=== block 1 ===
--- config.mk ---
export PLATFORM = sky130hd
export DESIGN_NAME = win_param
export DESIGN_NICKNAME = d
export VERILOG_FILES = /design/src/rtl/win_param.sv
export SDC_FILE = /design/constraint.sdc
export NUM_CORES = 2
export LEC_CHECK = 0
export CORE_MARGIN = 2
export CORE_UTILIZATION = 31
export CTS_BUF_LIST = sky130_fd_sc_hd__clkbuf_16
export CTS_CLUSTER_DIAMETER = 40
export DETAILED_ROUTE_END_ITERATION = 10
export SLEW_MARGIN = 10
export SYNTH_ARGS = -nofsm -noshare
export SYNTH_HDL_FRONTEND = slang
export SYNTH_SLANG_ARGS = --single-unit
--- constraint.sdc ---
create_clock -name clk -period 20.4 [get_ports clk]
set_input_delay 4.08 -clock clk [delete_from_list [all_inputs] [get_ports clk]]
set_output_delay 4.08 -clock clk [all_outputs]
set_load 0.1 [all_outputs]
--- src/rtl/win_param.sv ---
// Time-domain window multiplier: complex sample times a real coefficient from a
// double-buffered bank, 4-stage pipeline with round-half-up and saturation.
module win_param #(
    parameter int unsigned DWIDTH = 16,
    parameter int unsigned CWIDTH = 18,
    parameter int unsigned NWIN   = 32,
    parameter int unsigned IWIDTH = 5
) (
    input  logic                     clk,
    input  logic                     rstn,
    input  logic                     dv_in,
    input  logic [IWIDTH-1:0]        index_in,
    input  logic signed [DWIDTH-1:0] din_real,
    input  logic signed [DWIDTH-1:0] din_imag,
    input  logic                     bypass,
    input  logic                     coef_we,
    input  logic [IWIDTH-1:0]        coef_addr,
    input  logic [CWIDTH-1:0]        coef_data,
    input  logic                     coef_swap,
    output logic                     swap_pending,
    output logic                     active_bank,
    output logic                     dv_out,
    output logic [IWIDTH-1:0]        index_out,
    output logic signed [DWIDTH-1:0] dout_real,
    output logic signed [DWIDTH-1:0] dout_imag,
    output logic                     sat_out
);

    localparam int unsigned PWIDTH = DWIDTH + CWIDTH + 1;
    localparam logic [CWIDTH-1:0]        COEF_ONE = CWIDTH'(1) << (CWIDTH - 1);
    localparam logic signed [PWIDTH-1:0] RND      = PWIDTH'(1) << (CWIDTH - 2);
    localparam logic signed [PWIDTH-1:0] DMAX     = (PWIDTH'(1) << (DWIDTH - 1)) - PWIDTH'(1);
    localparam logic signed [PWIDTH-1:0] DMIN     = ~DMAX;

    typedef enum logic {
        S_IDLE    = 1'b0,
        S_PENDING = 1'b1
    } swap_state_e;

    swap_state_e state, state_nxt;
    logic        swap_apply_c;
    logic        rd_bank_c;

    // Swap state register
    always_ff @(posedge clk or negedge rstn) begin
        if (!rstn) state <= S_IDLE;
        else       state <= state_nxt;
    end

    // A requested swap waits for the first valid index-0 sample
    always_comb begin
        state_nxt    = state;
        swap_apply_c = 1'b0;
        case (state)
            S_IDLE: begin
                if (coef_swap) state_nxt = S_PENDING;
            end
            S_PENDING: begin
                if (dv_in && (index_in == '0)) begin
                    swap_apply_c = 1'b1;
                    state_nxt    = S_IDLE;
                end
            end
            default: state_nxt = S_IDLE;
        endcase
    end

    always_ff @(posedge clk or negedge rstn) begin
        if (!rstn) begin
            swap_pending <= 1'b0;
            active_bank  <= 1'b0;
        end else begin
            swap_pending <= (state_nxt == S_PENDING);
            active_bank  <= active_bank ^ swap_apply_c;
        end
    end

    // The sample that triggers the swap already reads the incoming bank
    assign rd_bank_c = active_bank ^ swap_apply_c;

    // Coefficients are stored XOR 1.0 so a zero-cleared array reads as a rectangular window
    logic [CWIDTH-1:0]        coef_mem [2][NWIN];
    logic [CWIDTH-1:0]        coef_s1;
    logic signed [DWIDTH-1:0] re_s1, im_s1;
    logic [IWIDTH-1:0]        idx_s1, idx_s2, idx_s3;
    logic                     v_s1, v_s2, v_s3;

    // S1: shadow-bank write, registered coefficient read, input capture
    always_ff @(posedge clk) begin
        if (coef_we) coef_mem[~active_bank][coef_addr] <= coef_data ^ COEF_ONE;
        if (dv_in) begin
            coef_s1 <= bypass ? COEF_ONE : (coef_mem[rd_bank_c][index_in] ^ COEF_ONE);
            re_s1   <= din_real;
            im_s1   <= din_imag;
            idx_s1  <= index_in;
        end
    end

    always_ff @(posedge clk or negedge rstn) begin
        if (!rstn) begin
            v_s1 <= 1'b0;
            v_s2 <= 1'b0;
            v_s3 <= 1'b0;
        end else begin
            v_s1 <= dv_in;
            v_s2 <= v_s1;
            v_s3 <= v_s2;
        end
    end

    // S2: full-precision signed multiplies
    logic signed [CWIDTH:0]   coef_ext_c;
    logic signed [PWIDTH-1:0] prod_re, prod_im;

    assign coef_ext_c = {1'b0, coef_s1};

    always_ff @(posedge clk) begin
        if (v_s1) begin
            prod_re <= PWIDTH'(re_s1) * PWIDTH'(coef_ext_c);
            prod_im <= PWIDTH'(im_s1) * PWIDTH'(coef_ext_c);
            idx_s2  <= idx_s1;
        end
    end

    // Returns {saturated, clamped value}
    function automatic logic [DWIDTH:0] clamp(input logic signed [PWIDTH-1:0] v);
        if (v > DMAX)      clamp = {1'b1, DMAX[DWIDTH-1:0]};
        else if (v < DMIN) clamp = {1'b1, DMIN[DWIDTH-1:0]};
        else               clamp = {1'b0, v[DWIDTH-1:0]};
    endfunction

    // S3: round half up, then saturate
    logic signed [PWIDTH-1:0] rnd_re_c, rnd_im_c;
    logic [DWIDTH:0]          sat_re_c, sat_im_c;
    logic signed [DWIDTH-1:0] re_s3, im_s3;
    logic                     sat_s3;

    always_comb begin
        rnd_re_c = (prod_re + RND) >>> (CWIDTH - 1);
        rnd_im_c = (prod_im + RND) >>> (CWIDTH - 1);
        sat_re_c = clamp(rnd_re_c);
        sat_im_c = clamp(rnd_im_c);
    end

    always_ff @(posedge clk) begin
        if (v_s2) begin
            re_s3  <= sat_re_c[DWIDTH-1:0];
            im_s3  <= sat_im_c[DWIDTH-1:0];
            sat_s3 <= sat_re_c[DWIDTH] | sat_im_c[DWIDTH];
            idx_s3 <= idx_s2;
        end
    end

    // S4: output register, holds between valid samples
    always_ff @(posedge clk or negedge rstn) begin
        if (!rstn) begin
            dv_out    <= 1'b0;
            index_out <= '0;
            dout_real <= '0;
            dout_imag <= '0;
            sat_out   <= 1'b0;
        end else begin
            dv_out <= v_s3;
            if (v_s3) begin
                index_out <= idx_s3;
                dout_real <= re_s3;
                dout_imag <= im_s3;
                sat_out   <= sat_s3;
            end
        end
    end

endmodule

==> out/qor.yml <==
status: "complete, no violations"
synth.distinct_cells: 75
detailedRoute.firstIterationViolations: 4101
crit_path_frequent_cell: "sky130_fd_sc_hd__buf_4"
clock_insertion_delay_worst_skew_ps: 800
crit_path_to: "coef_s1[1]"
setup.worst_path.start: "index_in[1]"
rsz_0062_raised_after_global_routing: "no"
synthesis.instances: 5636
drv.max_cap_violation_count: 0
grtUsageMet1_pct: 22.24
track_usage_pct: 16.75
ys.flop_type: "sky130_fd_sc_hd__edfxtp_1"
required_ps: 21070
dp_hpwl_um: 124300
total_count_of_max_transition_violations_in_the_final_report: 0
first_pass_iteration_count_of_the_detailed_router: 6
largestRegisters: "coef_mem (1152), prod_im (19), prod_re (19)"
worst_path_largest_cell_delay_ps: 830
mostFrequentLayoutCells: "sky130_fd_sc_hd__edfxtp_1, sky130_fd_sc_hd__nand2_1, sky130_fd_sc_hd__inv_1"
hold_viol: 0
cts_htree_levels: 4
post-route-period-util_pct: 49.37
wire_length_of_the_first_global_routing_pass_um: 298100
routed-via-count: 45456
power.share.switching_pct: 38.91
finalClockSkew_ps: 41.27
number_of_flip_flops_under_the_largest_register_name: 1152
synth-warning-count: 0
[cells by family after synthesis]
logic type,Yosys count,synth area share (%)
flops,1332,55.84
compound gates,632,6.023
mux,236,4.059
fa+ha+maj,690,16.78
simple gates,1835,11.91
buf+inv,848,4.616
xor+xnor,63,0.7746
[final cells by class]
cell class | count | area, sq um | share of cell area (%)
flip-flops and latches | 1332 | 39790 | 49.13
multi-input cells | 3456 | 28300 | 34.94
clock buffers | 158 | 3954 | 4.883
well taps | 3009 | 3765 | 4.649
repair buffers | 252 | 2068 | 2.554
inverters | 531 | 2001 | 2.471
clock inverters | 121 | 1106 | 1.366
[stage by stage]
stage / setup WS [ps] / instances / instance area [sq um]
final: 10330 / 8859 / 80980
after global routing: 9974 / 8859 / 80980
after CTS: 10440 / 8859 / 80960
after detailed placement: 9608 / 8580 / 75900
after global placement: 9618 / 8578 / 75860
after floorplan: 13570 / 5636 / 71230
[routing by layer]
metal  vias up  wire [um]
met5         -         13
met3       319      16210
met4         2       5856
met2      1869      93990
li1      19983          -
met1     23283      82840
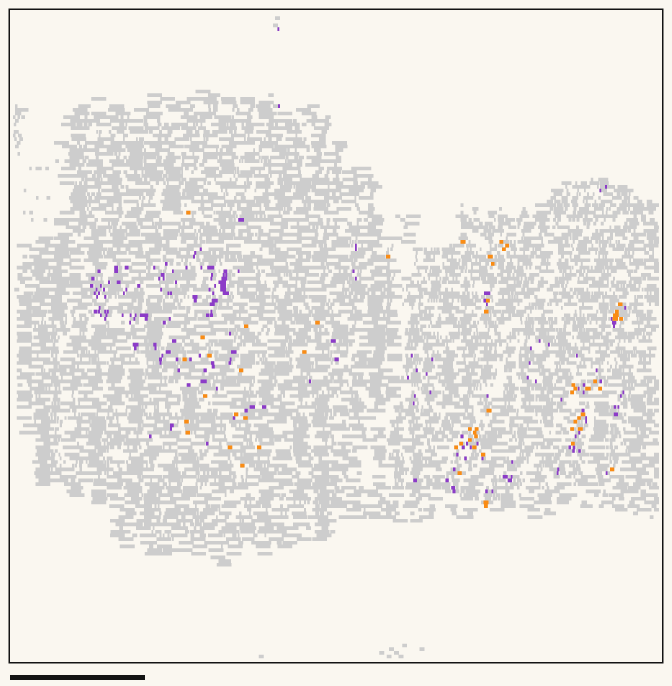
Figure 1: block 1, selected gate families.
Bar = 100 um.
| family | colour | cells |
|---|---|---|
| NOR gates | purple | 203 |
| AND-OR and OR-AND gates | orange | 56 |
fraction of area in multi-input gates: 34.94%
Post-Layout Cell Count: 8,859


=== block 2 ===
Figure 2. Routed clock nets over the placement (block 2).
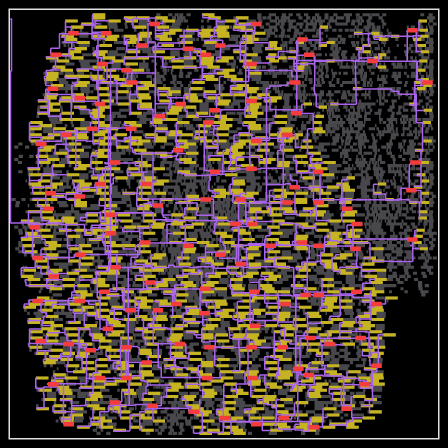
Figure 3. Metal layers overlaid (block 2).
Bar = 100 um.
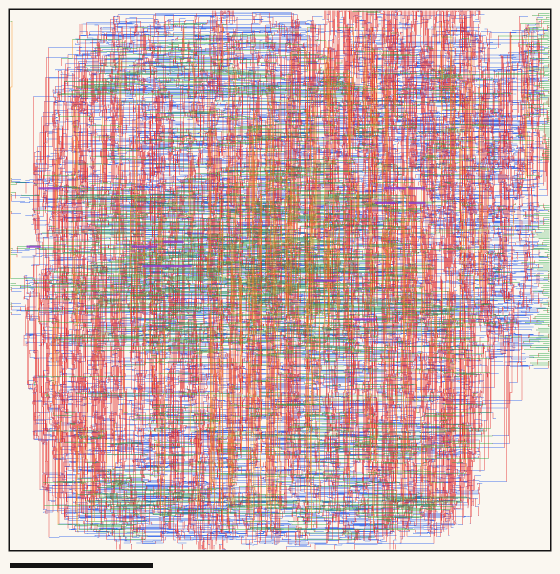
[src/rtl/decode_pkg.sv]
// rtl/decode_pkg.sv - opcode, branch funct3 and ALU op encodings shared by the decode stage
package decode_pkg;

   localparam logic [31:0] NOP_INSTR = 32'h0000_0013;

   localparam logic [6:0] OP_LUI    = 7'b0110111;
   localparam logic [6:0] OP_AUIPC  = 7'b0010111;
   localparam logic [6:0] OP_JAL    = 7'b1101111;
   localparam logic [6:0] OP_JALR   = 7'b1100111;
   localparam logic [6:0] OP_BRANCH = 7'b1100011;
   localparam logic [6:0] OP_LOAD   = 7'b0000011;
   localparam logic [6:0] OP_STORE  = 7'b0100011;
   localparam logic [6:0] OP_IMM    = 7'b0010011;
   localparam logic [6:0] OP_REG    = 7'b0110011;

   localparam logic [2:0] F3_BEQ  = 3'b000;
   localparam logic [2:0] F3_BNE  = 3'b001;
   localparam logic [2:0] F3_BLT  = 3'b100;
   localparam logic [2:0] F3_BGE  = 3'b101;
   localparam logic [2:0] F3_BLTU = 3'b110;
   localparam logic [2:0] F3_BGEU = 3'b111;

   typedef enum logic [3:0] {
      ALU_ADD   = 4'd0,
      ALU_SUB   = 4'd1,
      ALU_SLL   = 4'd2,
      ALU_SLT   = 4'd3,
      ALU_SLTU  = 4'd4,
      ALU_XOR   = 4'd5,
      ALU_SRL   = 4'd6,
      ALU_SRA   = 4'd7,
      ALU_OR    = 4'd8,
      ALU_AND   = 4'd9,
      ALU_PASSB = 4'd10
   } alu_op_e;

   // SUB only exists in register form; SRA is selected by instr[30] in both forms
   function automatic alu_op_e alu_op_decode(input logic [2:0] f3, input logic alt, input logic is_reg);
      case (f3)
         3'd0:    alu_op_decode = (is_reg && alt) ? ALU_SUB : ALU_ADD;
         3'd1:    alu_op_decode = ALU_SLL;
         3'd2:    alu_op_decode = ALU_SLT;
         3'd3:    alu_op_decode = ALU_SLTU;
         3'd4:    alu_op_decode = ALU_XOR;
         3'd5:    alu_op_decode = alt ? ALU_SRA : ALU_SRL;
         3'd6:    alu_op_decode = ALU_OR;
         default: alu_op_decode = ALU_AND;
      endcase
   endfunction

endpackage

[src/rtl/decode_register_file.sv]
// rtl/decode_register_file.sv - 32x32 register file, two async reads, one sync write with write-back bypass
module decode_register_file #(
   parameter bit REG_RESET = 1'b1
) (
   input  logic        clk,
   input  logic        rst,
   input  logic [4:0]  rs1,
   input  logic [4:0]  rs2,
   output logic [31:0] rs1_data,
   output logic [31:0] rs2_data,
   input  logic        we,
   input  logic [4:0]  wa,
   input  logic [31:0] wd
);

   logic [31:0] regs [0:31];

   // write port; x0 is never written so it can stay unreset when REG_RESET is 0
   always_ff @(posedge clk) begin
      if (REG_RESET && rst) begin
         for (int i = 0; i < 32; i++) regs[i] <= '0;
      end else if (we && wa != 5'd0) begin
         regs[wa] <= wd;
      end
   end

   // read ports: x0 is hard zero, a same-cycle write to the read index is bypassed
   always_comb begin
      rs1_data = regs[rs1];
      if (rs1 == 5'd0)               rs1_data = '0;
      else if (we && wa == rs1)      rs1_data = wd;
      rs2_data = regs[rs2];
      if (rs2 == 5'd0)               rs2_data = '0;
      else if (we && wa == rs2)      rs2_data = wd;
   end

endmodule

[src/rtl/decode.sv]
// rtl/decode.sv - decode stage: IF/ID register, regfile read, immediates, control, branch resolve, hazard stall
module decode
   import decode_pkg::*;
#(
   parameter logic [31:0] NOP_INSTR_P = NOP_INSTR,
   parameter bit          REG_RESET   = 1'b1
) (
   input  logic        clk,
   input  logic        rst,
   input  logic [31:0] instruction_f,
   input  logic [31:0] pc_f,
   input  logic        flush_m,
   input  logic        reg_write_e,
   input  logic        mem_read_e,
   input  logic [4:0]  rd_e,
   input  logic        reg_write_m,
   input  logic        mem_read_m,
   input  logic [4:0]  rd_m,
   input  logic [31:0] alu_result_m,
   input  logic        reg_write_w,
   input  logic [4:0]  rd_w,
   input  logic [31:0] rd_data_w,
   output logic        stall_f,
   output logic        branch_d,
   output logic [31:0] branch_next_addr_d,
   output logic        valid_d,
   output logic [31:0] pc_d,
   output logic [4:0]  rs1_d,
   output logic [4:0]  rs2_d,
   output logic [4:0]  rd_d,
   output logic [31:0] rs1_data_d,
   output logic [31:0] rs2_data_d,
   output logic [31:0] imm_d,
   output logic [2:0]  funct3_d,
   output logic [3:0]  alu_op_d,
   output logic        alu_src_d,
   output logic        mem_read_d,
   output logic        mem_write_d,
   output logic        reg_write_d
);

   logic [31:0] ifid_instr;
   logic [31:0] ifid_pc;
   logic        ifid_valid;

   // IF/ID register: reset > memory redirect > own redirect > hazard hold > load
   always_ff @(posedge clk) begin
      if (rst || flush_m || branch_d) begin
         ifid_instr <= NOP_INSTR_P;
         ifid_pc    <= '0;
         ifid_valid <= 1'b0;
      end else if (!stall_f) begin
         ifid_instr <= instruction_f;
         ifid_pc    <= pc_f;
         ifid_valid <= 1'b1;
      end
   end

   logic [6:0] opcode;
   logic [2:0] funct3;
   assign opcode = ifid_instr[6:0];
   assign funct3 = ifid_instr[14:12];
   assign rd_d   = ifid_instr[11:7];
   assign rs1_d  = ifid_instr[19:15];
   assign rs2_d  = ifid_instr[24:20];
   assign pc_d   = ifid_pc;

   decode_register_file #(.REG_RESET(REG_RESET)) u_regfile (
      .clk      (clk),
      .rst      (rst),
      .rs1      (rs1_d),
      .rs2      (rs2_d),
      .rs1_data (rs1_data_d),
      .rs2_data (rs2_data_d),
      .we       (reg_write_w),
      .wa       (rd_w),
      .wd       (rd_data_w)
   );

   logic        legal, uses_rs1, uses_rs2, is_branch, is_jal, is_jalr;
   logic        ctl_alu_src, ctl_mem_read, ctl_mem_write, ctl_reg_write;
   logic [31:0] imm;
   alu_op_e     alu_op;

   // opcode decode: operand usage, immediate format and raw control
   always_comb begin
      legal         = 1'b0;
      uses_rs1      = 1'b0;
      uses_rs2      = 1'b0;
      is_branch     = 1'b0;
      is_jal        = 1'b0;
      is_jalr       = 1'b0;
      ctl_alu_src   = 1'b0;
      ctl_mem_read  = 1'b0;
      ctl_mem_write = 1'b0;
      ctl_reg_write = 1'b0;
      imm           = '0;
      alu_op        = ALU_ADD;
      case (opcode)
         OP_LUI: begin
            legal = 1'b1; ctl_alu_src = 1'b1; ctl_reg_write = 1'b1; alu_op = ALU_PASSB;
            imm = {ifid_instr[31:12], 12'b0};
         end
         OP_AUIPC: begin
            legal = 1'b1; ctl_alu_src = 1'b1; ctl_reg_write = 1'b1;
            imm = {ifid_instr[31:12], 12'b0};
         end
         OP_JAL: begin
            legal = 1'b1; is_jal = 1'b1; ctl_reg_write = 1'b1;
            imm = {{11{ifid_instr[31]}}, ifid_instr[31], ifid_instr[19:12], ifid_instr[20], ifid_instr[30:21], 1'b0};
         end
         OP_JALR: begin
            legal = 1'b1; is_jalr = 1'b1; uses_rs1 = 1'b1; ctl_alu_src = 1'b1; ctl_reg_write = 1'b1;
            imm = {{20{ifid_instr[31]}}, ifid_instr[31:20]};
         end
         OP_BRANCH: begin
            legal = (funct3 != 3'b010) && (funct3 != 3'b011);
            is_branch = legal; uses_rs1 = legal; uses_rs2 = legal; alu_op = ALU_SUB;
            imm = {{19{ifid_instr[31]}}, ifid_instr[31], ifid_instr[7], ifid_instr[30:25], ifid_instr[11:8], 1'b0};
         end
         OP_LOAD: begin
            legal = 1'b1; uses_rs1 = 1'b1; ctl_alu_src = 1'b1; ctl_mem_read = 1'b1; ctl_reg_write = 1'b1;
            imm = {{20{ifid_instr[31]}}, ifid_instr[31:20]};
         end
         OP_STORE: begin
            legal = 1'b1; uses_rs1 = 1'b1; uses_rs2 = 1'b1; ctl_alu_src = 1'b1; ctl_mem_write = 1'b1;
            imm = {{20{ifid_instr[31]}}, ifid_instr[31:25], ifid_instr[11:7]};
         end
         OP_IMM: begin
            legal = 1'b1; uses_rs1 = 1'b1; ctl_alu_src = 1'b1; ctl_reg_write = 1'b1;
            imm = {{20{ifid_instr[31]}}, ifid_instr[31:20]};
            alu_op = alu_op_decode(funct3, ifid_instr[30], 1'b0);
         end
         OP_REG: begin
            legal = 1'b1; uses_rs1 = 1'b1; uses_rs2 = 1'b1; ctl_reg_write = 1'b1;
            alu_op = alu_op_decode(funct3, ifid_instr[30], 1'b1);
         end
         default: legal = 1'b0;
      endcase
   end

   logic live;
   assign live = ifid_valid && legal;

   logic e_hit, m_hit, load_use, br_hazard, hazard;
   assign e_hit = (uses_rs1 && rs1_d != 5'd0 && rs1_d == rd_e) ||
                  (uses_rs2 && rs2_d != 5'd0 && rs2_d == rd_e);
   assign m_hit = (uses_rs1 && rs1_d != 5'd0 && rs1_d == rd_m) ||
                  (uses_rs2 && rs2_d != 5'd0 && rs2_d == rd_m);
   assign load_use  = mem_read_e && e_hit;
   assign br_hazard = (is_branch || is_jalr) && ((reg_write_e && e_hit) || (mem_read_m && m_hit));
   assign hazard    = live && (load_use || br_hazard);
   assign stall_f   = hazard && !flush_m && !rst;

   logic        fwd_ok;
   logic [31:0] cmp_a, cmp_b;
   logic        taken;
   assign fwd_ok = reg_write_m && !mem_read_m;
   assign cmp_a  = (fwd_ok && rs1_d != 5'd0 && rd_m == rs1_d) ? alu_result_m : rs1_data_d;
   assign cmp_b  = (fwd_ok && rs2_d != 5'd0 && rd_m == rs2_d) ? alu_result_m : rs2_data_d;

   // branch condition from funct3 on M-forwarded operands
   always_comb begin
      taken = 1'b0;
      if (is_jal || is_jalr) begin
         taken = 1'b1;
      end else if (is_branch) begin
         case (funct3)
            F3_BEQ:  taken = (cmp_a == cmp_b);
            F3_BNE:  taken = (cmp_a != cmp_b);
            F3_BLT:  taken = ($signed(cmp_a) <  $signed(cmp_b));
            F3_BGE:  taken = ($signed(cmp_a) >= $signed(cmp_b));
            F3_BLTU: taken = (cmp_a <  cmp_b);
            F3_BGEU: taken = (cmp_a >= cmp_b);
            default: taken = 1'b0;
         endcase
      end
   end

   assign branch_next_addr_d = is_jalr ? ((cmp_a + imm) & ~32'h1) : (ifid_pc + imm);
   assign branch_d = live && taken && !stall_f && !flush_m && !rst;

   logic kill;
   assign kill = stall_f || flush_m;

   assign valid_d     = live && !kill;
   assign reg_write_d = live && !kill && ctl_reg_write && (rd_d != 5'd0);
   assign mem_read_d  = live && !kill && ctl_mem_read;
   assign mem_write_d = live && !kill && ctl_mem_write;
   assign alu_src_d   = live && ctl_alu_src;
   assign alu_op_d    = live ? alu_op : ALU_ADD;
   assign imm_d       = live ? imm : '0;
   assign funct3_d    = live ? funct3 : 3'd0;

endmodule

[config.mk]
export PLATFORM = sky130hd
export DESIGN_NAME = decode
export DESIGN_NICKNAME = d
export VERILOG_FILES = /design/src/rtl/decode_pkg.sv /design/src/rtl/decode_register_file.sv /design/src/rtl/decode.sv
export SDC_FILE = /design/constraint.sdc
export NUM_CORES = 2
export LEC_CHECK = 0
export CAP_MARGIN = 20
export CORE_UTILIZATION = 45
export CTS_CLUSTER_SIZE = 30
export DETAILED_ROUTE_END_ITERATION = 8
export GPL_TIMING_DRIVEN = 0
export SLEW_MARGIN = 20
export SYNTH_ARGS = -nofsm -noshare
export SYNTH_HDL_FRONTEND = slang
export SYNTH_SLANG_ARGS = --single-unit
[constraint.sdc]
create_clock -name clk -period 7.6 [get_ports clk]
set_input_delay 1.52 -clock clk [delete_from_list [all_inputs] [get_ports clk]]
set_output_delay 1.52 -clock clk [all_outputs]
set_load 0.01 [all_outputs]
==> out/qor.yml <==
status: "complete, but fails checks"
violations: "setup timing"
edf_count: 1024
ir_worst_vdd_v: 0.0002018
top_sig_layer: "met5"
ff2ff_setup_slack_ps: 760
dp_hpwl_um: 193900
clock-sinks: 1099
clockNetworkPower_mw: 5.96
ant_nets: 0
routed_wirelength_um: 274100
comb_power_mw: 2.76
number_of_global_route_vias_before_repair: 44677
max_clock_freq_ghz: 0.1154
static-leakage-power_nw: 26.75
worst_slack_setup_final_ps: -1067
globalplace.congestion: 0.9615
first_pass_iteration_count_of_the_detailed_router: 8
grtUsageMet3_pct: 11.82
setup_violations: 16
hold-path-endpoint: "pc_d[21]"
tritoncts: "built"
total_count_of_max_transition_violations_in_the_final_report: 0
Notes on Figure 2 above:
[cells driving clock nets] red | count: 119
[clock wires] purple | length: 15,700 um
[flip-flops] yellow | count: 1,099
routed clock nets: 120
flops lie: widely spread
worst clock skew on the final layout: 24.14 ps
Clock power frac: 37.7%

Notes on Figure 3 above:
| layer | colour | wire length |
|---|---|---|
| met2 | red | 124 mm |
| met4 | orange | 18,100 um |
| met5 | purple | 159 um |
| met3 | green | 34.4 mm |
| met1 | blue | 97.6 mm |

worst max-delay path by stage:
| stage | cells after the start | slack, ps | to |
|---|---|---|---|
| after CTS | 20 | -1080 | branch_d |
| final | 18 | -1070 | branch_d |
| after detailed placement | 20 | -3700 | branch_d |
| after global placement | 21 | -4050 | branch_d |
| after global routing | 19 | -1050 | branch_d |
| after floorplan | 21 | 50 | branch_next_addr_d[30] |
area by class of cell:
type	instances	share of cell area [%]
Sequential cell	1099	41.77
Inverter	18	0.09235
Tap cell	1876	3.040
Timing Repair Buffer	462	6.246
Antenna cell	13	0.04213
Multi-Input combinational cell	2985	40.27
Clock inverter	80	0.9770
Buffer	435	3.555
Clock buffer	144	4.005
kinds of logic after synthesis:
kind of cell | after synthesis
muxes | 772
buffers and inverters | 460
AOI/OAI and AO/OA | 421
and+or+nand+nor | 1587
adders and majority gates | 95
other | 1
xor gates and xnor gates | 78
DFF | 1099
state kept, by name, summed over array words and instances, names as in the netlist, named ones only:
register        count
pc_d               32
u_regfile.regs   1024
ifid_instr         32
ifid_valid          1

=== block 3 ===
Figure 4. Selected gate families (block 3).
Bar = 50 um.
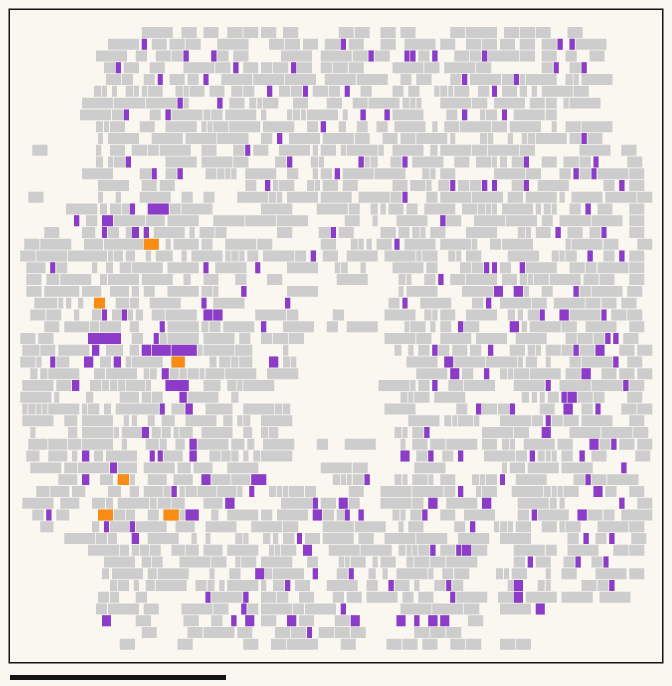
Figure 5. Local utilization (block 3).
15 x 15 tiles, from dark blue (low) to red (high), 0 to 100% covered.
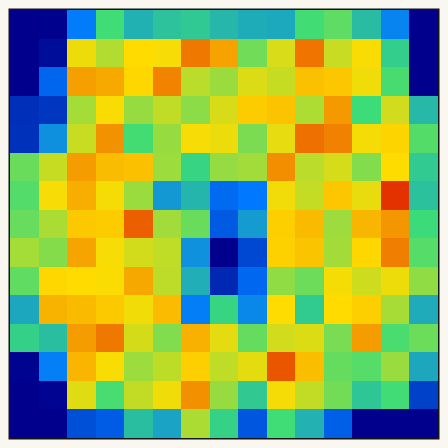
Figure 6. Track usage over the die (block 3).
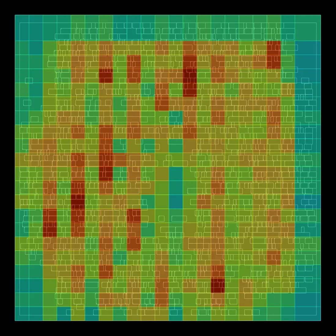
$ cat src/rtl/conv2d_asym_operand_streamer.sv
// -----------------------------------------------------------------------------
// conv2d_asym_operand_streamer
//
// Operand sequencer for a 2D convolution with a square input image and an
// asymmetric KH x KW kernel (single channel, dilation 1). On start it walks
// every output pixel in row-major order and, per pixel, every kernel tap
// (kernel row outer, kernel column inner). Each tap becomes one beat on a
// valid/ready stream carrying the pixel, the weight and framing flags.
// Taps that fall into the zero-padding border do not read the image SRAM and
// carry a pixel value of zero.
//
// Pipeline:
//   issue   : counters -> registered SRAM read strobes/addresses
//   in-flight: one cycle while the SRAM produces data
//   land    : SRAM data captured into the output register or a 2-entry skid
// Issue is credit based: a new tap is only issued when the output register,
// the skid and both in-flight stages together still leave room for it, so
// no read result is ever lost under backpressure.
//
// Ports:
//   clk, rst            clock, synchronous active-high reset
//   start               begin one frame (honoured only when idle)
//   busy, done          frame in progress / one-cycle end-of-frame pulse
//   img_rd_en/addr/data image SRAM read port (data one cycle after enable)
//   wgt_rd_en/addr/data weight SRAM read port (data one cycle after enable)
//   valid_out, ready_in beat handshake toward the conv datapath
//   input_data          pixel value (zero for padded taps)
//   weight_data         weight value
//   first_tap, last_tap beat is tap (0,0) / tap (KH-1,KW-1) of its pixel
//   last_pixel          beat belongs to the final output pixel
// -----------------------------------------------------------------------------
module conv2d_asym_operand_streamer #(
    parameter  int DW     = 32,
    parameter  int IMG    = 8,
    parameter  int KH     = 3,
    parameter  int KW     = 5,
    parameter  int STRIDE = 1,
    parameter  int PAD    = 0,
    localparam int AW     = (IMG * IMG > 1) ? $clog2(IMG * IMG) : 1,
    localparam int WAW    = (KH * KW > 1) ? $clog2(KH * KW) : 1
) (
    input  logic           clk,
    input  logic           rst,
    input  logic           start,
    output logic           busy,
    output logic           done,
    output logic           img_rd_en,
    output logic [AW-1:0]  img_rd_addr,
    input  logic [DW-1:0]  img_rd_data,
    output logic           wgt_rd_en,
    output logic [WAW-1:0] wgt_rd_addr,
    input  logic [DW-1:0]  wgt_rd_data,
    output logic           valid_out,
    input  logic           ready_in,
    output logic [DW-1:0]  input_data,
    output logic [DW-1:0]  weight_data,
    output logic           first_tap,
    output logic           last_tap,
    output logic           last_pixel
);

    localparam int OH = (IMG + 2 * PAD - KH) / STRIDE + 1;
    localparam int OW = (IMG + 2 * PAD - KW) / STRIDE + 1;
    localparam int CW = $clog2(IMG + 2 * PAD + KH + KW) + 1;
    // beat layout: {first_tap, last_tap, last_pixel, input_data, weight_data}
    localparam int BW = 2 * DW + 3;

    typedef enum logic [1:0] {
        S_IDLE  = 2'd0,
        S_RUN   = 2'd1,
        S_DRAIN = 2'd2,
        S_DONE  = 2'd3
    } state_t;

    state_t         state_r;
    state_t         state_s;

    logic [CW-1:0]  oy_r;
    logic [CW-1:0]  ox_r;
    logic [CW-1:0]  ky_r;
    logic [CW-1:0]  kx_r;

    int             ih_s;
    int             iw_s;
    logic           inb_s;
    logic [AW-1:0]  img_addr_s;
    logic [WAW-1:0] wgt_addr_s;
    logic           kx_last_s;
    logic           ky_last_s;
    logic           ox_last_s;
    logic           oy_last_s;
    logic           tap_last_s;
    logic           pix_last_s;
    logic           frame_last_s;

    // {first_tap, last_tap, last_pixel, pad} travelling alongside the read
    logic [3:0]     p1_meta_r;
    logic           p1_valid_r;
    logic [3:0]     p2_meta_r;
    logic           p2_valid_r;

    logic [BW-1:0]  out_beat_r;
    logic           valid_out_r;
    logic [BW-1:0]  skid0_r;
    logic [BW-1:0]  skid1_r;
    logic [1:0]     skid_cnt_r;

    logic [BW-1:0]  land_s;
    logic [BW-1:0]  out_beat_s;
    logic           valid_out_s;
    logic [BW-1:0]  skid0_s;
    logic [BW-1:0]  skid1_s;
    logic [1:0]     skid_cnt_s;

    logic           pop_s;
    logic [2:0]     pend_s;
    logic           room_s;
    logic           issue_s;
    logic           final_pop_s;

    assign valid_out   = valid_out_r;
    assign first_tap   = out_beat_r[BW-1];
    assign last_tap    = out_beat_r[BW-2];
    assign last_pixel  = out_beat_r[BW-3];
    assign input_data  = out_beat_r[2*DW-1:DW];
    assign weight_data = out_beat_r[DW-1:0];

    // Tap geometry and SRAM addresses for the current counter position
    always_comb begin
        ih_s         = int'(oy_r) * STRIDE + int'(ky_r) - PAD;
        iw_s         = int'(ox_r) * STRIDE + int'(kx_r) - PAD;
        inb_s        = (ih_s >= 0) && (ih_s < IMG) && (iw_s >= 0) && (iw_s < IMG);
        img_addr_s   = inb_s ? AW'(ih_s * IMG + iw_s) : {AW{1'b0}};
        wgt_addr_s   = WAW'(int'(ky_r) * KW + int'(kx_r));
        kx_last_s    = (kx_r == CW'(KW - 1));
        ky_last_s    = (ky_r == CW'(KH - 1));
        ox_last_s    = (ox_r == CW'(OW - 1));
        oy_last_s    = (oy_r == CW'(OH - 1));
        tap_last_s   = kx_last_s && ky_last_s;
        pix_last_s   = ox_last_s && oy_last_s;
        frame_last_s = tap_last_s && pix_last_s;
    end

    // Credit check: everything stored or in flight, minus the beat leaving now,
    // must stay below the three landing slots (output register + two skid)
    always_comb begin
        pop_s       = valid_out_r && ready_in;
        pend_s      = 3'(valid_out_r) + 3'(skid_cnt_r) + 3'(p1_valid_r)
                      + 3'(p2_valid_r) - 3'(pop_s);
        room_s      = (pend_s < 3'd3);
        issue_s     = room_s && (((state_r == S_IDLE) && start) || (state_r == S_RUN));
        final_pop_s = pop_s && out_beat_r[BW-2] && out_beat_r[BW-3];
    end

    // FSM next-state
    always_comb begin
        state_s = state_r;
        case (state_r)
            S_IDLE:  state_s = (start && issue_s) ? (frame_last_s ? S_DRAIN : S_RUN) : S_IDLE;
            S_RUN:   state_s = (issue_s && frame_last_s) ? S_DRAIN : S_RUN;
            S_DRAIN: state_s = final_pop_s ? S_DONE : S_DRAIN;
            S_DONE:  state_s = S_IDLE;
            default: state_s = S_IDLE;
        endcase
    end

    // FSM state register and registered status outputs
    always_ff @(posedge clk) begin
        if (rst) begin
            state_r <= S_IDLE;
            busy    <= 1'b0;
            done    <= 1'b0;
        end else begin
            state_r <= state_s;
            busy    <= (state_s != S_IDLE);
            done    <= (state_s == S_DONE);
        end
    end

    // Issue stage: tap counters, SRAM read strobes and the in-flight tag pipe
    always_ff @(posedge clk) begin
        if (rst) begin
            oy_r        <= {CW{1'b0}};
            ox_r        <= {CW{1'b0}};
            ky_r        <= {CW{1'b0}};
            kx_r        <= {CW{1'b0}};
            img_rd_en   <= 1'b0;
            img_rd_addr <= {AW{1'b0}};
            wgt_rd_en   <= 1'b0;
            wgt_rd_addr <= {WAW{1'b0}};
            p1_valid_r  <= 1'b0;
            p1_meta_r   <= 4'd0;
            p2_valid_r  <= 1'b0;
            p2_meta_r   <= 4'd0;
        end else begin
            img_rd_en  <= issue_s && inb_s;
            wgt_rd_en  <= issue_s;
            p1_valid_r <= issue_s;
            p2_valid_r <= p1_valid_r;
            p2_meta_r  <= p1_meta_r;
            if (issue_s) begin
                p1_meta_r   <= {(kx_r == {CW{1'b0}}) && (ky_r == {CW{1'b0}}),
                                tap_last_s, pix_last_s, !inb_s};
                wgt_rd_addr <= wgt_addr_s;
                if (inb_s) begin
                    img_rd_addr <= img_addr_s;
                end else begin
                    img_rd_addr <= img_rd_addr;
                end
                // kx fastest, then ky, ox, oy; all wrap to zero after the frame
                if (!kx_last_s) begin
                    kx_r <= kx_r + CW'(1);
                end else begin
                    kx_r <= {CW{1'b0}};
                    if (!ky_last_s) begin
                        ky_r <= ky_r + CW'(1);
                    end else begin
                        ky_r <= {CW{1'b0}};
                        if (!ox_last_s) begin
                            ox_r <= ox_r + CW'(1);
                        end else begin
                            ox_r <= {CW{1'b0}};
                            oy_r <= oy_last_s ? {CW{1'b0}} : oy_r + CW'(1);
                        end
                    end
                end
            end else begin
                p1_meta_r <= p1_meta_r;
            end
        end
    end

    // Landing logic: output register is the queue head, skid holds the rest in order
    always_comb begin
        land_s      = {p2_meta_r[3:1],
                       p2_meta_r[0] ? {DW{1'b0}} : img_rd_data,
                       wgt_rd_data};
        out_beat_s  = out_beat_r;
        valid_out_s = valid_out_r;
        skid0_s     = skid0_r;
        skid1_s     = skid1_r;
        skid_cnt_s  = skid_cnt_r;
        if (!valid_out_r || pop_s) begin
            if (skid_cnt_r != 2'd0) begin
                out_beat_s  = skid0_r;
                valid_out_s = 1'b1;
                skid0_s     = skid1_r;
                if (p2_valid_r) begin
                    if (skid_cnt_r == 2'd1) begin
                        skid0_s = land_s;
                    end else begin
                        skid1_s = land_s;
                    end
                    skid_cnt_s = skid_cnt_r;
                end else begin
                    skid_cnt_s = skid_cnt_r - 2'd1;
                end
            end else if (p2_valid_r) begin
                out_beat_s  = land_s;
                valid_out_s = 1'b1;
            end else begin
                valid_out_s = 1'b0;
            end
        end else begin
            if (p2_valid_r) begin
                if (skid_cnt_r == 2'd0) begin
                    skid0_s = land_s;
                end else begin
                    skid1_s = land_s;
                end
                skid_cnt_s = skid_cnt_r + 2'd1;
            end else begin
                skid_cnt_s = skid_cnt_r;
            end
        end
    end

    // Output register and skid storage
    always_ff @(posedge clk) begin
        if (rst) begin
            out_beat_r  <= {BW{1'b0}};
            valid_out_r <= 1'b0;
            skid0_r     <= {BW{1'b0}};
            skid1_r     <= {BW{1'b0}};
            skid_cnt_r  <= 2'd0;
        end else begin
            out_beat_r  <= out_beat_s;
            valid_out_r <= valid_out_s;
            skid0_r     <= skid0_s;
            skid1_r     <= skid1_s;
            skid_cnt_r  <= skid_cnt_s;
        end
    end

endmodule

$ cat config.mk
export PLATFORM = sky130hd
export DESIGN_NAME = conv2d_asym_operand_streamer
export DESIGN_NICKNAME = d
export VERILOG_FILES = /design/src/rtl/conv2d_asym_operand_streamer.sv
export SDC_FILE = /design/constraint.sdc
export NUM_CORES = 1
export LEC_CHECK = 0
export CAP_MARGIN = 20
export CORE_MARGIN = 2
export CORE_UTILIZATION = 51
export CTS_BUF_LIST = sky130_fd_sc_hd__clkbuf_4
export CTS_CLUSTER_DIAMETER = 120
export CTS_CLUSTER_SIZE = 14
export DETAILED_ROUTE_END_ITERATION = 8
export PLACE_DENSITY = 0.78
export SYNTH_ARGS = -nofsm -noshare
export SYNTH_HDL_FRONTEND = slang
export SYNTH_SLANG_ARGS = --single-unit
$ cat constraint.sdc
create_clock -name clk -period 3.5 [get_ports clk]
set_input_delay 0.875 -clock clk [delete_from_list [all_inputs] [get_ports clk]]
set_output_delay 0.875 -clock clk [all_outputs]
set_load 0.01 [all_outputs]
==> out/qor.yml <==
comb_power_mw: 4.42
power.share.switching_pct: 38.32
globalRoute.totalOverflow: 0
post_cts.resized_instances: 0
average_via_count_per_standard_cell: 5.495
number_of_global_route_vias_before_repair: 8321
detailroute.wirelength.met2_um: 11900
status: "complete, no violations"
timing.setup.critical_path_class: "reg2reg"
track_usage_pct: 21.58
synth-warning-count: 0
ir_worst_vdd_v: 0.0006500
yosys.area.top_type_share_pct: 45.40
post-route-min-period_ps: 3309
syn2layout_area_growth_pct: 19.18
routed-via-count: 8809
endpoint_kind: "flip-flop"
syn_area_per_cell_sq_um: 9.014
grt_start_max_net_pins: 91
post_synth_most_frequent_cells: "sky130_fd_sc_hd__dfxtp_1, sky130_fd_sc_hd__nand2_1, sky130_fd_sc_hd__nor2_1, sky130_fd_sc_hd__a211oi_1, sky130_fd_sc_hd__mux2i_1"
ff2ff_setup_slack_ps: 190
hold_viol: 0
## Picture notes: Figure 4
| family | colour | cells |
|---|---|---|
| NOR gates | purple | 213 |
| AND-OR and OR-AND gates | orange | 6 |
most instantiated logic cell after routing: sky130_fd_sc_hd__dfxtp_1
Post-Layout Cell Count: 1,603
fraction of area in multi-input gates: 43.26%

## Picture notes: Figure 5
mean over tiles: 56%
nearly empty tiles: 7.1%
fullest tile: 94%
tiles over 75% full: 24%
area of the placeable core: 0.02109 sq mm
fin util: 62.05%
Starting Density: 52.06%

## Picture notes: Figure 6
met1 Usage GRT: 29.00%
met3 Track Usage GR: 2.636%
post-DR wirelength/cell: 15.45 um
met2 routing resource usage after global routing: 37.16%
GRT busiest layer: met2

## worst max-delay path by stage
stage	start	end	slack, ps	cells past startpoint
4_1_cts	ready_in	oy_r[3]	6	13
6_report	valid_out	oy_r[3]	190	12
3_5_place_dp	ready_in	oy_r[3]	-710	13
5_1_grt	valid_out	oy_r[3]	30	12
2_1_floorplan	ready_in	oy_r[3]	-150	11
3_3_place_gp	ready_in	oy_r[3]	-650	13
## state kept, by name (all words and copies together), names as in the netlist, 2 cells and up
register	flops
img_rd_addr	6
ky_r	5
skid1_r	67
out_beat_r	67
ox_r	5
p1_meta_r	4
skid_cnt_r	2
kx_r	5
oy_r	5
skid0_r	67
state_r	2
p2_meta_r	4
wgt_rd_addr	4
## logic make-up (layout without fill, tap and decap cells)
group           after synthesis  count (layout)
compound gates              256             256
other cells                   0               2
flops                       249             249
xor+xnor                     23              23
buf+inv                     114             222
mux                         134             134
fa+ha+maj                    36              36
simple gates                406             406
## metrics by stage
step	area [sq um]	std cells	worst slack [ps]
finish	13090	1603	191.0
global route	13090	1603	28.63
CTS	13050	1600	6.397
detailed placement	12880	1578	-709.0
global placement	12880	1578	-649.9
floorplan	11030	1218	-145.2

=== block 4 ===
Figure 7. Selected gate families (block 4).
Bar = 20 um.
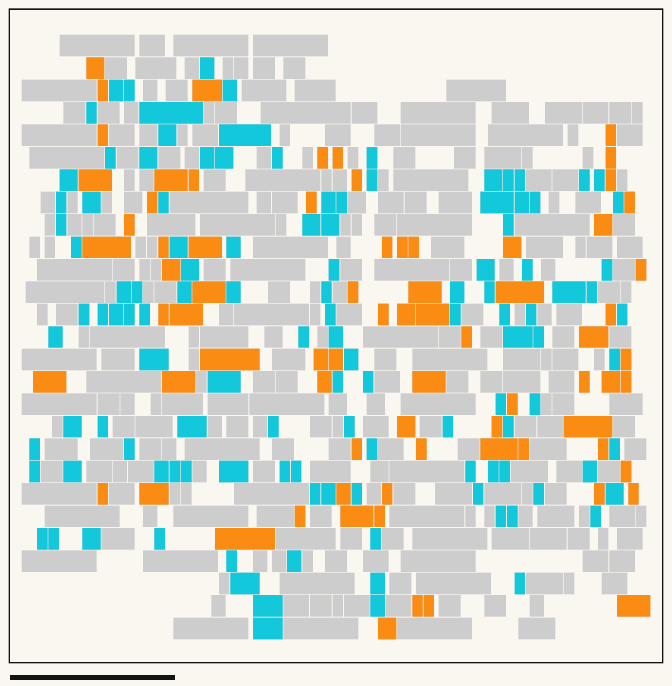
Figure 8. Local utilization (block 4).
8 x 8 tiles, from dark blue (low) to red (high), 0 to 100% covered.
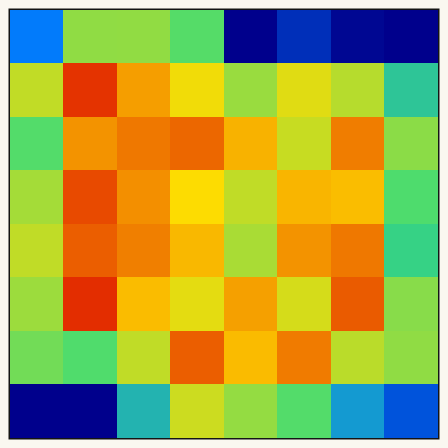
Figure 9. Track usage over the die (block 4).
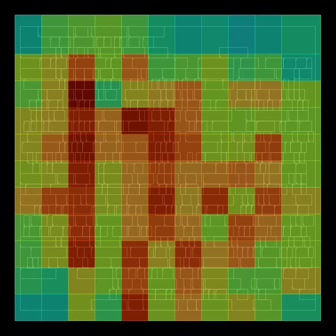
## config.mk

```make
export PLATFORM = sky130hd
export DESIGN_NAME = melody_sequencer_flat
export DESIGN_NICKNAME = d
export VERILOG_FILES = /design/src/rtl/melody_sequencer_if.sv /design/src/rtl/melody_sequencer.sv /design/src/flat_wrapper.sv
export SDC_FILE = /design/constraint.sdc
export NUM_CORES = 1
export LEC_CHECK = 0
export ABC_AREA = 1
export CAP_MARGIN = 20
export CORE_UTILIZATION = 50
export CTS_BUF_LIST = sky130_fd_sc_hd__clkbuf_8 sky130_fd_sc_hd__clkbuf_16
export DETAILED_ROUTE_END_ITERATION = 12
export DONT_BUFFER_PORTS = 1
export PLACE_DENSITY = 0.73
export SLEW_MARGIN = 10
export SYNTH_ARGS = -nofsm -noshare
export SYNTH_HDL_FRONTEND = slang
export SYNTH_SLANG_ARGS = --single-unit
```

## constraint.sdc

```tcl
create_clock -name clk -period 1.55 [get_ports clk]
set_input_delay 0.465 -clock clk [delete_from_list [all_inputs] [get_ports clk]]
set_output_delay 0.465 -clock clk [all_outputs]
set_load 0.005 [all_outputs]
```

## src/rtl/melody_sequencer_if.sv

```systemverilog
// rtl/melody_sequencer_if.sv - control, score ROM and audio signals of melody_sequencer
interface melody_sequencer_if #(
    parameter int NOTE_W = 4,
    parameter int DUR_W  = 3,
    parameter int ADDR_W = 6,
    parameter int DIV_W  = 16
);
    logic                    tick;
    logic                    start;
    logic                    stop;
    logic                    loop_en;
    logic [ADDR_W-1:0]       score_addr;
    logic [NOTE_W+DUR_W:0]   score_data;
    logic [NOTE_W-1:0]       note_code;
    logic [DIV_W-1:0]        half_period;
    logic                    wave;
    logic                    busy;
    logic                    note_strobe;
    logic                    done;

    modport master (
        input  tick, start, stop, loop_en, score_data, half_period,
        output score_addr, note_code, wave, busy, note_strobe, done
    );

    modport slave (
        output tick, start, stop, loop_en, score_data, half_period,
        input  score_addr, note_code, wave, busy, note_strobe, done
    );
endinterface

```

## src/rtl/melody_sequencer.sv

```systemverilog
// rtl/melody_sequencer.sv - score-driven tone player: fetches note records, times them on tempo ticks, emits a square wave
module melody_sequencer #(
    parameter int NOTE_W    = 4,
    parameter int DUR_W     = 3,
    parameter int ADDR_W    = 6,
    parameter int DIV_W     = 16,
    parameter int GAP_TICKS = 1
) (
    input  logic               clk,
    input  logic               nRST,
    melody_sequencer_if.master io_seq
);
    localparam int GAP_W = $clog2(GAP_TICKS + 2);
    localparam logic [GAP_W-1:0] GAP_LAST = GAP_W'((GAP_TICKS > 0) ? GAP_TICKS - 1 : 0);

    typedef enum logic [2:0] {S_IDLE, S_FETCH, S_LOAD, S_PLAY, S_GAP} state_t;

    state_t             r_state, w_state_nxt, w_after_note;
    logic [ADDR_W-1:0]  r_addr, w_addr_nxt;
    logic [NOTE_W-1:0]  r_note, w_note_nxt;
    logic [DUR_W-1:0]   r_dur, w_dur_nxt;
    logic [DUR_W-1:0]   r_dur_cnt, w_dur_cnt_nxt;
    logic [GAP_W-1:0]   r_gap_cnt, w_gap_cnt_nxt;
    logic [DIV_W-1:0]   r_per_cnt, w_per_cnt_nxt;
    logic               r_wave, w_wave_nxt;
    logic               r_loop, w_loop_nxt;
    logic               r_strobe, w_strobe_nxt;
    logic               r_done, w_done_nxt;
    logic               r_busy;

    wire                w_end      = io_seq.score_data[NOTE_W+DUR_W];
    wire [DUR_W-1:0]    w_rec_dur  = io_seq.score_data[NOTE_W +: DUR_W];
    wire [NOTE_W-1:0]   w_rec_note = io_seq.score_data[NOTE_W-1:0];
    wire                w_last     = &r_addr;
    wire                w_note_over = io_seq.tick && (r_dur_cnt == r_dur);
    wire                w_gap_over  = io_seq.tick && (r_gap_cnt == GAP_LAST);
    wire                w_tone_on   = (r_note != '0) && (io_seq.half_period != '0);

    // Running off the top of the score is treated exactly like an end record.
    assign w_after_note = (w_last && !r_loop) ? S_IDLE : S_FETCH;

    always_ff @(posedge clk or negedge nRST) begin
        if (!nRST) r_state <= S_IDLE;
        else       r_state <= w_state_nxt;
    end

    always_comb begin
        w_state_nxt = r_state;
        if (io_seq.stop) begin
            w_state_nxt = S_IDLE;
        end else begin
            case (r_state)
                S_IDLE:  if (io_seq.start) w_state_nxt = S_FETCH;
                S_FETCH: w_state_nxt = S_LOAD;
                S_LOAD:  w_state_nxt = w_end ? (io_seq.loop_en ? S_FETCH : S_IDLE) : S_PLAY;
                S_PLAY:  if (w_note_over) w_state_nxt = (GAP_TICKS > 0) ? S_GAP : w_after_note;
                S_GAP:   if (w_gap_over) w_state_nxt = w_after_note;
                default: w_state_nxt = S_IDLE;
            endcase
        end
    end

    always_comb begin
        w_addr_nxt    = r_addr;
        w_note_nxt    = r_note;
        w_dur_nxt     = r_dur;
        w_dur_cnt_nxt = r_dur_cnt;
        w_gap_cnt_nxt = r_gap_cnt;
        w_per_cnt_nxt = r_per_cnt;
        w_wave_nxt    = r_wave;
        w_loop_nxt    = r_loop;
        w_strobe_nxt  = 1'b0;
        w_done_nxt    = 1'b0;
        if (io_seq.stop) begin
            w_note_nxt    = '0;
            w_wave_nxt    = 1'b0;
            w_per_cnt_nxt = '0;
        end else begin
            case (r_state)
                S_IDLE: if (io_seq.start) w_addr_nxt = '0;
                S_LOAD: begin
                    w_loop_nxt = io_seq.loop_en;
                    if (w_end) begin
                        if (io_seq.loop_en) w_addr_nxt = '0;
                        else                w_done_nxt = 1'b1;
                    end else begin
                        w_note_nxt    = w_rec_note;
                        w_dur_nxt     = w_rec_dur;
                        w_dur_cnt_nxt = '0;
                        w_per_cnt_nxt = '0;
                        w_wave_nxt    = 1'b0;
                        w_strobe_nxt  = 1'b1;
                    end
                end
                S_PLAY: begin
                    // >= rather than == so a shortened half period mid-note still wraps.
                    if (!w_tone_on) begin
                        w_wave_nxt    = 1'b0;
                        w_per_cnt_nxt = '0;
                    end else if (r_per_cnt >= io_seq.half_period - DIV_W'(1)) begin
                        w_wave_nxt    = ~r_wave;
                        w_per_cnt_nxt = '0;
                    end else begin
                        w_per_cnt_nxt = r_per_cnt + DIV_W'(1);
                    end
                    if (io_seq.tick) w_dur_cnt_nxt = r_dur_cnt + DUR_W'(1);
                    if (w_note_over) begin
                        w_note_nxt    = '0;
                        w_wave_nxt    = 1'b0;
                        w_per_cnt_nxt = '0;
                        w_gap_cnt_nxt = '0;
                        if (GAP_TICKS == 0) begin
                            if (!w_last)     w_addr_nxt = r_addr + ADDR_W'(1);
                            else if (r_loop) w_addr_nxt = '0;
                            else             w_done_nxt = 1'b1;
                        end
                    end
                end
                S_GAP: begin
                    if (io_seq.tick) w_gap_cnt_nxt = r_gap_cnt + GAP_W'(1);
                    if (w_gap_over) begin
                        if (!w_last)     w_addr_nxt = r_addr + ADDR_W'(1);
                        else if (r_loop) w_addr_nxt = '0;
                        else             w_done_nxt = 1'b1;
                    end
                end
                default: ;
            endcase
        end
    end

    always_ff @(posedge clk or negedge nRST) begin
        if (!nRST) begin
            r_addr    <= '0;
            r_note    <= '0;
            r_dur     <= '0;
            r_dur_cnt <= '0;
            r_gap_cnt <= '0;
            r_per_cnt <= '0;
            r_wave    <= 1'b0;
            r_loop    <= 1'b0;
            r_strobe  <= 1'b0;
            r_done    <= 1'b0;
            r_busy    <= 1'b0;
        end else begin
            r_addr    <= w_addr_nxt;
            r_note    <= w_note_nxt;
            r_dur     <= w_dur_nxt;
            r_dur_cnt <= w_dur_cnt_nxt;
            r_gap_cnt <= w_gap_cnt_nxt;
            r_per_cnt <= w_per_cnt_nxt;
            r_wave    <= w_wave_nxt;
            r_loop    <= w_loop_nxt;
            r_strobe  <= w_strobe_nxt;
            r_done    <= w_done_nxt;
            r_busy    <= (w_state_nxt != S_IDLE);
        end
    end

    assign io_seq.score_addr  = r_addr;
    assign io_seq.note_code   = r_note;
    assign io_seq.wave        = r_wave;
    assign io_seq.busy        = r_busy;
    assign io_seq.note_strobe = r_strobe;
    assign io_seq.done        = r_done;
endmodule

```

## src/flat_wrapper.sv

```systemverilog
// flat-port wrapper written by rule: the top's interface ports become plain ports
module melody_sequencer_flat 
#(
    parameter int NOTE_W    = 4,
    parameter int DUR_W     = 3,
    parameter int ADDR_W    = 6,
    parameter int DIV_W     = 16,
    parameter int GAP_TICKS = 1
)
  (clk, nRST, io_seq_tick, io_seq_start, io_seq_stop, io_seq_loop_en, io_seq_score_data, io_seq_half_period, io_seq_score_addr, io_seq_note_code, io_seq_wave, io_seq_busy, io_seq_note_strobe, io_seq_done);
  melody_sequencer_if #(.NOTE_W(NOTE_W), .DUR_W(DUR_W), .ADDR_W(ADDR_W), .DIV_W(DIV_W)) io_seq_i ();
  input  logic clk;
  input  logic nRST;
  input wire logic [$bits(io_seq_i.tick)-1:0] io_seq_tick;
  input wire logic [$bits(io_seq_i.start)-1:0] io_seq_start;
  input wire logic [$bits(io_seq_i.stop)-1:0] io_seq_stop;
  input wire logic [$bits(io_seq_i.loop_en)-1:0] io_seq_loop_en;
  input wire logic [$bits(io_seq_i.score_data)-1:0] io_seq_score_data;
  input wire logic [$bits(io_seq_i.half_period)-1:0] io_seq_half_period;
  output wire logic [$bits(io_seq_i.score_addr)-1:0] io_seq_score_addr;
  output wire logic [$bits(io_seq_i.note_code)-1:0] io_seq_note_code;
  output wire logic [$bits(io_seq_i.wave)-1:0] io_seq_wave;
  output wire logic [$bits(io_seq_i.busy)-1:0] io_seq_busy;
  output wire logic [$bits(io_seq_i.note_strobe)-1:0] io_seq_note_strobe;
  output wire logic [$bits(io_seq_i.done)-1:0] io_seq_done;
  assign io_seq_i.tick = io_seq_tick;
  assign io_seq_i.start = io_seq_start;
  assign io_seq_i.stop = io_seq_stop;
  assign io_seq_i.loop_en = io_seq_loop_en;
  assign io_seq_i.score_data = io_seq_score_data;
  assign io_seq_i.half_period = io_seq_half_period;
  assign io_seq_score_addr = io_seq_i.score_addr;
  assign io_seq_note_code = io_seq_i.note_code;
  assign io_seq_wave = io_seq_i.wave;
  assign io_seq_busy = io_seq_i.busy;
  assign io_seq_note_strobe = io_seq_i.note_strobe;
  assign io_seq_done = io_seq_i.done;
  melody_sequencer #(.NOTE_W(NOTE_W), .DUR_W(DUR_W), .ADDR_W(ADDR_W), .DIV_W(DIV_W), .GAP_TICKS(GAP_TICKS)) u_core (.clk(clk), .nRST(nRST), .io_seq(io_seq_i));
endmodule
```

==> out/qor.yml <==
finalClockSkew_ps: 5.632
violations: "setup timing"
synthesis.instances: 395
static-leakage-power_nw: 1.947
post_cts.resized_instances: 10
switchingPower_mw: 0.9192
drv.max_cap_violation_count: 0
timing.hold.worst.class: "in2async"
power_frac_seq_pct: 44.4
worst_slack_setup_final_ps: -962.3
global_route.usage.met2_pct: 42.41
setup_violations: 25
status: "complete, but fails checks"
chipArea_sq_mm: 0.006261
max_clock_freq_ghz: 0.3980
About Figure 7:
| family | colour | cells |
|---|---|---|
| NAND gates | cyan | 119 |
| NOR gates | orange | 74 |
Post-Layout Cell Count: 541
fraction of area in multi-input gates: 48.83%

About Figure 8:
mean over tiles: 63%
nearly empty tiles: 7.8%
fullest tile: 95%
tiles over 75% full: 36%

About Figure 9:
fin util: 71.51%
met3 Track Usage GR: 4.023%
GRT busiest layer: met2

-- worst max path at each step --
stage	to	slack [ps]	startpoint
finish	u_core.r_per_cnt[6]	-960	io_seq_half_period[3]
global route	u_core.r_per_cnt[12]	-1130	io_seq_half_period[3]
CTS	u_core.r_per_cnt[7]	-1000	io_seq_half_period[1]
detailed placement	u_core.r_per_cnt[7]	-1490	io_seq_half_period[1]
global placement	u_core.r_per_cnt[15]	-1420	io_seq_half_period[1]
floorplan	u_core.r_per_cnt[11]	-1140	io_seq_half_period[1]
-- cell families (layout without fill, tap and decap cells) --
group	count (synthesis)	after routing	synth area share (%)
AND/OR/NAND/NOR	197	198	31.17
buffers and inverters	64	137	8.666
AND-OR/OR-AND	43	43	7.741
flip-flops	42	42	35.34
XOR/XNOR	28	28	8.246
adder cells (fa/ha/maj)	21	21	8.835
-- sequential cells by signal (all words and copies together), names as in the netlist --
name,count
u_core.io_seq.busy,1
u_core.io_seq.note_strobe,1
u_core.io_seq.done,1
u_core.r_loop,1
u_core.r_dur,3
u_core.r_state,3
u_core.r_gap_cnt,2
u_core.io_seq.note_code,4
u_core.r_dur_cnt,3
u_core.io_seq.score_addr,6
u_core.io_seq.wave,1
u_core.r_per_cnt,16

=== block 5 ===
Figure 10. Selected gate families (block 5).
Bar = 10 um.
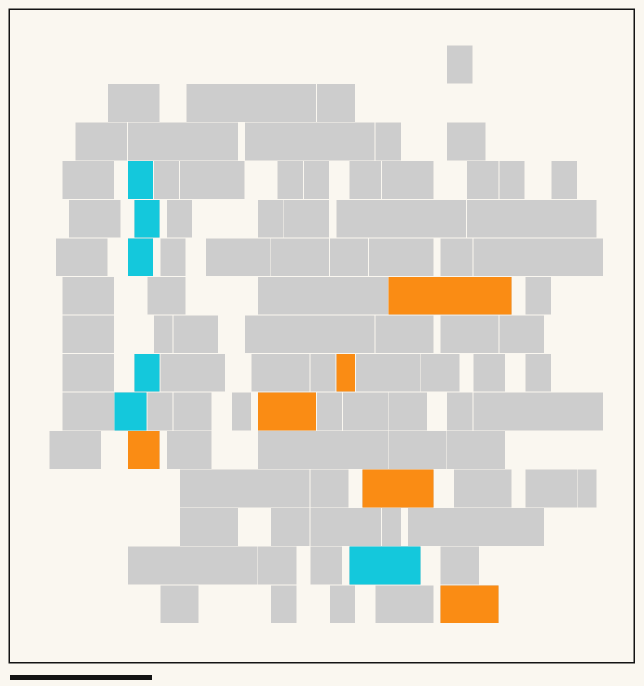
## config.mk

```make
export PLATFORM = sky130hd
export DESIGN_NAME = jk_reg_arbiter
export DESIGN_NICKNAME = d
export VERILOG_FILES = /design/src/rtl/jk_reg_arbiter.sv
export SDC_FILE = /design/constraint.sdc
export NUM_CORES = 1
export LEC_CHECK = 0
export ABC_AREA = 0
export CAP_MARGIN = 20
export CORE_AREA = 2 2 42 44
export DETAILED_ROUTE_END_ITERATION = 16
export DIE_AREA = 0 0 44 46
export PLACE_DENSITY = 0.71
export SETUP_SLACK_MARGIN = 0.4
export SLEW_MARGIN = 0
export SYNTH_ARGS = -nofsm -noshare
export SYNTH_HDL_FRONTEND = slang
export SYNTH_SLANG_ARGS = --single-unit
export TNS_END_PERCENT = 20
```

## constraint.sdc

```tcl
create_clock -name clk -period 1.3 [get_ports clk]
set_input_delay 0.26 -clock clk [delete_from_list [all_inputs] [get_ports clk]]
set_output_delay 0.26 -clock clk [all_outputs]
set_load 0.005 [all_outputs]
```

## src/rtl/jk_reg_arbiter.sv

```systemverilog
// ---------------------------------------------------------------------------
// jk_reg_arbiter
//
// Two requesters share a WIDTH-bit register made of JK flip-flops. Each
// request names one bit (idx) and a {J,K} command (00 hold, 01 clear,
// 10 set, 11 toggle). A three-state FSM (IDLE -> GRANT -> APPLY) serialises
// the requests: one command per three cycles.
//
// Optional build macro:
//   JK_ARB_FIXED_PRI_EN  defined   : requester 0 always wins a tie, no pointer
//                        undefined : round-robin between the two requesters
//
// Ports:
//   clk          sole clock, rising edge
//   clr          asynchronous active-high reset
//   req0/req1    request, held high until the matching ack
//   idx0/idx1    target bit, captured when the winner is chosen
//   jk0/jk1      {J,K} command, captured when the winner is chosen
//   gnt0/gnt1    one-cycle grant pulse (GRANT state)
//   ack0/ack1    one-cycle completion pulse (APPLY state, q already updated)
//   q            shared register contents
//   busy         high whenever the FSM is not in IDLE
// ---------------------------------------------------------------------------
module jk_reg_arbiter #(
    parameter int WIDTH = 4,
    parameter int IDXW  = 2
) (
    input  logic             clk,
    input  logic             clr,
    input  logic             req0,
    input  logic             req1,
    input  logic [IDXW-1:0]  idx0,
    input  logic [IDXW-1:0]  idx1,
    input  logic [1:0]       jk0,
    input  logic [1:0]       jk1,
    output logic             gnt0,
    output logic             gnt1,
    output logic             ack0,
    output logic             ack1,
    output logic [WIDTH-1:0] q,
    output logic             busy
);

    typedef enum logic [1:0] {
        IDLE  = 2'd0,
        GRANT = 2'd1,
        APPLY = 2'd2
    } state_t;

    state_t            state;
    state_t            state_nxt;
    logic              win;        // requester owning the command in flight
    logic              win_nxt;
    logic [IDXW-1:0]   lat_idx;
    logic [1:0]        lat_jk;
    logic [WIDTH-1:0]  q_upd;

    // -----------------------------------------------------------------------
    // Winner selection
    // -----------------------------------------------------------------------
`ifdef JK_ARB_FIXED_PRI_EN
    always_comb begin
        win_nxt = 1'b0;
        if (!req0 && req1)
            win_nxt = 1'b1;
    end
`else
    // ptr names the requester that wins the next tie; it points away from
    // whoever completed last, so reset value 0 favours requester 0.
    logic ptr;

    always_ff @(posedge clk or posedge clr) begin
        if (clr)
            ptr <= 1'b0;
        else if (state == APPLY)
            ptr <= ~win;
    end

    always_comb begin
        win_nxt = 1'b0;
        if (req0 && req1)
            win_nxt = ptr;
        else if (req1)
            win_nxt = 1'b1;
    end
`endif

    // -----------------------------------------------------------------------
    // FSM: state register
    // -----------------------------------------------------------------------
    always_ff @(posedge clk or posedge clr) begin
        if (clr)
            state <= IDLE;
        else
            state <= state_nxt;
    end

    // -----------------------------------------------------------------------
    // FSM: next state
    // -----------------------------------------------------------------------
    always_comb begin
        state_nxt = state;
        case (state)
            IDLE:    if (req0 || req1) state_nxt = GRANT;
            GRANT:   state_nxt = APPLY;
            APPLY:   state_nxt = IDLE;
            default: state_nxt = IDLE;
        endcase
    end

    // -----------------------------------------------------------------------
    // FSM: outputs
    // -----------------------------------------------------------------------
    always_comb begin
        gnt0 = (state == GRANT) && !win;
        gnt1 = (state == GRANT) &&  win;
        ack0 = (state == APPLY) && !win;
        ack1 = (state == APPLY) &&  win;
        busy = (state != IDLE);
    end

    // -----------------------------------------------------------------------
    // Command capture and register update
    // -----------------------------------------------------------------------
    // Only the addressed bit can change; an idx beyond WIDTH matches no bit.
    always_comb begin
        q_upd = q;
        for (int unsigned i = 0; i < WIDTH; i++) begin
            if (lat_idx == IDXW'(i)) begin
                case (lat_jk)
                    2'b01:   q_upd[i] = 1'b0;
                    2'b10:   q_upd[i] = 1'b1;
                    2'b11:   q_upd[i] = ~q[i];
                    default: q_upd[i] = q[i];
                endcase
            end
        end
    end

    // The command is captured on the edge that enters GRANT, so later idx/jk
    // changes cannot reach it. q is written on the edge that enters APPLY,
    // which makes the result visible together with the ack pulse.
    always_ff @(posedge clk or posedge clr) begin
        if (clr) begin
            win     <= 1'b0;
            lat_idx <= '0;
            lat_jk  <= '0;
            q       <= '0;
        end else begin
            case (state)
                IDLE: begin
                    if (req0 || req1) begin
                        win     <= win_nxt;
                        lat_idx <= win_nxt ? idx1 : idx0;
                        lat_jk  <= win_nxt ? jk1  : jk0;
                    end
                end
                GRANT:   q <= q_upd;
                default: ;
            endcase
        end
    end

endmodule

```

==> out/qor.yml <==
worst-r2r-cell-count: 6
clock_area_share_pct: 3.550
worst_slack_setup_final_ps: -143.9
grt_start_max_net_pins: 13
worst-slew-pin-transition_ps: 446.5
timing.critical_path.arrival_ps: 1180
clock_tree.buffer_depth: 2
setup_violations: 5
worst_slew_margin_relative_to_its_limit_pct: 70.20
violations: "setup timing"
clock_insertion_delay_worst_skew_ps: 270
status: "complete, but fails checks"
power.share.switching_pct: 35.57
number_of_flip_flops_under_the_largest_register_name: 4
cts.reportedPaths.clkPinSlew_ps: 80
clkbuf_count: 4
About Figure 10:
| family | colour | cells |
|---|---|---|
| NOR gates | orange | 6 |
| NAND gates | cyan | 6 |
Post-Layout Cell Count: 113
fraction of area in multi-input gates: 33.41%

==> through the flow <==
stage	area (sq um)	hold WS, ps	setup WS (ps)	cells	TNS (ps)
final	1022	278.9	-143.9	113	-438.1
after global routing	1022	334.4	-178.0	113	-830.9
after CTS	994.7	295.9	-120.9	112	-374.6
after detailed placement	894.6	463.9	-167.4	101	-1414
after global placement	894.6	451.1	-139.0	101	-1241
after floorplan	631.9	124.6	266.9	58	0
==> cells in the mapped netlist, drive strengths merged (2+ instances only) <==
cell type | number | area [sq um]
inv | 4 | 15.01
nand2b | 2 | 12.51
and4bb | 2 | 25.02
nor2 | 3 | 13.77
o21ai | 4 | 20.01
a21oi | 8 | 40.04
a31oi | 8 | 83.83
and2 | 3 | 21.27
nor2b | 2 | 12.51
nand3 | 4 | 20.02
dfrtp | 12 | 300.3
==> cells by family (layout without fill, tap and decap cells) <==
group	count (synthesis)	after routing	share of synthesized area [%]
buffers and inverters	5	43	4.199
flip-flops	12	12	48.00
AND/OR/NAND/NOR	19	19	22.20
AND-OR/OR-AND	22	22	25.60

=== block 6 ===
### src/rtl/regfile_pkg.sv
// Shared constants and helpers for the scoreboarded register file.
// Pure declarations; no logic, no latency, no backpressure.
package regfile_pkg;

  localparam int DEF_DATA_W = 16;
  localparam int DEF_ADDR_W = 3;
  localparam int ZERO_ADDR  = 0;

  // Low bit of port `port` inside a packed per-port bus of `width`-bit fields.
  function automatic int unsigned slice_lo(input int unsigned port, input int unsigned width);
    return port * width;
  endfunction

endpackage

### src/rtl/regfile_sb_if.sv
// Issue/writeback bundle for regfile_sb; the master is the pipeline, the slave is the register file.
// No handshake: every field is sampled or produced each cycle.
interface regfile_sb_if import regfile_pkg::*; #(
  parameter int DATA_W = DEF_DATA_W,
  parameter int ADDR_W = DEF_ADDR_W,
  parameter int NUM_RD = 2
);
  localparam int DEPTH = 2 ** ADDR_W;

  logic                     we;
  logic [ADDR_W-1:0]        waddr;
  logic [DATA_W-1:0]        wdata;
  logic [NUM_RD*ADDR_W-1:0] raddr;
  logic [NUM_RD*DATA_W-1:0] rdata;
  logic [NUM_RD-1:0]        rd_busy;
  logic                     rsv_en;
  logic [ADDR_W-1:0]        rsv_addr;
  logic [DEPTH-1:0]         pending;
  logic [ADDR_W-1:0]        dbg_sel;
  logic [DATA_W-1:0]        dbg_data;

  modport master (
    output we, waddr, wdata, raddr, rsv_en, rsv_addr, dbg_sel,
    input  rdata, rd_busy, pending, dbg_data
  );

  modport slave (
    input  we, waddr, wdata, raddr, rsv_en, rsv_addr, dbg_sel,
    output rdata, rd_busy, pending, dbg_data
  );

endinterface

### src/rtl/regfile_rdport.sv
// One combinational read port: zero-register check, write bypass, then array/scoreboard lookup.
// Zero latency; never stalls, reports a pending source through rd_busy instead.
module regfile_rdport import regfile_pkg::*; #(
  parameter int DATA_W   = DEF_DATA_W,
  parameter int ADDR_W   = DEF_ADDR_W,
  parameter bit ZERO_REG = 1'b1,
  parameter bit BYPASS   = 1'b1
) (
  input  logic [ADDR_W-1:0]    raddr,
  input  logic                 fwd_vld,
  input  logic [ADDR_W-1:0]    waddr,
  input  logic [DATA_W-1:0]    wdata,
  input  logic [DATA_W-1:0]    regs [2**ADDR_W],
  input  logic [2**ADDR_W-1:0] pending,
  output logic [DATA_W-1:0]    rdata,
  output logic                 rd_busy
);

  always_comb begin
    rdata   = regs[raddr];
    rd_busy = pending[raddr];
    if (BYPASS && fwd_vld && (waddr == raddr)) begin
      rdata   = wdata;
      rd_busy = 1'b0;
    end
    // Checked last so a forwarded write to r0 can never leak through.
    if (ZERO_REG && (raddr == ADDR_W'(ZERO_ADDR))) begin
      rdata   = '0;
      rd_busy = 1'b0;
    end
  end

endmodule

### src/rtl/regfile_sb.sv
// Parametrised register file with per-register pending scoreboard and NUM_RD bypassing read ports.
// Writes/reservations take one edge, reads are combinational; no backpressure.
module regfile_sb import regfile_pkg::*; #(
  parameter int DATA_W   = DEF_DATA_W,
  parameter int ADDR_W   = DEF_ADDR_W,
  parameter int NUM_RD   = 2,
  parameter bit ZERO_REG = 1'b1,
  parameter bit BYPASS   = 1'b1
) (
  input logic         clk,
  input logic         rst,
  regfile_sb_if.slave bus
);

  localparam int DEPTH = 2 ** ADDR_W;

  logic [DATA_W-1:0] regs [DEPTH];
  logic [DEPTH-1:0]  pend;
  logic              wr_ok;
  logic              rsv_ok;
  logic              fwd_vld;

  assign wr_ok  = bus.we     && !(ZERO_REG && (bus.waddr    == ADDR_W'(ZERO_ADDR)));
  assign rsv_ok = bus.rsv_en && !(ZERO_REG && (bus.rsv_addr == ADDR_W'(ZERO_ADDR)));
  // Held reset must read as all-zero, so forwarding is suppressed too.
  assign fwd_vld = bus.we && !rst;

  always_ff @(posedge clk or posedge rst) begin
    if (rst) begin
      for (int i = 0; i < DEPTH; i++) regs[i] <= '0;
    end else if (wr_ok) begin
      regs[bus.waddr] <= bus.wdata;
    end
  end

  // Reserve is applied after release so a same-address pair ends pending.
  always_ff @(posedge clk or posedge rst) begin
    if (rst) begin
      pend <= '0;
    end else begin
      if (wr_ok)  pend[bus.waddr]    <= 1'b0;
      if (rsv_ok) pend[bus.rsv_addr] <= 1'b1;
    end
  end

  assign bus.pending  = pend;
  assign bus.dbg_data = (ZERO_REG && (bus.dbg_sel == ADDR_W'(ZERO_ADDR))) ? '0 : regs[bus.dbg_sel];

  logic [NUM_RD*DATA_W-1:0] rdata_w;
  logic [NUM_RD-1:0]        busy_w;

  for (genvar i = 0; i < NUM_RD; i++) begin : g_rd
    regfile_rdport #(
      .DATA_W  (DATA_W),
      .ADDR_W  (ADDR_W),
      .ZERO_REG(ZERO_REG),
      .BYPASS  (BYPASS)
    ) u_rdport (
      .raddr  (bus.raddr[slice_lo(i, ADDR_W) +: ADDR_W]),
      .fwd_vld(fwd_vld),
      .waddr  (bus.waddr),
      .wdata  (bus.wdata),
      .regs   (regs),
      .pending(pend),
      .rdata  (rdata_w[slice_lo(i, DATA_W) +: DATA_W]),
      .rd_busy(busy_w[i])
    );
  end

  assign bus.rdata   = rdata_w;
  assign bus.rd_busy = busy_w;

endmodule

### src/flat_wrapper.sv
// flat-port wrapper written by rule: the top's interface ports become plain ports
module regfile_sb_flat import regfile_pkg::*;
#(
  parameter int DATA_W   = DEF_DATA_W,
  parameter int ADDR_W   = DEF_ADDR_W,
  parameter int NUM_RD   = 2,
  parameter bit ZERO_REG = 1'b1,
  parameter bit BYPASS   = 1'b1
)
  (clk, rst, bus_we, bus_waddr, bus_wdata, bus_raddr, bus_rsv_en, bus_rsv_addr, bus_dbg_sel, bus_rdata, bus_rd_busy, bus_pending, bus_dbg_data);
  regfile_sb_if #(.DATA_W(DATA_W), .ADDR_W(ADDR_W), .NUM_RD(NUM_RD)) bus_i ();
  input logic clk;
  input logic rst;
  input wire logic [$bits(bus_i.we)-1:0] bus_we;
  input wire logic [$bits(bus_i.waddr)-1:0] bus_waddr;
  input wire logic [$bits(bus_i.wdata)-1:0] bus_wdata;
  input wire logic [$bits(bus_i.raddr)-1:0] bus_raddr;
  input wire logic [$bits(bus_i.rsv_en)-1:0] bus_rsv_en;
  input wire logic [$bits(bus_i.rsv_addr)-1:0] bus_rsv_addr;
  input wire logic [$bits(bus_i.dbg_sel)-1:0] bus_dbg_sel;
  output wire logic [$bits(bus_i.rdata)-1:0] bus_rdata;
  output wire logic [$bits(bus_i.rd_busy)-1:0] bus_rd_busy;
  output wire logic [$bits(bus_i.pending)-1:0] bus_pending;
  output wire logic [$bits(bus_i.dbg_data)-1:0] bus_dbg_data;
  assign bus_i.we = bus_we;
  assign bus_i.waddr = bus_waddr;
  assign bus_i.wdata = bus_wdata;
  assign bus_i.raddr = bus_raddr;
  assign bus_i.rsv_en = bus_rsv_en;
  assign bus_i.rsv_addr = bus_rsv_addr;
  assign bus_i.dbg_sel = bus_dbg_sel;
  assign bus_rdata = bus_i.rdata;
  assign bus_rd_busy = bus_i.rd_busy;
  assign bus_pending = bus_i.pending;
  assign bus_dbg_data = bus_i.dbg_data;
  regfile_sb #(.DATA_W(DATA_W), .ADDR_W(ADDR_W), .NUM_RD(NUM_RD), .ZERO_REG(ZERO_REG), .BYPASS(BYPASS)) u_core (.clk(clk), .rst(rst), .bus(bus_i));
endmodule
### config.mk
export PLATFORM = sky130hd
export DESIGN_NAME = regfile_sb_flat
export DESIGN_NICKNAME = d
export VERILOG_FILES = /design/src/rtl/regfile_pkg.sv /design/src/rtl/regfile_sb_if.sv /design/src/rtl/regfile_rdport.sv /design/src/rtl/regfile_sb.sv /design/src/flat_wrapper.sv
export SDC_FILE = /design/constraint.sdc
export NUM_CORES = 1
export LEC_CHECK = 0
export CORE_ASPECT_RATIO = 2
export CORE_UTILIZATION = 40
export CTS_CLUSTER_SIZE = 28
export DETAILED_ROUTE_END_ITERATION = 8
export GPL_ROUTABILITY_DRIVEN = 1
export PLACE_DENSITY = 0.71
export SETUP_SLACK_MARGIN = 0.4
export SYNTH_ARGS = -nofsm -noshare
export SYNTH_HDL_FRONTEND = slang
export SYNTH_SLANG_ARGS = --single-unit
### constraint.sdc
create_clock -name clk -period 8.2 [get_ports clk]
set_input_delay 2.46 -clock clk [delete_from_list [all_inputs] [get_ports clk]]
set_output_delay 2.46 -clock clk [all_outputs]
set_load 0.01 [all_outputs]
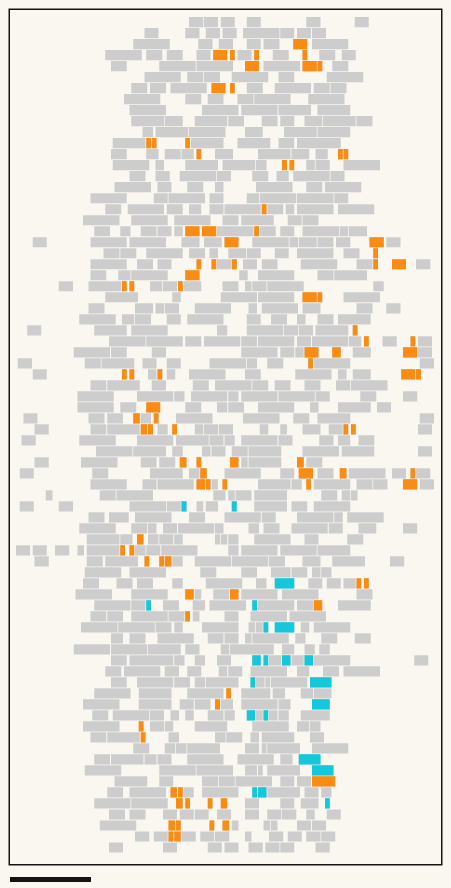
Figure 11: block 6, selected gate families.
Bar = 20 um.
| family | colour | cells |
|---|---|---|
| NOR gates | orange | 98 |
| NAND gates | cyan | 21 |

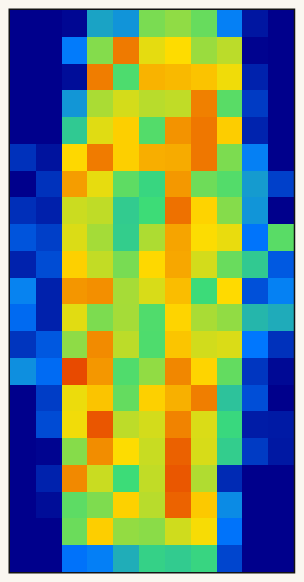
Figure 12: block 6, local utilization.
11 x 21 tiles, from dark blue (low) to red (high), 0 to 100% covered.
mean over tiles: 44%
nearly empty tiles: 17%
tiles over 75% full: 21%
fin util: 47.99%
area of the placeable core: 0.02149 sq mm
Starting Density: 40.68%

==> out/qor.yml <==
fp.dieH_um: 211.1
floorplan.tapcells: 273
powerDensity_mw_per_mm2: 238.6
ir_worst_vdd_v: 0.0001149
synth.yosys.chip_area_sq_mm: 0.008743
wire_length_of_the_first_global_routing_pass_um: 41000
rsz_0062_raised_after_global_routing: "no"
path_delay_family: "buffers and inverters"
switchingPower_mw: 0.7475
final_common_cell: "sky130_fd_sc_hd__dfrtp_1"
status: "complete, no violations"
synthesis.area_sq_mm: 0.008743
pin_count: 93
power_sequential_mw: 0.937
yosys.area.top_type: "sky130_fd_sc_hd__dfrtp_1"
drv.max_cap_violation_count: 0
finalNetCount: 783
timing.critical_path.arrival_ps: 5210
chipArea_sq_mm: 0.02249
combinationalPowerShare_pct: 28.9
bufAreaShareNonClock_pct: 10.56
warning_count: 26
ff2ff_setup_slack_ps: 7370
max_clock_freq_ghz: 0.1304
post_layout_cell_count: 1034
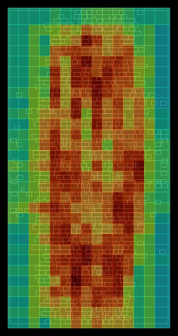
Figure 13: block 6, track usage over the die.
post-DR wirelength/cell: 26.02 um
met3 Track Usage GR: 4.536%
met1 Usage GRT: 26.91%
met2 routing resource usage after global routing: 43.39%
GRT busiest layer: met2

-- worst max-delay path by stage --
| stage | start | end | slack [ps] |
|---|---|---|---|
| floorplan | rst | u_core.bus.pending[0] | 2100 |
| global placement | bus_waddr[1] | bus_rdata[10] | 550 |
| detailed placement | bus_waddr[1] | bus_rdata[11] | 490 |
| CTS | bus_waddr[1] | bus_rdata[10] | 480 |
| global route | bus_waddr[1] | bus_rdata[29] | 440 |
| finish | bus_waddr[1] | bus_rdata[25] | 530 |
-- kinds of logic after synthesis --
| logic type | after synthesis | synth area share [%] |
|---|---|---|
| compound gates | 94 | 8.486 |
| xor+xnor | 6 | 0.6010 |
| flops | 136 | 38.92 |
| simple gates | 127 | 8.558 |
| buf+inv | 83 | 5.753 |
| mux | 246 | 37.68 |
-- state kept, by name, indices dropped and copies added, names as in the netlist --
name and cells:
u_core.bus.pending 8, u_core.regs 128
-- what timing repair did --
action | 4_1_cts | 5_1_grt
resized | 0 | 0
buffers inserted | 0 | 1
setup endpoints to repair | 0 | 3
-- per-layer routing --
layer,up-vias,global-route usage [%],share of wire [%]
met5,-,0,0
met4,0,17.81,6.3
met3,108,4.536,4.8
met2,284,43.39,53
met1,3383,26.91,36
li1,2748,-,-

=== block 7 ===
===== src/rtl/hc_counter_pkg.sv =====
// Shared constants and elaboration-time helpers for the hc counter family.
package hc_counter_pkg;

    localparam int unsigned EDGE_FALL = 0;
    localparam int unsigned EDGE_RISE = 1;

    // Highest value q may take: MODULUS-1, or all-ones for natural wrap.
    function automatic logic [31:0] max_count(input int unsigned width, input int unsigned modulus);
        logic [63:0] full;
        full = (64'd1 << width) - 64'd1;
        if (modulus == 0) begin
            return full[31:0];
        end
        return modulus - 32'd1;
    endfunction

    function automatic bit params_ok(input int unsigned width, input int unsigned modulus,
                                     input int unsigned edge_sel, input int unsigned sync_stages);
        logic [63:0] span;
        span = 64'd1 << width;
        if (width < 1 || width > 32) return 1'b0;
        if (modulus != 0 && (modulus < 2 || 64'(modulus) > span)) return 1'b0;
        if (edge_sel > EDGE_RISE) return 1'b0;
        if (sync_stages > 3) return 1'b0;
        return 1'b1;
    endfunction

endpackage


===== src/rtl/hc_binary_counter_edge_detect.sv =====
// Synchronises cnt_in into clk and emits a one-cycle strobe on the selected edge.
module hc_edge_detect
    import hc_counter_pkg::*;
#(
    parameter int unsigned SYNC_STAGES = 2,
    parameter int unsigned EDGE        = EDGE_FALL
) (
    input  logic clk,
    input  logic rst,
    input  logic cnt_in,
    output logic strobe_c
);

    // Idle level of the pin; reset parks the pipeline here so a static input never counts.
    localparam logic INACTIVE = (EDGE == EDGE_RISE);

    logic s;
    logic prev;

    if (SYNC_STAGES == 0) begin : g_direct
        assign s = cnt_in;
    end else begin : g_sync
        logic [SYNC_STAGES-1:0] sync;

        always_ff @(posedge clk) begin
            if (rst) begin
                sync <= {SYNC_STAGES{INACTIVE}};
            end else begin
                sync <= (sync << 1) | SYNC_STAGES'(cnt_in);
            end
        end

        assign s = sync[SYNC_STAGES-1];
    end

    always_ff @(posedge clk) begin
        if (rst) begin
            prev <= INACTIVE;
        end else begin
            prev <= s;
        end
    end

    assign strobe_c = (EDGE == EDGE_RISE) ? (~prev & s) : (prev & ~s);

endmodule


===== src/rtl/hc_binary_counter.sv =====
// Synchronous up/down modulus counter driven by qualified edges on cnt_in.
module hc_binary_counter
    import hc_counter_pkg::*;
#(
    parameter int unsigned WIDTH       = 12,
    parameter int unsigned MODULUS     = 0,
    parameter int unsigned EDGE        = EDGE_FALL,
    parameter int unsigned SYNC_STAGES = 2
) (
    input  logic             clk,
    input  logic             rst,
    input  logic             cnt_in,
    input  logic             clr,
    input  logic             load,
    input  logic [WIDTH-1:0] d_in,
    input  logic             en,
    input  logic             up,
    output logic [WIDTH-1:0] q,
    output logic             tc,
    output logic             co
);

    if (!params_ok(WIDTH, MODULUS, EDGE, SYNC_STAGES)) begin : g_bad_params
        $error("hc_binary_counter: illegal WIDTH/MODULUS/EDGE/SYNC_STAGES combination");
    end

    localparam logic [WIDTH-1:0] MAX = WIDTH'(max_count(WIDTH, MODULUS));

    logic strobe_c;

    hc_edge_detect #(
        .SYNC_STAGES(SYNC_STAGES),
        .EDGE       (EDGE)
    ) u_edge (
        .clk     (clk),
        .rst     (rst),
        .cnt_in  (cnt_in),
        .strobe_c(strobe_c)
    );

    // Values above MAX (only reachable via load) wrap to 0 on the next up count.
    always_ff @(posedge clk) begin
        if (rst) begin
            q  <= '0;
            co <= 1'b0;
        end else if (clr) begin
            q  <= '0;
            co <= 1'b0;
        end else if (load) begin
            q  <= d_in;
            co <= 1'b0;
        end else if (strobe_c && en) begin
            if (up) begin
                if (q >= MAX) begin
                    q  <= '0;
                    co <= 1'b1;
                end else begin
                    q  <= q + WIDTH'(1);
                    co <= 1'b0;
                end
            end else begin
                if (q == '0) begin
                    q  <= MAX;
                    co <= 1'b1;
                end else begin
                    q  <= q - WIDTH'(1);
                    co <= 1'b0;
                end
            end
        end else begin
            co <= 1'b0;
        end
    end

    assign tc = up ? (q == MAX) : (q == '0);

endmodule


===== config.mk =====
export PLATFORM = sky130hd
export DESIGN_NAME = hc_binary_counter
export DESIGN_NICKNAME = d
export VERILOG_FILES = /design/src/rtl/hc_counter_pkg.sv /design/src/rtl/hc_binary_counter_edge_detect.sv /design/src/rtl/hc_binary_counter.sv
export SDC_FILE = /design/constraint.sdc
export NUM_CORES = 1
export LEC_CHECK = 0
export ABC_AREA = 0
export CAP_MARGIN = 15
export CORE_MARGIN = 3
export CORE_UTILIZATION = 45
export CTS_BUF_LIST = sky130_fd_sc_hd__clkbuf_4 sky130_fd_sc_hd__clkbuf_8
export DETAILED_ROUTE_END_ITERATION = 7
export PLACE_DENSITY = 0.72
export SYNTH_ARGS = -nofsm -noshare
export SYNTH_HDL_FRONTEND = slang
export SYNTH_SLANG_ARGS = --single-unit

===== constraint.sdc =====
create_clock -name clk -period 3.2 [get_ports clk]
set_input_delay 0.64 -clock clk [delete_from_list [all_inputs] [get_ports clk]]
set_output_delay 0.64 -clock clk [all_outputs]
set_load 0.05 [all_outputs]

==> out/qor.yml <==
status: "complete, no violations"
hold_viol: 0
wirelength_met1_um: 1762
ys.flop_type: "sky130_fd_sc_hd__dfxtp_1"
average_via_count_per_standard_cell: 6.609
post_synth_ao_oa_area_fraction_pct: 31.67
synth_xor_xnor_area_share_pct: 1.369
number_of_global_route_vias_before_repair: 1354
ys_top_logic_family: "AND-OR/OR-AND gates"
drt-wirelength-per-cell_um: 17.72
yosys.area_share.adder_pct: 2.933
detailedRoute.firstIterationViolations: 101
min_path_cells: 1
crit_path_frequent_cell: "sky130_fd_sc_hd__nand2_1"
critical_hold_path_startpoint: "u_edge.g_sync.sync[0]"
route.met3.wl_um: 276
routed_wirelength_um: 3987
yosys_cells: 170
hold-path-endpoint: "u_edge.g_sync.sync[1]"
post_synth_mux_area_share_pct: 1.564
power_frac_seq_pct: 42.1
syn2layout_area_growth_pct: 28.15
## power groups by stage
stage | Combinational (mW) | Clock (mW) | Sequential (mW)
after floorplan | 0.0930 | 0 | 0.240
after global placement | 0.163 | 0 | 0.229
after detailed placement | 0.164 | 0 | 0.229
after CTS | 0.165 | 0.143 | 0.225
after global routing | 0.179 | 0.151 | 0.227
final | 0.166 | 0.143 | 0.225
## cell usage after synthesis (4+ instances only)
cell / instances
sky130_fd_sc_hd__a21oi_1: 10
sky130_fd_sc_hd__a31oi_1: 7
sky130_fd_sc_hd__clkbuf_1: 10
sky130_fd_sc_hd__dfxtp_1: 16
sky130_fd_sc_hd__inv_1: 7
sky130_fd_sc_hd__nand2_1: 13
sky130_fd_sc_hd__nand3_1: 8
sky130_fd_sc_hd__nand4_1: 5
sky130_fd_sc_hd__nor2_1: 12
sky130_fd_sc_hd__nor2b_1: 4
sky130_fd_sc_hd__o211ai_1: 4
sky130_fd_sc_hd__o21ai_0: 9
## cell type report
class                           count  share of cell area [%]
Inverter                            7                   1.602
Timing Repair Buffer               34                   21.05
Clock buffer                        4                   2.212
Sequential cell                    16                   19.53
Multi-Input combinational cell    134                   53.32
Tap cell                           30                   2.288
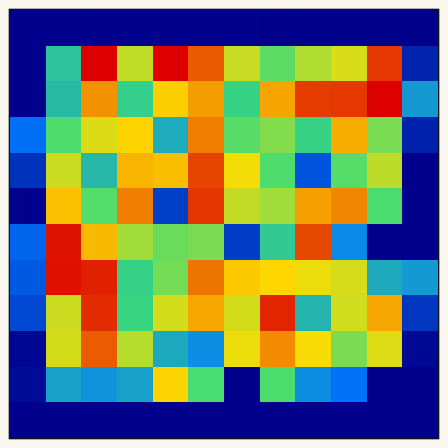
Figure 14: block 7, local utilization.
12 x 12 tiles, from dark blue (low) to red (high), 0 to 100% covered.
emptiest ninth of the die: bottom right
mean over tiles: 46%
nearly empty tiles: 25%
tiles over 75% full: 26%


=== block 8 ===
[config.mk]
export PLATFORM = sky130hd
export DESIGN_NAME = wrr_req_source
export DESIGN_NICKNAME = d
export VERILOG_FILES = /design/src/rtl/wrr_pkg.sv /design/src/rtl/wrr_chan_ctr.sv /design/src/rtl/wrr_req_source.sv
export SDC_FILE = /design/constraint.sdc
export NUM_CORES = 1
export LEC_CHECK = 0
export ABC_AREA = 1
export CAP_MARGIN = 20
export CORE_MARGIN = 1.5
export CORE_UTILIZATION = 45
export DETAILED_ROUTE_END_ITERATION = 10
export PLACE_DENSITY = 0.77
export SLEW_MARGIN = 40
export SYNTH_ARGS = -nofsm -noshare
export SYNTH_HDL_FRONTEND = slang
export SYNTH_HIERARCHICAL = 1
export SYNTH_SLANG_ARGS = --single-unit
[constraint.sdc]
create_clock -name clk -period 10.46 [get_ports clk]
set_clock_uncertainty 0.05 [all_clocks]
set_input_delay 1.046 -clock clk [delete_from_list [all_inputs] [get_ports clk]]
set_output_delay 1.046 -clock clk [all_outputs]
set_load 0.005 [all_outputs]
[src/rtl/wrr_pkg.sv]
// Shared definitions for the weighted round-robin arbiter and its requester.
package wrr_pkg;

  localparam int CHANNELS     = 8;
  localparam int WIDTH        = 32;
  localparam int DEPTH        = 16;
  localparam int WEIGHT_LIMIT = 16;

  localparam int CHAN_W = $clog2(CHANNELS);
  localparam int CNT_W  = $clog2(DEPTH) + 1;

  typedef logic [CHAN_W-1:0] chan_idx_t;
  typedef logic [WIDTH-1:0]  weight_t;

  // True when exactly one bit of v is set.
  function automatic logic is_onehot(input logic [CHANNELS-1:0] v);
    int ones;
    ones = 0;
    for (int i = 0; i < CHANNELS; i++) begin
      ones = ones + int'(v[i]);
    end
    return (ones == 1);
  endfunction

  // Binary index of a one-hot vector; result is meaningless if v is not one-hot.
  function automatic chan_idx_t onehot_to_idx(input logic [CHANNELS-1:0] v);
    chan_idx_t idx;
    idx = '0;
    for (int i = 0; i < CHANNELS; i++) begin
      if (v[i]) begin
        idx = idx | chan_idx_t'(i);
      end
    end
    return idx;
  endfunction

endpackage

[src/rtl/wrr_chan_ctr.sv]
// Single-channel pending-transaction counter, saturating at DEPTH.
module wrr_chan_ctr #(
  parameter int DEPTH = wrr_pkg::DEPTH
) (
  input  logic                     clk,
  input  logic                     reset,
  input  logic                     inc,
  input  logic                     dec,
  output logic [$clog2(DEPTH):0]   count,
  output logic                     nonzero,
  output logic                     ovf
);

  localparam int CNT_W = $clog2(DEPTH) + 1;

  logic [CNT_W-1:0] count_reg;
  logic             full;

  assign full    = (count_reg == CNT_W'(DEPTH));
  assign count   = count_reg;
  assign nonzero = (count_reg != '0);
  // A simultaneous inc/dec cancels, so a full channel never overflows then.
  assign ovf     = inc && !dec && full;

  // Count update: inc and dec together leave the count unchanged.
  always_ff @(posedge clk) begin
    if (reset) begin
      count_reg <= '0;
    end else if (inc && !dec) begin
      if (!full) begin
        count_reg <= count_reg + CNT_W'(1);
      end
    end else if (dec && !inc && nonzero) begin
      count_reg <= count_reg - CNT_W'(1);
    end
  end

endmodule

[src/rtl/wrr_req_source.sv]
// Requester side of the WRR arbiter: per-channel pending counts drive the
// request vector, legal grants retire transactions, weights are programmable.
module wrr_req_source #(
  parameter int CHANNELS     = wrr_pkg::CHANNELS,
  parameter int WIDTH        = wrr_pkg::WIDTH,
  parameter int DEPTH        = wrr_pkg::DEPTH,
  parameter int WEIGHT_LIMIT = wrr_pkg::WEIGHT_LIMIT
) (
  input  logic                                   clk,
  input  logic                                   reset,
  input  logic [CHANNELS-1:0]                    enq,
  output logic [CHANNELS-1:0]                    request,
  input  logic [CHANNELS-1:0]                    grant1,
  output logic [CHANNELS*WIDTH-1:0]              weight,
  input  logic                                   cfg_we,
  input  logic [$clog2(CHANNELS)-1:0]            cfg_ch,
  input  logic [WIDTH-1:0]                       cfg_wdata,
  output logic                                   gnt_valid,
  output logic [$clog2(CHANNELS)-1:0]            gnt_id,
  output logic [CHANNELS*($clog2(DEPTH)+1)-1:0]  pend_cnt_flat,
  output logic [CHANNELS-1:0]                    ovf_err,
  output logic                                   proto_err,
  output logic [CHANNELS-1:0]                    err_ch,
  input  logic                                   err_clr
);

  import wrr_pkg::*;

  localparam int CW     = $clog2(CHANNELS);
  localparam int CNT_W  = $clog2(DEPTH) + 1;

  logic [CHANNELS-1:0] nonzero;
  logic [CHANNELS-1:0] dec;
  logic [CHANNELS-1:0] ovf_pulse;
  logic                grant_legal;
  logic                grant_illegal;
  logic [WIDTH-1:0]    wr_value;
  logic                cfg_in_range;

  logic [WIDTH-1:0]    weight_reg [CHANNELS];
  logic                gnt_valid_reg;
  logic [CW-1:0]       gnt_id_reg;
  logic [CHANNELS-1:0] ovf_err_reg;
  logic                proto_err_reg;
  logic [CHANNELS-1:0] err_ch_reg;

  assign request = nonzero;

  // Grant legality: exactly one bit, and it must hit a channel with work pending.
  always_comb begin
    grant_legal   = is_onehot(grant1) && ((grant1 & nonzero) != '0);
    grant_illegal = (grant1 != '0) && !grant_legal;
    dec           = grant_legal ? grant1 : '0;
  end

  // Clamp the programmed weight into 1..WEIGHT_LIMIT.
  always_comb begin
    cfg_in_range = (int'(cfg_ch) < CHANNELS);
    if (cfg_wdata == '0) begin
      wr_value = WIDTH'(1);
    end else if (cfg_wdata > WIDTH'(WEIGHT_LIMIT)) begin
      wr_value = WIDTH'(WEIGHT_LIMIT);
    end else begin
      wr_value = cfg_wdata;
    end
  end

  genvar gi;
  generate
    for (gi = 0; gi < CHANNELS; gi++) begin : g_chan
      wrr_chan_ctr #(.DEPTH(DEPTH)) u_ctr (
        .clk     (clk),
        .reset   (reset),
        .inc     (enq[gi]),
        .dec     (dec[gi]),
        .count   (pend_cnt_flat[gi*CNT_W +: CNT_W]),
        .nonzero (nonzero[gi]),
        .ovf     (ovf_pulse[gi])
      );

      // Per-channel weight register, reset to the minimum legal weight.
      always_ff @(posedge clk) begin
        if (reset) begin
          weight_reg[gi] <= WIDTH'(1);
        end else if (cfg_we && cfg_in_range && (cfg_ch == CW'(gi))) begin
          weight_reg[gi] <= wr_value;
        end
      end

      assign weight[gi*WIDTH +: WIDTH] = weight_reg[gi];
    end
  endgenerate

  // Grant event reporting and sticky error capture; a new error beats err_clr.
  always_ff @(posedge clk) begin
    if (reset) begin
      gnt_valid_reg <= 1'b0;
      gnt_id_reg    <= '0;
      ovf_err_reg   <= '0;
      proto_err_reg <= 1'b0;
      err_ch_reg    <= '0;
    end else begin
      gnt_valid_reg <= grant_legal;
      if (grant_legal) begin
        gnt_id_reg <= onehot_to_idx(grant1);
      end
      ovf_err_reg   <= (err_clr ? '0 : ovf_err_reg) | ovf_pulse;
      proto_err_reg <= (err_clr ? 1'b0 : proto_err_reg) | grant_illegal;
      if (grant_illegal && (!proto_err_reg || err_clr)) begin
        err_ch_reg <= grant1;
      end else if (err_clr) begin
        err_ch_reg <= '0;
      end
    end
  end

  assign gnt_valid = gnt_valid_reg;
  assign gnt_id    = gnt_id_reg;
  assign ovf_err   = ovf_err_reg;
  assign proto_err = proto_err_reg;
  assign err_ch    = err_ch_reg;

endmodule

==> out/qor.yml <==
status: "complete, no violations"
core_util_floorplan_pct: 46.09
fin_area_sq_mm: 0.01864
drv.max_cap_violation_count: 0
synth_xor_xnor_area_share_pct: 0.5610
warning_count: 27
drt_drc_violations_left: 0
cts-root-buf: "sky130_fd_sc_hd__clkbuf_16"
power_frac_seq_pct: 43.3
worst_path_largest_cell_delay_ps: 610
worst-path-stages: 24
ys_top_logic_family: "simple AND/OR/NAND/NOR gates"
finalPower_mw: 3.742
placedCellCount: 1991
setup_violations: 0
placement_rows: 60
path_max_fanout: 20
max_clock_freq_ghz: 0.1735
mostFrequentLayoutCells: "sky130_fd_sc_hd__clkdlybuf4s50_1, sky130_fd_sc_hd__edfxtp_1, sky130_fd_sc_hd__nand2_1"
tightest hold or removal path, delay by kind of cell, from the launching register on:
kind / cells / cell delay, ps
compound gates: 1 / 60
flops: 1 / 310
simple gates: 1 / 70
metal layers:
metal	routed length, um	up-vias
met1	11140	4313
met3	2231	45
met5	0	-
li1	-	4552
met4	713	0
met2	16310	329
Yosys cell counts, drive strengths merged:
master | n | area share (%)
a21oi | 70 | 2.8
buf | 3 | 0.22
clkbuf | 4 | 0.28
clkinv | 9 | 0.35
conb | 1 | 0.030
dfxtp | 61 | 9.8
edfxtp | 256 | 62
fa | 12 | 1.9
ha | 28 | 2.8
inv | 82 | 2.5
nand2 | 254 | 8.5
nand3 | 88 | 3.9
nand4 | 8 | 0.40
nor2 | 130 | 3.9
nor3 | 4 | 0.29
nor4 | 1 | 0.050
o21ai | 4 | 0.16
xor2 | 8 | 0.56
layout make-up:
cell class	count	area [sq um]	area share, %
timing repair buffer	388	3856	20.69
inverter	91	351.6	1.887
antenna	2	5.005	0.02686
tap	372	465.4	2.498
clock inverter	20	182.7	0.9803
sequential	317	8909	47.80
clock buffer	41	887.1	4.760
multi-input combinational	823	3979	21.35
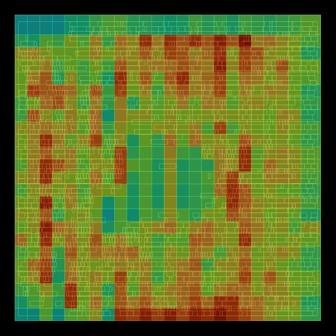
Figure 15: block 8, track usage over the die.
post-DR wirelength/cell: 14.80 um
met2 routing resource usage after global routing: 39.50%
met3 Track Usage GR: 5.527%


=== block 9 ===
--- config.mk ---
export PLATFORM = sky130hd
export DESIGN_NAME = can_rx_frame_sequencer_flat
export DESIGN_NICKNAME = d
export VERILOG_FILES = /design/src/rtl/can_rx_frame_sequencer_if.sv /design/src/rtl/can_rx_frame_sequencer.sv /design/src/flat_wrapper.sv
export SDC_FILE = /design/constraint.sdc
export NUM_CORES = 1
export LEC_CHECK = 0
export CAP_MARGIN = 25
export CORE_MARGIN = 2
export CORE_UTILIZATION = 40
export DETAILED_ROUTE_END_ITERATION = 8
export PLACE_DENSITY = 0.7
export SLEW_MARGIN = 20
export SYNTH_ARGS = -nofsm -noshare
export SYNTH_HDL_FRONTEND = slang
export SYNTH_SLANG_ARGS = --single-unit
--- constraint.sdc ---
create_clock -name clk -period 3.09 [get_ports clk]
set_input_delay 0.7725 -clock clk [delete_from_list [all_inputs] [get_ports clk]]
set_output_delay 0.7725 -clock clk [all_outputs]
set_load 0.01 [all_outputs]
--- src/rtl/can_rx_frame_sequencer_if.sv ---
// can_rx_frame_sequencer_if: bit-timing strobe/bit in, decoded CAN frame fields and status out
interface can_rx_frame_sequencer_if;
  logic        bitstrobe;
  logic        rx_bit;
  logic        bitstuff;
  logic        dataphase;
  logic [3:0]  pkt_size;
  logic [10:0] id;
  logic [3:0]  dlc;
  logic [7:0]  rx_byte;
  logic        byte_valid;
  logic [14:0] crc_rx;
  logic        ack_slot;
  logic        frame_valid;
  logic        stuff_error;
  logic        form_error;
  logic        bus_idle;
  modport master (
    output bitstrobe, rx_bit,
    input  bitstuff, dataphase, pkt_size, id, dlc, rx_byte, byte_valid,
           crc_rx, ack_slot, frame_valid, stuff_error, form_error, bus_idle
  );
  modport slave (
    input  bitstrobe, rx_bit,
    output bitstuff, dataphase, pkt_size, id, dlc, rx_byte, byte_valid,
           crc_rx, ack_slot, frame_valid, stuff_error, form_error, bus_idle
  );
endinterface

--- src/rtl/can_rx_frame_sequencer.sv ---
// can_rx_frame_sequencer: CAN 2.0A base-frame receive FSM with de-stuffing and field extraction
module can_rx_frame_sequencer #(
  parameter int IDLE_BITS = 11,
  parameter int IFS_BITS  = 3
) (
  input logic                      clk,
  input logic                      nRST,
  can_rx_frame_sequencer_if.slave  bus
);
  typedef enum logic [3:0] {
    S_RECOVER, S_IDLE, S_ID, S_RTR, S_IDE, S_R0, S_DLC,
    S_DATA, S_CRC, S_CRC_DEL, S_ACK, S_ACK_DEL, S_EOF, S_IFS
  } state_t;
  state_t      r_state, w_state;
  logic [6:0]  r_cnt, w_cnt, w_cnt1;
  logic [2:0]  r_run, w_run;
  logic        r_last, w_last;
  logic        r_bitstuff, w_bitstuff;
  logic        r_dataphase, w_dataphase;
  logic [3:0]  r_pkt_size, w_pkt_size;
  logic [10:0] r_id, w_id;
  logic [3:0]  r_dlc, w_dlc, w_dlc_n, w_pkt_n;
  logic        r_rtr, w_rtr;
  logic [6:0]  r_sh, w_sh;
  logic [7:0]  r_rx_byte, w_rx_byte;
  logic        r_byte_valid, w_byte_valid;
  logic [14:0] r_crc, w_crc;
  logic        r_frame_valid, w_frame_valid;
  logic        r_stuff_error, w_stuff_error;
  logic        r_form_error, w_form_error;
  logic        w_err, w_sof, w_field;
  logic        w_rx;
  assign w_rx    = bus.rx_bit;
  assign w_cnt1  = r_cnt + 7'd1;
  assign w_dlc_n = {r_dlc[2:0], w_rx};
  assign w_pkt_n = (w_dlc_n > 4'd8) ? 4'd8 : w_dlc_n;
  always_ff @(posedge clk or negedge nRST) begin
    if (!nRST) begin
      r_state       <= S_RECOVER;
      r_cnt         <= '0;
      r_run         <= '0;
      r_last        <= 1'b0;
      r_bitstuff    <= 1'b0;
      r_dataphase   <= 1'b0;
      r_pkt_size    <= '0;
      r_id          <= '0;
      r_dlc         <= '0;
      r_rtr         <= 1'b0;
      r_sh          <= '0;
      r_rx_byte     <= '0;
      r_byte_valid  <= 1'b0;
      r_crc         <= '0;
      r_frame_valid <= 1'b0;
      r_stuff_error <= 1'b0;
      r_form_error  <= 1'b0;
    end else begin
      r_state       <= w_state;
      r_cnt         <= w_cnt;
      r_run         <= w_run;
      r_last        <= w_last;
      r_bitstuff    <= w_bitstuff;
      r_dataphase   <= w_dataphase;
      r_pkt_size    <= w_pkt_size;
      r_id          <= w_id;
      r_dlc         <= w_dlc;
      r_rtr         <= w_rtr;
      r_sh          <= w_sh;
      r_rx_byte     <= w_rx_byte;
      r_byte_valid  <= w_byte_valid;
      r_crc         <= w_crc;
      r_frame_valid <= w_frame_valid;
      r_stuff_error <= w_stuff_error;
      r_form_error  <= w_form_error;
    end
  end
  always_comb begin
    w_state       = r_state;
    w_cnt         = r_cnt;
    w_run         = r_run;
    w_last        = r_last;
    w_bitstuff    = r_bitstuff;
    w_dataphase   = r_dataphase;
    w_pkt_size    = r_pkt_size;
    w_id          = r_id;
    w_dlc         = r_dlc;
    w_rtr         = r_rtr;
    w_sh          = r_sh;
    w_rx_byte     = r_rx_byte;
    w_crc         = r_crc;
    w_byte_valid  = 1'b0;
    w_frame_valid = 1'b0;
    w_stuff_error = 1'b0;
    w_form_error  = 1'b0;
    w_err         = 1'b0;
    w_sof         = 1'b0;
    w_field       = 1'b0;
    if (bus.bitstrobe) begin
      if (r_bitstuff) begin
        // stuff bit: consumed here, never reaches a field
        if (w_rx == r_last) begin
          w_stuff_error = 1'b1;
          w_err         = 1'b1;
        end else begin
          w_run      = 3'd1;
          w_last     = w_rx;
          w_bitstuff = 1'b0;
        end
      end else begin
        w_field = r_state inside {S_ID, S_RTR, S_IDE, S_R0, S_DLC, S_DATA, S_CRC};
        case (r_state)
          S_RECOVER: begin
            w_cnt = w_rx ? w_cnt1 : 7'd0;
            if (w_rx && w_cnt1 == 7'(IDLE_BITS)) begin
              w_state = S_IDLE;
              w_cnt   = '0;
            end
          end
          S_IDLE: w_sof = !w_rx;
          S_ID: begin
            w_id  = {r_id[9:0], w_rx};
            w_cnt = w_cnt1;
            if (r_cnt == 7'd10) begin
              w_state = S_RTR;
              w_cnt   = '0;
            end
          end
          S_RTR: begin
            w_rtr   = w_rx;
            w_state = S_IDE;
          end
          S_IDE: begin
            w_err   = w_rx;
            w_state = S_R0;
          end
          S_R0: begin
            w_err   = w_rx;
            w_state = S_DLC;
          end
          S_DLC: begin
            w_dlc = w_dlc_n;
            w_cnt = w_cnt1;
            if (r_cnt == 7'd3) begin
              w_cnt       = '0;
              w_pkt_size  = w_pkt_n;
              w_dataphase = !(r_rtr || w_pkt_n == 4'd0);
              w_state     = w_dataphase ? S_DATA : S_CRC;
            end
          end
          S_DATA: begin
            w_sh  = {r_sh[5:0], w_rx};
            w_cnt = w_cnt1;
            if (r_cnt[2:0] == 3'd7) begin
              w_rx_byte    = {r_sh, w_rx};
              w_byte_valid = 1'b1;
            end
            if (w_cnt1 == {r_pkt_size, 3'b000}) begin
              w_state     = S_CRC;
              w_cnt       = '0;
              w_dataphase = 1'b0;
            end
          end
          S_CRC: begin
            w_crc = {r_crc[13:0], w_rx};
            w_cnt = w_cnt1;
            if (r_cnt == 7'd14) begin
              w_state = S_CRC_DEL;
              w_cnt   = '0;
            end
          end
          S_CRC_DEL: begin
            w_err   = !w_rx;
            w_state = S_ACK;
          end
          S_ACK: w_state = S_ACK_DEL;
          S_ACK_DEL: begin
            w_err   = !w_rx;
            w_state = S_EOF;
            w_cnt   = '0;
          end
          S_EOF: begin
            w_err = !w_rx;
            w_cnt = w_cnt1;
            if (r_cnt == 7'd6) begin
              w_frame_valid = w_rx;
              w_state       = S_IFS;
              w_cnt         = '0;
            end
          end
          S_IFS: begin
            w_sof = !w_rx;
            w_cnt = w_cnt1;
            if (w_cnt1 == 7'(IFS_BITS)) begin
              w_state = S_IDLE;
              w_cnt   = '0;
            end
          end
          default: w_state = S_RECOVER;
        endcase
        w_form_error = w_err;
        if (w_sof) begin
          w_state = S_ID;
          w_cnt   = '0;
          w_run   = 3'd1;
          w_last  = 1'b0;
        end
        if (w_field) begin
          w_run      = (w_rx == r_last) ? r_run + 3'd1 : 3'd1;
          w_last     = w_rx;
          w_bitstuff = (w_run == 3'd5);
        end
      end
      if (w_err) begin
        w_state       = S_RECOVER;
        w_cnt         = '0;
        w_dataphase   = 1'b0;
        w_bitstuff    = 1'b0;
        w_pkt_size    = '0;
        w_frame_valid = 1'b0;
      end
    end
  end
  assign bus.bitstuff    = r_bitstuff;
  assign bus.dataphase   = r_dataphase;
  assign bus.pkt_size    = r_pkt_size;
  assign bus.id          = r_id;
  assign bus.dlc         = r_dlc;
  assign bus.rx_byte     = r_rx_byte;
  assign bus.byte_valid  = r_byte_valid;
  assign bus.crc_rx      = r_crc;
  assign bus.ack_slot    = (r_state == S_ACK);
  assign bus.frame_valid = r_frame_valid;
  assign bus.stuff_error = r_stuff_error;
  assign bus.form_error  = r_form_error;
  assign bus.bus_idle    = (r_state == S_IDLE);
endmodule

--- src/flat_wrapper.sv ---
// flat-port wrapper written by rule: the top's interface ports become plain ports
module can_rx_frame_sequencer_flat 
#(
  parameter int IDLE_BITS = 11,
  parameter int IFS_BITS  = 3
)
  (clk, nRST, bus_bitstrobe, bus_rx_bit, bus_bitstuff, bus_dataphase, bus_pkt_size, bus_id, bus_dlc, bus_rx_byte, bus_byte_valid, bus_crc_rx, bus_ack_slot, bus_frame_valid, bus_stuff_error, bus_form_error, bus_bus_idle);
  can_rx_frame_sequencer_if bus_i ();
  input logic clk;
  input logic nRST;
  input wire logic [$bits(bus_i.bitstrobe)-1:0] bus_bitstrobe;
  input wire logic [$bits(bus_i.rx_bit)-1:0] bus_rx_bit;
  output wire logic [$bits(bus_i.bitstuff)-1:0] bus_bitstuff;
  output wire logic [$bits(bus_i.dataphase)-1:0] bus_dataphase;
  output wire logic [$bits(bus_i.pkt_size)-1:0] bus_pkt_size;
  output wire logic [$bits(bus_i.id)-1:0] bus_id;
  output wire logic [$bits(bus_i.dlc)-1:0] bus_dlc;
  output wire logic [$bits(bus_i.rx_byte)-1:0] bus_rx_byte;
  output wire logic [$bits(bus_i.byte_valid)-1:0] bus_byte_valid;
  output wire logic [$bits(bus_i.crc_rx)-1:0] bus_crc_rx;
  output wire logic [$bits(bus_i.ack_slot)-1:0] bus_ack_slot;
  output wire logic [$bits(bus_i.frame_valid)-1:0] bus_frame_valid;
  output wire logic [$bits(bus_i.stuff_error)-1:0] bus_stuff_error;
  output wire logic [$bits(bus_i.form_error)-1:0] bus_form_error;
  output wire logic [$bits(bus_i.bus_idle)-1:0] bus_bus_idle;
  assign bus_i.bitstrobe = bus_bitstrobe;
  assign bus_i.rx_bit = bus_rx_bit;
  assign bus_bitstuff = bus_i.bitstuff;
  assign bus_dataphase = bus_i.dataphase;
  assign bus_pkt_size = bus_i.pkt_size;
  assign bus_id = bus_i.id;
  assign bus_dlc = bus_i.dlc;
  assign bus_rx_byte = bus_i.rx_byte;
  assign bus_byte_valid = bus_i.byte_valid;
  assign bus_crc_rx = bus_i.crc_rx;
  assign bus_ack_slot = bus_i.ack_slot;
  assign bus_frame_valid = bus_i.frame_valid;
  assign bus_stuff_error = bus_i.stuff_error;
  assign bus_form_error = bus_i.form_error;
  assign bus_bus_idle = bus_i.bus_idle;
  can_rx_frame_sequencer #(.IDLE_BITS(IDLE_BITS), .IFS_BITS(IFS_BITS)) u_core (.clk(clk), .nRST(nRST), .bus(bus_i));
endmodule
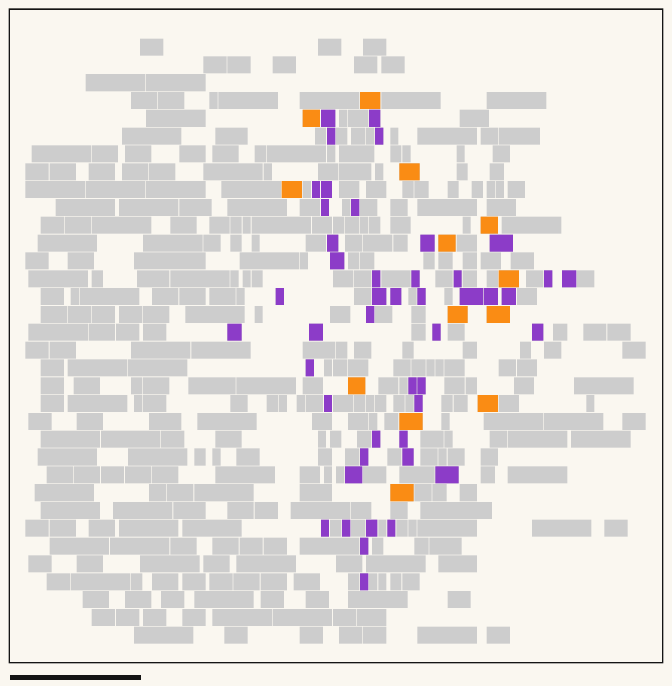
Figure 16: block 9, selected gate families.
Bar = 20 um.
| family | colour | cells |
|---|---|---|
| AND-OR and OR-AND gates | orange | 13 |
| NOR gates | purple | 46 |
most instantiated logic cell after routing: sky130_fd_sc_hd__dfrtp_1
Post-Layout Cell Count: 521
fraction of area in multi-input gates: 38.18%

==> out/qor.yml <==
fin_area_sq_mm: 0.004588
yosys.area_share.adder_pct: 1.372
detailedRoute.firstIterationViolations: 183
endpoint_kind: "output port"
seq-cell-share_pct: 38.72
timing.critical_path.slowest_stage_cell: "sky130_fd_sc_hd__dfrtp_1"
synthesis.area_sq_mm: 0.003647
status: "complete, no violations"
average_via_count_per_standard_cell: 5.572
floorplan.die.width_um: 99.49
required_ps: 2320
static-leakage-power_nw: 2.082
cts_htree_levels: 3
number_of_non_clock_buffers: 71
number_of_sequential_cells_in_the_layout: 71
max_clock_freq_ghz: 0.3513
post_synth_mux_area_share_pct: 14.10
drt_drc_violations_left: 0
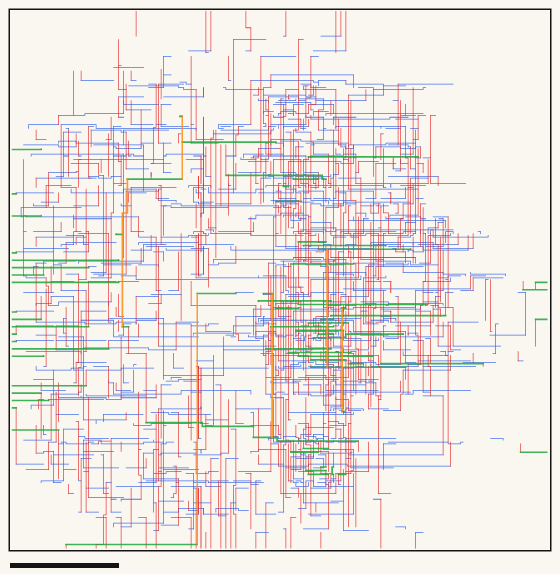
Figure 17: block 9, metal layers overlaid.
Bar = 20 um.
| layer | colour | wire length |
|---|---|---|
| met2 | red | 4,090 um |
| met4 | orange | 153 um |
| met1 | blue | 3,810 um |
| met3 | green | 582 um |
total number of vias: 2,903
drt total wl: 8635 um

## where the power goes
group / internal (mW) / switching (mW) / leakage (nW)
clock: 0.457 / 0.374 / 0.106
combinational: 0.168 / 0.220 / 0.996
sequential: 0.977 / 0.0589 / 0.980
total: 1.60 / 0.652 / 2.08
## per-layer routing
metal	global-route usage [%]	wire [um]
met5	0	0
met4	7.482	153
met3	4.708	582
met2	28.64	4094
met1	25.28	3806
## state kept, by name, indices dropped and copies added (netlist names), 3 cells and up
name	cells
u_core.bus.rx_byte	8
u_core.bus.dlc	4
u_core.bus.id	11
u_core.r_sh	7
u_core.r_cnt	7
u_core.bus.crc_rx	15
u_core.bus.pkt_size	4
u_core.r_state	4
u_core.r_run	3
## final timing paths
| check | from | to |
|---|---|---|
| max | u_core.r_state[3] | bus_ack_slot |
| min | nRST | u_core.bus.id[5] |
| max reg2reg | u_core.r_state[3] | u_core.r_state[1] |
| min reg2reg | u_core.bus.crc_rx[0] | u_core.bus.crc_rx[0] |
| max in group asynchronous | nRST | u_core.bus.crc_rx[13] |
| min in group clk | u_core.bus.crc_rx[0] | u_core.bus.crc_rx[0] |

=== block 10 ===
Figure 18. Track usage over the die (block 10).
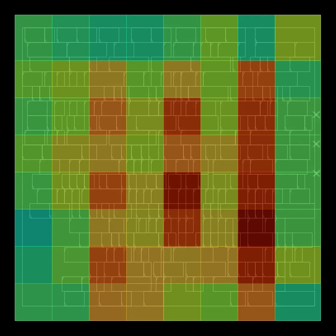
Figure 19. Local utilization (block 10).
11 x 11 tiles, from dark blue (low) to red (high), 0 to 100% covered.
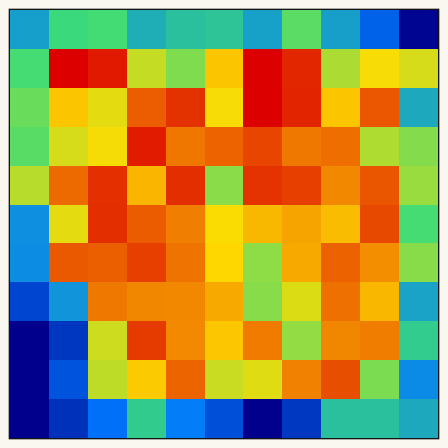
Figure 20. Selected gate families (block 10).
Bar = 20 um.
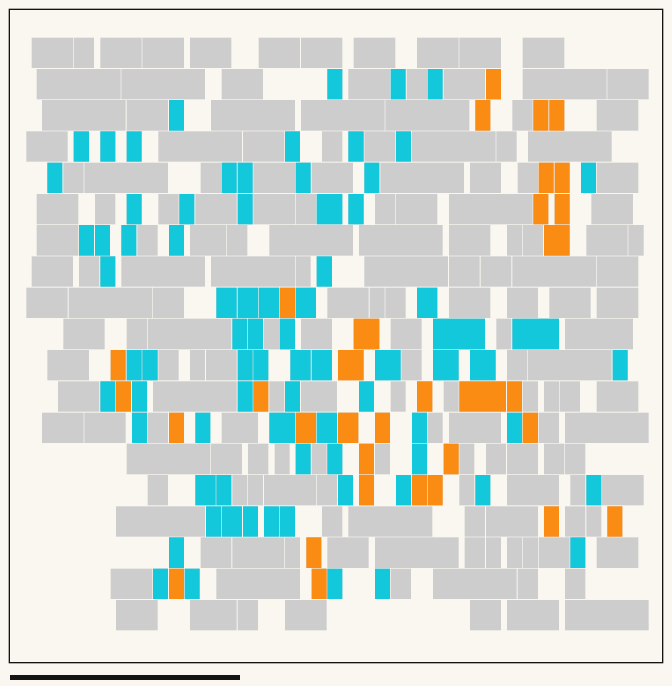
**config.mk**
```make
export PLATFORM = sky130hd
export DESIGN_NAME = fifo_burst_reader
export DESIGN_NICKNAME = d
export VERILOG_FILES = /design/src/rtl/fifo_rd_pkg.sv /design/src/rtl/fifo_burst_reader_out_stage.sv /design/src/rtl/fifo_burst_reader.sv
export SDC_FILE = /design/constraint.sdc
export NUM_CORES = 1
export LEC_CHECK = 0
export ABC_AREA = 1
export ABC_CLOCK_PERIOD_IN_PS = 2200
export CORE_MARGIN = 1
export CORE_UTILIZATION = 51
export CTS_BUF_LIST = sky130_fd_sc_hd__clkbuf_4
export DETAILED_ROUTE_END_ITERATION = 8
export PLACE_DENSITY = 0.88
export SLEW_MARGIN = 20
export SYNTH_ARGS = -nofsm -noshare
export SYNTH_HDL_FRONTEND = slang
export SYNTH_SLANG_ARGS = --single-unit
```
**constraint.sdc**
```tcl
create_clock -name clk -period 2.2 [get_ports clk]
set_input_delay 0.44 -clock clk [delete_from_list [all_inputs] [get_ports clk]]
set_output_delay 0.44 -clock clk [all_outputs]
set_load 0.02 [all_outputs]
```
**src/rtl/fifo_rd_pkg.sv**
```systemverilog
// Shared types and default sizing for the FIFO burst reader.
package fifo_rd_pkg;

  localparam int unsigned WIDTH_DEF       = 16;
  localparam int unsigned LEN_W_DEF       = 8;
  localparam int unsigned TIMEOUT_CYC_DEF = 64;

  typedef enum logic [1:0] {
    IDLE  = 2'd0,
    READ  = 2'd1,
    DRAIN = 2'd2,
    DONE  = 2'd3
  } state_e;

endpackage

```
**src/rtl/fifo_burst_reader_out_stage.sv**
```systemverilog
// Registered valid/ready output slice: loads a word on i_load, holds it until accepted.
module fifo_out_stage
  import fifo_rd_pkg::*;
#(
  parameter int unsigned WIDTH = WIDTH_DEF
) (
  input  logic             i_clk,
  input  logic             i_rst,
  input  logic             i_load,
  input  logic [WIDTH-1:0] i_data,
  input  logic             i_last,
  input  logic             i_ready,
  output logic             o_valid,
  output logic [WIDTH-1:0] o_data,
  output logic             o_last
);

  logic             r_valid;
  logic [WIDTH-1:0] r_data;
  logic             r_last;

  // Load wins over accept so back-to-back pops stream at one word per cycle.
  always_ff @(posedge i_clk) begin
    if (i_rst) begin
      r_valid <= 1'b0;
      r_data  <= '0;
      r_last  <= 1'b0;
    end else if (i_load) begin
      r_valid <= 1'b1;
      r_data  <= i_data;
      r_last  <= i_last;
    end else if (r_valid && i_ready) begin
      r_valid <= 1'b0;
      r_last  <= 1'b0;
    end
  end

  assign o_valid = r_valid;
  assign o_data  = r_data;
  assign o_last  = r_last;

endmodule

```
**src/rtl/fifo_burst_reader.sv**
```systemverilog
// Burst read engine for a show-ahead sync FIFO: pops len words and streams them out.
// Optional starvation abort is enabled by defining FIFO_BURST_READER_TIMEOUT_EN.
module fifo_burst_reader
  import fifo_rd_pkg::*;
#(
  parameter int unsigned WIDTH       = WIDTH_DEF,
  parameter int unsigned LEN_W       = LEN_W_DEF
`ifdef FIFO_BURST_READER_TIMEOUT_EN
  ,
  parameter int unsigned TIMEOUT_CYC = TIMEOUT_CYC_DEF
`endif
) (
  input  logic             clk,
  input  logic             rst,
  input  logic             start,
  input  logic [LEN_W-1:0] len,
  output logic             busy,
  output logic             done,
  input  logic             fifo_empty,
  input  logic [WIDTH-1:0] fifo_rd_data,
  output logic             fifo_rd_en,
  output logic             m_valid,
  output logic [WIDTH-1:0] m_data,
  output logic             m_last,
  input  logic             m_ready
`ifdef FIFO_BURST_READER_TIMEOUT_EN
  ,
  output logic             timeout_err
`endif
);

  state_e           r_state;
  logic [LEN_W-1:0] r_remaining;
  logic             r_busy;
  logic             r_done;
  logic             w_pop;
  logic             w_last;
  logic             w_accept;

`ifdef FIFO_BURST_READER_TIMEOUT_EN
  localparam int unsigned CNT_W = $clog2(TIMEOUT_CYC + 1);
  logic [CNT_W-1:0] r_starve;
  logic             r_abort;
  logic             r_timeout_err;
  logic             w_starve_hit;
`endif

  // Pop only when a word is owed, available, and the output slot is free; suppressed in reset
  // so a reset never consumes a word from the FIFO.
  always_comb begin
    w_pop    = (r_state == READ) && (r_remaining != '0) && !fifo_empty &&
               (!m_valid || m_ready) && !rst;
    w_last   = (r_remaining == LEN_W'(1));
    w_accept = m_valid && m_ready;
  end

`ifdef FIFO_BURST_READER_TIMEOUT_EN
  // Starvation counter: counts empty cycles while words are still owed, clears on any pop.
  always_ff @(posedge clk) begin
    if (rst || w_pop || (r_state != READ)) begin
      r_starve <= '0;
    end else if (fifo_empty && (r_remaining != '0)) begin
      r_starve <= r_starve + CNT_W'(1);
    end
  end

  always_comb begin
    w_starve_hit = (r_state == READ) && (r_remaining != '0) && fifo_empty &&
                   (r_starve == CNT_W'(TIMEOUT_CYC - 1));
  end
`endif

  // Burst control FSM with registered busy/done.
  always_ff @(posedge clk) begin
    if (rst) begin
      r_state     <= IDLE;
      r_remaining <= '0;
      r_busy      <= 1'b0;
      r_done      <= 1'b0;
`ifdef FIFO_BURST_READER_TIMEOUT_EN
      r_abort       <= 1'b0;
      r_timeout_err <= 1'b0;
`endif
    end else begin
      r_done <= 1'b0;
`ifdef FIFO_BURST_READER_TIMEOUT_EN
      r_timeout_err <= 1'b0;
`endif
      if (w_pop) begin
        r_remaining <= r_remaining - LEN_W'(1);
      end
      case (r_state)
        IDLE: begin
          if (start) begin
            r_busy <= 1'b1;
            if (len != '0) begin
              r_remaining <= len;
              r_state     <= READ;
            end else begin
              r_state <= DONE;
              r_done  <= 1'b1;
            end
          end
        end
        READ: begin
          // All words popped: the final one is on the output slot.
          if (r_remaining == '0) begin
            if (w_accept) begin
              r_state <= DONE;
              r_done  <= 1'b1;
            end else begin
              r_state <= DRAIN;
            end
          end
`ifdef FIFO_BURST_READER_TIMEOUT_EN
          else if (w_starve_hit) begin
            r_remaining <= '0;
            if (m_valid && !m_ready) begin
              r_state <= DRAIN;
              r_abort <= 1'b1;
            end else begin
              r_state       <= DONE;
              r_done        <= 1'b1;
              r_timeout_err <= 1'b1;
            end
          end
`endif
        end
        DRAIN: begin
          if (w_accept) begin
            r_state <= DONE;
            r_done  <= 1'b1;
`ifdef FIFO_BURST_READER_TIMEOUT_EN
            r_timeout_err <= r_abort;
            r_abort       <= 1'b0;
`endif
          end
        end
        DONE: begin
          r_state <= IDLE;
          r_busy  <= 1'b0;
        end
        default: begin
          r_state <= IDLE;
          r_busy  <= 1'b0;
        end
      endcase
    end
  end

  fifo_out_stage #(
    .WIDTH (WIDTH)
  ) u_out_stage (
    .i_clk   (clk),
    .i_rst   (rst),
    .i_load  (w_pop),
    .i_data  (fifo_rd_data),
    .i_last  (w_last),
    .i_ready (m_ready),
    .o_valid (m_valid),
    .o_data  (m_data),
    .o_last  (m_last)
  );

  assign busy       = r_busy;
  assign done       = r_done;
  assign fifo_rd_en = w_pop;
`ifdef FIFO_BURST_READER_TIMEOUT_EN
  assign timeout_err = r_timeout_err;
`endif

endmodule

```
==> out/qor.yml <==
rsz_0062_raised_after_global_routing: "no"
synth.distinct_cells: 26
asyncSetResetFlopFracSynth_pct: 0
syn2layout_area_growth_pct: 39.74
edf_count: 0
drt_drc_violations_left: 6
ff2ff_setup_slack_ps: 630
timing.critical_path.slowest_stage_cell: "sky130_fd_sc_hd__clkdlybuf4s50_1"
status: "complete, but fails checks"
syn_nets: 256
ys_top_logic_family: "simple AND/OR/NAND/NOR gates"
tritoncts: "built"
warning_count: 30
crit_path_to: "fifo_rd_en"
violations: "DRC"
path_buffers: 4
antenna_found_initial: 0
synth_flops: 30
worst_slack_setup_final_ps: 67.33
fin_area_sq_mm: 0.002138
min_path_cells: 2
ys.flop_type: "sky130_fd_sc_hd__dfxtp_1"
drv.max_cap_violation_count: 0
post_layout_cell_count: 310
cts.reportedPaths.clkPinSlew_ps: 100
Notes on Figure 18 above:
post-DR wirelength/cell: 11.57 um
met2 routing resource usage after global routing: 41.50%
fin util: 76.23%
met3 Track Usage GR: 6.912%

Notes on Figure 19 above:
emptiest ninth of the die: bottom left
mean over tiles: 65%
fullest tile: 100%
tiles over 75% full: 47%
Starting Density: 54.55%
area of the placeable core: 0.002805 sq mm

Notes on Figure 20 above:
| family | colour | cells |
|---|---|---|
| NAND gates | cyan | 78 |
| NOR gates | orange | 33 |

==> registers in the layout, summed over array words and instances, names as in the netlist <==
signal	cells
done	1
u_out_stage.o_last	1
u_out_stage.o_data	16
u_out_stage.o_valid	1
r_remaining	8
r_state	2
busy	1
==> repair_timing <==
item | CTS | global route
endpoints found under the setup margin | 1 | 1
pin swaps | 0 | 1
resized | 3 | 1
buffers inserted | 0 | 2
hold buffers | 0 | 0
==> where the power goes <==
group / total [mW] / switching (mW) / internal [mW]
Combinational: 0.843 / 0.498 / 0.345
Clock: 0.329 / 0.210 / 0.119
Sequential: 0.699 / 0.0657 / 0.633
Total: 1.87 / 0.774 / 1.10
==> layout make-up <==
class,count,area [sq um]
Timing Repair Buffer,56,556.8
Sequential cell,30,601.8
Clock inverter,3,16.27
Tap cell,31,38.79
Inverter,25,93.84
Multi-Input combinational cell,160,793.3
Clock buffer,5,37.54
Fill cell,214,666.9
==> layer usage <==
metal  vias to the layer above  global-route usage, %  wire length [um]
li1                        815                      -                 -
met5                         -                      0                 0
met2                        54                  41.50              1764
met4                         0                  14.98                78
met3                         7                  6.912               240
met1                       701                  27.26              1505

=== block 11 ===
Figure 21. Local utilization (block 11).
14 x 10 tiles, from dark blue (low) to red (high), 0 to 100% covered.
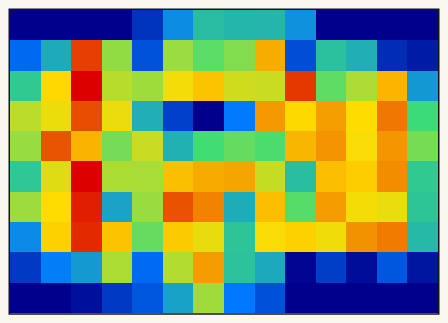
==> config.mk <==
export PLATFORM = sky130hd
export DESIGN_NAME = wb_port_arbiter
export DESIGN_NICKNAME = d
export VERILOG_FILES = /design/src/rtl/wb_port_arbiter.sv
export SDC_FILE = /design/constraint.sdc
export NUM_CORES = 1
export LEC_CHECK = 0
export CAP_MARGIN = 0
export CORE_ASPECT_RATIO = 0.7
export CORE_MARGIN = 2
export CORE_UTILIZATION = 40
export DETAILED_ROUTE_END_ITERATION = 10
export PLACE_DENSITY = 0.77
export SLEW_MARGIN = 20
export SYNTH_ARGS = -nofsm -noshare
export SYNTH_HDL_FRONTEND = slang
export SYNTH_SLANG_ARGS = --single-unit
==> constraint.sdc <==
create_clock -name i_Clock -period 4.15 [get_ports i_Clock]
set_input_delay 0.6225 -clock i_Clock [delete_from_list [all_inputs] [get_ports i_Clock]]
set_output_delay 0.6225 -clock i_Clock [all_outputs]
set_load 0.03 [all_outputs]
==> src/rtl/wb_port_arbiter.sv <==
`default_nettype none
// ============================================================================
// Module   : wb_port_arbiter
// Brief    : Register-file write port arbiter; the pipeline has priority and
//            auxiliary results are queued with squash and starvation stall.
// Revision : 1.0
// ============================================================================
module wb_port_arbiter #(
    parameter int DATA_WIDTH   = 32,
    parameter int REG_WIDTH    = 5,
    parameter int FIFO_DEPTH   = 2,
    parameter int STARVE_LIMIT = 4
) (
    input  logic                                 i_Clock,
    input  logic                                 i_Reset,
    input  logic [DATA_WIDTH-1:0]                i_PipeWrData,
    input  logic [REG_WIDTH-1:0]                 i_PipeWrAddr,
    input  logic                                 i_PipeWrEnable,
    input  logic                                 i_AuxValid,
    input  logic [DATA_WIDTH-1:0]                i_AuxData,
    input  logic [REG_WIDTH-1:0]                 i_AuxAddr,
    output logic                                 o_AuxReady,
    output logic                                 o_PipeStall,
    output logic [$clog2(FIFO_DEPTH+1)-1:0]      o_AuxCount,
    output logic [DATA_WIDTH-1:0]                o_RegWrData,
    output logic [REG_WIDTH-1:0]                 o_RegWrAddr,
    output logic                                 o_RegWrEnable
);

    localparam int c_CNT_W    = $clog2(FIFO_DEPTH + 1);
    localparam int c_PTR_W    = $clog2(FIFO_DEPTH);
    localparam int c_STARVE_W = $clog2(STARVE_LIMIT + 1);
    localparam logic [c_CNT_W-1:0]    c_DEPTH = c_CNT_W'(FIFO_DEPTH);
    localparam logic [c_STARVE_W-1:0] c_LIMIT = c_STARVE_W'(STARVE_LIMIT);

    logic [DATA_WIDTH-1:0] r_data_mem [FIFO_DEPTH];
    logic [REG_WIDTH-1:0]  r_addr_mem [FIFO_DEPTH];
    logic [FIFO_DEPTH-1:0] r_kill;
    logic [c_PTR_W-1:0]    r_rd_ptr;
    logic [c_PTR_W-1:0]    r_wr_ptr;
    logic [c_CNT_W-1:0]    r_count;
    logic [c_STARVE_W-1:0] r_starve;
    logic                  r_stall;
    logic [DATA_WIDTH-1:0] r_wr_data;
    logic [REG_WIDTH-1:0]  r_wr_addr;
    logic                  r_wr_en;

    logic w_pipe_valid;
    logic w_not_empty;
    logic w_ready;
    logic w_push;
    logic w_pop;

    // Writes to x0 are architecturally void, so they never claim the port.
    assign w_pipe_valid = i_PipeWrEnable && (i_PipeWrAddr != '0);
    assign w_not_empty  = (r_count != '0);
    assign w_ready      = !i_Reset && (r_count < c_DEPTH);
    assign w_push       = i_AuxValid && w_ready && (i_AuxAddr != '0);
    assign w_pop        = !w_pipe_valid && w_not_empty;

    always_ff @(posedge i_Clock) begin
        if (w_push) begin
            r_data_mem[r_wr_ptr] <= i_AuxData;
            r_addr_mem[r_wr_ptr] <= i_AuxAddr;
        end
    end

    always_ff @(posedge i_Clock) begin
        if (i_Reset) begin
            r_kill    <= '0;
            r_rd_ptr  <= '0;
            r_wr_ptr  <= '0;
            r_count   <= '0;
            r_starve  <= '0;
            r_stall   <= 1'b0;
            r_wr_data <= '0;
            r_wr_addr <= '0;
            r_wr_en   <= 1'b0;
        end else begin
            // A newer pipeline write makes any queued result to the same register stale.
            for (int i = 0; i < FIFO_DEPTH; i++) begin
                if (w_pipe_valid && (r_addr_mem[i] == i_PipeWrAddr)) begin
                    r_kill[i] <= 1'b1;
                end
            end
            if (w_push) begin
                r_kill[r_wr_ptr] <= 1'b0;
                r_wr_ptr         <= r_wr_ptr + c_PTR_W'(1);
            end
            if (w_pop) begin
                r_rd_ptr <= r_rd_ptr + c_PTR_W'(1);
            end
            r_count <= r_count + c_CNT_W'(w_push) - c_CNT_W'(w_pop);

            if (!w_not_empty || w_pop) begin
                r_starve <= '0;
            end else if (r_starve != c_LIMIT) begin
                r_starve <= r_starve + c_STARVE_W'(1);
            end
            r_stall <= w_not_empty && !w_pop && (r_starve == c_LIMIT);

            if (w_pipe_valid) begin
                r_wr_en   <= 1'b1;
                r_wr_data <= i_PipeWrData;
                r_wr_addr <= i_PipeWrAddr;
            end else if (w_pop) begin
                r_wr_en   <= !r_kill[r_rd_ptr];
                r_wr_data <= r_data_mem[r_rd_ptr];
                r_wr_addr <= r_addr_mem[r_rd_ptr];
            end else begin
                r_wr_en   <= 1'b0;
            end
        end
    end

    assign o_AuxReady    = w_ready;
    assign o_PipeStall   = r_stall;
    assign o_AuxCount    = r_count;
    assign o_RegWrData   = r_wr_data;
    assign o_RegWrAddr   = r_wr_addr;
    assign o_RegWrEnable = r_wr_en;

endmodule
`default_nettype wire

==> out/qor.yml <==
routed_wirelength_um: 11600
timing.rr.start: "o_AuxCount[1]"
tritoncts: "built"
antenna_found_initial: 0
route.met3.wl_um: 1058
total_count_of_max_transition_violations_in_the_final_report: 0
holdBufCountCts: 0
seq-cell-share_pct: 47.07
fp.dieH_um: 96.81
status: "complete, no violations"
yosys.area_share.adder_pct: 0.7626
track_usage_pct: 17.97
clock_area_share_pct: 8.742
drive_gt1_share_pct: 8.812
buffer_ports.inserted: 119
pin_count: 120
post-route-min-period_ps: 2638
dpl_worst_slack_ps: 1162
finalClockSkew_ps: 8.695
ys_top_logic_family: "AND-OR/OR-AND gates"
ir_worst_vdd_v: 0.0004490
post_cts_buffers: 0
crit_chain: "clkdlybuf4s50_1, or4_1, o211ai_2, xnor2_1, ha_1, xor2_1, and3_1, nor3_1"
first_pass_iteration_count_of_the_detailed_router: 5
floorplan.die.width_um: 136.6
crit_path_to: "o_AuxCount[1]"
clock_insertion_delay_worst_skew_ps: 400
cts-root-buf: "sky130_fd_sc_hd__clkbuf_16"
grt_start_max_net_pins: 76
warning_count: 27
About Figure 21:
emptiest ninth of the die: bottom right
tiles over 75% full: 26%
mean over tiles: 50%
nearly empty tiles: 12%
fin util: 57.49%
Starting Density: 41.54%

-- power by group --
part / internal, mW / leakage [nW] / switching [mW]
Clock: 0.966 / 0.286 / 0.482
Sequential: 1.47 / 1.08 / 0.160
Combinational: 0.510 / 0.967 / 0.684
Total: 2.95 / 2.34 / 1.33
-- cells in the mapped netlist, types with 2 or more instances --
cell / number
sky130_fd_sc_hd__ha_1: 3
sky130_fd_sc_hd__buf_6: 4
sky130_fd_sc_hd__o211ai_2: 3
sky130_fd_sc_hd__nor4_1: 4
sky130_fd_sc_hd__xnor2_1: 8
sky130_fd_sc_hd__xor2_1: 7
sky130_fd_sc_hd__a41oi_1: 2
sky130_fd_sc_hd__inv_1: 3
sky130_fd_sc_hd__nor3_1: 5
sky130_fd_sc_hd__buf_2: 10
sky130_fd_sc_hd__clkbuf_1: 15
sky130_fd_sc_hd__nor2_1: 7
sky130_fd_sc_hd__dfxtp_1: 49
sky130_fd_sc_hd__a21oi_1: 37
sky130_fd_sc_hd__mux2i_1: 39
sky130_fd_sc_hd__edfxtp_1: 74
sky130_fd_sc_hd__nand2_1: 76
sky130_fd_sc_hd__a21oi_2: 2
sky130_fd_sc_hd__o211ai_1: 35

=== block 12 ===
File: config.mk
export PLATFORM = sky130hd
export DESIGN_NAME = pong_paddle_score_flat
export DESIGN_NICKNAME = d
export VERILOG_FILES = /design/src/rtl/pong_paddle_score_if.sv /design/src/rtl/pong_paddle_score.sv /design/src/flat_wrapper.sv
export SDC_FILE = /design/constraint.sdc
export NUM_CORES = 1
export LEC_CHECK = 0
export CAP_MARGIN = 20
export CORE_MARGIN = 3
export CORE_UTILIZATION = 48
export DETAILED_ROUTE_END_ITERATION = 6
export GPL_ROUTABILITY_DRIVEN = 0
export PLACE_DENSITY = 0.81
export SLEW_MARGIN = 20
export SYNTH_ARGS = -nofsm -noshare
export SYNTH_HDL_FRONTEND = slang
export SYNTH_SLANG_ARGS = --single-unit
File: constraint.sdc
create_clock -name clk_in -period 2.26 [get_ports clk_in]
set_clock_uncertainty 0.05 [all_clocks]
set_input_delay 0.452 -clock clk_in [delete_from_list [all_inputs] [get_ports clk_in]]
set_output_delay 0.452 -clock clk_in [all_outputs]
set_load 0.005 [all_outputs]
File: src/rtl/pong_paddle_score_if.sv
`default_nettype none
// +----------------------------------------------------------------------------+
// | Module      : pong_paddle_score_if                                         |
// | Description : Signal bundle between the game-control block and its         |
// |               surroundings (VGA timing, player buttons, ball renderer).     |
// |   master : drives pixel position, buttons and point levels; reads paddles, |
// |            ball enable, scores and winner.                                 |
// |   slave  : the pong_paddle_score block itself.                              |
// | Revision    : 1.0  initial release                                          |
// +----------------------------------------------------------------------------+
interface pong_paddle_score_if;
  logic [9:0] o_x;           // current pixel x from VGA timing
  logic [8:0] o_y;           // current pixel y from VGA timing
  logic       btn_up1;       // player 1 up   (asynchronous)
  logic       btn_dn1;       // player 1 down (asynchronous)
  logic       btn_up2;       // player 2 up   (asynchronous)
  logic       btn_dn2;       // player 2 down (asynchronous)
  logic       btn_start;     // start / serve / restart (asynchronous)
  logic       pointPlayer1;  // player 1 scored (level)
  logic       pointPlayer2;  // player 2 scored (level)
  logic [8:0] pos_yBarra1;   // paddle 1 top y
  logic [8:0] pos_yBarra2;   // paddle 2 top y
  logic       enablePong;    // ball motion/draw enable
  logic [3:0] score1;        // player 1 score
  logic [3:0] score2;        // player 2 score
  logic [1:0] winner;        // 00 none, 01 p1, 10 p2, 11 draw

  modport master (
    output o_x, o_y, btn_up1, btn_dn1, btn_up2, btn_dn2, btn_start,
           pointPlayer1, pointPlayer2,
    input  pos_yBarra1, pos_yBarra2, enablePong, score1, score2, winner
  );

  modport slave (
    input  o_x, o_y, btn_up1, btn_dn1, btn_up2, btn_dn2, btn_start,
           pointPlayer1, pointPlayer2,
    output pos_yBarra1, pos_yBarra2, enablePong, score1, score2, winner
  );
endinterface
`default_nettype wire

File: src/rtl/pong_paddle_score.sv
`default_nettype none
// +----------------------------------------------------------------------------+
// | Module      : pong_paddle_score                                            |
// | Description : Pong game control. Moves both paddles from player buttons     |
// |               once per video frame, keeps the scores and runs the           |
// |               IDLE/PLAY/SERVE/OVER game state machine.                      |
// | Ports       : clk_in  system clock                                          |
// |               i_rst   synchronous active-high reset                         |
// |               bus     pong_paddle_score_if.slave (pixel position, buttons,  |
// |                       point levels in; paddles, enable, scores, winner out) |
// | Option      : PONG_AUTO_SERVE_EN - when defined, SERVE returns to PLAY by    |
// |               itself after SERVE_FRAMES frame ticks; otherwise only a       |
// |               start edge leaves SERVE and the serve counter is not built.   |
// | Revision    : 1.0  initial release                                          |
// +----------------------------------------------------------------------------+
module pong_paddle_score #(
  parameter int PADDLE_H     = 90,
  parameter int PADDLE_STEP  = 4,
  parameter int Y_MAX        = 480,
  parameter int WIN_SCORE    = 9,
  parameter int SERVE_FRAMES = 60
) (
  input  wire logic         clk_in,
  input  wire logic         i_rst,
  pong_paddle_score_if.slave bus
);

  localparam logic [9:0] C_Y_BOT = 10'(Y_MAX - PADDLE_H);
  localparam logic [8:0] C_Y_CTR = 9'((Y_MAX - PADDLE_H) / 2);
  localparam logic [9:0] C_STEP  = 10'(PADDLE_STEP);
  localparam logic [3:0] C_WIN   = 4'(WIN_SCORE);

  // Scores are 4 bits wide, and a serve delay of zero frames is meaningless.
  generate
    if (WIN_SCORE < 1 || WIN_SCORE > 15 || SERVE_FRAMES < 1) begin : g_param_check
      $error("pong_paddle_score: WIN_SCORE must be 1..15 and SERVE_FRAMES >= 1");
    end
  endgenerate

  typedef enum logic [1:0] {
    ST_IDLE  = 2'd0,
    ST_PLAY  = 2'd1,
    ST_SERVE = 2'd2,
    ST_OVER  = 2'd3
  } state_t;

  // Button bit order: 0 up1, 1 dn1, 2 up2, 3 dn2, 4 start
  logic [4:0] sync1_q, sync1_d, sync2_q, sync2_d;
  logic       start_prev_q, start_prev_d;
  logic [1:0] pt_q, pt_d, pt_prev_q, pt_prev_d;
  logic       frame_tick_q, frame_tick_d;
  state_t     state_q, state_d;
  logic [8:0] y1_q, y1_d, y2_q, y2_d;
  logic [3:0] score1_q, score1_d, score2_q, score2_d;
  logic [1:0] winner_q, winner_d;
`ifdef PONG_AUTO_SERVE_EN
  localparam int C_CNT_W = (SERVE_FRAMES > 1) ? $clog2(SERVE_FRAMES) : 1;
  localparam logic [C_CNT_W-1:0] C_CNT_LAST = C_CNT_W'(SERVE_FRAMES - 1);
  logic [C_CNT_W-1:0] serve_cnt_q, serve_cnt_d;
`endif

  logic       w_start_edge;
  logic [1:0] w_pt_edge;
  logic [3:0] w_sc1_inc, w_sc2_inc;
  logic       w_win1, w_win2;

  assign w_start_edge = sync2_q[4] & ~start_prev_q;
  assign w_pt_edge    = pt_q & ~pt_prev_q;
  assign w_sc1_inc    = (score1_q < C_WIN) ? score1_q + 4'd1 : score1_q;
  assign w_sc2_inc    = (score2_q < C_WIN) ? score2_q + 4'd1 : score2_q;
  assign w_win1       = w_pt_edge[0] && (w_sc1_inc == C_WIN);
  assign w_win2       = w_pt_edge[1] && (w_sc2_inc == C_WIN);

  // Clamped paddle move. Widening to 10 bits makes an underflow show up in
  // bit 9 instead of wrapping to a large positive line number.
  function automatic logic [8:0] move(input logic [8:0] y, input logic up,
                                      input logic dn);
    logic [9:0] y_up;
    logic [9:0] y_dn;
    y_up = {1'b0, y} - C_STEP;
    y_dn = {1'b0, y} + C_STEP;
    move = y;
    if (up && !dn) begin
      move = y_up[9] ? 9'd0 : y_up[8:0];
    end else if (dn && !up) begin
      move = (y_dn > C_Y_BOT) ? C_Y_BOT[8:0] : y_dn[8:0];
    end
  endfunction

  always_comb begin
    sync1_d      = {bus.btn_start, bus.btn_dn2, bus.btn_up2, bus.btn_dn1, bus.btn_up1};
    sync2_d      = sync1_q;
    start_prev_d = sync2_q[4];
    pt_d         = {bus.pointPlayer2, bus.pointPlayer1};
    pt_prev_d    = pt_q;
    frame_tick_d = (bus.o_x == 10'd639) && (bus.o_y == 9'd479);
    state_d      = state_q;
    y1_d         = y1_q;
    y2_d         = y2_q;
    score1_d     = score1_q;
    score2_d     = score2_q;
    winner_d     = winner_q;
`ifdef PONG_AUTO_SERVE_EN
    serve_cnt_d  = serve_cnt_q;
`endif

    if (frame_tick_q && (state_q == ST_PLAY || state_q == ST_SERVE)) begin
      y1_d = move(y1_q, sync2_q[0], sync2_q[1]);
      y2_d = move(y2_q, sync2_q[2], sync2_q[3]);
    end

    case (state_q)
      ST_IDLE: begin
        if (w_start_edge) state_d = ST_PLAY;
      end
      ST_PLAY: begin
        if (w_pt_edge != 2'b00) begin
          if (w_pt_edge[0]) score1_d = w_sc1_inc;
          if (w_pt_edge[1]) score2_d = w_sc2_inc;
          if (w_win1 || w_win2) begin
            state_d  = ST_OVER;
            winner_d = {w_win2, w_win1};
          end else begin
            state_d = ST_SERVE;
`ifdef PONG_AUTO_SERVE_EN
            serve_cnt_d = '0;
`endif
          end
        end
      end
      ST_SERVE: begin
`ifdef PONG_AUTO_SERVE_EN
        if (w_start_edge) begin
          state_d = ST_PLAY;
        end else if (frame_tick_q) begin
          if (serve_cnt_q == C_CNT_LAST) state_d = ST_PLAY;
          else serve_cnt_d = serve_cnt_q + 1'b1;
        end
`else
        if (w_start_edge) state_d = ST_PLAY;
`endif
      end
      ST_OVER: begin
        if (w_start_edge) begin
          state_d  = ST_IDLE;
          score1_d = 4'd0;
          score2_d = 4'd0;
          winner_d = 2'b00;
          y1_d     = C_Y_CTR;
          y2_d     = C_Y_CTR;
        end
      end
      default: state_d = ST_IDLE;
    endcase
  end

  always_ff @(posedge clk_in) begin
    if (i_rst) begin
      sync1_q      <= '0;
      sync2_q      <= '0;
      start_prev_q <= 1'b0;
      pt_q         <= 2'b00;
      pt_prev_q    <= 2'b00;
      frame_tick_q <= 1'b0;
      state_q      <= ST_IDLE;
      y1_q         <= C_Y_CTR;
      y2_q         <= C_Y_CTR;
      score1_q     <= 4'd0;
      score2_q     <= 4'd0;
      winner_q     <= 2'b00;
`ifdef PONG_AUTO_SERVE_EN
      serve_cnt_q  <= '0;
`endif
    end else begin
      sync1_q      <= sync1_d;
      sync2_q      <= sync2_d;
      start_prev_q <= start_prev_d;
      pt_q         <= pt_d;
      pt_prev_q    <= pt_prev_d;
      frame_tick_q <= frame_tick_d;
      state_q      <= state_d;
      y1_q         <= y1_d;
      y2_q         <= y2_d;
      score1_q     <= score1_d;
      score2_q     <= score2_d;
      winner_q     <= winner_d;
`ifdef PONG_AUTO_SERVE_EN
      serve_cnt_q  <= serve_cnt_d;
`endif
    end
  end

  assign bus.pos_yBarra1 = y1_q;
  assign bus.pos_yBarra2 = y2_q;
  assign bus.enablePong  = (state_q == ST_PLAY);
  assign bus.score1      = score1_q;
  assign bus.score2      = score2_q;
  assign bus.winner      = winner_q;

endmodule
`default_nettype wire

File: src/flat_wrapper.sv
// flat-port wrapper written by rule: the top's interface ports become plain ports
module pong_paddle_score_flat 
#(
  parameter int PADDLE_H     = 90,
  parameter int PADDLE_STEP  = 4,
  parameter int Y_MAX        = 480,
  parameter int WIN_SCORE    = 9,
  parameter int SERVE_FRAMES = 60
)
  (clk_in, i_rst, bus_o_x, bus_o_y, bus_btn_up1, bus_btn_dn1, bus_btn_up2, bus_btn_dn2, bus_btn_start, bus_pointPlayer1, bus_pointPlayer2, bus_pos_yBarra1, bus_pos_yBarra2, bus_enablePong, bus_score1, bus_score2, bus_winner);
  pong_paddle_score_if bus_i ();
  input  wire logic clk_in;
  input  wire logic i_rst;
  input wire logic [$bits(bus_i.o_x)-1:0] bus_o_x;
  input wire logic [$bits(bus_i.o_y)-1:0] bus_o_y;
  input wire logic [$bits(bus_i.btn_up1)-1:0] bus_btn_up1;
  input wire logic [$bits(bus_i.btn_dn1)-1:0] bus_btn_dn1;
  input wire logic [$bits(bus_i.btn_up2)-1:0] bus_btn_up2;
  input wire logic [$bits(bus_i.btn_dn2)-1:0] bus_btn_dn2;
  input wire logic [$bits(bus_i.btn_start)-1:0] bus_btn_start;
  input wire logic [$bits(bus_i.pointPlayer1)-1:0] bus_pointPlayer1;
  input wire logic [$bits(bus_i.pointPlayer2)-1:0] bus_pointPlayer2;
  output wire logic [$bits(bus_i.pos_yBarra1)-1:0] bus_pos_yBarra1;
  output wire logic [$bits(bus_i.pos_yBarra2)-1:0] bus_pos_yBarra2;
  output wire logic [$bits(bus_i.enablePong)-1:0] bus_enablePong;
  output wire logic [$bits(bus_i.score1)-1:0] bus_score1;
  output wire logic [$bits(bus_i.score2)-1:0] bus_score2;
  output wire logic [$bits(bus_i.winner)-1:0] bus_winner;
  assign bus_i.o_x = bus_o_x;
  assign bus_i.o_y = bus_o_y;
  assign bus_i.btn_up1 = bus_btn_up1;
  assign bus_i.btn_dn1 = bus_btn_dn1;
  assign bus_i.btn_up2 = bus_btn_up2;
  assign bus_i.btn_dn2 = bus_btn_dn2;
  assign bus_i.btn_start = bus_btn_start;
  assign bus_i.pointPlayer1 = bus_pointPlayer1;
  assign bus_i.pointPlayer2 = bus_pointPlayer2;
  assign bus_pos_yBarra1 = bus_i.pos_yBarra1;
  assign bus_pos_yBarra2 = bus_i.pos_yBarra2;
  assign bus_enablePong = bus_i.enablePong;
  assign bus_score1 = bus_i.score1;
  assign bus_score2 = bus_i.score2;
  assign bus_winner = bus_i.winner;
  pong_paddle_score #(.PADDLE_H(PADDLE_H), .PADDLE_STEP(PADDLE_STEP), .Y_MAX(Y_MAX), .WIN_SCORE(WIN_SCORE), .SERVE_FRAMES(SERVE_FRAMES)) u_core (.clk_in(clk_in), .i_rst(i_rst), .bus(bus_i));
endmodule
==> out/qor.yml <==
status: "complete, no violations"
worst_slack_setup_final_ps: 12.08
finalNetCount: 546
power_frac_seq_pct: 46.3
holdBufCountCts: 0
chipArea_sq_mm: 0.007745
power.group.top: "registers"
powerDensity_mw_per_mm2: 439.1
power.share.switching_pct: 31.33
average_via_count_per_standard_cell: 6.381
postSynthSeqShare_pct: 28.53
path_max_fanout: 5
combinationalPowerShare_pct: 24.1
comb_power_mw: 0.456
syn_nets: 469
worst-r2r-cell-count: 7
yosys_cells: 427
number_of_global_route_vias_before_repair: 3328
cts_htree_levels: 2
setup_violations: 0
hold_viol: 0
placedCellCount: 567
worst_r2r_endpoint: "u_core.bus.pos_yBarra1[7]"
cts.reportedPaths.clkPinSlew_ps: 100
synth_flops: 46
==> sequential cells by signal, summed over array words and instances, names as in the netlist <==
signal                  cells
u_core.bus.pos_yBarra2      9
u_core.bus.winner           2
u_core.state_q              2
u_core.pt_prev_q            2
u_core.start_prev_q         1
u_core.sync1_q              5
u_core.frame_tick_q         1
u_core.bus.pos_yBarra1      9
u_core.bus.score1           4
u_core.sync2_q              5
u_core.bus.score2           4
u_core.pt_prev_d            2
==> cell type report <==
cell class                      instances  area (sq um)
Multi-Input combinational cell        332          2223
Fill cell                             508          2111
Sequential cell                        46         930.9
Timing Repair Buffer                   99         890.9
Tap cell                               77         96.34
Inverter                               20         75.07
Clock buffer                            5         68.82
Clock inverter                          3         26.28
==> per-stage QoR <==
step	instance area (sq um)	utilization (%)
2_1_floorplan	3228	-
3_3_place_gp	4018	62.56
3_5_place_dp	4018	62.56
4_1_cts	4129	64.29
5_1_grt	4312	67.13
6_report	4312	67.13
==> layer usage <==
metal,up-vias,track usage [%]
met5,-,0
met4,0,8.089
li1,1718,-
met2,227,40.34
met3,47,4.045
met1,1722,30.94
==> what timing repair did <==
action,CTS,global route
pin swaps,1,11
gates resized,2,28
buffers inserted,1,6
endpoints found under the setup margin,2,12
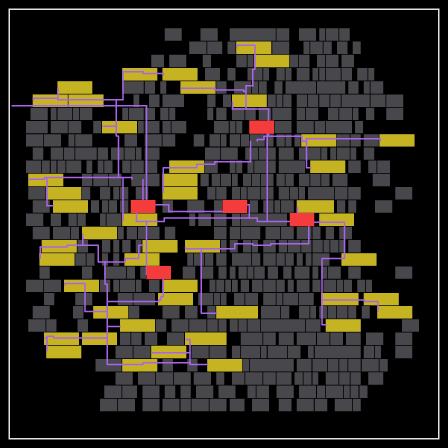
Figure 22: block 12, routed clock nets over the placement.
[cells driving clock nets] red | count: 5
[flip-flops] yellow | count: 46
[clock wires] purple | length: 601 um
routed clock nets: 6
Insertion Delay late pin: 310 ps
power attributed to the clock group: 0.561 mW

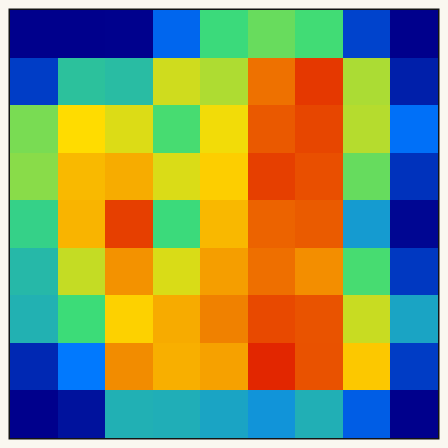
Figure 23: block 12, local utilization.
9 x 9 tiles, from dark blue (low) to red (high), 0 to 100% covered.
nearly empty tiles: 8.6%
mean over tiles: 54%
fullest tile: 96%
tiles over 75% full: 36%
densest ninth of the die: middle

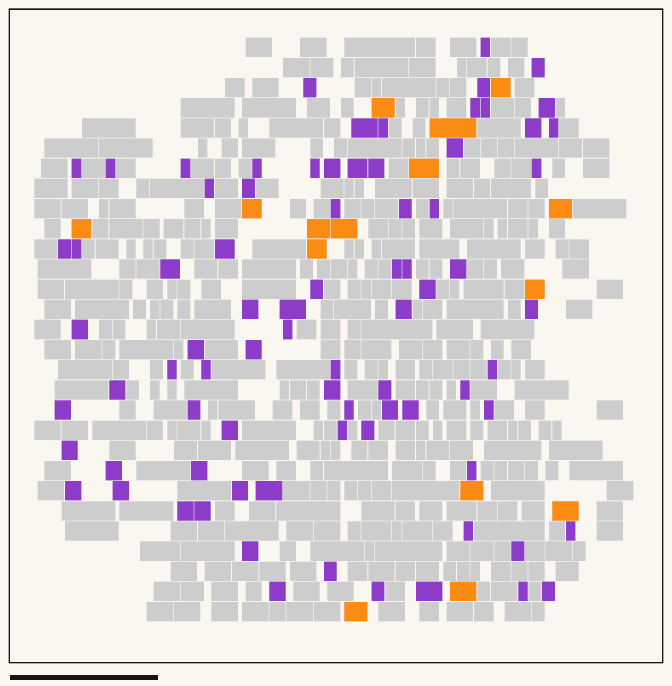
Figure 24: block 12, selected gate families.
Bar = 20 um.
| family | colour | cells |
|---|---|---|
| AND-OR and OR-AND gates | orange | 15 |
| NOR gates | purple | 80 |


=== block 13 ===
Figure 25. Track usage over the die (block 13).
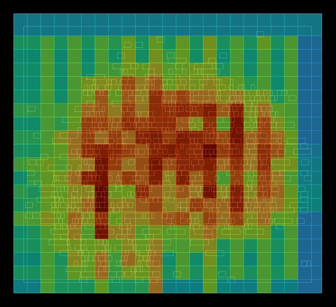
Figure 26. Local utilization (block 13).
16 x 14 tiles, from dark blue (low) to red (high), 0 to 100% covered.
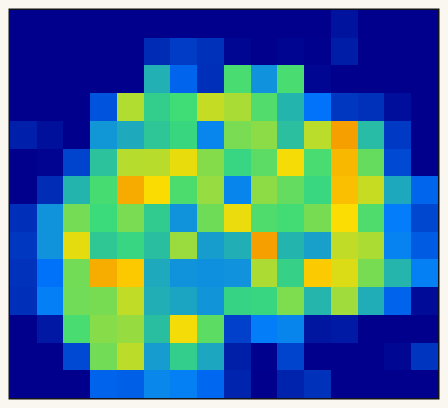
[src/rtl/vnlp.sv]
// vnlp: walks a circular linked list of 2-D floating-point vectors held in an
// internal preloaded memory and accumulates the squared norm X^2+Y^2 of every
// visited node. NORM2 = {39-bit normalised fraction mantissa, 8-bit exponent}.

module vnlp_mem #(
   parameter int DEPTH = 64,
   parameter int AW    = 6
) (
   input  logic          clk,
   input  logic [AW-1:0] rd_addr,
   output logic [23:0]   rd_data,
   input  logic          wr_en,
   input  logic [AW-1:0] wr_addr,
   input  logic [23:0]   wr_data
);
   logic [23:0] memory [0:DEPTH-1];

   // Single-port style block RAM with registered read (1-cycle latency).
   always_ff @(posedge clk) begin
      if (wr_en) memory[wr_addr] <= wr_data;
      rd_data <= memory[rd_addr];
   end
endmodule

module vnlp #(
   parameter int DEPTH   = 64,
   parameter int HEAD    = 0,
   parameter int MAX_LEN = 127
) (
   output logic        DONE,
   output logic [46:0] NORM2,
   output logic [6:0]  LEN,
   input  logic        START,
   input  logic        clk,
   input  logic        rst_n
);
   localparam int AW = $clog2(DEPTH);
   localparam logic [AW-1:0] HEAD_FWD  = AW'(HEAD + 1);
   localparam logic [23:0]   HEAD_PTR  = 24'(HEAD + 1);
   localparam logic [24:0]   DEPTH_W   = 25'(DEPTH);
   localparam logic [6:0]    MAX_LEN_W = 7'(MAX_LEN);
   localparam logic [AW-1:0] ONE       = AW'(1);
   localparam logic [AW-1:0] TWO       = AW'(2);

   typedef enum logic [2:0] {
      ST_IDLE, ST_READ_PTR, ST_READ_X, ST_READ_Y, ST_ACCUM, ST_NEXT, ST_DONE
   } state_t;

   state_t        state_reg, state_next;
   logic [AW-1:0] cur_reg, cur_next;
   logic [22:0]   x_reg, x_next, y_reg, y_next;
   logic [23:0]   ptr_reg, ptr_next;
   logic [38:0]   acc_m_reg, acc_m_next;
   logic [7:0]    acc_e_reg, acc_e_next;
   logic [6:0]    len_reg, len_next;
   logic          done_reg, done_next;
   logic          armed_reg, armed_next;

   logic [AW-1:0] rd_addr;
   logic [23:0]   rd_data;

   // Memory is filled by preload only; the write port stays idle.
   vnlp_mem #(.DEPTH(DEPTH), .AW(AW)) M2_MEM (
      .clk(clk), .rd_addr(rd_addr), .rd_data(rd_data),
      .wr_en(1'b0), .wr_addr('0), .wr_data(24'd0)
   );

   // Squarer + floating accumulate: X^2 during ACCUM, Y^2 during READ_PTR.
   logic [22:0]       sq_src;
   logic [29:0]       sq_p;
   logic [38:0]       ma, mb, m_norm, m_shift, add_m;
   logic signed [9:0] ea, eb, e_sum, e_n, e_shift;
   logic [9:0]        diff;
   logic [39:0]       m_sum;
   logic [5:0]        lz;
   logic [7:0]        add_e;

   always_comb begin
      sq_src  = (state_reg == ST_ACCUM) ? x_reg : y_reg;
      sq_p    = sq_src[22:8] * sq_src[22:8];
      mb      = {sq_p, 9'd0};
      eb      = {sq_src[7], sq_src[7:0], 1'b0};
      ma      = acc_m_reg;
      ea      = {{2{acc_e_reg[7]}}, acc_e_reg};
      diff    = 10'd0;
      m_sum   = 40'd0;
      e_sum   = 10'sd0;
      // zero operands bypass alignment so their exponent never matters
      if (ma == 39'd0) begin
         m_sum = {1'b0, mb};
         e_sum = eb;
      end else if (mb == 39'd0) begin
         m_sum = {1'b0, ma};
         e_sum = ea;
      end else if (ea >= eb) begin
         diff  = ea - eb;
         m_sum = {1'b0, ma} + {1'b0, (diff >= 10'd39) ? 39'd0 : (mb >> diff)};
         e_sum = ea;
      end else begin
         diff  = eb - ea;
         m_sum = {1'b0, mb} + {1'b0, (diff >= 10'd39) ? 39'd0 : (ma >> diff)};
         e_sum = eb;
      end
      if (m_sum[39]) begin
         m_norm = m_sum[39:1];
         e_n    = e_sum + 10'sd1;
      end else begin
         m_norm = m_sum[38:0];
         e_n    = e_sum;
      end
      lz = 6'd0;
      for (int i = 0; i < 39; i++) begin
         if (m_norm[i]) lz = 6'(38 - i);
      end
      m_shift = m_norm << lz;
      e_shift = e_n - $signed({4'd0, lz});
      add_m   = m_shift;
      add_e   = e_shift[7:0];
      if (m_norm == 39'd0) begin
         add_m = 39'd0;
         add_e = 8'd0;
      end else if (e_shift > 10'sd127) begin
         add_m = '1;                 // overflow saturates
         add_e = 8'h7F;
      end else if (e_shift < -10'sd128) begin
         add_m = 39'd0;              // underflow flushes to zero
         add_e = 8'd0;
      end
   end

   // Read address: X, Y, then the forward pointer of the current node.
   always_comb begin
      rd_addr = cur_reg;
      case (state_reg)
         ST_READ_X: rd_addr = cur_reg + ONE;
         ST_READ_Y: rd_addr = cur_reg + TWO;
         default:   rd_addr = cur_reg;
      endcase
   end

   // Next-state and datapath updates of the list walker.
   always_comb begin
      state_next = state_reg;
      cur_next   = cur_reg;
      x_next     = x_reg;
      y_next     = y_reg;
      ptr_next   = ptr_reg;
      acc_m_next = acc_m_reg;
      acc_e_next = acc_e_reg;
      len_next   = len_reg;
      done_next  = done_reg;
      armed_next = armed_reg | ~START;
      case (state_reg)
         ST_IDLE: begin
            if (START && armed_reg) begin
               done_next  = 1'b0;
               acc_m_next = 39'd0;
               acc_e_next = 8'd0;
               len_next   = 7'd0;
               cur_next   = HEAD_FWD;
               state_next = ST_READ_X;
            end
         end
         ST_READ_X: state_next = ST_READ_Y;
         ST_READ_Y: begin
            x_next     = rd_data[22:0];
            state_next = ST_ACCUM;
         end
         ST_ACCUM: begin
            y_next     = rd_data[22:0];
            acc_m_next = add_m;
            acc_e_next = add_e;
            len_next   = len_reg + 7'd1;
            state_next = ST_READ_PTR;
         end
         ST_READ_PTR: begin
            ptr_next   = rd_data;
            acc_m_next = add_m;
            acc_e_next = add_e;
            state_next = ST_NEXT;
         end
         ST_NEXT: begin
            if (ptr_reg == HEAD_PTR || ({1'b0, ptr_reg} + 25'd2) >= DEPTH_W ||
                len_reg == MAX_LEN_W) begin
               done_next  = 1'b1;
               armed_next = 1'b0;    // START must drop before another run
               state_next = ST_DONE;
            end else begin
               cur_next   = ptr_reg[AW-1:0];
               state_next = ST_READ_X;
            end
         end
         ST_DONE: begin
            if (!START) state_next = ST_IDLE;
         end
         default: state_next = ST_IDLE;
      endcase
   end

   // State and datapath registers; memory contents are not reset.
   always_ff @(posedge clk or negedge rst_n) begin
      if (!rst_n) begin
         state_reg <= ST_IDLE;
         cur_reg   <= '0;
         x_reg     <= 23'd0;
         y_reg     <= 23'd0;
         ptr_reg   <= 24'd0;
         acc_m_reg <= 39'd0;
         acc_e_reg <= 8'd0;
         len_reg   <= 7'd0;
         done_reg  <= 1'b0;
         armed_reg <= 1'b1;
      end else begin
         state_reg <= state_next;
         cur_reg   <= cur_next;
         x_reg     <= x_next;
         y_reg     <= y_next;
         ptr_reg   <= ptr_next;
         acc_m_reg <= acc_m_next;
         acc_e_reg <= acc_e_next;
         len_reg   <= len_next;
         done_reg  <= done_next;
         armed_reg <= armed_next;
      end
   end

   assign DONE  = done_reg;
   assign NORM2 = {acc_m_reg, acc_e_reg};
   assign LEN   = len_reg;
endmodule

[config.mk]
export PLATFORM = sky130hd
export DESIGN_NAME = vnlp
export DESIGN_NICKNAME = d
export VERILOG_FILES = /design/src/rtl/vnlp.sv
export SDC_FILE = /design/constraint.sdc
export NUM_CORES = 1
export LEC_CHECK = 0
export CORE_ASPECT_RATIO = 0.9
export CORE_MARGIN = 5
export CORE_UTILIZATION = 30
export CTS_CLUSTER_SIZE = 28
export DETAILED_ROUTE_END_ITERATION = 12
export SYNTH_ARGS = -nofsm -noshare
export SYNTH_HDL_FRONTEND = slang
export SYNTH_SLANG_ARGS = --single-unit
[constraint.sdc]
create_clock -name clk -period 8.8 [get_ports clk]
set_clock_uncertainty 0.2 [all_clocks]
set_input_delay 1.76 -clock clk [delete_from_list [all_inputs] [get_ports clk]]
set_output_delay 1.76 -clock clk [all_outputs]
set_load 0.01 [all_outputs]
==> out/qor.yml <==
chipArea_sq_mm: 0.02237
floorplan.tapcells: 250
average_via_count_per_standard_cell: 6.254
endpoint_kind: "flip-flop"
fp.dieH_um: 142.4
dpl_worst_slack_ps: 2367
dp_hpwl_um: 17320
regArea_sq_mm: 0.001478
critical_path.startpoint_type: "flip-flop"
routed_wirelength_um: 23900
worst_slew_margin_relative_to_its_limit_pct: 25.86
holdBufCountCts: 0
placedInstanceArea_sq_mm: 0.006460
yosys.area.top_type_share_pct: 24.84
number_of_flip_flops_under_the_largest_register_name: 39
timing.rr.start: "acc_m_reg[18]"
post-route-period-util_pct: 74.49
syn2layout_area_growth_pct: 15.76
status: "complete, no violations"
floorplan.die.width_um: 157.1
asyncSetResetFlopFracSynth_pct: 100.0
tritoncts: "built"
drive_gt1_share_pct: 9.904
## Picture notes: Figure 25
fin util: 35.30%
met2 routing resource usage after global routing: 30.04%
post-DR wirelength/cell: 24.46 um

## Picture notes: Figure 26
fullest tile: 82%
tiles over 75% full: 3.6%
nearly empty tiles: 30%
emptiest ninth of the die: top left
mean over tiles: 29%
densest ninth of the die: middle
Starting Density: 30.49%
area of the placeable core: 0.01916 sq mm

routing by layer:
metal	vias up	wire length (um)	GRT usage, %
li1	2727	-	-
met1	2932	10550	30.55
met2	380	9847	30.04
met3	71	2695	7.145
met4	0	811	6.926
met5	-	0	0
how the worst min path moves through the flow:
stage / from / endpoint / slack, ps / cells after the start
3_5_place_dp: armed_reg / armed_reg / 260 / 2
2_1_floorplan: armed_reg / armed_reg / 250 / 2
5_1_grt: armed_reg / armed_reg / 310 / 2
6_report: armed_reg / armed_reg / 270 / 2
3_3_place_gp: armed_reg / armed_reg / 260 / 2
4_1_cts: armed_reg / armed_reg / 270 / 2
stage by stage:
stage                     util [%]
after floorplan                  -
after global placement       33.72
after detailed placement     33.72
after CTS                    35.30
after global routing         35.30
final                        35.30
worst min-delay path, cell delays in order, from the launching register on:
cell,delay (ps)
sky130_fd_sc_hd__dfstp_2,370
sky130_fd_sc_hd__inv_1,50
sky130_fd_sc_hd__a21oi_1,50

=== block 14 ===
Figure 27. Selected gate families (block 14).
Bar = 10 um.
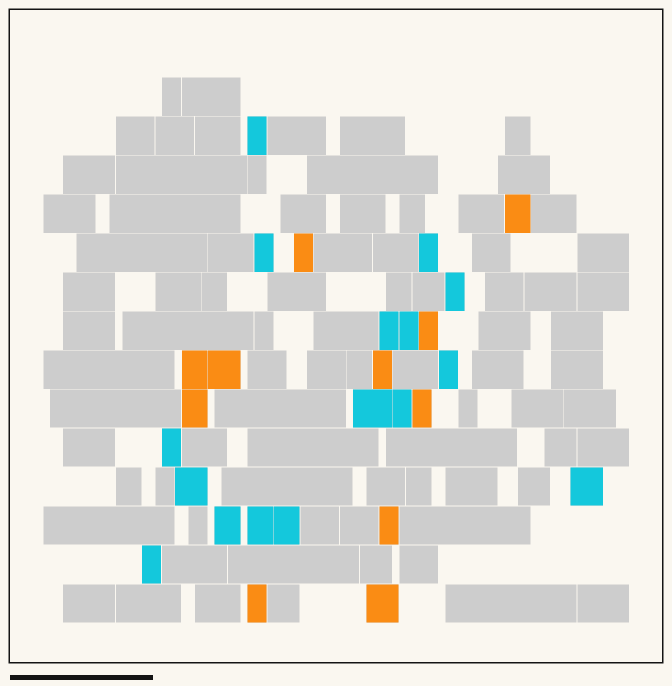
$ cat src/rtl/rr_req_arbiter.sv
// rr_req_arbiter: round-robin arbiter sharing one resource among REQ_CNT
// requesters, with a hold limit and a mandatory idle cycle after each grant.
// Ports:
//   clk_i, rst_ni     clock, async active-low reset
//   req_i[REQ_CNT]    level-sensitive request vector
//   done_i            current owner finished (used only while granted)
//   grant_o[REQ_CNT]  registered one-hot grant
//   grant_idx_o       binary index of the owner (held while idle)
//   grant_val_o       a grant is active
//   timeout_o         one-cycle pulse after a hold-limit release
module rr_req_arbiter #(
    parameter int REQ_CNT  = 4,
    parameter int MAX_HOLD = 16,
    localparam int IDX_W   = $clog2(REQ_CNT),
    localparam int HOLD_W  = (MAX_HOLD > 0) ? $clog2(MAX_HOLD + 1) : 1
) (
    input  logic               clk_i,
    input  logic               rst_ni,
    input  logic [REQ_CNT-1:0] req_i,
    input  logic               done_i,
    output logic [REQ_CNT-1:0] grant_o,
    output logic [IDX_W-1:0]   grant_idx_o,
    output logic               grant_val_o,
    output logic               timeout_o
);

    typedef enum logic {
        ST_IDLE,
        ST_GRANT
    } state_t;

    state_t             state_q, state_d;
    logic [REQ_CNT-1:0] grant_q, grant_d;
    logic [IDX_W-1:0]   idx_q, idx_d;
    logic [IDX_W-1:0]   ptr_q, ptr_d;
    logic [HOLD_W-1:0]  hold_q, hold_d;
    logic               to_q, to_d;

    logic [2*REQ_CNT-1:0] dbl;
    logic [REQ_CNT-1:0]   rot;
    logic [IDX_W-1:0]     off;
    logic [IDX_W:0]       sum;
    logic [IDX_W-1:0]     sel;
    logic [IDX_W-1:0]     nxt_ptr;

    // Rotate the request vector so the pointer lands on bit 0, take the
    // lowest set bit, then rotate the offset back into ring coordinates.
    always_comb begin
        dbl = {req_i, req_i} >> ptr_q;
        rot = dbl[REQ_CNT-1:0];
        off = '0;
        for (int i = REQ_CNT - 1; i >= 0; i--) begin
            if (rot[i]) begin
                off = IDX_W'(i);
            end
        end
        sum = {1'b0, ptr_q} + {1'b0, off};
        if (sum >= (IDX_W + 1)'(REQ_CNT)) begin
            sum = sum - (IDX_W + 1)'(REQ_CNT);
        end
        sel = sum[IDX_W-1:0];
    end

    // Pointer moves just past the owner being released.
    always_comb begin
        if (idx_q == IDX_W'(REQ_CNT - 1)) begin
            nxt_ptr = '0;
        end else begin
            nxt_ptr = idx_q + 1'b1;
        end
    end

    always_comb begin
        state_d = state_q;
        grant_d = grant_q;
        idx_d   = idx_q;
        ptr_d   = ptr_q;
        hold_d  = hold_q;
        to_d    = 1'b0;
        unique case (state_q)
            ST_IDLE: begin
                if (|req_i) begin
                    state_d      = ST_GRANT;
                    grant_d      = '0;
                    grant_d[sel] = 1'b1;
                    idx_d        = sel;
                    hold_d       = HOLD_W'(1);
                end
            end
            ST_GRANT: begin
                // done and a dropped request take precedence over the limit
                if (done_i || !req_i[idx_q]) begin
                    state_d = ST_IDLE;
                    grant_d = '0;
                    ptr_d   = nxt_ptr;
                    hold_d  = '0;
                end else if (MAX_HOLD != 0 &&
                             hold_q == HOLD_W'(MAX_HOLD)) begin
                    state_d = ST_IDLE;
                    grant_d = '0;
                    ptr_d   = nxt_ptr;
                    hold_d  = '0;
                    to_d    = 1'b1;
                end else if (MAX_HOLD != 0) begin
                    // below the limit here, so no saturation check needed
                    hold_d = hold_q + 1'b1;
                end
            end
            default: begin
                state_d = ST_IDLE;
                grant_d = '0;
            end
        endcase
    end

    always_ff @(posedge clk_i or negedge rst_ni) begin
        if (!rst_ni) begin
            state_q <= ST_IDLE;
            grant_q <= '0;
            idx_q   <= '0;
            ptr_q   <= '0;
            hold_q  <= '0;
            to_q    <= 1'b0;
        end else begin
            state_q <= state_d;
            grant_q <= grant_d;
            idx_q   <= idx_d;
            ptr_q   <= ptr_d;
            hold_q  <= hold_d;
            to_q    <= to_d;
        end
    end

    assign grant_o     = grant_q;
    assign grant_idx_o = idx_q;
    assign grant_val_o = |grant_q;
    assign timeout_o   = to_q;

endmodule

$ cat config.mk
export PLATFORM = sky130hd
export DESIGN_NAME = rr_req_arbiter
export DESIGN_NICKNAME = d
export VERILOG_FILES = /design/src/rtl/rr_req_arbiter.sv
export SDC_FILE = /design/constraint.sdc
export NUM_CORES = 1
export LEC_CHECK = 0
export CAP_MARGIN = 10
export CORE_MARGIN = 2
export CORE_UTILIZATION = 51
export DETAILED_ROUTE_END_ITERATION = 10
export GPL_ROUTABILITY_DRIVEN = 0
export HOLD_SLACK_MARGIN = 0.06
export PLACE_DENSITY = 0.81
export SLEW_MARGIN = 30
export SYNTH_ARGS = -nofsm -noshare
export SYNTH_HDL_FRONTEND = slang
export SYNTH_SLANG_ARGS = --single-unit
$ cat constraint.sdc
create_clock -name clk_i -period 2.6 [get_ports clk_i]
set_input_delay 0.52 -clock clk_i [delete_from_list [all_inputs] [get_ports clk_i]]
set_output_delay 0.52 -clock clk_i [all_outputs]
set_load 0.02 [all_outputs]
==> out/qor.yml <==
status: "complete, no violations"
timing.hold.worst.class: "reg2reg"
core_util_floorplan_pct: 56.34
placement_rows: 14
fin_area_sq_mm: 0.001064
grt_start_max_net_pins: 16
comb_cells: 68
grtUsageMet3_pct: 4.762
worst-slew-pin-transition_ps: 641.3
path_buffers: 1
timing.setup.critical_path_class: "in2reg"
static-leakage-power_nw: 0.4688
number_of_sequential_cells_in_the_layout: 15
globalRoute.totalOverflow: 0
syn_nets: 101
syn_area_per_cell_sq_um: 9.759
endpoint_kind: "flip-flop"
clkbuf_count: 4
tritoncts: "built"
About Figure 27:
| family | colour | cells |
|---|---|---|
| NOR gates | orange | 11 |
| NAND gates | cyan | 16 |
fraction of area in multi-input gates: 44.00%
most instantiated logic cell after routing: sky130_fd_sc_hd__dfrtp_1
Post-Layout Cell Count: 124

## state kept, by name, indices dropped and copies added, names as in the netlist
signal and flops:
grant_o 4, timeout_o 1, hold_q 5, state_q 1
ptr_q 2, grant_idx_o 2
## synth_stat cells (all sizes together)
cell	count	area share, %
nand3b	1	0.86
and2b	1	1.0
xor2	2	2.0
ha	4	5.7
xnor2	2	2.0
a32o	2	2.6
o22ai	2	1.4
nor3	3	1.7
and3b	1	1.1
a41oi	1	1.0
o2bb2ai	2	2.0
buf	1	1.3
nand4	1	0.71
nor2	6	2.6
nand2b	1	0.71
o21ai	6	3.4
clkbuf	1	0.57
and2	1	0.71
or4	2	1.7
a21boi	1	0.86
a31oi	1	0.71
mux2i	4	4.6
or2b	1	0.86
dfrtp	15	43
nand2	10	4.3
mux2	2	2.6
or2	1	0.71
a21oi	1	0.57
o221ai	2	2.0
o311ai	1	1.0
nand3	3	1.7
inv	5	2.1
a211oi	1	0.86
nor2b	2	1.4
## report_power, final
group	switching, mW	internal [mW]
combinational	0.313	0.306
clock	0.0733	0.0597
sequential	0.101	0.309
total	0.488	0.674

=== block 15 ===
Figure 28. Track usage over the die (block 15).
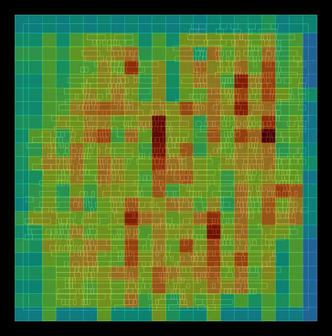
Figure 29. Local utilization (block 15).
15 x 15 tiles, from dark blue (low) to red (high), 0 to 100% covered.
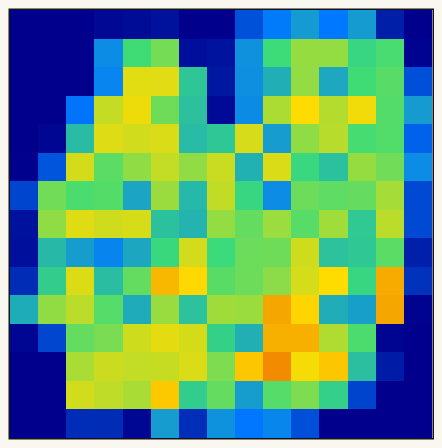
Figure 30. Routed clock nets over the placement (block 15).
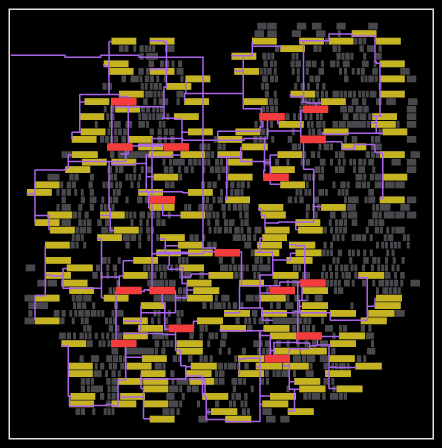
===== config.mk =====
export PLATFORM = sky130hd
export DESIGN_NAME = seven_seg_capture
export DESIGN_NICKNAME = d
export VERILOG_FILES = /design/src/rtl/seven_seg_capture.sv
export SDC_FILE = /design/constraint.sdc
export NUM_CORES = 1
export LEC_CHECK = 0
export ABC_AREA = 1
export CAP_MARGIN = 5
export CORE_AREA = 4 4 148 150
export CTS_BUF_LIST = sky130_fd_sc_hd__clkbuf_16
export CTS_CLUSTER_DIAMETER = 100
export DETAILED_ROUTE_END_ITERATION = 6
export DIE_AREA = 0 0 152 154
export HOLD_SLACK_MARGIN = 0.15
export RECOVER_POWER = 50
export SLEW_MARGIN = 40
export SYNTH_ARGS = -nofsm -noshare
export SYNTH_HDL_FRONTEND = slang
export SYNTH_SLANG_ARGS = --single-unit

===== constraint.sdc =====
create_clock -name clk -period 4.9 [get_ports clk]
set_input_delay 0.98 -clock clk [delete_from_list [all_inputs] [get_ports clk]]
set_output_delay 0.98 -clock clk [all_outputs]
set_load 0.005 [all_outputs]

===== src/rtl/seven_seg_capture.sv =====
// seven_seg_capture: reconstructs four hex digits from a multiplexed,
// active-low seven-segment display bus. Each position must show the same
// 8-bit pattern (segments plus decimal point) for STABLE_COUNT selecting
// samples before it is committed. A position that goes unselected for
// TIMEOUT cycles loses its valid flag.
module seven_seg_capture #(
  parameter int STABLE_COUNT = 4,
  parameter int TIMEOUT      = 1024
) (
  input  logic        clk,
  input  logic        reset,
  input  logic [3:0]  anodes,
  input  logic [7:0]  segments,
  output logic [15:0] digits,
  output logic [3:0]  decimal_points,
  output logic [3:0]  digit_valid,
  output logic [3:0]  pattern_error,
  output logic        update
);

  localparam logic [3:0]  STABLE_C = 4'(STABLE_COUNT);
  localparam logic [15:0] TMO_LAST = 16'(TIMEOUT - 1);

  // Pattern decode: {legal, blank, value[3:0]} for an active-low gfedcba pattern.
  function automatic logic [5:0] decode_seg(input logic [6:0] pat);
    logic [5:0] r;
    case (pat)
      7'b1000000: r = {2'b10, 4'h0};
      7'b1111001: r = {2'b10, 4'h1};
      7'b0100100: r = {2'b10, 4'h2};
      7'b0110000: r = {2'b10, 4'h3};
      7'b0011001: r = {2'b10, 4'h4};
      7'b0010010: r = {2'b10, 4'h5};
      7'b0000010: r = {2'b10, 4'h6};
      7'b1111000: r = {2'b10, 4'h7};
      7'b0000000: r = {2'b10, 4'h8};
      7'b0010000: r = {2'b10, 4'h9};
      7'b0001000: r = {2'b10, 4'hA};
      7'b0000011: r = {2'b10, 4'hB};
      7'b1000110: r = {2'b10, 4'hC};
      7'b0100001: r = {2'b10, 4'hD};
      7'b0000110: r = {2'b10, 4'hE};
      7'b0001110: r = {2'b10, 4'hF};
      7'b1111111: r = {2'b01, 4'h0};
      default:    r = {2'b00, 4'h0};
    endcase
    return r;
  endfunction

  // ---------------- stage 1: input capture ----------------
  logic [3:0] anodes_p1_q;
  logic [7:0] seg_p1_q;

  // Register the raw display bus once before any use.
  always_ff @(posedge clk or posedge reset) begin
    if (reset) begin
      anodes_p1_q <= '1;
      seg_p1_q    <= '1;
    end else begin
      anodes_p1_q <= anodes;
      seg_p1_q    <= segments;
    end
  end

  logic [3:0] sel;
  logic [1:0] sel_idx;

  // Only a single cleared anode selects a position; anything else is ignored.
  always_comb begin
    sel     = '0;
    sel_idx = '0;
    case (anodes_p1_q)
      4'b1110: begin sel = 4'b0001; sel_idx = 2'd0; end
      4'b1101: begin sel = 4'b0010; sel_idx = 2'd1; end
      4'b1011: begin sel = 4'b0100; sel_idx = 2'd2; end
      4'b0111: begin sel = 4'b1000; sel_idx = 2'd3; end
      default: ;
    endcase
  end

  // ---------------- stage 2: match tracking and commit detect ----------------
  logic [7:0]  cand_q  [4];
  logic [7:0]  cand_d  [4];
  logic [3:0]  match_q [4];
  logic [3:0]  match_d [4];
  logic [15:0] sil_q   [4];
  logic [15:0] sil_d   [4];
  logic [3:0]  tmo;
  logic        commit_d;

  // Candidate/match/silence next state; a commit fires only on the sample
  // that first brings the match count to STABLE_COUNT.
  always_comb begin
    commit_d = 1'b0;
    tmo      = '0;
    for (int i = 0; i < 4; i++) begin
      cand_d[i]  = cand_q[i];
      match_d[i] = match_q[i];
      sil_d[i]   = sil_q[i];
      if (sel[i]) begin
        sil_d[i] = '0;
        if (seg_p1_q == cand_q[i]) begin
          if (match_q[i] < STABLE_C) begin
            match_d[i] = match_q[i] + 4'd1;
            commit_d   = (match_q[i] == STABLE_C - 4'd1);
          end
        end else begin
          cand_d[i]  = seg_p1_q;
          match_d[i] = 4'd1;
          commit_d   = (STABLE_C == 4'd1);
        end
      end else begin
        if (sil_q[i] != 16'hFFFF) sil_d[i] = sil_q[i] + 16'd1;
        // The silence counter reaches TIMEOUT on this edge.
        if (sil_q[i] == TMO_LAST) begin
          tmo[i]     = 1'b1;
          match_d[i] = '0;
        end
      end
    end
  end

  logic       commit_p2_q;
  logic [1:0] pos_p2_q;
  logic [7:0] seg_p2_q;

  // Per-position tracking state and the commit request for the output stage.
  always_ff @(posedge clk or posedge reset) begin
    if (reset) begin
      for (int i = 0; i < 4; i++) begin
        cand_q[i]  <= 8'hFF;
        match_q[i] <= '0;
        sil_q[i]   <= '0;
      end
      commit_p2_q <= 1'b0;
      pos_p2_q    <= '0;
      seg_p2_q    <= '1;
    end else begin
      for (int i = 0; i < 4; i++) begin
        cand_q[i]  <= cand_d[i];
        match_q[i] <= match_d[i];
        sil_q[i]   <= sil_d[i];
      end
      commit_p2_q <= commit_d;
      pos_p2_q    <= sel_idx;
      seg_p2_q    <= seg_p1_q;
    end
  end

  // ---------------- stage 3: committed outputs ----------------
  logic [15:0] digits_q, digits_d;
  logic [3:0]  dp_q, dp_d;
  logic [3:0]  valid_q, valid_d;
  logic [3:0]  err_q, err_d;
  logic        update_q, update_d;
  logic [5:0]  dec;

  // Apply the pending commit (which wins over a timeout on the same position),
  // then clear valid on timed-out positions; update flags any visible change.
  // The decimal point follows the sampled level on every commit.
  always_comb begin
    dec      = decode_seg(seg_p2_q[6:0]);
    digits_d = digits_q;
    dp_d     = dp_q;
    valid_d  = valid_q;
    err_d    = err_q;
    for (int i = 0; i < 4; i++) begin
      if (commit_p2_q && (pos_p2_q == 2'(i))) begin
        dp_d[i] = seg_p2_q[7];
        if (dec[5]) begin
          digits_d[4*i +: 4] = dec[3:0];
          valid_d[i]         = 1'b1;
          err_d[i]           = 1'b0;
        end else if (dec[4]) begin
          valid_d[i] = 1'b0;
          err_d[i]   = 1'b0;
        end else begin
          valid_d[i] = 1'b0;
          err_d[i]   = 1'b1;
        end
      end else if (tmo[i]) begin
        valid_d[i] = 1'b0;
      end
    end
    update_d = ({digits_d, dp_d, valid_d, err_d} != {digits_q, dp_q, valid_q, err_q});
  end

  // Output registers.
  always_ff @(posedge clk or posedge reset) begin
    if (reset) begin
      digits_q <= '0;
      dp_q     <= '0;
      valid_q  <= '0;
      err_q    <= '0;
      update_q <= 1'b0;
    end else begin
      digits_q <= digits_d;
      dp_q     <= dp_d;
      valid_q  <= valid_d;
      err_q    <= err_d;
      update_q <= update_d;
    end
  end

  assign digits         = digits_q;
  assign decimal_points = dp_q;
  assign digit_valid    = valid_q;
  assign pattern_error  = err_q;
  assign update         = update_q;

endmodule


==> out/qor.yml <==
grtUsageMet3_pct: 2.983
post_cts_buffers: 0
yosysMostFrequentCell: "sky130_fd_sc_hd__nand2_1"
final_common_cell: "sky130_fd_sc_hd__nand2_1"
post_layout_cell_count: 1412
logic_area_sq_mm: 0.003690
wire_length_of_the_first_global_routing_pass_um: 33360
synthesis.area_sq_mm: 0.008573
worst-r2r-cell-count: 14
timing.setup.critical_path_class: "reg2reg"
synth-warning-count: 0
cts.reportedPaths.clkPinSlew_ps: 70
global_route.usage.met2_pct: 27.94
chipArea_sq_mm: 0.02341
min_path_cells: 0
status: "complete, no violations"
clockNetworkPower_mw: 1.32
routed-via-count: 7142
routed_wirelength_um: 19460
combinationalPowerShare_pct: 13.1
Notes on Figure 28 above:
met1 Usage GRT: 23.61%
total routing resource utilization after global routing: 17.20%

Notes on Figure 29 above:
emptiest ninth of the die: top left
nearly empty tiles: 16%
mean over tiles: 41%
tiles over 75% full: 5.8%
fullest tile: 84%

Notes on Figure 30 above:
[cells driving clock nets] red | count: 17
[flip-flops] yellow | count: 164
[clock wires] purple | length: 2,140 um
flops lie: widely spread
Clock power frac: 37.9%
worst clock skew on the final layout: 14.37 ps
Insertion Delay late pin: 430 ps

==> stage by stage <==
| step | setup WS [ps] | hold slack [ps] |
|---|---|---|
| 3_5_place_dp | 2348 | 384.7 |
| 5_1_grt | 1886 | 442.7 |
| 3_3_place_gp | 2448 | 383.7 |
| 6_report | 2169 | 420.6 |
| 4_1_cts | 2331 | 399.8 |
| 2_1_floorplan | 1878 | 351.9 |
==> state kept, by name, indices dropped and copies added (netlist names) <==
name,cells
sil_q,64
cand_q,32
digits,16
match_q,16
seg_p1_q,8
seg_p2_q,8
anodes_p1_q,4
decimal_points,4
digit_valid,4
pattern_error,4
pos_p2_q,2
commit_p2_q,1
update,1
==> cell families (layout without fill, tap and decap cells) <==
group | after synthesis | count (layout) | share of synthesized area [%]
fa+ha+maj | 8 | 8 | 1.168
compound gates | 161 | 161 | 10.76
simple gates | 534 | 534 | 28.84
flops | 164 | 164 | 48.63
xor+xnor | 24 | 24 | 2.452
buf+inv | 183 | 246 | 8.158
==> area by class of cell <==
cell class                 count  share of cell area (%)
sequential                   164                   42.17
multi-input combinational    727                   37.32
inverter                     166                   6.315
timing repair buffer          48                   4.885
clock buffer                  17                   4.303
tap                          275                   3.480
clock inverter                15                   1.531

=== block 16 ===
Figure 31. Local utilization (block 16).
18 x 18 tiles, from dark blue (low) to red (high), 0 to 100% covered.
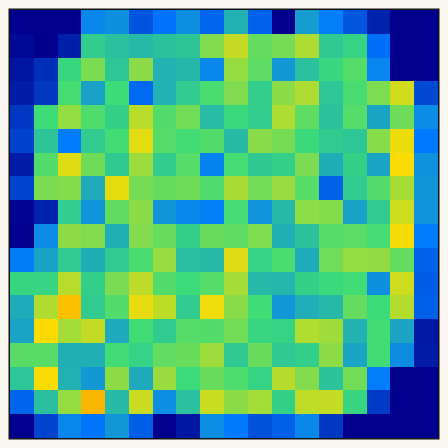
Figure 32. Metal layers overlaid (block 16).
Bar = 50 um.
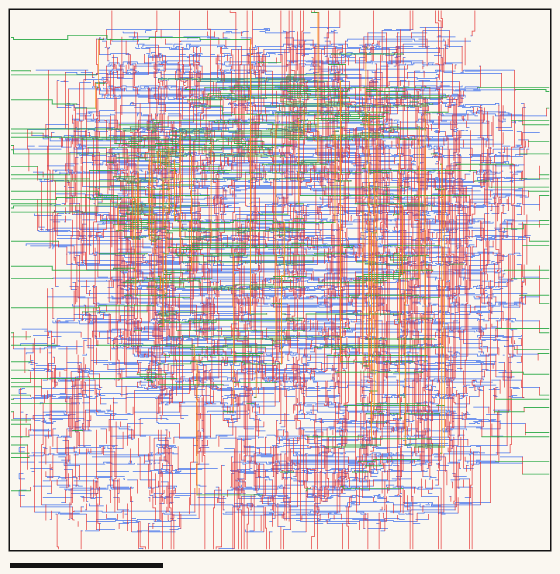
Figure 33. Selected gate families (block 16).
Bar = 50 um.
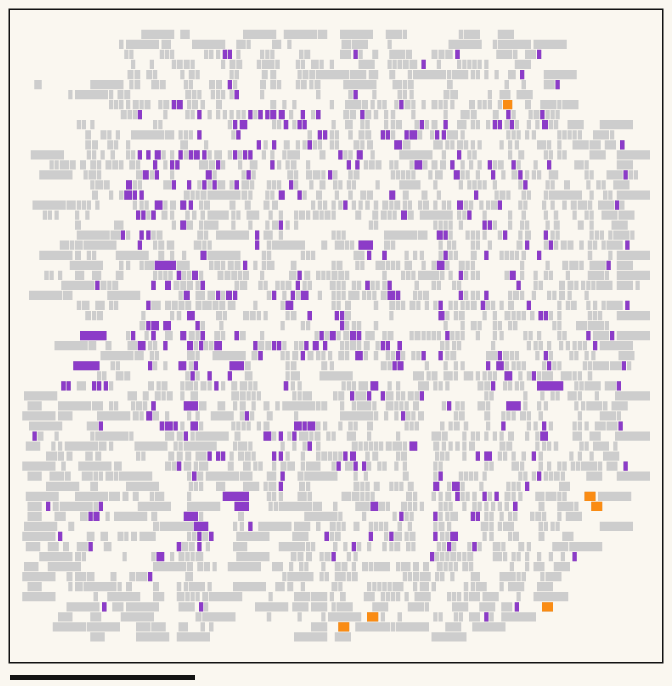
--- src/rtl/cajero_pkg.sv ---
// cajero_pkg: shared widths and FSM state encoding for the ATM controller
package cajero_pkg;
   localparam int ANCHO_PIN    = 16;
   localparam int ANCHO_DIGITO = 4;
   localparam int ANCHO_MONTO  = 32;
   localparam int MAX_INTENTOS = 3;
   typedef logic [1:0] estado_t;
   localparam estado_t ESPERA_TARJETA = 2'd0;
   localparam estado_t INGRESO_PIN    = 2'd1;
   localparam estado_t ESPERA_MONTO   = 2'd2;
   localparam estado_t BLOQUEADO      = 2'd3;
endpackage

--- src/rtl/cajero_controlador_if.sv ---
// cajero_controlador_if: card, PIN, transaction and result signals of the ATM controller
interface cajero_controlador_if
   import cajero_pkg::*;
#(
   parameter int ANCHO_BALANCE = 64
);
   logic                     tarjeta_recibida;
   logic                     tipo_de_tarjeta;
   logic [ANCHO_PIN-1:0]     pin;
   logic [ANCHO_DIGITO-1:0]  digito;
   logic                     digito_stb;
   logic                     tipo_trans;
   logic [ANCHO_MONTO-1:0]   monto;
   logic                     monto_stb;
   logic                     balance_actualizado;
   logic                     entregar_dinero;
   logic                     fondos_insuficientes;
   logic                     pin_incorrecto;
   logic                     advertencia;
   logic                     bloqueo;
   logic [ANCHO_BALANCE-1:0] balance;
   modport master (
      output tarjeta_recibida, tipo_de_tarjeta, pin, digito, digito_stb, tipo_trans, monto, monto_stb,
      input  balance_actualizado, entregar_dinero, fondos_insuficientes, pin_incorrecto, advertencia, bloqueo, balance
   );
   modport slave (
      input  tarjeta_recibida, tipo_de_tarjeta, pin, digito, digito_stb, tipo_trans, monto, monto_stb,
      output balance_actualizado, entregar_dinero, fondos_insuficientes, pin_incorrecto, advertencia, bloqueo, balance
   );
endinterface

--- src/rtl/cajero_verificador_pin.sv ---
// cajero_verificador_pin: collects 4 PIN digits, compares them and counts failed attempts
module cajero_verificador_pin
   import cajero_pkg::*;
(
   input  logic                    clk,
   input  logic                    reset,
   input  logic                    clear,
   input  logic                    digito_stb,
   input  logic [ANCHO_DIGITO-1:0] digito,
   input  logic [ANCHO_PIN-1:0]    pin_ref,
   output logic                    pin_ok,
   output logic                    pin_mal,
   output logic [1:0]              intentos
);
   logic [ANCHO_PIN-1:0] registro;
   logic [ANCHO_PIN-1:0] entrada;
   logic [1:0]           cuenta;
   logic                 cuarto;
   // verdict is decided on the edge that accepts the 4th digit, so it is combinational here
   always_comb begin
      entrada = {registro[ANCHO_PIN-ANCHO_DIGITO-1:0], digito};
      cuarto  = digito_stb && cuenta == 2'd3;
      pin_ok  = cuarto && entrada == pin_ref;
      pin_mal = cuarto && entrada != pin_ref;
   end
   // digit shift register; the 2-bit counter wraps to 0 after the 4th digit
   always_ff @(posedge clk or posedge reset)
      if (reset) begin
         registro <= '0;
         cuenta   <= '0;
      end else if (clear) begin
         registro <= '0;
         cuenta   <= '0;
      end else if (digito_stb) begin
         registro <= entrada;
         cuenta   <= cuenta + 2'd1;
      end
   // failed attempts survive card removal; only a correct PIN or reset clears them
   always_ff @(posedge clk or posedge reset)
      if (reset)
         intentos <= '0;
      else if (pin_ok)
         intentos <= '0;
      else if (pin_mal)
         intentos <= intentos + 2'd1;
endmodule

--- src/rtl/cajero_controlador.sv ---
// cajero_controlador: ATM session FSM, PIN lockout and balance update; COMISION_EN adds a non-BCR withdrawal fee
module cajero_controlador
   import cajero_pkg::*;
#(
   parameter int                     ANCHO_BALANCE   = 64,
   parameter logic [ANCHO_BALANCE-1:0] BALANCE_INICIAL = 64'd50000,
   parameter logic [31:0]            COMISION        = 32'd500
)(
   input logic                 clk,
   input logic                 reset,
   cajero_controlador_if.slave bus
);
   estado_t                  estado;
   logic [ANCHO_BALANCE-1:0] saldo;
   logic [ANCHO_PIN-1:0]     pin_ref;
   logic                     actualizado, entregar, fondos, incorrecto, advertencia, bloqueo;
   logic                     dig_stb, limpiar, pin_ok, pin_mal;
   logic [1:0]               intentos;
   logic [ANCHO_BALANCE:0]   suma;
   logic [ANCHO_MONTO:0]     costo;
   logic                     alcanza;
`ifdef COMISION_EN
   logic                     tipo_ref;
`endif
   // digits count only while a card is inserted and the PIN is being entered
   always_comb begin
      dig_stb = estado == INGRESO_PIN && bus.tarjeta_recibida && bus.digito_stb;
      limpiar = estado != INGRESO_PIN;
   end
   cajero_verificador_pin u_verificador (
      .clk        (clk),
      .reset      (reset),
      .clear      (limpiar),
      .digito_stb (dig_stb),
      .digito     (bus.digito),
      .pin_ref    (pin_ref),
      .pin_ok     (pin_ok),
      .pin_mal    (pin_mal),
      .intentos   (intentos)
   );
   // deposit sum carries one extra bit for saturation; withdrawal cost never wraps
   always_comb begin
      suma    = {1'b0, saldo} + (ANCHO_BALANCE+1)'(bus.monto);
`ifdef COMISION_EN
      costo   = {1'b0, bus.monto} + (tipo_ref ? (ANCHO_MONTO+1)'(COMISION) : '0);
`else
      costo   = {1'b0, bus.monto};
`endif
      alcanza = ANCHO_BALANCE'(costo) <= saldo;
   end
   // session FSM, balance register and registered result pulses
   always_ff @(posedge clk or posedge reset)
      if (reset) begin
         estado      <= ESPERA_TARJETA;
         saldo       <= BALANCE_INICIAL;
         pin_ref     <= '0;
`ifdef COMISION_EN
         tipo_ref    <= 1'b0;
`endif
         actualizado <= 1'b0;
         entregar    <= 1'b0;
         fondos      <= 1'b0;
         incorrecto  <= 1'b0;
         advertencia <= 1'b0;
         bloqueo     <= 1'b0;
      end else begin
         actualizado <= 1'b0;
         entregar    <= 1'b0;
         fondos      <= 1'b0;
         incorrecto  <= pin_mal;
         case (estado)
            ESPERA_TARJETA:
               if (bus.tarjeta_recibida) begin
                  pin_ref  <= bus.pin;
`ifdef COMISION_EN
                  tipo_ref <= bus.tipo_de_tarjeta;
`endif
                  estado   <= INGRESO_PIN;
               end
            INGRESO_PIN:
               if (!bus.tarjeta_recibida)
                  estado <= ESPERA_TARJETA;
               else if (pin_ok) begin
                  advertencia <= 1'b0;
                  estado      <= ESPERA_MONTO;
               end else if (pin_mal) begin
                  if (intentos == 2'(MAX_INTENTOS-2))
                     advertencia <= 1'b1;
                  if (intentos == 2'(MAX_INTENTOS-1)) begin
                     bloqueo <= 1'b1;
                     estado  <= BLOQUEADO;
                  end
               end
            ESPERA_MONTO:
               if (!bus.tarjeta_recibida)
                  estado <= ESPERA_TARJETA;
               else if (bus.monto_stb) begin
                  estado <= ESPERA_TARJETA;
                  if (!bus.tipo_trans) begin
                     saldo       <= suma[ANCHO_BALANCE] ? '1 : suma[ANCHO_BALANCE-1:0];
                     actualizado <= 1'b1;
                  end else if (alcanza) begin
                     saldo       <= saldo - ANCHO_BALANCE'(costo);
                     actualizado <= 1'b1;
                     entregar    <= 1'b1;
                  end else
                     fondos <= 1'b1;
               end
            default: ;
         endcase
      end
   assign bus.balance              = saldo;
   assign bus.balance_actualizado  = actualizado;
   assign bus.entregar_dinero      = entregar;
   assign bus.fondos_insuficientes = fondos;
   assign bus.pin_incorrecto       = incorrecto;
   assign bus.advertencia          = advertencia;
   assign bus.bloqueo              = bloqueo;
endmodule

--- src/flat_wrapper.sv ---
// flat-port wrapper written by rule: the top's interface ports become plain ports
module cajero_controlador_flat import cajero_pkg::*;
#(
   parameter int                     ANCHO_BALANCE   = 64,
   parameter logic [ANCHO_BALANCE-1:0] BALANCE_INICIAL = 64'd50000,
   parameter logic [31:0]            COMISION        = 32'd500
)
  (clk, reset, bus_tarjeta_recibida, bus_tipo_de_tarjeta, bus_pin, bus_digito, bus_digito_stb, bus_tipo_trans, bus_monto, bus_monto_stb, bus_balance_actualizado, bus_entregar_dinero, bus_fondos_insuficientes, bus_pin_incorrecto, bus_advertencia, bus_bloqueo, bus_balance);
  cajero_controlador_if #(.ANCHO_BALANCE(ANCHO_BALANCE)) bus_i ();
  input logic clk;
  input logic reset;
  input wire logic [$bits(bus_i.tarjeta_recibida)-1:0] bus_tarjeta_recibida;
  input wire logic [$bits(bus_i.tipo_de_tarjeta)-1:0] bus_tipo_de_tarjeta;
  input wire logic [$bits(bus_i.pin)-1:0] bus_pin;
  input wire logic [$bits(bus_i.digito)-1:0] bus_digito;
  input wire logic [$bits(bus_i.digito_stb)-1:0] bus_digito_stb;
  input wire logic [$bits(bus_i.tipo_trans)-1:0] bus_tipo_trans;
  input wire logic [$bits(bus_i.monto)-1:0] bus_monto;
  input wire logic [$bits(bus_i.monto_stb)-1:0] bus_monto_stb;
  output wire logic [$bits(bus_i.balance_actualizado)-1:0] bus_balance_actualizado;
  output wire logic [$bits(bus_i.entregar_dinero)-1:0] bus_entregar_dinero;
  output wire logic [$bits(bus_i.fondos_insuficientes)-1:0] bus_fondos_insuficientes;
  output wire logic [$bits(bus_i.pin_incorrecto)-1:0] bus_pin_incorrecto;
  output wire logic [$bits(bus_i.advertencia)-1:0] bus_advertencia;
  output wire logic [$bits(bus_i.bloqueo)-1:0] bus_bloqueo;
  output wire logic [$bits(bus_i.balance)-1:0] bus_balance;
  assign bus_i.tarjeta_recibida = bus_tarjeta_recibida;
  assign bus_i.tipo_de_tarjeta = bus_tipo_de_tarjeta;
  assign bus_i.pin = bus_pin;
  assign bus_i.digito = bus_digito;
  assign bus_i.digito_stb = bus_digito_stb;
  assign bus_i.tipo_trans = bus_tipo_trans;
  assign bus_i.monto = bus_monto;
  assign bus_i.monto_stb = bus_monto_stb;
  assign bus_balance_actualizado = bus_i.balance_actualizado;
  assign bus_entregar_dinero = bus_i.entregar_dinero;
  assign bus_fondos_insuficientes = bus_i.fondos_insuficientes;
  assign bus_pin_incorrecto = bus_i.pin_incorrecto;
  assign bus_advertencia = bus_i.advertencia;
  assign bus_bloqueo = bus_i.bloqueo;
  assign bus_balance = bus_i.balance;
  cajero_controlador #(.ANCHO_BALANCE(ANCHO_BALANCE), .BALANCE_INICIAL(BALANCE_INICIAL), .COMISION(COMISION)) u_core (.clk(clk), .reset(reset), .bus(bus_i));
endmodule
--- config.mk ---
export PLATFORM = sky130hd
export DESIGN_NAME = cajero_controlador_flat
export DESIGN_NICKNAME = d
export VERILOG_FILES = /design/src/rtl/cajero_pkg.sv /design/src/rtl/cajero_controlador_if.sv /design/src/rtl/cajero_verificador_pin.sv /design/src/rtl/cajero_controlador.sv /design/src/flat_wrapper.sv
export SDC_FILE = /design/constraint.sdc
export NUM_CORES = 1
export LEC_CHECK = 0
export ABC_AREA = 1
export CORE_MARGIN = 3
export CORE_UTILIZATION = 45
export CTS_CLUSTER_SIZE = 20
export DETAILED_ROUTE_END_ITERATION = 10
export DONT_BUFFER_PORTS = 1
export GPL_ROUTABILITY_DRIVEN = 0
export GPL_TIMING_DRIVEN = 1
export SLEW_MARGIN = 5
export SYNTH_ARGS = -nofsm -noshare
export SYNTH_HDL_FRONTEND = slang
export SYNTH_SLANG_ARGS = --single-unit
export TNS_END_PERCENT = 20
--- constraint.sdc ---
create_clock -name clk -period 7.4 [get_ports clk]
set_input_delay 0.74 -clock clk [delete_from_list [all_inputs] [get_ports clk]]
set_output_delay 0.74 -clock clk [all_outputs]
set_load 0.1 [all_outputs]
==> out/qor.yml <==
status: "complete, no violations"
worst_slack_setup_final_ps: 3089
final_util_pct: 48.58
powerDensity_mw_per_mm2: 463.6
timing.critical_path.slowest_stage_cell: "sky130_fd_sc_hd__dfrtp_1"
clock_insertion_delay_worst_skew_ps: 380
syn_area_per_cell_sq_um: 5.692
ys.flop_type: "sky130_fd_sc_hd__dfrtp_1"
drive_gt1_share_pct: 6.971
grtUsageMet1_pct: 42.30
tritoncts: "built"
drt-wirelength-per-cell_um: 18.09
placedInstanceArea_sq_mm: 0.01340
placedCellCount: 2643
syn_nets: 2429
total_count_of_max_transition_violations_in_the_final_report: 0
yosys.area.top_type: "sky130_fd_sc_hd__nand2_1"
post_layout_cell_count: 2659
layout.cells.largest_class: "logic gates"
combinationalPowerShare_pct: 64.8
global_route.usage.met2_pct: 47.81
final.fill_count: 3177
Notes on Figure 31 above:
tiles over 75% full: 0.90%
nearly empty tiles: 7.4%
mean over tiles: 43%
fullest tile: 79%

Notes on Figure 32 above:
| layer | colour | wire length |
|---|---|---|
| met1 | blue | 20.8 mm |
| met2 | red | 20.4 mm |
| met4 | orange | 1,830 um |
| met3 | green | 5,070 um |
total routing resource utilization after global routing: 30.73%
drt total wl: 48,100 um
total number of vias: 14,280

Notes on Figure 33 above:
| family | colour | cells |
|---|---|---|
| NOR gates | purple | 340 |
| AND-OR and OR-AND gates | orange | 6 |

==> registers in the layout, summed over array words and instances (netlist names) <==
name	cells
u_core.u_verificador.cuenta	2
u_core.bus.entregar_dinero	1
u_core.bus.fondos_insuficientes	1
u_core.u_verificador.intentos	2
u_core.bus.balance_actualizado	1
u_core.bus.pin_incorrecto	1
u_core.bus.advertencia	1
u_core.u_verificador.registro	12
u_core.bus.balance	64
u_core.estado	2
u_core.pin_ref	16
u_core.bus.bloqueo	1
==> worst paths after layout <==
kind | startpoint | cells past startpoint | to | slack [ps]
max | u_core.bus.balance[0] | 16 | u_core.bus.balance[11] | 3090
min | reset | 1 | u_core.bus.balance[50] | 240
max reg2reg | u_core.bus.balance[0] | 16 | u_core.bus.balance[11] | 3090
min reg2reg | u_core.u_verificador.cuenta[0] | 1 | u_core.u_verificador.cuenta[0] | 510
max in group asynchronous | reset | 2 | u_core.bus.balance[24] | 5770
min in group clk | bus_digito_stb | 2 | u_core.u_verificador.cuenta[1] | 500
==> cell families after synthesis <==
kind of cell	share of synthesized area [%]
simple gates	46.28
fa+ha+maj	6.707
mux	1.204
compound gates	8.789
buf+inv	14.82
xor+xnor	2.274
flops	19.93

=== block 17 ===
**config.mk**
```make
export PLATFORM = sky130hd
export DESIGN_NAME = neuron_stream
export DESIGN_NICKNAME = d
export VERILOG_FILES = /design/src/rtl/neuron_stream.sv
export SDC_FILE = /design/constraint.sdc
export NUM_CORES = 1
export LEC_CHECK = 0
export ABC_CLOCK_PERIOD_IN_PS = 11300
export CAP_MARGIN = 20
export CORE_ASPECT_RATIO = 0.7
export CORE_MARGIN = 2
export CORE_UTILIZATION = 45
export CTS_CLUSTER_SIZE = 14
export DETAILED_ROUTE_END_ITERATION = 10
export PLACE_DENSITY = 0.71
export SLEW_MARGIN = 10
export SYNTH_ARGS = -nofsm -noshare
export SYNTH_HDL_FRONTEND = slang
export SYNTH_SLANG_ARGS = --single-unit
```
**constraint.sdc**
```tcl
create_clock -name clk -period 11.3 [get_ports clk]
set_clock_uncertainty 0.1 [all_clocks]
set_input_delay 3.39 -clock clk [delete_from_list [all_inputs] [get_ports clk]]
set_output_delay 3.39 -clock clk [all_outputs]
set_load 0.01 [all_outputs]
```
**src/rtl/neuron_stream.sv**
```systemverilog
// ---------------------------------------------------------------------------
// neuron_stream
//
// Signed multiply-accumulate neuron fed by a valid/ready stream. One run
// accumulates M input/weight products and adds a bias captured at start.
// The sum is then saturated to N bits and registered together with a result
// flag and an overflow flag.
//
// Optional feature macro: NEURON_STREAM_RELU_EN
//   When defined, a ReLU is applied after saturation, so any negative result
//   becomes 0. ovf still reports a negative saturation.
//
// Ports:
//   clk       single clock, all state updates on the rising edge
//   rst       synchronous active-high reset
//   start     begin a run (only looked at while idle)
//   bias      signed bias, captured when start is accepted
//   in_valid  an in/weight pair is offered this cycle
//   in_ready  block accepts a pair this cycle (high while accumulating)
//   in        signed input operand
//   weight    signed weight operand
//   out       signed saturated result, held until the next result
//   ready     result valid, stays high until the next accepted start
//   busy      run in progress
//   ovf       last result was saturated
// ---------------------------------------------------------------------------
module neuron_stream #(
    parameter int DW = 8,
    parameter int WW = 8,
    parameter int M  = 4,
    parameter int N  = 18
) (
    input  logic                 clk,
    input  logic                 rst,
    input  logic                 start,
    input  logic signed [N-1:0]  bias,
    input  logic                 in_valid,
    output logic                 in_ready,
    input  logic signed [DW-1:0] in,
    input  logic signed [WW-1:0] weight,
    output logic signed [N-1:0]  out,
    output logic                 ready,
    output logic                 busy,
    output logic                 ovf
);

    // Product, accumulator and compare widths. The accumulator carries
    // clog2(M)+1 guard bits so M worst-case products cannot wrap, and the
    // sum gets one more bit than the wider of accumulator and bias.
    localparam int PW = DW + WW;
    localparam int AW = PW + $clog2(M) + 1;
    localparam int CW = (M > 1) ? $clog2(M) : 1;
    localparam int SW = ((AW > N) ? AW : N) + 1;

    localparam logic signed [SW-1:0] SAT_MAX = $signed({{(SW-N+1){1'b0}}, {(N-1){1'b1}}});
    localparam logic signed [SW-1:0] SAT_MIN = $signed({{(SW-N+1){1'b1}}, {(N-1){1'b0}}});

    typedef enum logic [1:0] {
        IDLE,
        ACC,
        FIN
    } state_t;

    state_t state;
    state_t next_state;

    logic signed [AW-1:0] acc;
    logic        [CW-1:0] cnt;
    logic signed [N-1:0]  bias_reg;

    logic signed [PW-1:0] prod;
    logic signed [AW-1:0] prod_ext;
    logic signed [SW-1:0] sum;
    logic signed [N-1:0]  sat_val;
    logic signed [N-1:0]  res_val;
    logic                 sat_hit;
    logic                 accept;
    logic                 last_pair;

    assign in_ready  = (state == ACC);
    assign busy      = (state != IDLE);
    assign accept    = in_valid && in_ready;
    assign last_pair = (cnt == CW'(M - 1));

    // Operands are sign-extended to the full product width before the
    // multiply so the product is exact.
    assign prod     = $signed({{WW{in[DW-1]}}, in}) * $signed({{DW{weight[WW-1]}}, weight});
    assign prod_ext = $signed({{(AW-PW){prod[PW-1]}}, prod});
    assign sum      = $signed({{(SW-AW){acc[AW-1]}}, acc})
                    + $signed({{(SW-N){bias_reg[N-1]}}, bias_reg});

    // State register.
    always_ff @(posedge clk) begin
        if (rst) begin
            state <= IDLE;
        end else begin
            state <= next_state;
        end
    end

    // Next-state logic: a start while idle opens a run, the M-th accepted
    // pair closes accumulation, and the finish state lasts exactly one cycle.
    always_comb begin
        next_state = state;
        case (state)
            IDLE: begin
                if (start) begin
                    next_state = ACC;
                end
            end
            ACC: begin
                if (accept && last_pair) begin
                    next_state = FIN;
                end
            end
            FIN: begin
                next_state = IDLE;
            end
            default: begin
                next_state = IDLE;
            end
        endcase
    end

    // Saturation to N bits, followed by the optional ReLU. The clamp and
    // the overflow flag are decided on the wide sum so no wrap can hide an
    // overflow.
    always_comb begin
        sat_val = sum[N-1:0];
        sat_hit = 1'b0;
        if (sum > SAT_MAX) begin
            sat_val = {1'b0, {(N-1){1'b1}}};
            sat_hit = 1'b1;
        end else if (sum < SAT_MIN) begin
            sat_val = {1'b1, {(N-1){1'b0}}};
            sat_hit = 1'b1;
        end
        res_val = sat_val;
`ifdef NEURON_STREAM_RELU_EN
        if (sat_val[N-1]) begin
            res_val = '0;
        end
`else
        res_val = sat_val;
`endif
    end

    // Datapath registers. Starting a run clears the result flags but keeps
    // the previous out value, which only changes in the finish state.
    // Stalled cycles in ACC leave the accumulator and counter untouched.
    always_ff @(posedge clk) begin
        if (rst) begin
            acc      <= '0;
            cnt      <= '0;
            bias_reg <= '0;
            out      <= '0;
            ready    <= 1'b0;
            ovf      <= 1'b0;
        end else begin
            case (state)
                IDLE: begin
                    if (start) begin
                        bias_reg <= bias;
                        acc      <= '0;
                        cnt      <= '0;
                        ready    <= 1'b0;
                        ovf      <= 1'b0;
                    end
                end
                ACC: begin
                    if (accept) begin
                        acc <= acc + prod_ext;
                        cnt <= cnt + CW'(1);
                    end
                end
                FIN: begin
                    out   <= res_val;
                    ovf   <= sat_hit;
                    ready <= 1'b1;
                end
                default: begin
                end
            endcase
        end
    end

endmodule

```
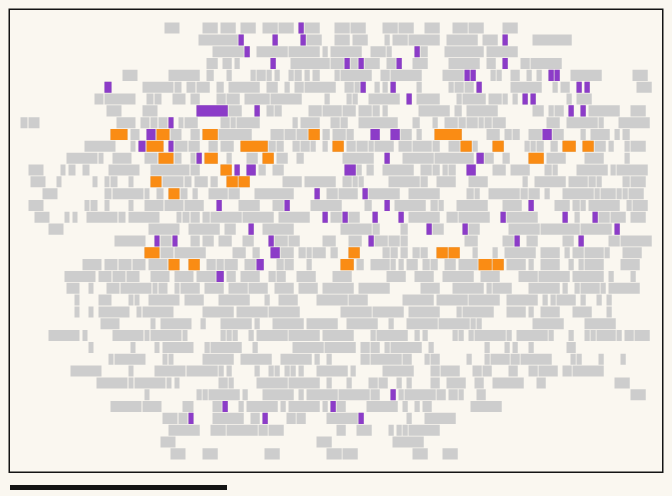
Figure 34: block 17, selected gate families.
Bar = 50 um.
| family | colour | cells |
|---|---|---|
| NOR gates | purple | 75 |
| AND-OR and OR-AND gates | orange | 30 |

==> out/qor.yml <==
post_layout_cell_count: 1017
path_max_fanout: 12
setup_violations: 0
post-route-period-util_pct: 80.19
mostFrequentLayoutCells: "sky130_fd_sc_hd__inv_1, sky130_fd_sc_hd__nand2_1, sky130_fd_sc_hd__fa_1"
ff2ff_setup_slack_ps: 6220
power.group.top: "combinational logic"
power_report.internal_total_mw: 1.015
fin_tns_setup_ps: 0
buffer_ports.inserted: 59
post-route-min-period_ps: 9061
path_delay_family: "adder cells"
synth.yosys.chip_area_sq_mm: 0.006709
static-leakage-power_nw: 3.599
fin_hold_ws_ps: 360.8
number_of_global_route_vias_before_repair: 5281
grtUsageMet1_pct: 29.30
synthesis.area_sq_mm: 0.006709
clock-sinks: 61
cts-root-buf: "sky130_fd_sc_hd__clkbuf_16"
yosysMostFrequentCell: "sky130_fd_sc_hd__inv_1"
finalPower_mw: 1.856
placement_rows: 37
status: "complete, no violations"
tritoncts: "built"
fp.dieH_um: 106.2
dp_hpwl_um: 11610
worst-slew-pin-transition_ps: 829.7
yosys.area.top_type: "sky130_fd_sc_hd__fa_1"
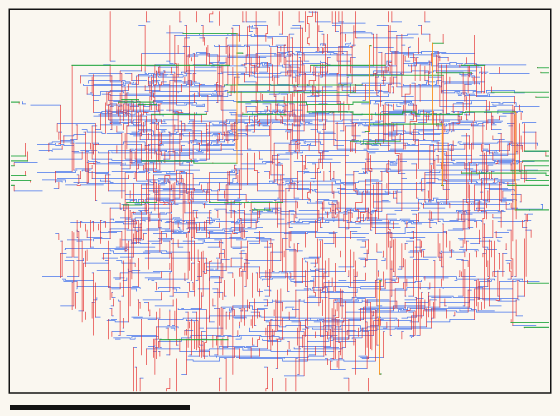
Figure 35: block 17, metal layers overlaid.
Bar = 50 um.
| layer | colour | wire length |
|---|---|---|
| met4 | orange | 152 um |
| met3 | green | 622 um |
| met1 | blue | 7,230 um |
| met2 | red | 6,260 um |
total routing resource utilization after global routing: 19.76%
total number of vias: 5,274
post-DR wirelength/cell: 14.02 um

==> final cells by class <==
type                    count  area, sq um
fillers                  1401         6860
flip-flops and latches     61         1221
clock inverters             3        20.02
repair buffers             63        615.6
clock buffers              12        266.5
multi-input cells         581         5019
well taps                 195        244.0
inverters                 102        382.9
==> kinds of logic (layout without fill, tap and decap cells) <==
family,Yosys count,after routing,share of synthesized area (%)
simple gates,234,234,16.13
compound gates,164,164,16.82
fa+ha+maj,149,149,37.30
buf+inv,124,180,6.994
flops,61,61,18.20
xor+xnor,32,32,4.177
mux,2,2,0.3729
==> worst max path at each step <==
stage	start	slack (ps)	depth (start not counted)	endpoint
floorplan	weight[0]	3080	17	acc[17]
global placement	weight[0]	2030	18	acc[17]
detailed placement	weight[0]	1920	18	acc[17]
CTS	weight[0]	2260	18	acc[17]
global route	weight[0]	1950	18	acc[17]
finish	weight[0]	2240	18	acc[17]
==> metal layers <==
layer,wire (um),vias up,share of wire (%)
met2,6262,79,44
met4,152,0,1.1
met5,0,-,0
met1,7225,2539,51
met3,622,16,4.4
li1,-,2640,-

=== block 18 ===
Figure 36. Routed clock nets over the placement (block 18).
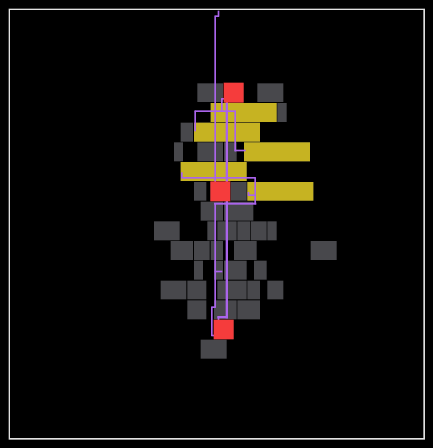
$ cat config.mk
export PLATFORM = sky130hd
export DESIGN_NAME = sequence_detector
export DESIGN_NICKNAME = d
export VERILOG_FILES = /design/src/rtl/sequence_detector.sv
export SDC_FILE = /design/constraint.sdc
export NUM_CORES = 1
export LEC_CHECK = 0
export CAP_MARGIN = 20
export CORE_AREA = 10 10 47 49
export DETAILED_ROUTE_END_ITERATION = 8
export DIE_AREA = 0 0 57 59
export SYNTH_ARGS = -nofsm -noshare
export SYNTH_HDL_FRONTEND = slang
export SYNTH_SLANG_ARGS = --single-unit
$ cat constraint.sdc
create_clock -name clk -period 2.85 [get_ports clk]
set_clock_uncertainty 0.1 [all_clocks]
set_input_delay 0.285 -clock clk [delete_from_list [all_inputs] [get_ports clk]]
set_output_delay 0.285 -clock clk [all_outputs]
set_load 0.005 [all_outputs]
$ cat src/rtl/sequence_detector.sv
// Serial matcher for the fixed 3-bit symbol pattern 001,101,110,000,110,110,011,101.
// Raises a registered one-cycle pulse after the eighth consecutive matching symbol.
module sequence_detector (
   input  logic       clk,
   input  logic       reset_n,
   input  logic [2:0] data,
   output logic       sequence_found
);

   typedef enum logic [3:0] {
      St0, St1, St2, St3, St4, St5, St6, St7, StFound
   } state_e;

   localparam logic [2:0] Sym0 = 3'b001;
   localparam logic [2:0] Sym1 = 3'b101;
   localparam logic [2:0] Sym2 = 3'b110;
   localparam logic [2:0] Sym3 = 3'b000;
   localparam logic [2:0] Sym4 = 3'b110;
   localparam logic [2:0] Sym5 = 3'b110;
   localparam logic [2:0] Sym6 = 3'b011;
   localparam logic [2:0] Sym7 = 3'b101;

   state_e state_q, state_d;
   logic   found_q, found_d;

   // 001 appears only at the head of the pattern, so a mismatch on 001 restarts at St1.
   function automatic state_e advance(input logic [2:0] sym, input logic [2:0] want,
                                      input state_e on_match);
      if (sym == want) begin
         return on_match;
      end else if (sym == Sym0) begin
         return St1;
      end else begin
         return St0;
      end
   endfunction

   always_comb begin
      state_d = St0;
      case (state_q)
         St0:     state_d = advance(data, Sym0, St1);
         St1:     state_d = advance(data, Sym1, St2);
         St2:     state_d = advance(data, Sym2, St3);
         St3:     state_d = advance(data, Sym3, St4);
         St4:     state_d = advance(data, Sym4, St5);
         St5:     state_d = advance(data, Sym5, St6);
         St6:     state_d = advance(data, Sym6, St7);
         St7:     state_d = advance(data, Sym7, StFound);
         StFound: state_d = (data == Sym0) ? St1 : St0;
         default: state_d = St0;
      endcase
   end

   assign found_d = (state_d == StFound);

   always_ff @(posedge clk or posedge reset_n) begin
      if (reset_n) begin
         state_q <= St0;
         found_q <= 1'b0;
      end else begin
         state_q <= state_d;
         found_q <= found_d;
      end
   end

   assign sequence_found = found_q;

endmodule

==> out/qor.yml <==
status: "complete, no violations"
logic_area_sq_um: 188.9
synth.yosys.chip_area_sq_um: 344.1
grtUsageMet3_pct: 1.931
detailedRoute.firstIterationViolations: 16
average_via_count_per_standard_cell: 5.271
floorplan.die.width_um: 57
ir_worst_vdd_v: 0.0001186
routed_wirelength_um: 779
drt-wirelength-per-cell_um: 13.20
static-leakage-power_nw: 0.1677
ant_nets: 0
fp.dieH_um: 59
power.share.switching_pct: 25.35
cts_htree_levels: 1
finalPower_mw: 0.1783
drt_drc_violations_left: 0
yosys.area.top_type_share_pct: 36.36
buffer_ports.inserted: 5
layout.cells.largest_class: "logic gates"
worst_path_largest_cell_delay_ps: 610
wire_length_of_the_first_global_routing_pass_um: 1255
worst_r2r_endpoint: "state_q[1]"
globalRoute.totalOverflow: 0
powerDensity_mw_per_mm2: 426.8
timing.rr.start: "state_q[2]"
warning_count: 26
number_of_sequential_cells_in_the_layout: 5
About Figure 36:
[flip-flops] yellow | count: 5
[cells driving clock nets] red | count: 3
[clock wires] purple | length: 120 um
routed clock nets: 4
Clock power frac: 50.6%
Insertion Delay late pin: 260 ps
power attributed to the clock group: 0.0903 mW

## flip-flops by register name, summed over array words and instances (netlist names)
signal / count
state_q: 4
sequence_found: 1
## cell usage in the layout (no fill, tap or decap), drive strengths merged, types with 2 or more instances in the layout
cell type and instances:
clkbuf 4, dfrtp 5, and2b 2, inv 2, clkdlybuf4s50 5, nor2 2
a21oi 2, nor3 2, nand4 2, nand3 2
## kinds of logic (layout without fill, tap and decap cells)
group	count (synthesis)	after routing	synth area share, %
simple gates	19	19	38.55
compound gates	7	7	13.82
flops	5	5	36.36
buf+inv	4	11	8.728
xor+xnor	1	1	2.546
## how the worst max path moves through the flow
stage	start	to	slack (ps)	cells past startpoint
CTS	data[1]	state_q[1]	1380	4
detailed placement	data[1]	state_q[1]	1120	4
global route	data[1]	state_q[1]	1290	4
floorplan	state_q[0]	state_q[1]	1610	2
finish	data[1]	state_q[1]	1370	4
global placement	data[1]	state_q[1]	1130	4
## metrics by stage
stage	hold WS (ps)	area, sq um	std cells
finish	117.0	417.9	59
global route	144.2	417.9	59
CTS	124.8	417.9	59
detailed placement	396.8	391.6	55
global placement	394.3	391.6	55
floorplan	-36.48	344.1	36

=== block 19 ===
Figure 37. Track usage over the die (block 19).
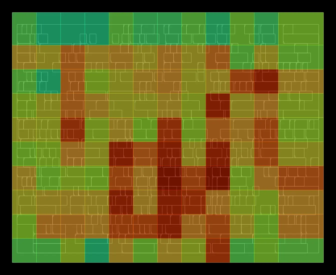
--- src/rtl/debug_dump_sequencer.sv ---
// debug_dump_sequencer: after a run, walks PC, cycle count, register bank
// and data memory, and streams each word LSB-first as UART frames.
//
// Ports:
//   i_clk, i_reset                 clock, async active-high reset
//   i_start                        one-cycle dump request (ignored while busy)
//   i_pc, i_clk_count              core PC and executed-cycle counter
//   i_data_register, i_data_mem    combinational reads at the select addresses
//   i_tx_done                      UART frame-finished pulse
//   o_select_addr_registers        register bank read address
//   o_select_addr_memdata          data memory read address
//   o_tx_start, o_tx_data          UART request pulse and frame byte
//   o_busy, o_done                 dump in progress / one-cycle completion pulse
module debug_dump_sequencer #(
    parameter int BITS_SIZE   = 32,
    parameter int SIZE_TRAMA  = 8,
    parameter int N_REGS      = 32,
    parameter int N_MEM_WORDS = 16
) (
    input  logic                           i_clk,
    input  logic                           i_reset,
    input  logic                           i_start,
    input  logic [BITS_SIZE-1:0]           i_pc,
    input  logic [BITS_SIZE-1:0]           i_clk_count,
    input  logic [BITS_SIZE-1:0]           i_data_register,
    input  logic [BITS_SIZE-1:0]           i_data_mem,
    input  logic                           i_tx_done,
    output logic [$clog2(N_REGS)-1:0]      o_select_addr_registers,
    output logic [$clog2(N_MEM_WORDS)-1:0] o_select_addr_memdata,
    output logic                           o_tx_start,
    output logic [SIZE_TRAMA-1:0]          o_tx_data,
    output logic                           o_busy,
    output logic                           o_done
);

    localparam int N_WORDS = 2 + N_REGS + N_MEM_WORDS;
    localparam int IW      = $clog2(N_WORDS);
    localparam int AR      = $clog2(N_REGS);
    localparam int AM      = $clog2(N_MEM_WORDS);
    localparam int NB      = BITS_SIZE / SIZE_TRAMA;
    localparam int BW      = $clog2(NB);

    localparam logic [IW-1:0] LAST_IDX  = IW'(N_WORDS - 1);
    localparam logic [IW-1:0] REG_BASE  = IW'(2);
    localparam logic [IW-1:0] MEM_BASE  = IW'(2 + N_REGS);
    localparam logic [BW-1:0] LAST_BYTE = BW'(NB - 1);

    typedef enum logic [2:0] {
        IDLE,
        SELECT,
        LOAD,
        SEND,
        WAIT,
        NEXT,
        DONE
    } state_t;

    state_t                 state;
    state_t                 state_n;
    logic [IW-1:0]          idx;
    logic [IW-1:0]          idx_n;
    logic [BW-1:0]          byte_cnt;
    logic [BITS_SIZE-1:0]   shift;
    logic [BITS_SIZE-1:0]   src;
    logic [IW-1:0]          reg_off;
    logic [IW-1:0]          mem_off;
    logic [AR-1:0]          addr_r;
    logic [AM-1:0]          addr_m;

    logic                   tx_start_n;
    logic [SIZE_TRAMA-1:0]  tx_data_n;
    logic                   busy_n;
    logic                   done_n;
    logic [AR-1:0]          sel_r_n;
    logic [AM-1:0]          sel_m_n;

    // State register
    always_ff @(posedge i_clk or posedge i_reset) begin
        if (i_reset) begin
            state <= IDLE;
        end else begin
            state <= state_n;
        end
    end

    // Next-state logic
    always_comb begin
        state_n = state;
        unique case (state)
            IDLE:    if (i_start) state_n = SELECT;
            SELECT:  state_n = LOAD;
            LOAD:    state_n = SEND;
            SEND:    state_n = WAIT;
            WAIT:    if (i_tx_done) state_n = NEXT;
            NEXT: begin
                if (byte_cnt < LAST_BYTE) begin
                    state_n = SEND;
                end else if (idx < LAST_IDX) begin
                    state_n = SELECT;
                end else begin
                    state_n = DONE;
                end
            end
            DONE:    state_n = IDLE;
            default: state_n = IDLE;
        endcase
    end

    // Word index for the upcoming SELECT; addresses are derived from it so
    // they are already registered and settled during SELECT.
    always_comb begin
        idx_n = idx;
        if (state == IDLE && i_start) begin
            idx_n = '0;
        end else if (state == NEXT && state_n == SELECT) begin
            idx_n = idx + IW'(1);
        end
    end

    always_comb begin
        reg_off = idx_n - REG_BASE;
        mem_off = idx_n - MEM_BASE;
        addr_r  = '0;
        addr_m  = '0;
        if (idx_n >= REG_BASE && idx_n < MEM_BASE) begin
            addr_r = reg_off[AR-1:0];
        end
        if (idx_n >= MEM_BASE) begin
            addr_m = mem_off[AM-1:0];
        end
    end

    always_comb begin
        if (idx == '0) begin
            src = i_pc;
        end else if (idx == IW'(1)) begin
            src = i_clk_count;
        end else if (idx < MEM_BASE) begin
            src = i_data_register;
        end else begin
            src = i_data_mem;
        end
    end

    // Output logic: values the output registers take on the next edge
    always_comb begin
        tx_start_n = (state_n == SEND);
        busy_n     = (state_n != IDLE);
        done_n     = (state_n == DONE);
        tx_data_n  = o_tx_data;
        sel_r_n    = o_select_addr_registers;
        sel_m_n    = o_select_addr_memdata;
        if (state == LOAD) begin
            tx_data_n = src[SIZE_TRAMA-1:0];
        end else if (state == NEXT && state_n == SEND) begin
            // shift still holds the byte just sent in its low slot
            tx_data_n = shift[2*SIZE_TRAMA-1:SIZE_TRAMA];
        end
        if (state_n == SELECT) begin
            sel_r_n = addr_r;
            sel_m_n = addr_m;
        end else if (state_n == IDLE) begin
            sel_r_n = '0;
            sel_m_n = '0;
        end
    end

    // Datapath registers
    always_ff @(posedge i_clk or posedge i_reset) begin
        if (i_reset) begin
            idx      <= '0;
            byte_cnt <= '0;
            shift    <= '0;
        end else begin
            idx <= idx_n;
            if (state == LOAD) begin
                shift    <= src;
                byte_cnt <= '0;
            end else if (state == NEXT) begin
                shift    <= shift >> SIZE_TRAMA;
                byte_cnt <= byte_cnt + BW'(1);
            end else if (state == IDLE && i_start) begin
                byte_cnt <= '0;
            end
        end
    end

    // Output registers
    always_ff @(posedge i_clk or posedge i_reset) begin
        if (i_reset) begin
            o_tx_start              <= 1'b0;
            o_tx_data               <= '0;
            o_busy                  <= 1'b0;
            o_done                  <= 1'b0;
            o_select_addr_registers <= '0;
            o_select_addr_memdata   <= '0;
        end else begin
            o_tx_start              <= tx_start_n;
            o_tx_data               <= tx_data_n;
            o_busy                  <= busy_n;
            o_done                  <= done_n;
            o_select_addr_registers <= sel_r_n;
            o_select_addr_memdata   <= sel_m_n;
        end
    end

endmodule

--- config.mk ---
export PLATFORM = sky130hd
export DESIGN_NAME = debug_dump_sequencer
export DESIGN_NICKNAME = d
export VERILOG_FILES = /design/src/rtl/debug_dump_sequencer.sv
export SDC_FILE = /design/constraint.sdc
export NUM_CORES = 1
export LEC_CHECK = 0
export ABC_CLOCK_PERIOD_IN_PS = 2740
export CAP_MARGIN = 40
export CORE_ASPECT_RATIO = 0.8
export CORE_UTILIZATION = 58
export DETAILED_ROUTE_END_ITERATION = 10
export DONT_BUFFER_PORTS = 1
export PLACE_DENSITY_LB_ADDON = 0.25
export SKIP_LAST_GASP = 1
export SYNTH_ARGS = -nofsm -noshare
export SYNTH_HDL_FRONTEND = slang
export SYNTH_SLANG_ARGS = --single-unit
--- constraint.sdc ---
create_clock -name i_clk -period 2.74 [get_ports i_clk]
set_clock_uncertainty 0.2 [all_clocks]
set_input_delay 0.411 -clock i_clk [delete_from_list [all_inputs] [get_ports i_clk]]
set_output_delay 0.411 -clock i_clk [all_outputs]
set_load 0.1 [all_outputs]
==> out/qor.yml <==
hold_viol: 0
status: "complete, no violations"
regArea_sq_mm: 0.001376
clock_insertion_delay_worst_skew_ps: 310
synthesis.instances: 389
fin_area_sq_mm: 0.004093
pin_count: 152
holdBufCountCts: 1
core_sq_mm: 0.005615
buffer_ports.inserted: 0
cts_htree_levels: 2
timing.hold.worst.class: "in2reg"
switchingPower_mw: 1.809
syn_nets: 528
finalNetCount: 544
ir_worst_vdd_v: 0.0004410
cts.reportedPaths.clkPinSlew_ps: 100
fp.dieH_um: 71.40
setup_violations: 0
post-route-min-period_ps: 2608
synth_xor_xnor_area_share_pct: 1.218
comb_power_mw: 1.79
## Picture notes: Figure 37
GRT busiest layer: met2
fin util: 72.88%
met3 Track Usage GR: 6.106%

==> final timing paths <==
path,from,to,slack [ps],depth (start not counted)
max,byte_cnt[1],o_select_addr_registers[3],130,7
min,i_pc[31],shift[31],110,2
max reg2reg,byte_cnt[1],o_select_addr_registers[3],130,7
min reg2reg,byte_cnt[1],byte_cnt[1],330,1
max in group asynchronous,i_reset,o_tx_data[4],1410,3
min in group asynchronous,i_reset,shift[27],300,2
==> logic make-up after synthesis <==
logic type	Yosys count
compound gates	144
simple gates	101
flops	55
buf+inv	41
mux	37
fa+ha+maj	7
xor+xnor	4
==> metrics by stage <==
step | util, % | TNS [ps] | power (mW) | cells
floorplan | - | 0 | 2.700 | 389
global placement | 65.78 | 0 | 3.039 | 464
detailed placement | 70.19 | 0 | 3.334 | 473
CTS | 72.01 | 0 | 3.794 | 482
global route | 72.88 | -14.59 | 4.038 | 484
finish | 72.88 | 0 | 3.807 | 484
==> metal layers <==
layer | vias to the layer above | wire (um) | global-route usage (%)
met5 | - | 0 | 0
met3 | 14 | 751 | 6.106
met4 | 0 | 133 | 7.168
li1 | 1471 | - | -
met1 | 1462 | 4126 | 40.33
met2 | 178 | 4654 | 50.77

=== block 20 ===
Figure 38. Track usage over the die (block 20).
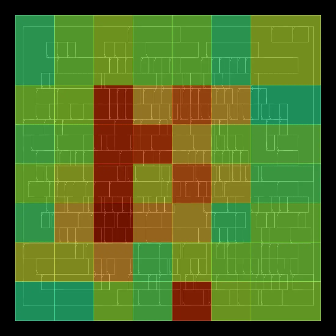
Figure 39. Metal layers overlaid (block 20).
Bar = 20 um.
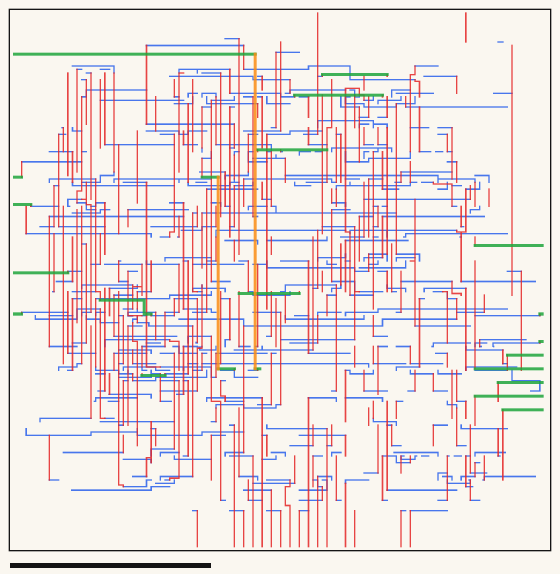
Figure 40. Local utilization (block 20).
11 x 11 tiles, from dark blue (low) to red (high), 0 to 100% covered.
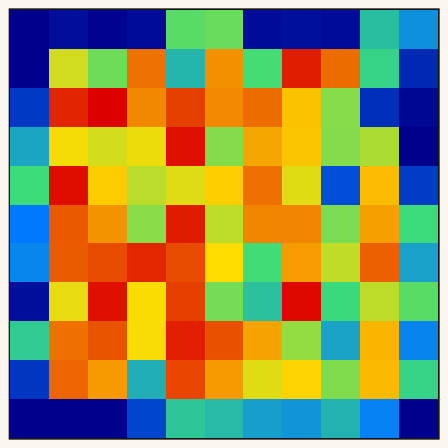
## config.mk

```make
export PLATFORM = sky130hd
export DESIGN_NAME = countdown_screen_sequencer
export DESIGN_NICKNAME = d
export VERILOG_FILES = /design/src/rtl/countdown_screen_sequencer.sv
export SDC_FILE = /design/constraint.sdc
export NUM_CORES = 1
export LEC_CHECK = 0
export ABC_AREA = 1
export CAP_MARGIN = 25
export CORE_UTILIZATION = 49
export DETAILED_ROUTE_END_ITERATION = 6
export PLACE_DENSITY = 0.79
export REMOVE_ABC_BUFFERS = 1
export SYNTH_ARGS = -nofsm -noshare
export SYNTH_HDL_FRONTEND = slang
export SYNTH_SLANG_ARGS = --single-unit
```

## constraint.sdc

```tcl
create_clock -name vga_clk -period 1.8 [get_ports vga_clk]
set_input_delay 0.18 -clock vga_clk [delete_from_list [all_inputs] [get_ports vga_clk]]
set_output_delay 0.18 -clock vga_clk [all_outputs]
set_load 0.02 [all_outputs]
```

## src/rtl/countdown_screen_sequencer.sv

```systemverilog
// Pre-game countdown sequencer: steps image_sel through NUM_DIGITS..1, one digit per
// HOLD_FRAMES frames, switching only on the first blanking line so the picture never tears.
module countdown_screen_sequencer #(
    parameter int NUM_DIGITS  = 5,
    parameter int HOLD_FRAMES = 60,
    parameter int V_ACTIVE    = 480
) (
    input  logic       vga_clk,
    input  logic       reset_n,
    input  logic [9:0] DrawX,
    input  logic [9:0] DrawY,
    input  logic       start,
    input  logic       skip,
    input  logic       pause,
    output logic [2:0] image_sel,
    output logic       overlay_en,
    output logic       busy,
    output logic       done
);

    typedef enum logic [1:0] {
        ST_IDLE  = 2'd0,
        ST_ARMED = 2'd1,
        ST_SHOW  = 2'd2
    } state_t;

    localparam logic [2:0] P_FIRST_DIGIT = 3'(NUM_DIGITS);
    localparam logic [7:0] P_LAST_HOLD   = 8'(HOLD_FRAMES - 1);

    state_t     r_state;
    state_t     w_state_nxt;
    logic [2:0] r_sel;
    logic [2:0] w_sel_nxt;
    logic [7:0] r_hold_cnt;
    logic [7:0] w_hold_nxt;
    logic       r_skip_pend;
    logic       w_skip_nxt;
    logic       r_overlay_en;
    logic       w_overlay_nxt;
    logic       r_busy;
    logic       w_busy_nxt;
    logic       r_done;
    logic       w_done_nxt;
    logic       w_ftick;
    logic       w_advance;

    // One cycle per frame: first pixel of the first blanking line.
    assign w_ftick = (DrawX == 10'd0) && (DrawY == 10'(V_ACTIVE));

    always_comb begin
        w_state_nxt   = r_state;
        w_sel_nxt     = r_sel;
        w_hold_nxt    = r_hold_cnt;
        w_skip_nxt    = r_skip_pend;
        w_overlay_nxt = r_overlay_en;
        w_busy_nxt    = r_busy;
        w_done_nxt    = 1'b0;
        w_advance     = 1'b0;

        case (r_state)
            ST_IDLE: begin
                if (start) begin
                    w_state_nxt = ST_ARMED;
                    w_busy_nxt  = 1'b1;
                end
            end

            ST_ARMED: begin
                if (w_ftick) begin
                    w_state_nxt   = ST_SHOW;
                    w_sel_nxt     = P_FIRST_DIGIT;
                    w_overlay_nxt = 1'b1;
                    w_hold_nxt    = 8'd0;
                    w_skip_nxt    = 1'b0;
                end
            end

            ST_SHOW: begin
                // A skip arriving on the tick itself is consumed by that tick.
                if (w_ftick) begin
                    if (r_skip_pend || skip) begin
                        w_advance  = 1'b1;
                        w_skip_nxt = 1'b0;
                    end else if (!pause) begin
                        if (r_hold_cnt == P_LAST_HOLD) begin
                            w_advance = 1'b1;
                        end else begin
                            w_hold_nxt = r_hold_cnt + 8'd1;
                        end
                    end
                end else if (skip) begin
                    w_skip_nxt = 1'b1;
                end

                if (w_advance) begin
                    w_hold_nxt = 8'd0;
                    if (r_sel <= 3'd1) begin
                        w_state_nxt   = ST_IDLE;
                        w_sel_nxt     = 3'd0;
                        w_overlay_nxt = 1'b0;
                        w_busy_nxt    = 1'b0;
                        w_skip_nxt    = 1'b0;
                        w_done_nxt    = 1'b1;
                    end else begin
                        w_sel_nxt = r_sel - 3'd1;
                    end
                end
            end

            default: begin
                w_state_nxt   = ST_IDLE;
                w_sel_nxt     = 3'd0;
                w_hold_nxt    = 8'd0;
                w_skip_nxt    = 1'b0;
                w_overlay_nxt = 1'b0;
                w_busy_nxt    = 1'b0;
            end
        endcase
    end

    always_ff @(posedge vga_clk or negedge reset_n) begin
        if (!reset_n) begin
            r_state      <= ST_IDLE;
            r_sel        <= 3'd0;
            r_hold_cnt   <= 8'd0;
            r_skip_pend  <= 1'b0;
            r_overlay_en <= 1'b0;
            r_busy       <= 1'b0;
            r_done       <= 1'b0;
        end else begin
            r_state      <= w_state_nxt;
            r_sel        <= w_sel_nxt;
            r_hold_cnt   <= w_hold_nxt;
            r_skip_pend  <= w_skip_nxt;
            r_overlay_en <= w_overlay_nxt;
            r_busy       <= w_busy_nxt;
            r_done       <= w_done_nxt;
        end
    end

    assign image_sel  = r_sel;
    assign overlay_en = r_overlay_en;
    assign busy       = r_busy;
    assign done       = r_done;

endmodule

```

==> out/qor.yml <==
status: "complete, no violations"
synth.yosys.chip_area_sq_mm: 0.001309
combinationalPowerShare_pct: 59.3
fin_area_sq_mm: 0.001692
ir_worst_vdd_v: 0.0009062
holdBufCountCts: 0
setup_violations: 0
power_sequential_mw: 0.555
netlist_top_cells_area: "sky130_fd_sc_hd__dfrtp_1, sky130_fd_sc_hd__nand2_1, sky130_fd_sc_hd__nor2_1"
top_sig_layer: "met4"
fp.dieH_um: 53.68
inv_count: 28
first_pass_iteration_count_of_the_detailed_router: 4
wire_length_of_the_first_global_routing_pass_um: 4871
power.group.top: "combinational logic"
yosys.area_share.adder_pct: 5.736
rsz_0062_raised_after_global_routing: "no"
clkbuf_count: 4
switchingPower_mw: 0.8831
antenna_found_initial: 0
seq-cell-share_pct: 25.15
post_synth_ao_oa_area_fraction_pct: 3.346
asyncSetResetFlopFracSynth_pct: 100.0
hold_viol: 0
clock-sinks: 17
worst_slew_margin_relative_to_its_limit_pct: 75.07
clock_power_share_pct: 11.0
About Figure 38:
total routing resource utilization after global routing: 23.83%
met1 Usage GRT: 27.50%
met3 Track Usage GR: 4.237%
fin util: 67.67%
post-DR wirelength/cell: 11.35 um

About Figure 39:
| layer | colour | wire length |
|---|---|---|
| met3 | green | 105 um |
| met1 | blue | 1,260 um |
| met2 | red | 1,480 um |
| met4 | orange | 50.3 um |
drt total wl: 2895 um
total number of vias: 1,272

About Figure 40:
densest ninth of the die: middle
tiles over 75% full: 38%
nearly empty tiles: 7.4%
area of the placeable core: 0.002500 sq mm
Starting Density: 52.35%

[stage by stage]
stage	power (mW)	instances	util, %	setup TNS, ps
6_report	1.871	255	67.67	0
5_1_grt	2.036	255	67.67	0
4_1_cts	1.859	255	67.37	0
3_5_place_dp	1.649	251	66.32	-222.6
3_3_place_gp	1.592	251	66.32	0
2_1_floorplan	1.285	188	-	0
[flip-flops by register name, summed over array words and instances (netlist names)]
| signal | count |
|---|---|
| busy | 1 |
| done | 1 |
| image_sel | 3 |
| overlay_en | 1 |
| r_hold_cnt | 8 |
| r_skip_pend | 1 |
| r_state | 2 |
[timing repair]
item                       CTS  global route
buffers inserted             0             0
setup endpoints to repair    0             4
gates resized                0             2
[worst max path at each step]
stage / from / endpoint / slack, ps / depth (start not counted)
2_1_floorplan: image_sel[1] / image_sel[1] / 250 / 6
3_3_place_gp: DrawY[7] / image_sel[1] / 40 / 10
3_5_place_dp: DrawY[6] / image_sel[1] / -80 / 10
4_1_cts: r_hold_cnt[0] / image_sel[1] / 80 / 10
5_1_grt: r_hold_cnt[0] / r_hold_cnt[2] / 4 / 10
6_report: r_hold_cnt[0] / r_hold_cnt[2] / 140 / 10

=== block 21 ===
$ cat src/rtl/fetch_pkg.sv
// Shared types and constants for the instruction-fetch queue.
package fetch_pkg;

    localparam int FQ_XLEN = 32;
    localparam int FQ_ILEN = 32;

    localparam logic [FQ_XLEN-1:0] DEF_RESET_PC = 32'h0000_0000;
    localparam int                 DEF_PC_STEP  = 4;

    typedef struct packed {
        logic               filled;
        logic [FQ_XLEN-1:0] pc;
        logic [FQ_ILEN-1:0] inst;
    } fq_entry_t;

    // Circular-buffer pointer advance; depth need not be a power of two here.
    function automatic logic [31:0] next_ptr(input logic [31:0] ptr, input int unsigned depth);
        return (ptr + 32'd1) % depth;
    endfunction

endpackage

$ cat src/rtl/fq_storage.sv
// Prefetch queue slot array: reserve writes the PC, fill writes the instruction,
// retire frees the head slot, flush empties every slot.
module fq_storage
    import fetch_pkg::*;
#(
    parameter int XLEN  = 32,
    parameter int ILEN  = 32,
    parameter int DEPTH = 4,
    parameter int PW    = $clog2(DEPTH)
) (
    input  logic            clk,
    input  logic            reset,
    input  logic            flush,
    input  logic            reserve_en,
    input  logic [PW-1:0]   reserve_ptr,
    input  logic [XLEN-1:0] reserve_pc,
    input  logic            fill_en,
    input  logic [PW-1:0]   fill_ptr,
    input  logic [ILEN-1:0] fill_inst,
    input  logic            retire_en,
    input  logic [PW-1:0]   retire_ptr,
    input  logic [PW-1:0]   head_ptr,
    output logic            head_filled,
    output logic [XLEN-1:0] head_pc,
    output logic [ILEN-1:0] head_inst
);

    logic            filled_all [DEPTH];
    logic [XLEN-1:0] pc_all     [DEPTH];
    logic [ILEN-1:0] inst_all   [DEPTH];

    genvar gi;
    generate
        for (gi = 0; gi < DEPTH; gi++) begin : g_slot
            logic            filled_reg;
            logic [XLEN-1:0] pc_reg;
            logic [ILEN-1:0] inst_reg;

            always_ff @(posedge clk) begin
                if (reset || flush) begin
                    filled_reg <= 1'b0;
                    pc_reg     <= '0;
                    inst_reg   <= '0;
                end else begin
                    // A slot is never filled and retired together: fill needs it unfilled.
                    if (fill_en && fill_ptr == PW'(gi)) begin
                        filled_reg <= 1'b1;
                        inst_reg   <= fill_inst;
                    end else if (retire_en && retire_ptr == PW'(gi)) begin
                        filled_reg <= 1'b0;
                    end
                    if (reserve_en && reserve_ptr == PW'(gi)) begin
                        pc_reg <= reserve_pc;
                    end
                end
            end

            assign filled_all[gi] = filled_reg;
            assign pc_all[gi]     = pc_reg;
            assign inst_all[gi]   = inst_reg;
        end
    endgenerate

    assign head_filled = filled_all[head_ptr];
    assign head_pc     = pc_all[head_ptr];
    assign head_inst   = inst_all[head_ptr];

endmodule

$ cat src/rtl/fetch_queue_unit.sv
// Fetch front end: PC generator, pipelined imem request/response and prefetch queue.
// Optional macro FETCH_PERF_CNT_EN adds saturating request/redirect/stall counters.
module fetch_queue_unit
    import fetch_pkg::*;
#(
    parameter int              XLEN     = 32,
    parameter int              ILEN     = 32,
    parameter int              DEPTH    = 4,
    parameter logic [XLEN-1:0] RESET_PC = XLEN'(DEF_RESET_PC),
    parameter int              PC_STEP  = DEF_PC_STEP
) (
    input  logic                       clk,
    input  logic                       reset,
    input  logic                       fetch_en,
    output logic                       imem_req_valid,
    input  logic                       imem_req_ready,
    output logic [XLEN-1:0]            imem_req_addr,
    input  logic                       imem_rsp_valid,
    input  logic [ILEN-1:0]            imem_rsp_data,
    input  logic                       redirect_valid,
    input  logic [XLEN-1:0]            redirect_pc,
    output logic                       deq_valid,
    input  logic                       deq_ready,
    output logic [ILEN-1:0]            deq_inst,
    output logic [XLEN-1:0]            deq_pc,
    output logic [XLEN-1:0]            deq_pc4,
    output logic [$clog2(DEPTH+1)-1:0] occupancy
`ifdef FETCH_PERF_CNT_EN
    ,
    output logic [31:0]                perf_req_cnt,
    output logic [31:0]                perf_redirect_cnt,
    output logic [31:0]                perf_stall_cnt
`endif
);

    localparam int PW = $clog2(DEPTH);
    localparam int OW = $clog2(DEPTH+1);
    // Drops can pile up across back-to-back redirects, so leave generous headroom.
    localparam int DW = 16;

    logic [XLEN-1:0] fetch_pc_reg;
    logic [PW-1:0]   issue_ptr_reg;
    logic [PW-1:0]   rsp_ptr_reg;
    logic [PW-1:0]   head_ptr_reg;
    logic [OW-1:0]   occ_reg;
    logic [OW-1:0]   inflight_reg;
    logic [DW-1:0]   drop_cnt_reg;

    logic            req_fire;
    logic            rsp_drop;
    logic            rsp_fill;
    logic            deq_fire;
    logic            head_filled;
    logic [XLEN-1:0] head_pc;
    logic [ILEN-1:0] head_inst;

    assign imem_req_valid = fetch_en & ~reset & ~redirect_valid & (occ_reg < OW'(DEPTH));
    assign imem_req_addr  = fetch_pc_reg;
    assign req_fire       = imem_req_valid & imem_req_ready;

    assign rsp_drop = imem_rsp_valid & (drop_cnt_reg != '0);
    assign rsp_fill = imem_rsp_valid & (drop_cnt_reg == '0) & ~redirect_valid;

    assign deq_valid = head_filled & ~redirect_valid;
    assign deq_fire  = deq_valid & deq_ready;
    assign deq_inst  = head_inst;
    assign deq_pc    = head_pc;
    assign deq_pc4   = head_pc + XLEN'(PC_STEP);
    assign occupancy = occ_reg;

    always_ff @(posedge clk) begin
        if (reset) begin
            fetch_pc_reg  <= RESET_PC;
            issue_ptr_reg <= '0;
            rsp_ptr_reg   <= '0;
            head_ptr_reg  <= '0;
            occ_reg       <= '0;
            inflight_reg  <= '0;
            drop_cnt_reg  <= '0;
        end else if (redirect_valid) begin
            fetch_pc_reg  <= redirect_pc;
            issue_ptr_reg <= '0;
            rsp_ptr_reg   <= '0;
            head_ptr_reg  <= '0;
            occ_reg       <= '0;
            inflight_reg  <= '0;
            // Any response arriving now, dropped or not, is one fewer to discard later.
            drop_cnt_reg  <= drop_cnt_reg + DW'(inflight_reg) - DW'(imem_rsp_valid);
        end else begin
            if (req_fire) begin
                fetch_pc_reg  <= fetch_pc_reg + XLEN'(PC_STEP);
                issue_ptr_reg <= PW'(next_ptr(32'(issue_ptr_reg), DEPTH));
            end
            if (rsp_drop) begin
                drop_cnt_reg <= drop_cnt_reg - DW'(1);
            end
            if (rsp_fill) begin
                rsp_ptr_reg <= PW'(next_ptr(32'(rsp_ptr_reg), DEPTH));
            end
            if (deq_fire) begin
                head_ptr_reg <= PW'(next_ptr(32'(head_ptr_reg), DEPTH));
            end
            occ_reg      <= occ_reg + OW'(req_fire) - OW'(deq_fire);
            inflight_reg <= inflight_reg + OW'(req_fire) - OW'(rsp_fill);
        end
    end

    fq_storage #(
        .XLEN  (XLEN),
        .ILEN  (ILEN),
        .DEPTH (DEPTH),
        .PW    (PW)
    ) u_storage (
        .clk         (clk),
        .reset       (reset),
        .flush       (redirect_valid),
        .reserve_en  (req_fire),
        .reserve_ptr (issue_ptr_reg),
        .reserve_pc  (fetch_pc_reg),
        .fill_en     (rsp_fill),
        .fill_ptr    (rsp_ptr_reg),
        .fill_inst   (imem_rsp_data),
        .retire_en   (deq_fire),
        .retire_ptr  (head_ptr_reg),
        .head_ptr    (head_ptr_reg),
        .head_filled (head_filled),
        .head_pc     (head_pc),
        .head_inst   (head_inst)
    );

`ifdef FETCH_PERF_CNT_EN
    logic [31:0] perf_req_reg;
    logic [31:0] perf_redirect_reg;
    logic [31:0] perf_stall_reg;

    always_ff @(posedge clk) begin
        if (reset) begin
            perf_req_reg      <= '0;
            perf_redirect_reg <= '0;
            perf_stall_reg    <= '0;
        end else begin
            if (req_fire && perf_req_reg != '1) begin
                perf_req_reg <= perf_req_reg + 32'd1;
            end
            if (redirect_valid && perf_redirect_reg != '1) begin
                perf_redirect_reg <= perf_redirect_reg + 32'd1;
            end
            if (deq_valid && !deq_ready && perf_stall_reg != '1) begin
                perf_stall_reg <= perf_stall_reg + 32'd1;
            end
        end
    end

    assign perf_req_cnt      = perf_req_reg;
    assign perf_redirect_cnt = perf_redirect_reg;
    assign perf_stall_cnt    = perf_stall_reg;
`endif

endmodule

$ cat config.mk
export PLATFORM = sky130hd
export DESIGN_NAME = fetch_queue_unit
export DESIGN_NICKNAME = d
export VERILOG_FILES = /design/src/rtl/fetch_pkg.sv /design/src/rtl/fq_storage.sv /design/src/rtl/fetch_queue_unit.sv
export SDC_FILE = /design/constraint.sdc
export NUM_CORES = 1
export LEC_CHECK = 0
export ABC_AREA = 1
export CAP_MARGIN = 20
export CORE_MARGIN = 4
export CORE_UTILIZATION = 50
export CTS_BUF_LIST = sky130_fd_sc_hd__clkbuf_4
export DETAILED_ROUTE_END_ITERATION = 6
export PLACE_DENSITY = 0.75
export SLEW_MARGIN = 5
export SYNTH_ARGS = -nofsm -noshare
export SYNTH_HDL_FRONTEND = slang
export SYNTH_SLANG_ARGS = --single-unit
$ cat constraint.sdc
create_clock -name clk -period 2.8 [get_ports clk]
set_input_delay 0.84 -clock clk [delete_from_list [all_inputs] [get_ports clk]]
set_output_delay 0.84 -clock clk [all_outputs]
set_load 0.02 [all_outputs]
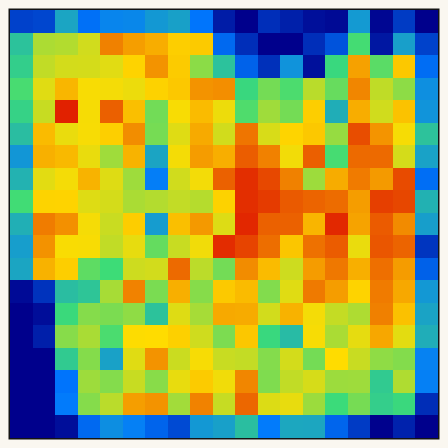
Figure 41: block 21, local utilization.
19 x 19 tiles, from dark blue (low) to red (high), 0 to 100% covered.
emptiest ninth of the die: bottom left
mean over tiles: 59%
fullest tile: 96%
tiles over 75% full: 33%
nearly empty tiles: 4.7%
fin util: 66.83%
area of the placeable core: 0.03370 sq mm

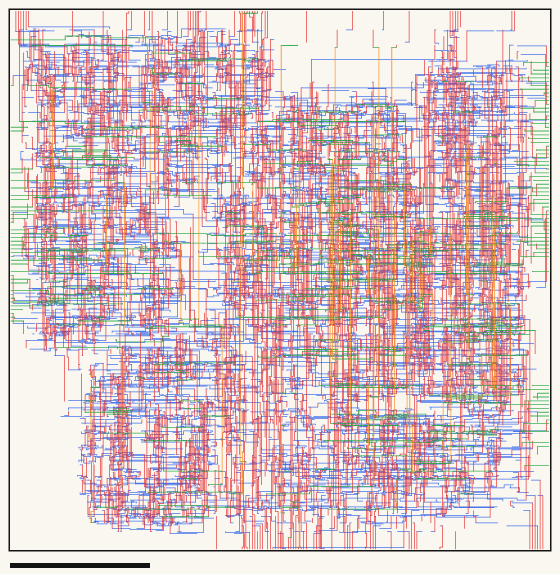
Figure 42: block 21, metal layers overlaid.
Bar = 50 um.
| layer | colour | wire length |
|---|---|---|
| met4 | orange | 2,970 um |
| met2 | red | 27.6 mm |
| met1 | blue | 23.1 mm |
| met3 | green | 5,000 um |

==> out/qor.yml <==
worst-slew-pin-transition_ps: 891.5
asyncSetResetFlopFracSynth_pct: 0
grt_start_max_net_pins: 142
yosysMostFrequentCell: "sky130_fd_sc_hd__nand2_1"
ant_nets: 0
post_synth_ao_oa_area_fraction_pct: 19.45
placedInstanceArea_sq_mm: 0.02030
total_count_of_max_transition_violations_in_the_final_report: 0
first_pass_iteration_count_of_the_detailed_router: 7
status: "complete, but fails checks"
violations: "DRC, setup timing"
setup_violations: 98
drt_drc_violations_left: 2
worst_slack_setup_final_ps: -751.4
final_common_cell: "sky130_fd_sc_hd__nand2_1"
number_of_global_route_vias_before_repair: 17899
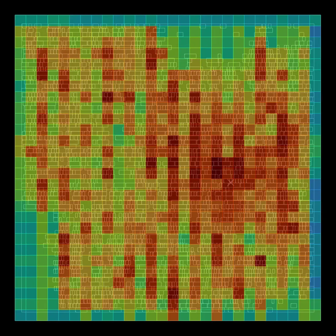
Figure 43: block 21, track usage over the die.
met3 Track Usage GR: 5.584%
post-DR wirelength/cell: 17.47 um

-- how the worst max path moves through the flow --
| stage | from | to | slack, ps | depth (start not counted) |
|---|---|---|---|---|
| final | head_ptr_reg[0] | deq_pc4[6] | -750 | 14 |
| after CTS | head_ptr_reg[0] | deq_pc4[13] | -720 | 10 |
| after floorplan | head_ptr_reg[1] | deq_pc4[18] | -9 | 11 |
| after global placement | head_ptr_reg[0] | deq_pc4[20] | -400 | 11 |
| after global routing | head_ptr_reg[0] | deq_pc4[13] | -870 | 10 |
| after detailed placement | head_ptr_reg[0] | deq_pc4[20] | -440 | 11 |
-- repair_timing --
item / CTS / global route
resized: 490 / 151
gates cloned: 6 / 3
pin swaps: 36 / 32
endpoints found under the setup margin: 112 / 110
setup buffers: 7 / 19
-- routing by layer --
metal	wire length, um	share of wire (%)	vias up	track usage [%]
li1	-	-	9061	-
met1	23110	39	8744	35.91
met2	27610	47	904	48.01
met3	4998	8.5	179	5.584
met4	2973	5.1	0	15.26
met5	0	0	-	0
-- report_power, final --
group	leakage [nW]	total (mW)	internal (mW)	switching, mW
combinational	6.41	2.27	0.836	1.43
clock	0.623	4.05	2.01	2.04
sequential	2.59	4.74	4.64	0.101
total	9.62	11.1	7.49	3.57

=== block 22 ===
Figure 44. Local utilization (block 22).
6 x 5 tiles, from dark blue (low) to red (high), 0 to 100% covered.
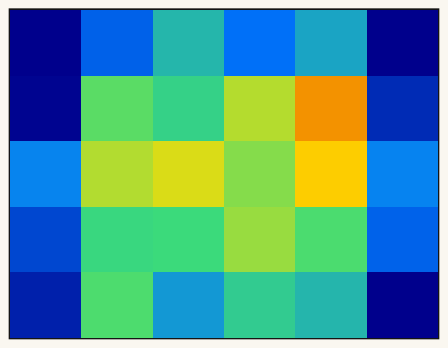
Figure 45. Track usage over the die (block 22).
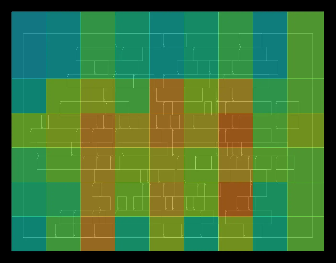
===== config.mk =====
export PLATFORM = sky130hd
export DESIGN_NAME = serial_sub_ctrl
export DESIGN_NICKNAME = d
export VERILOG_FILES = /design/src/rtl/serial_sub_pkg.sv /design/src/rtl/half_sub_cell.sv /design/src/rtl/serial_sub_ctrl.sv
export SDC_FILE = /design/constraint.sdc
export NUM_CORES = 1
export LEC_CHECK = 0
export CORE_ASPECT_RATIO = 0.75
export CORE_MARGIN = 2
export CORE_UTILIZATION = 36
export CTS_CLUSTER_SIZE = 20
export DETAILED_ROUTE_END_ITERATION = 12
export PLACE_DENSITY = 0.59
export REMOVE_ABC_BUFFERS = 1
export SYNTH_ARGS = -nofsm -noshare
export SYNTH_HDL_FRONTEND = slang
export SYNTH_SLANG_ARGS = --single-unit

===== constraint.sdc =====
create_clock -name clock -period 1.6 [get_ports clock]
set_input_delay 0.24 -clock clock [delete_from_list [all_inputs] [get_ports clock]]
set_output_delay 0.24 -clock clock [all_outputs]
set_load 0.03 [all_outputs]

===== src/rtl/serial_sub_pkg.sv =====
`default_nettype none
// +----------------------------------------------------------------------+
// | serial_sub_pkg : shared FSM state encoding and default operand width  |
// | Revision: 1.0                                                         |
// +----------------------------------------------------------------------+
package serial_sub_pkg;

  typedef enum logic [1:0] {
    IDLE  = 2'd0,
    SHIFT = 2'd1,
    DONE  = 2'd2
  } state_t;

  localparam int C_DEFAULT_W = 4;

endpackage
`default_nettype wire


===== src/rtl/half_sub_cell.sv =====
`default_nettype none
// +----------------------------------------------------------------------+
// | half_sub_cell : combinational one-bit half subtractor (a - b)         |
// | Revision: 1.0                                                         |
// +----------------------------------------------------------------------+
module half_sub_cell (
  input  logic a,
  input  logic b,
  output logic d,
  output logic bo
);

  assign d  = a ^ b;
  assign bo = ~a & b;

endmodule
`default_nettype wire


===== src/rtl/serial_sub_ctrl.sv =====
`default_nettype none
// +----------------------------------------------------------------------+
// | serial_sub_ctrl : bit-serial W-bit subtractor, LSB first, busy/done   |
// | Revision: 1.0                                                         |
// +----------------------------------------------------------------------+
module serial_sub_ctrl
  import serial_sub_pkg::*;
#(
  parameter int W  = C_DEFAULT_W,
  parameter int CW = $clog2(W)
) (
  input  logic         clock,
  input  logic         rst_n,
  input  logic         start,
  input  logic [W-1:0] a,
  input  logic [W-1:0] b,
  output logic         busy,
  output logic         done,
  output logic [W-1:0] diff,
  output logic         bout
);

  state_t        r_state;
  state_t        w_state_next;
  logic [W-1:0]  r_a_s;
  logic [W-1:0]  r_b_s;
  logic [W-2:0]  r_acc;
  logic          r_br;
  logic [CW-1:0] r_cnt;

  logic          w_d1;
  logic          w_b1;
  logic          w_d;
  logic          w_b2;
  logic          w_br_next;
  logic          w_last;
  logic [W-1:0]  w_acc_next;

  half_sub_cell u_hs0 (
    .a  (r_a_s[0]),
    .b  (r_b_s[0]),
    .d  (w_d1),
    .bo (w_b1)
  );

  half_sub_cell u_hs1 (
    .a  (w_d1),
    .b  (r_br),
    .d  (w_d),
    .bo (w_b2)
  );

  assign w_br_next  = w_b1 | w_b2;
  assign w_last     = (r_cnt == CW'(W-1));
  // New bit enters at the MSB; after W shifts this is the full difference.
  assign w_acc_next = {w_d, r_acc};

  assign busy = (r_state != IDLE);
  assign done = (r_state == DONE);

  always_ff @(posedge clock or negedge rst_n) begin
    if (!rst_n) begin
      r_state <= IDLE;
    end else begin
      r_state <= w_state_next;
    end
  end

  always_comb begin
    w_state_next = r_state;
    case (r_state)
      IDLE:    if (start)  w_state_next = SHIFT;
      SHIFT:   if (w_last) w_state_next = DONE;
      DONE:    w_state_next = IDLE;
      default: w_state_next = IDLE;
    endcase
  end

  always_ff @(posedge clock or negedge rst_n) begin
    if (!rst_n) begin
      r_a_s <= '0;
      r_b_s <= '0;
      r_acc <= '0;
      r_br  <= 1'b0;
      r_cnt <= '0;
      diff  <= '0;
      bout  <= 1'b0;
    end else begin
      case (r_state)
        IDLE: begin
          if (start) begin
            r_a_s <= a;
            r_b_s <= b;
            r_br  <= 1'b0;
            r_cnt <= '0;
          end
        end
        SHIFT: begin
          r_a_s <= r_a_s >> 1;
          r_b_s <= r_b_s >> 1;
          r_br  <= w_br_next;
          r_cnt <= r_cnt + CW'(1);
          r_acc <= w_acc_next[W-1:1];
          // Outputs only change once the whole word is ready.
          if (w_last) begin
            diff <= w_acc_next;
            bout <= w_br_next;
          end
        end
        default: ;
      endcase
    end
  end

endmodule
`default_nettype wire


==> out/qor.yml <==
placement_rows: 15
finalPower_mw: 2.311
worst_slack_setup_final_ps: 202.4
combinationalPowerShare_pct: 48.5
setup.worst_path.start: "r_state[0]"
grt_start_max_net_pins: 22
timing.setup.critical_path_class: "reg2out"
status: "complete, no violations"
cts_htree_levels: 1
timing.critical_path.slowest_stage_cell: "sky130_fd_sc_hd__dfrtp_1"
clockNetworkPower_mw: 0.254
yosys.area.top_type_share_pct: 56.83
fin_hold_ws_ps: 265.7
cts.reportedPaths.clkPinSlew_ps: 110
placedCellCount: 131
asyncSetResetFlopFracSynth_pct: 100.0
routed-via-count: 675
pin_count: 18
core_sq_mm: 0.002365
drive_gt1_share_pct: 18.81
wire_length_of_the_first_global_routing_pass_um: 2946
About Figure 44:
fullest tile: 83%
mean over tiles: 38%
tiles over 75% full: 6.7%
emptiest ninth of the die: top left
densest ninth of the die: middle
nearly empty tiles: 13%

About Figure 45:
GRT busiest layer: met2
met3 Track Usage GR: 5.412%

==> layout make-up <==
cell class | instances | area (sq um) | area share [%]
Inverter | 5 | 18.77 | 1.601
Multi-Input combinational cell | 50 | 354.1 | 30.20
Timing Repair Buffer | 21 | 205.2 | 17.50
Clock buffer | 4 | 26.28 | 2.241
Sequential cell | 21 | 525.5 | 44.82
Tap cell | 34 | 42.54 | 3.629
==> layer usage <==
metal  track usage (%)  part of all wire (%)  vias up
met3             5.412                   4.1        5
met2             21.29                    44       10
met4             6.667                   1.8        0
li1                  -                     -      337
met5                 0                     0        -
met1             16.57                    50      323
==> cell families after synthesis <==
logic type | count (synthesis) | synth area share (%)
AND/OR/NAND/NOR | 17 | 9.339
AND-OR/OR-AND | 24 | 16.51
flip-flops | 21 | 56.83
multiplexers | 7 | 8.930
buffers and inverters | 9 | 4.871
adder cells (fa/ha/maj) | 2 | 3.518
==> timing repair <==
item	CTS	global route
pin swaps	0	0
gates resized	1	7
hold buffers	0	0
endpoints found under the setup margin	1	6


==> gallery <==
Routed clock nets over the placement.
panel A
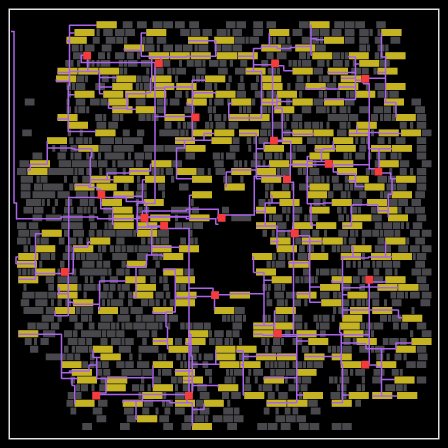
panel B
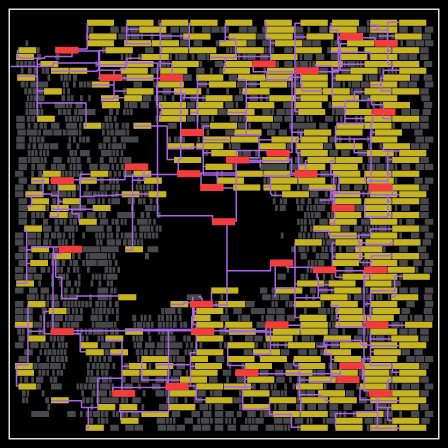
panel C
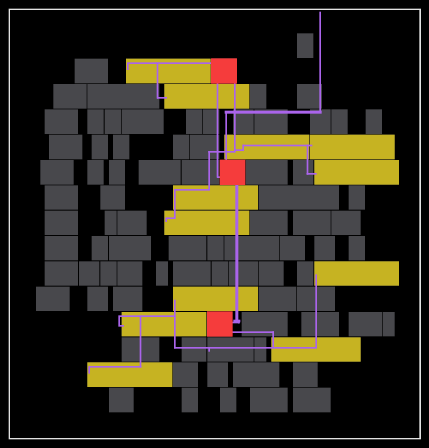
panel D
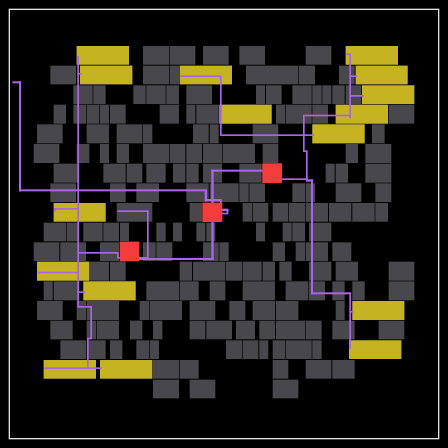
panel E
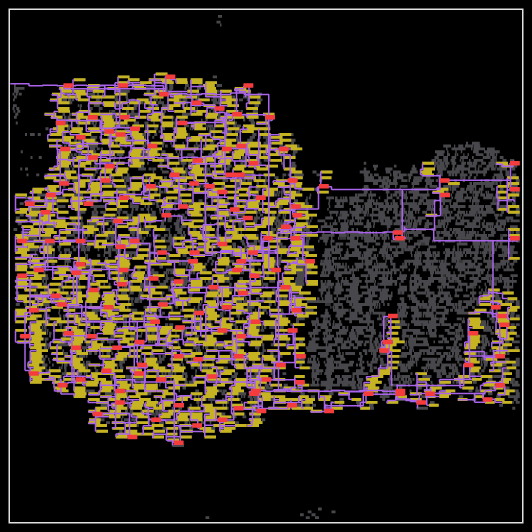
panel F
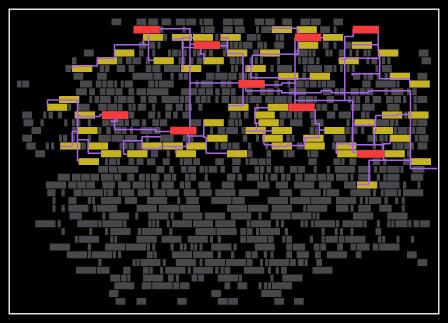
| picture | from |
|---|---|
| panel A | block 3 |
| panel F | block 17 |
| panel D | block 7 |
| panel E | block 1 |
| panel B | block 8 |
| panel C | block 5 |

Key to panel E:
[clock wires] purple | length: 16,900 um
[flip-flops] yellow | count: 1,332
[cells driving clock nets] red | count: 153
routed clock nets: 154


==> layout pictures side by side <==
Local utilization.
(a)
9 x 9 tiles, from dark blue (low) to red (high), 0 to 100% covered.
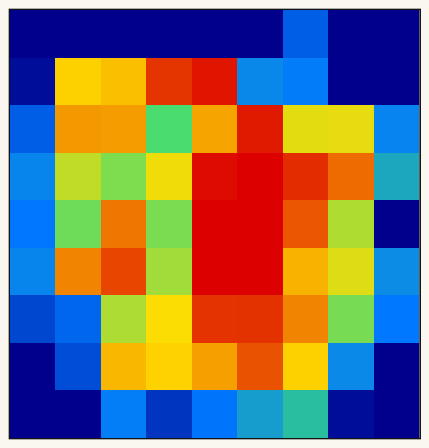
(b)
11 x 12 tiles, from dark blue (low) to red (high), 0 to 100% covered.
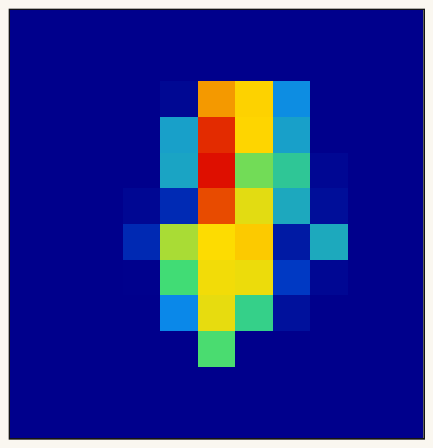
(c)
15 x 11 tiles, from dark blue (low) to red (high), 0 to 100% covered.
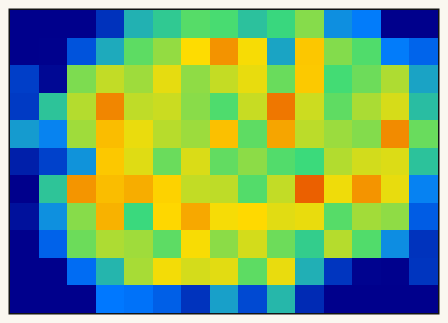
(d)
17 x 17 tiles, from dark blue (low) to red (high), 0 to 100% covered.
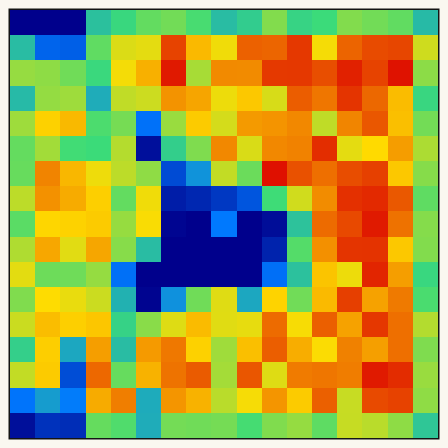
(e)
10 x 10 tiles, from dark blue (low) to red (high), 0 to 100% covered.
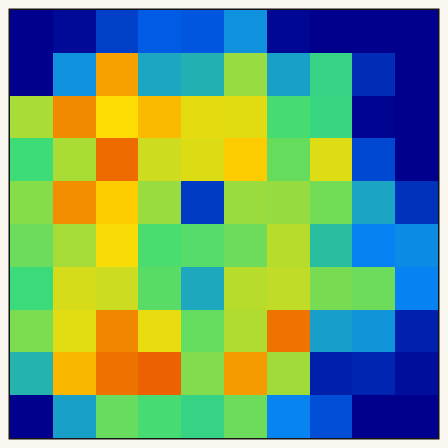
(f)
38 x 38 tiles, from dark blue (low) to red (high), 0 to 100% covered.
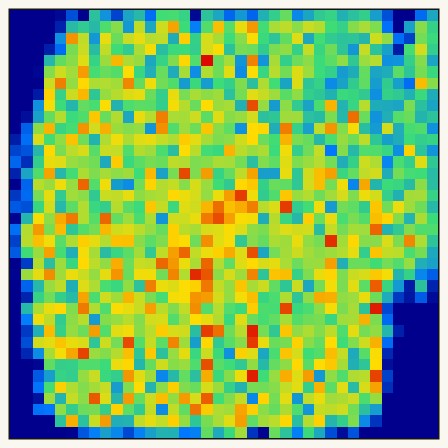
block 8 -> (d)
block 9 -> (e)
block 2 -> (f)
block 5 -> (a)
block 18 -> (b)
block 17 -> (c)
- lowest utilization: (b)

Key to (f):
densest ninth of the die: middle
fullest tile: 99%
emptiest ninth of the die: bottom right
mean over tiles: 52%

Power is estimated from default activity; no workload was simulated.
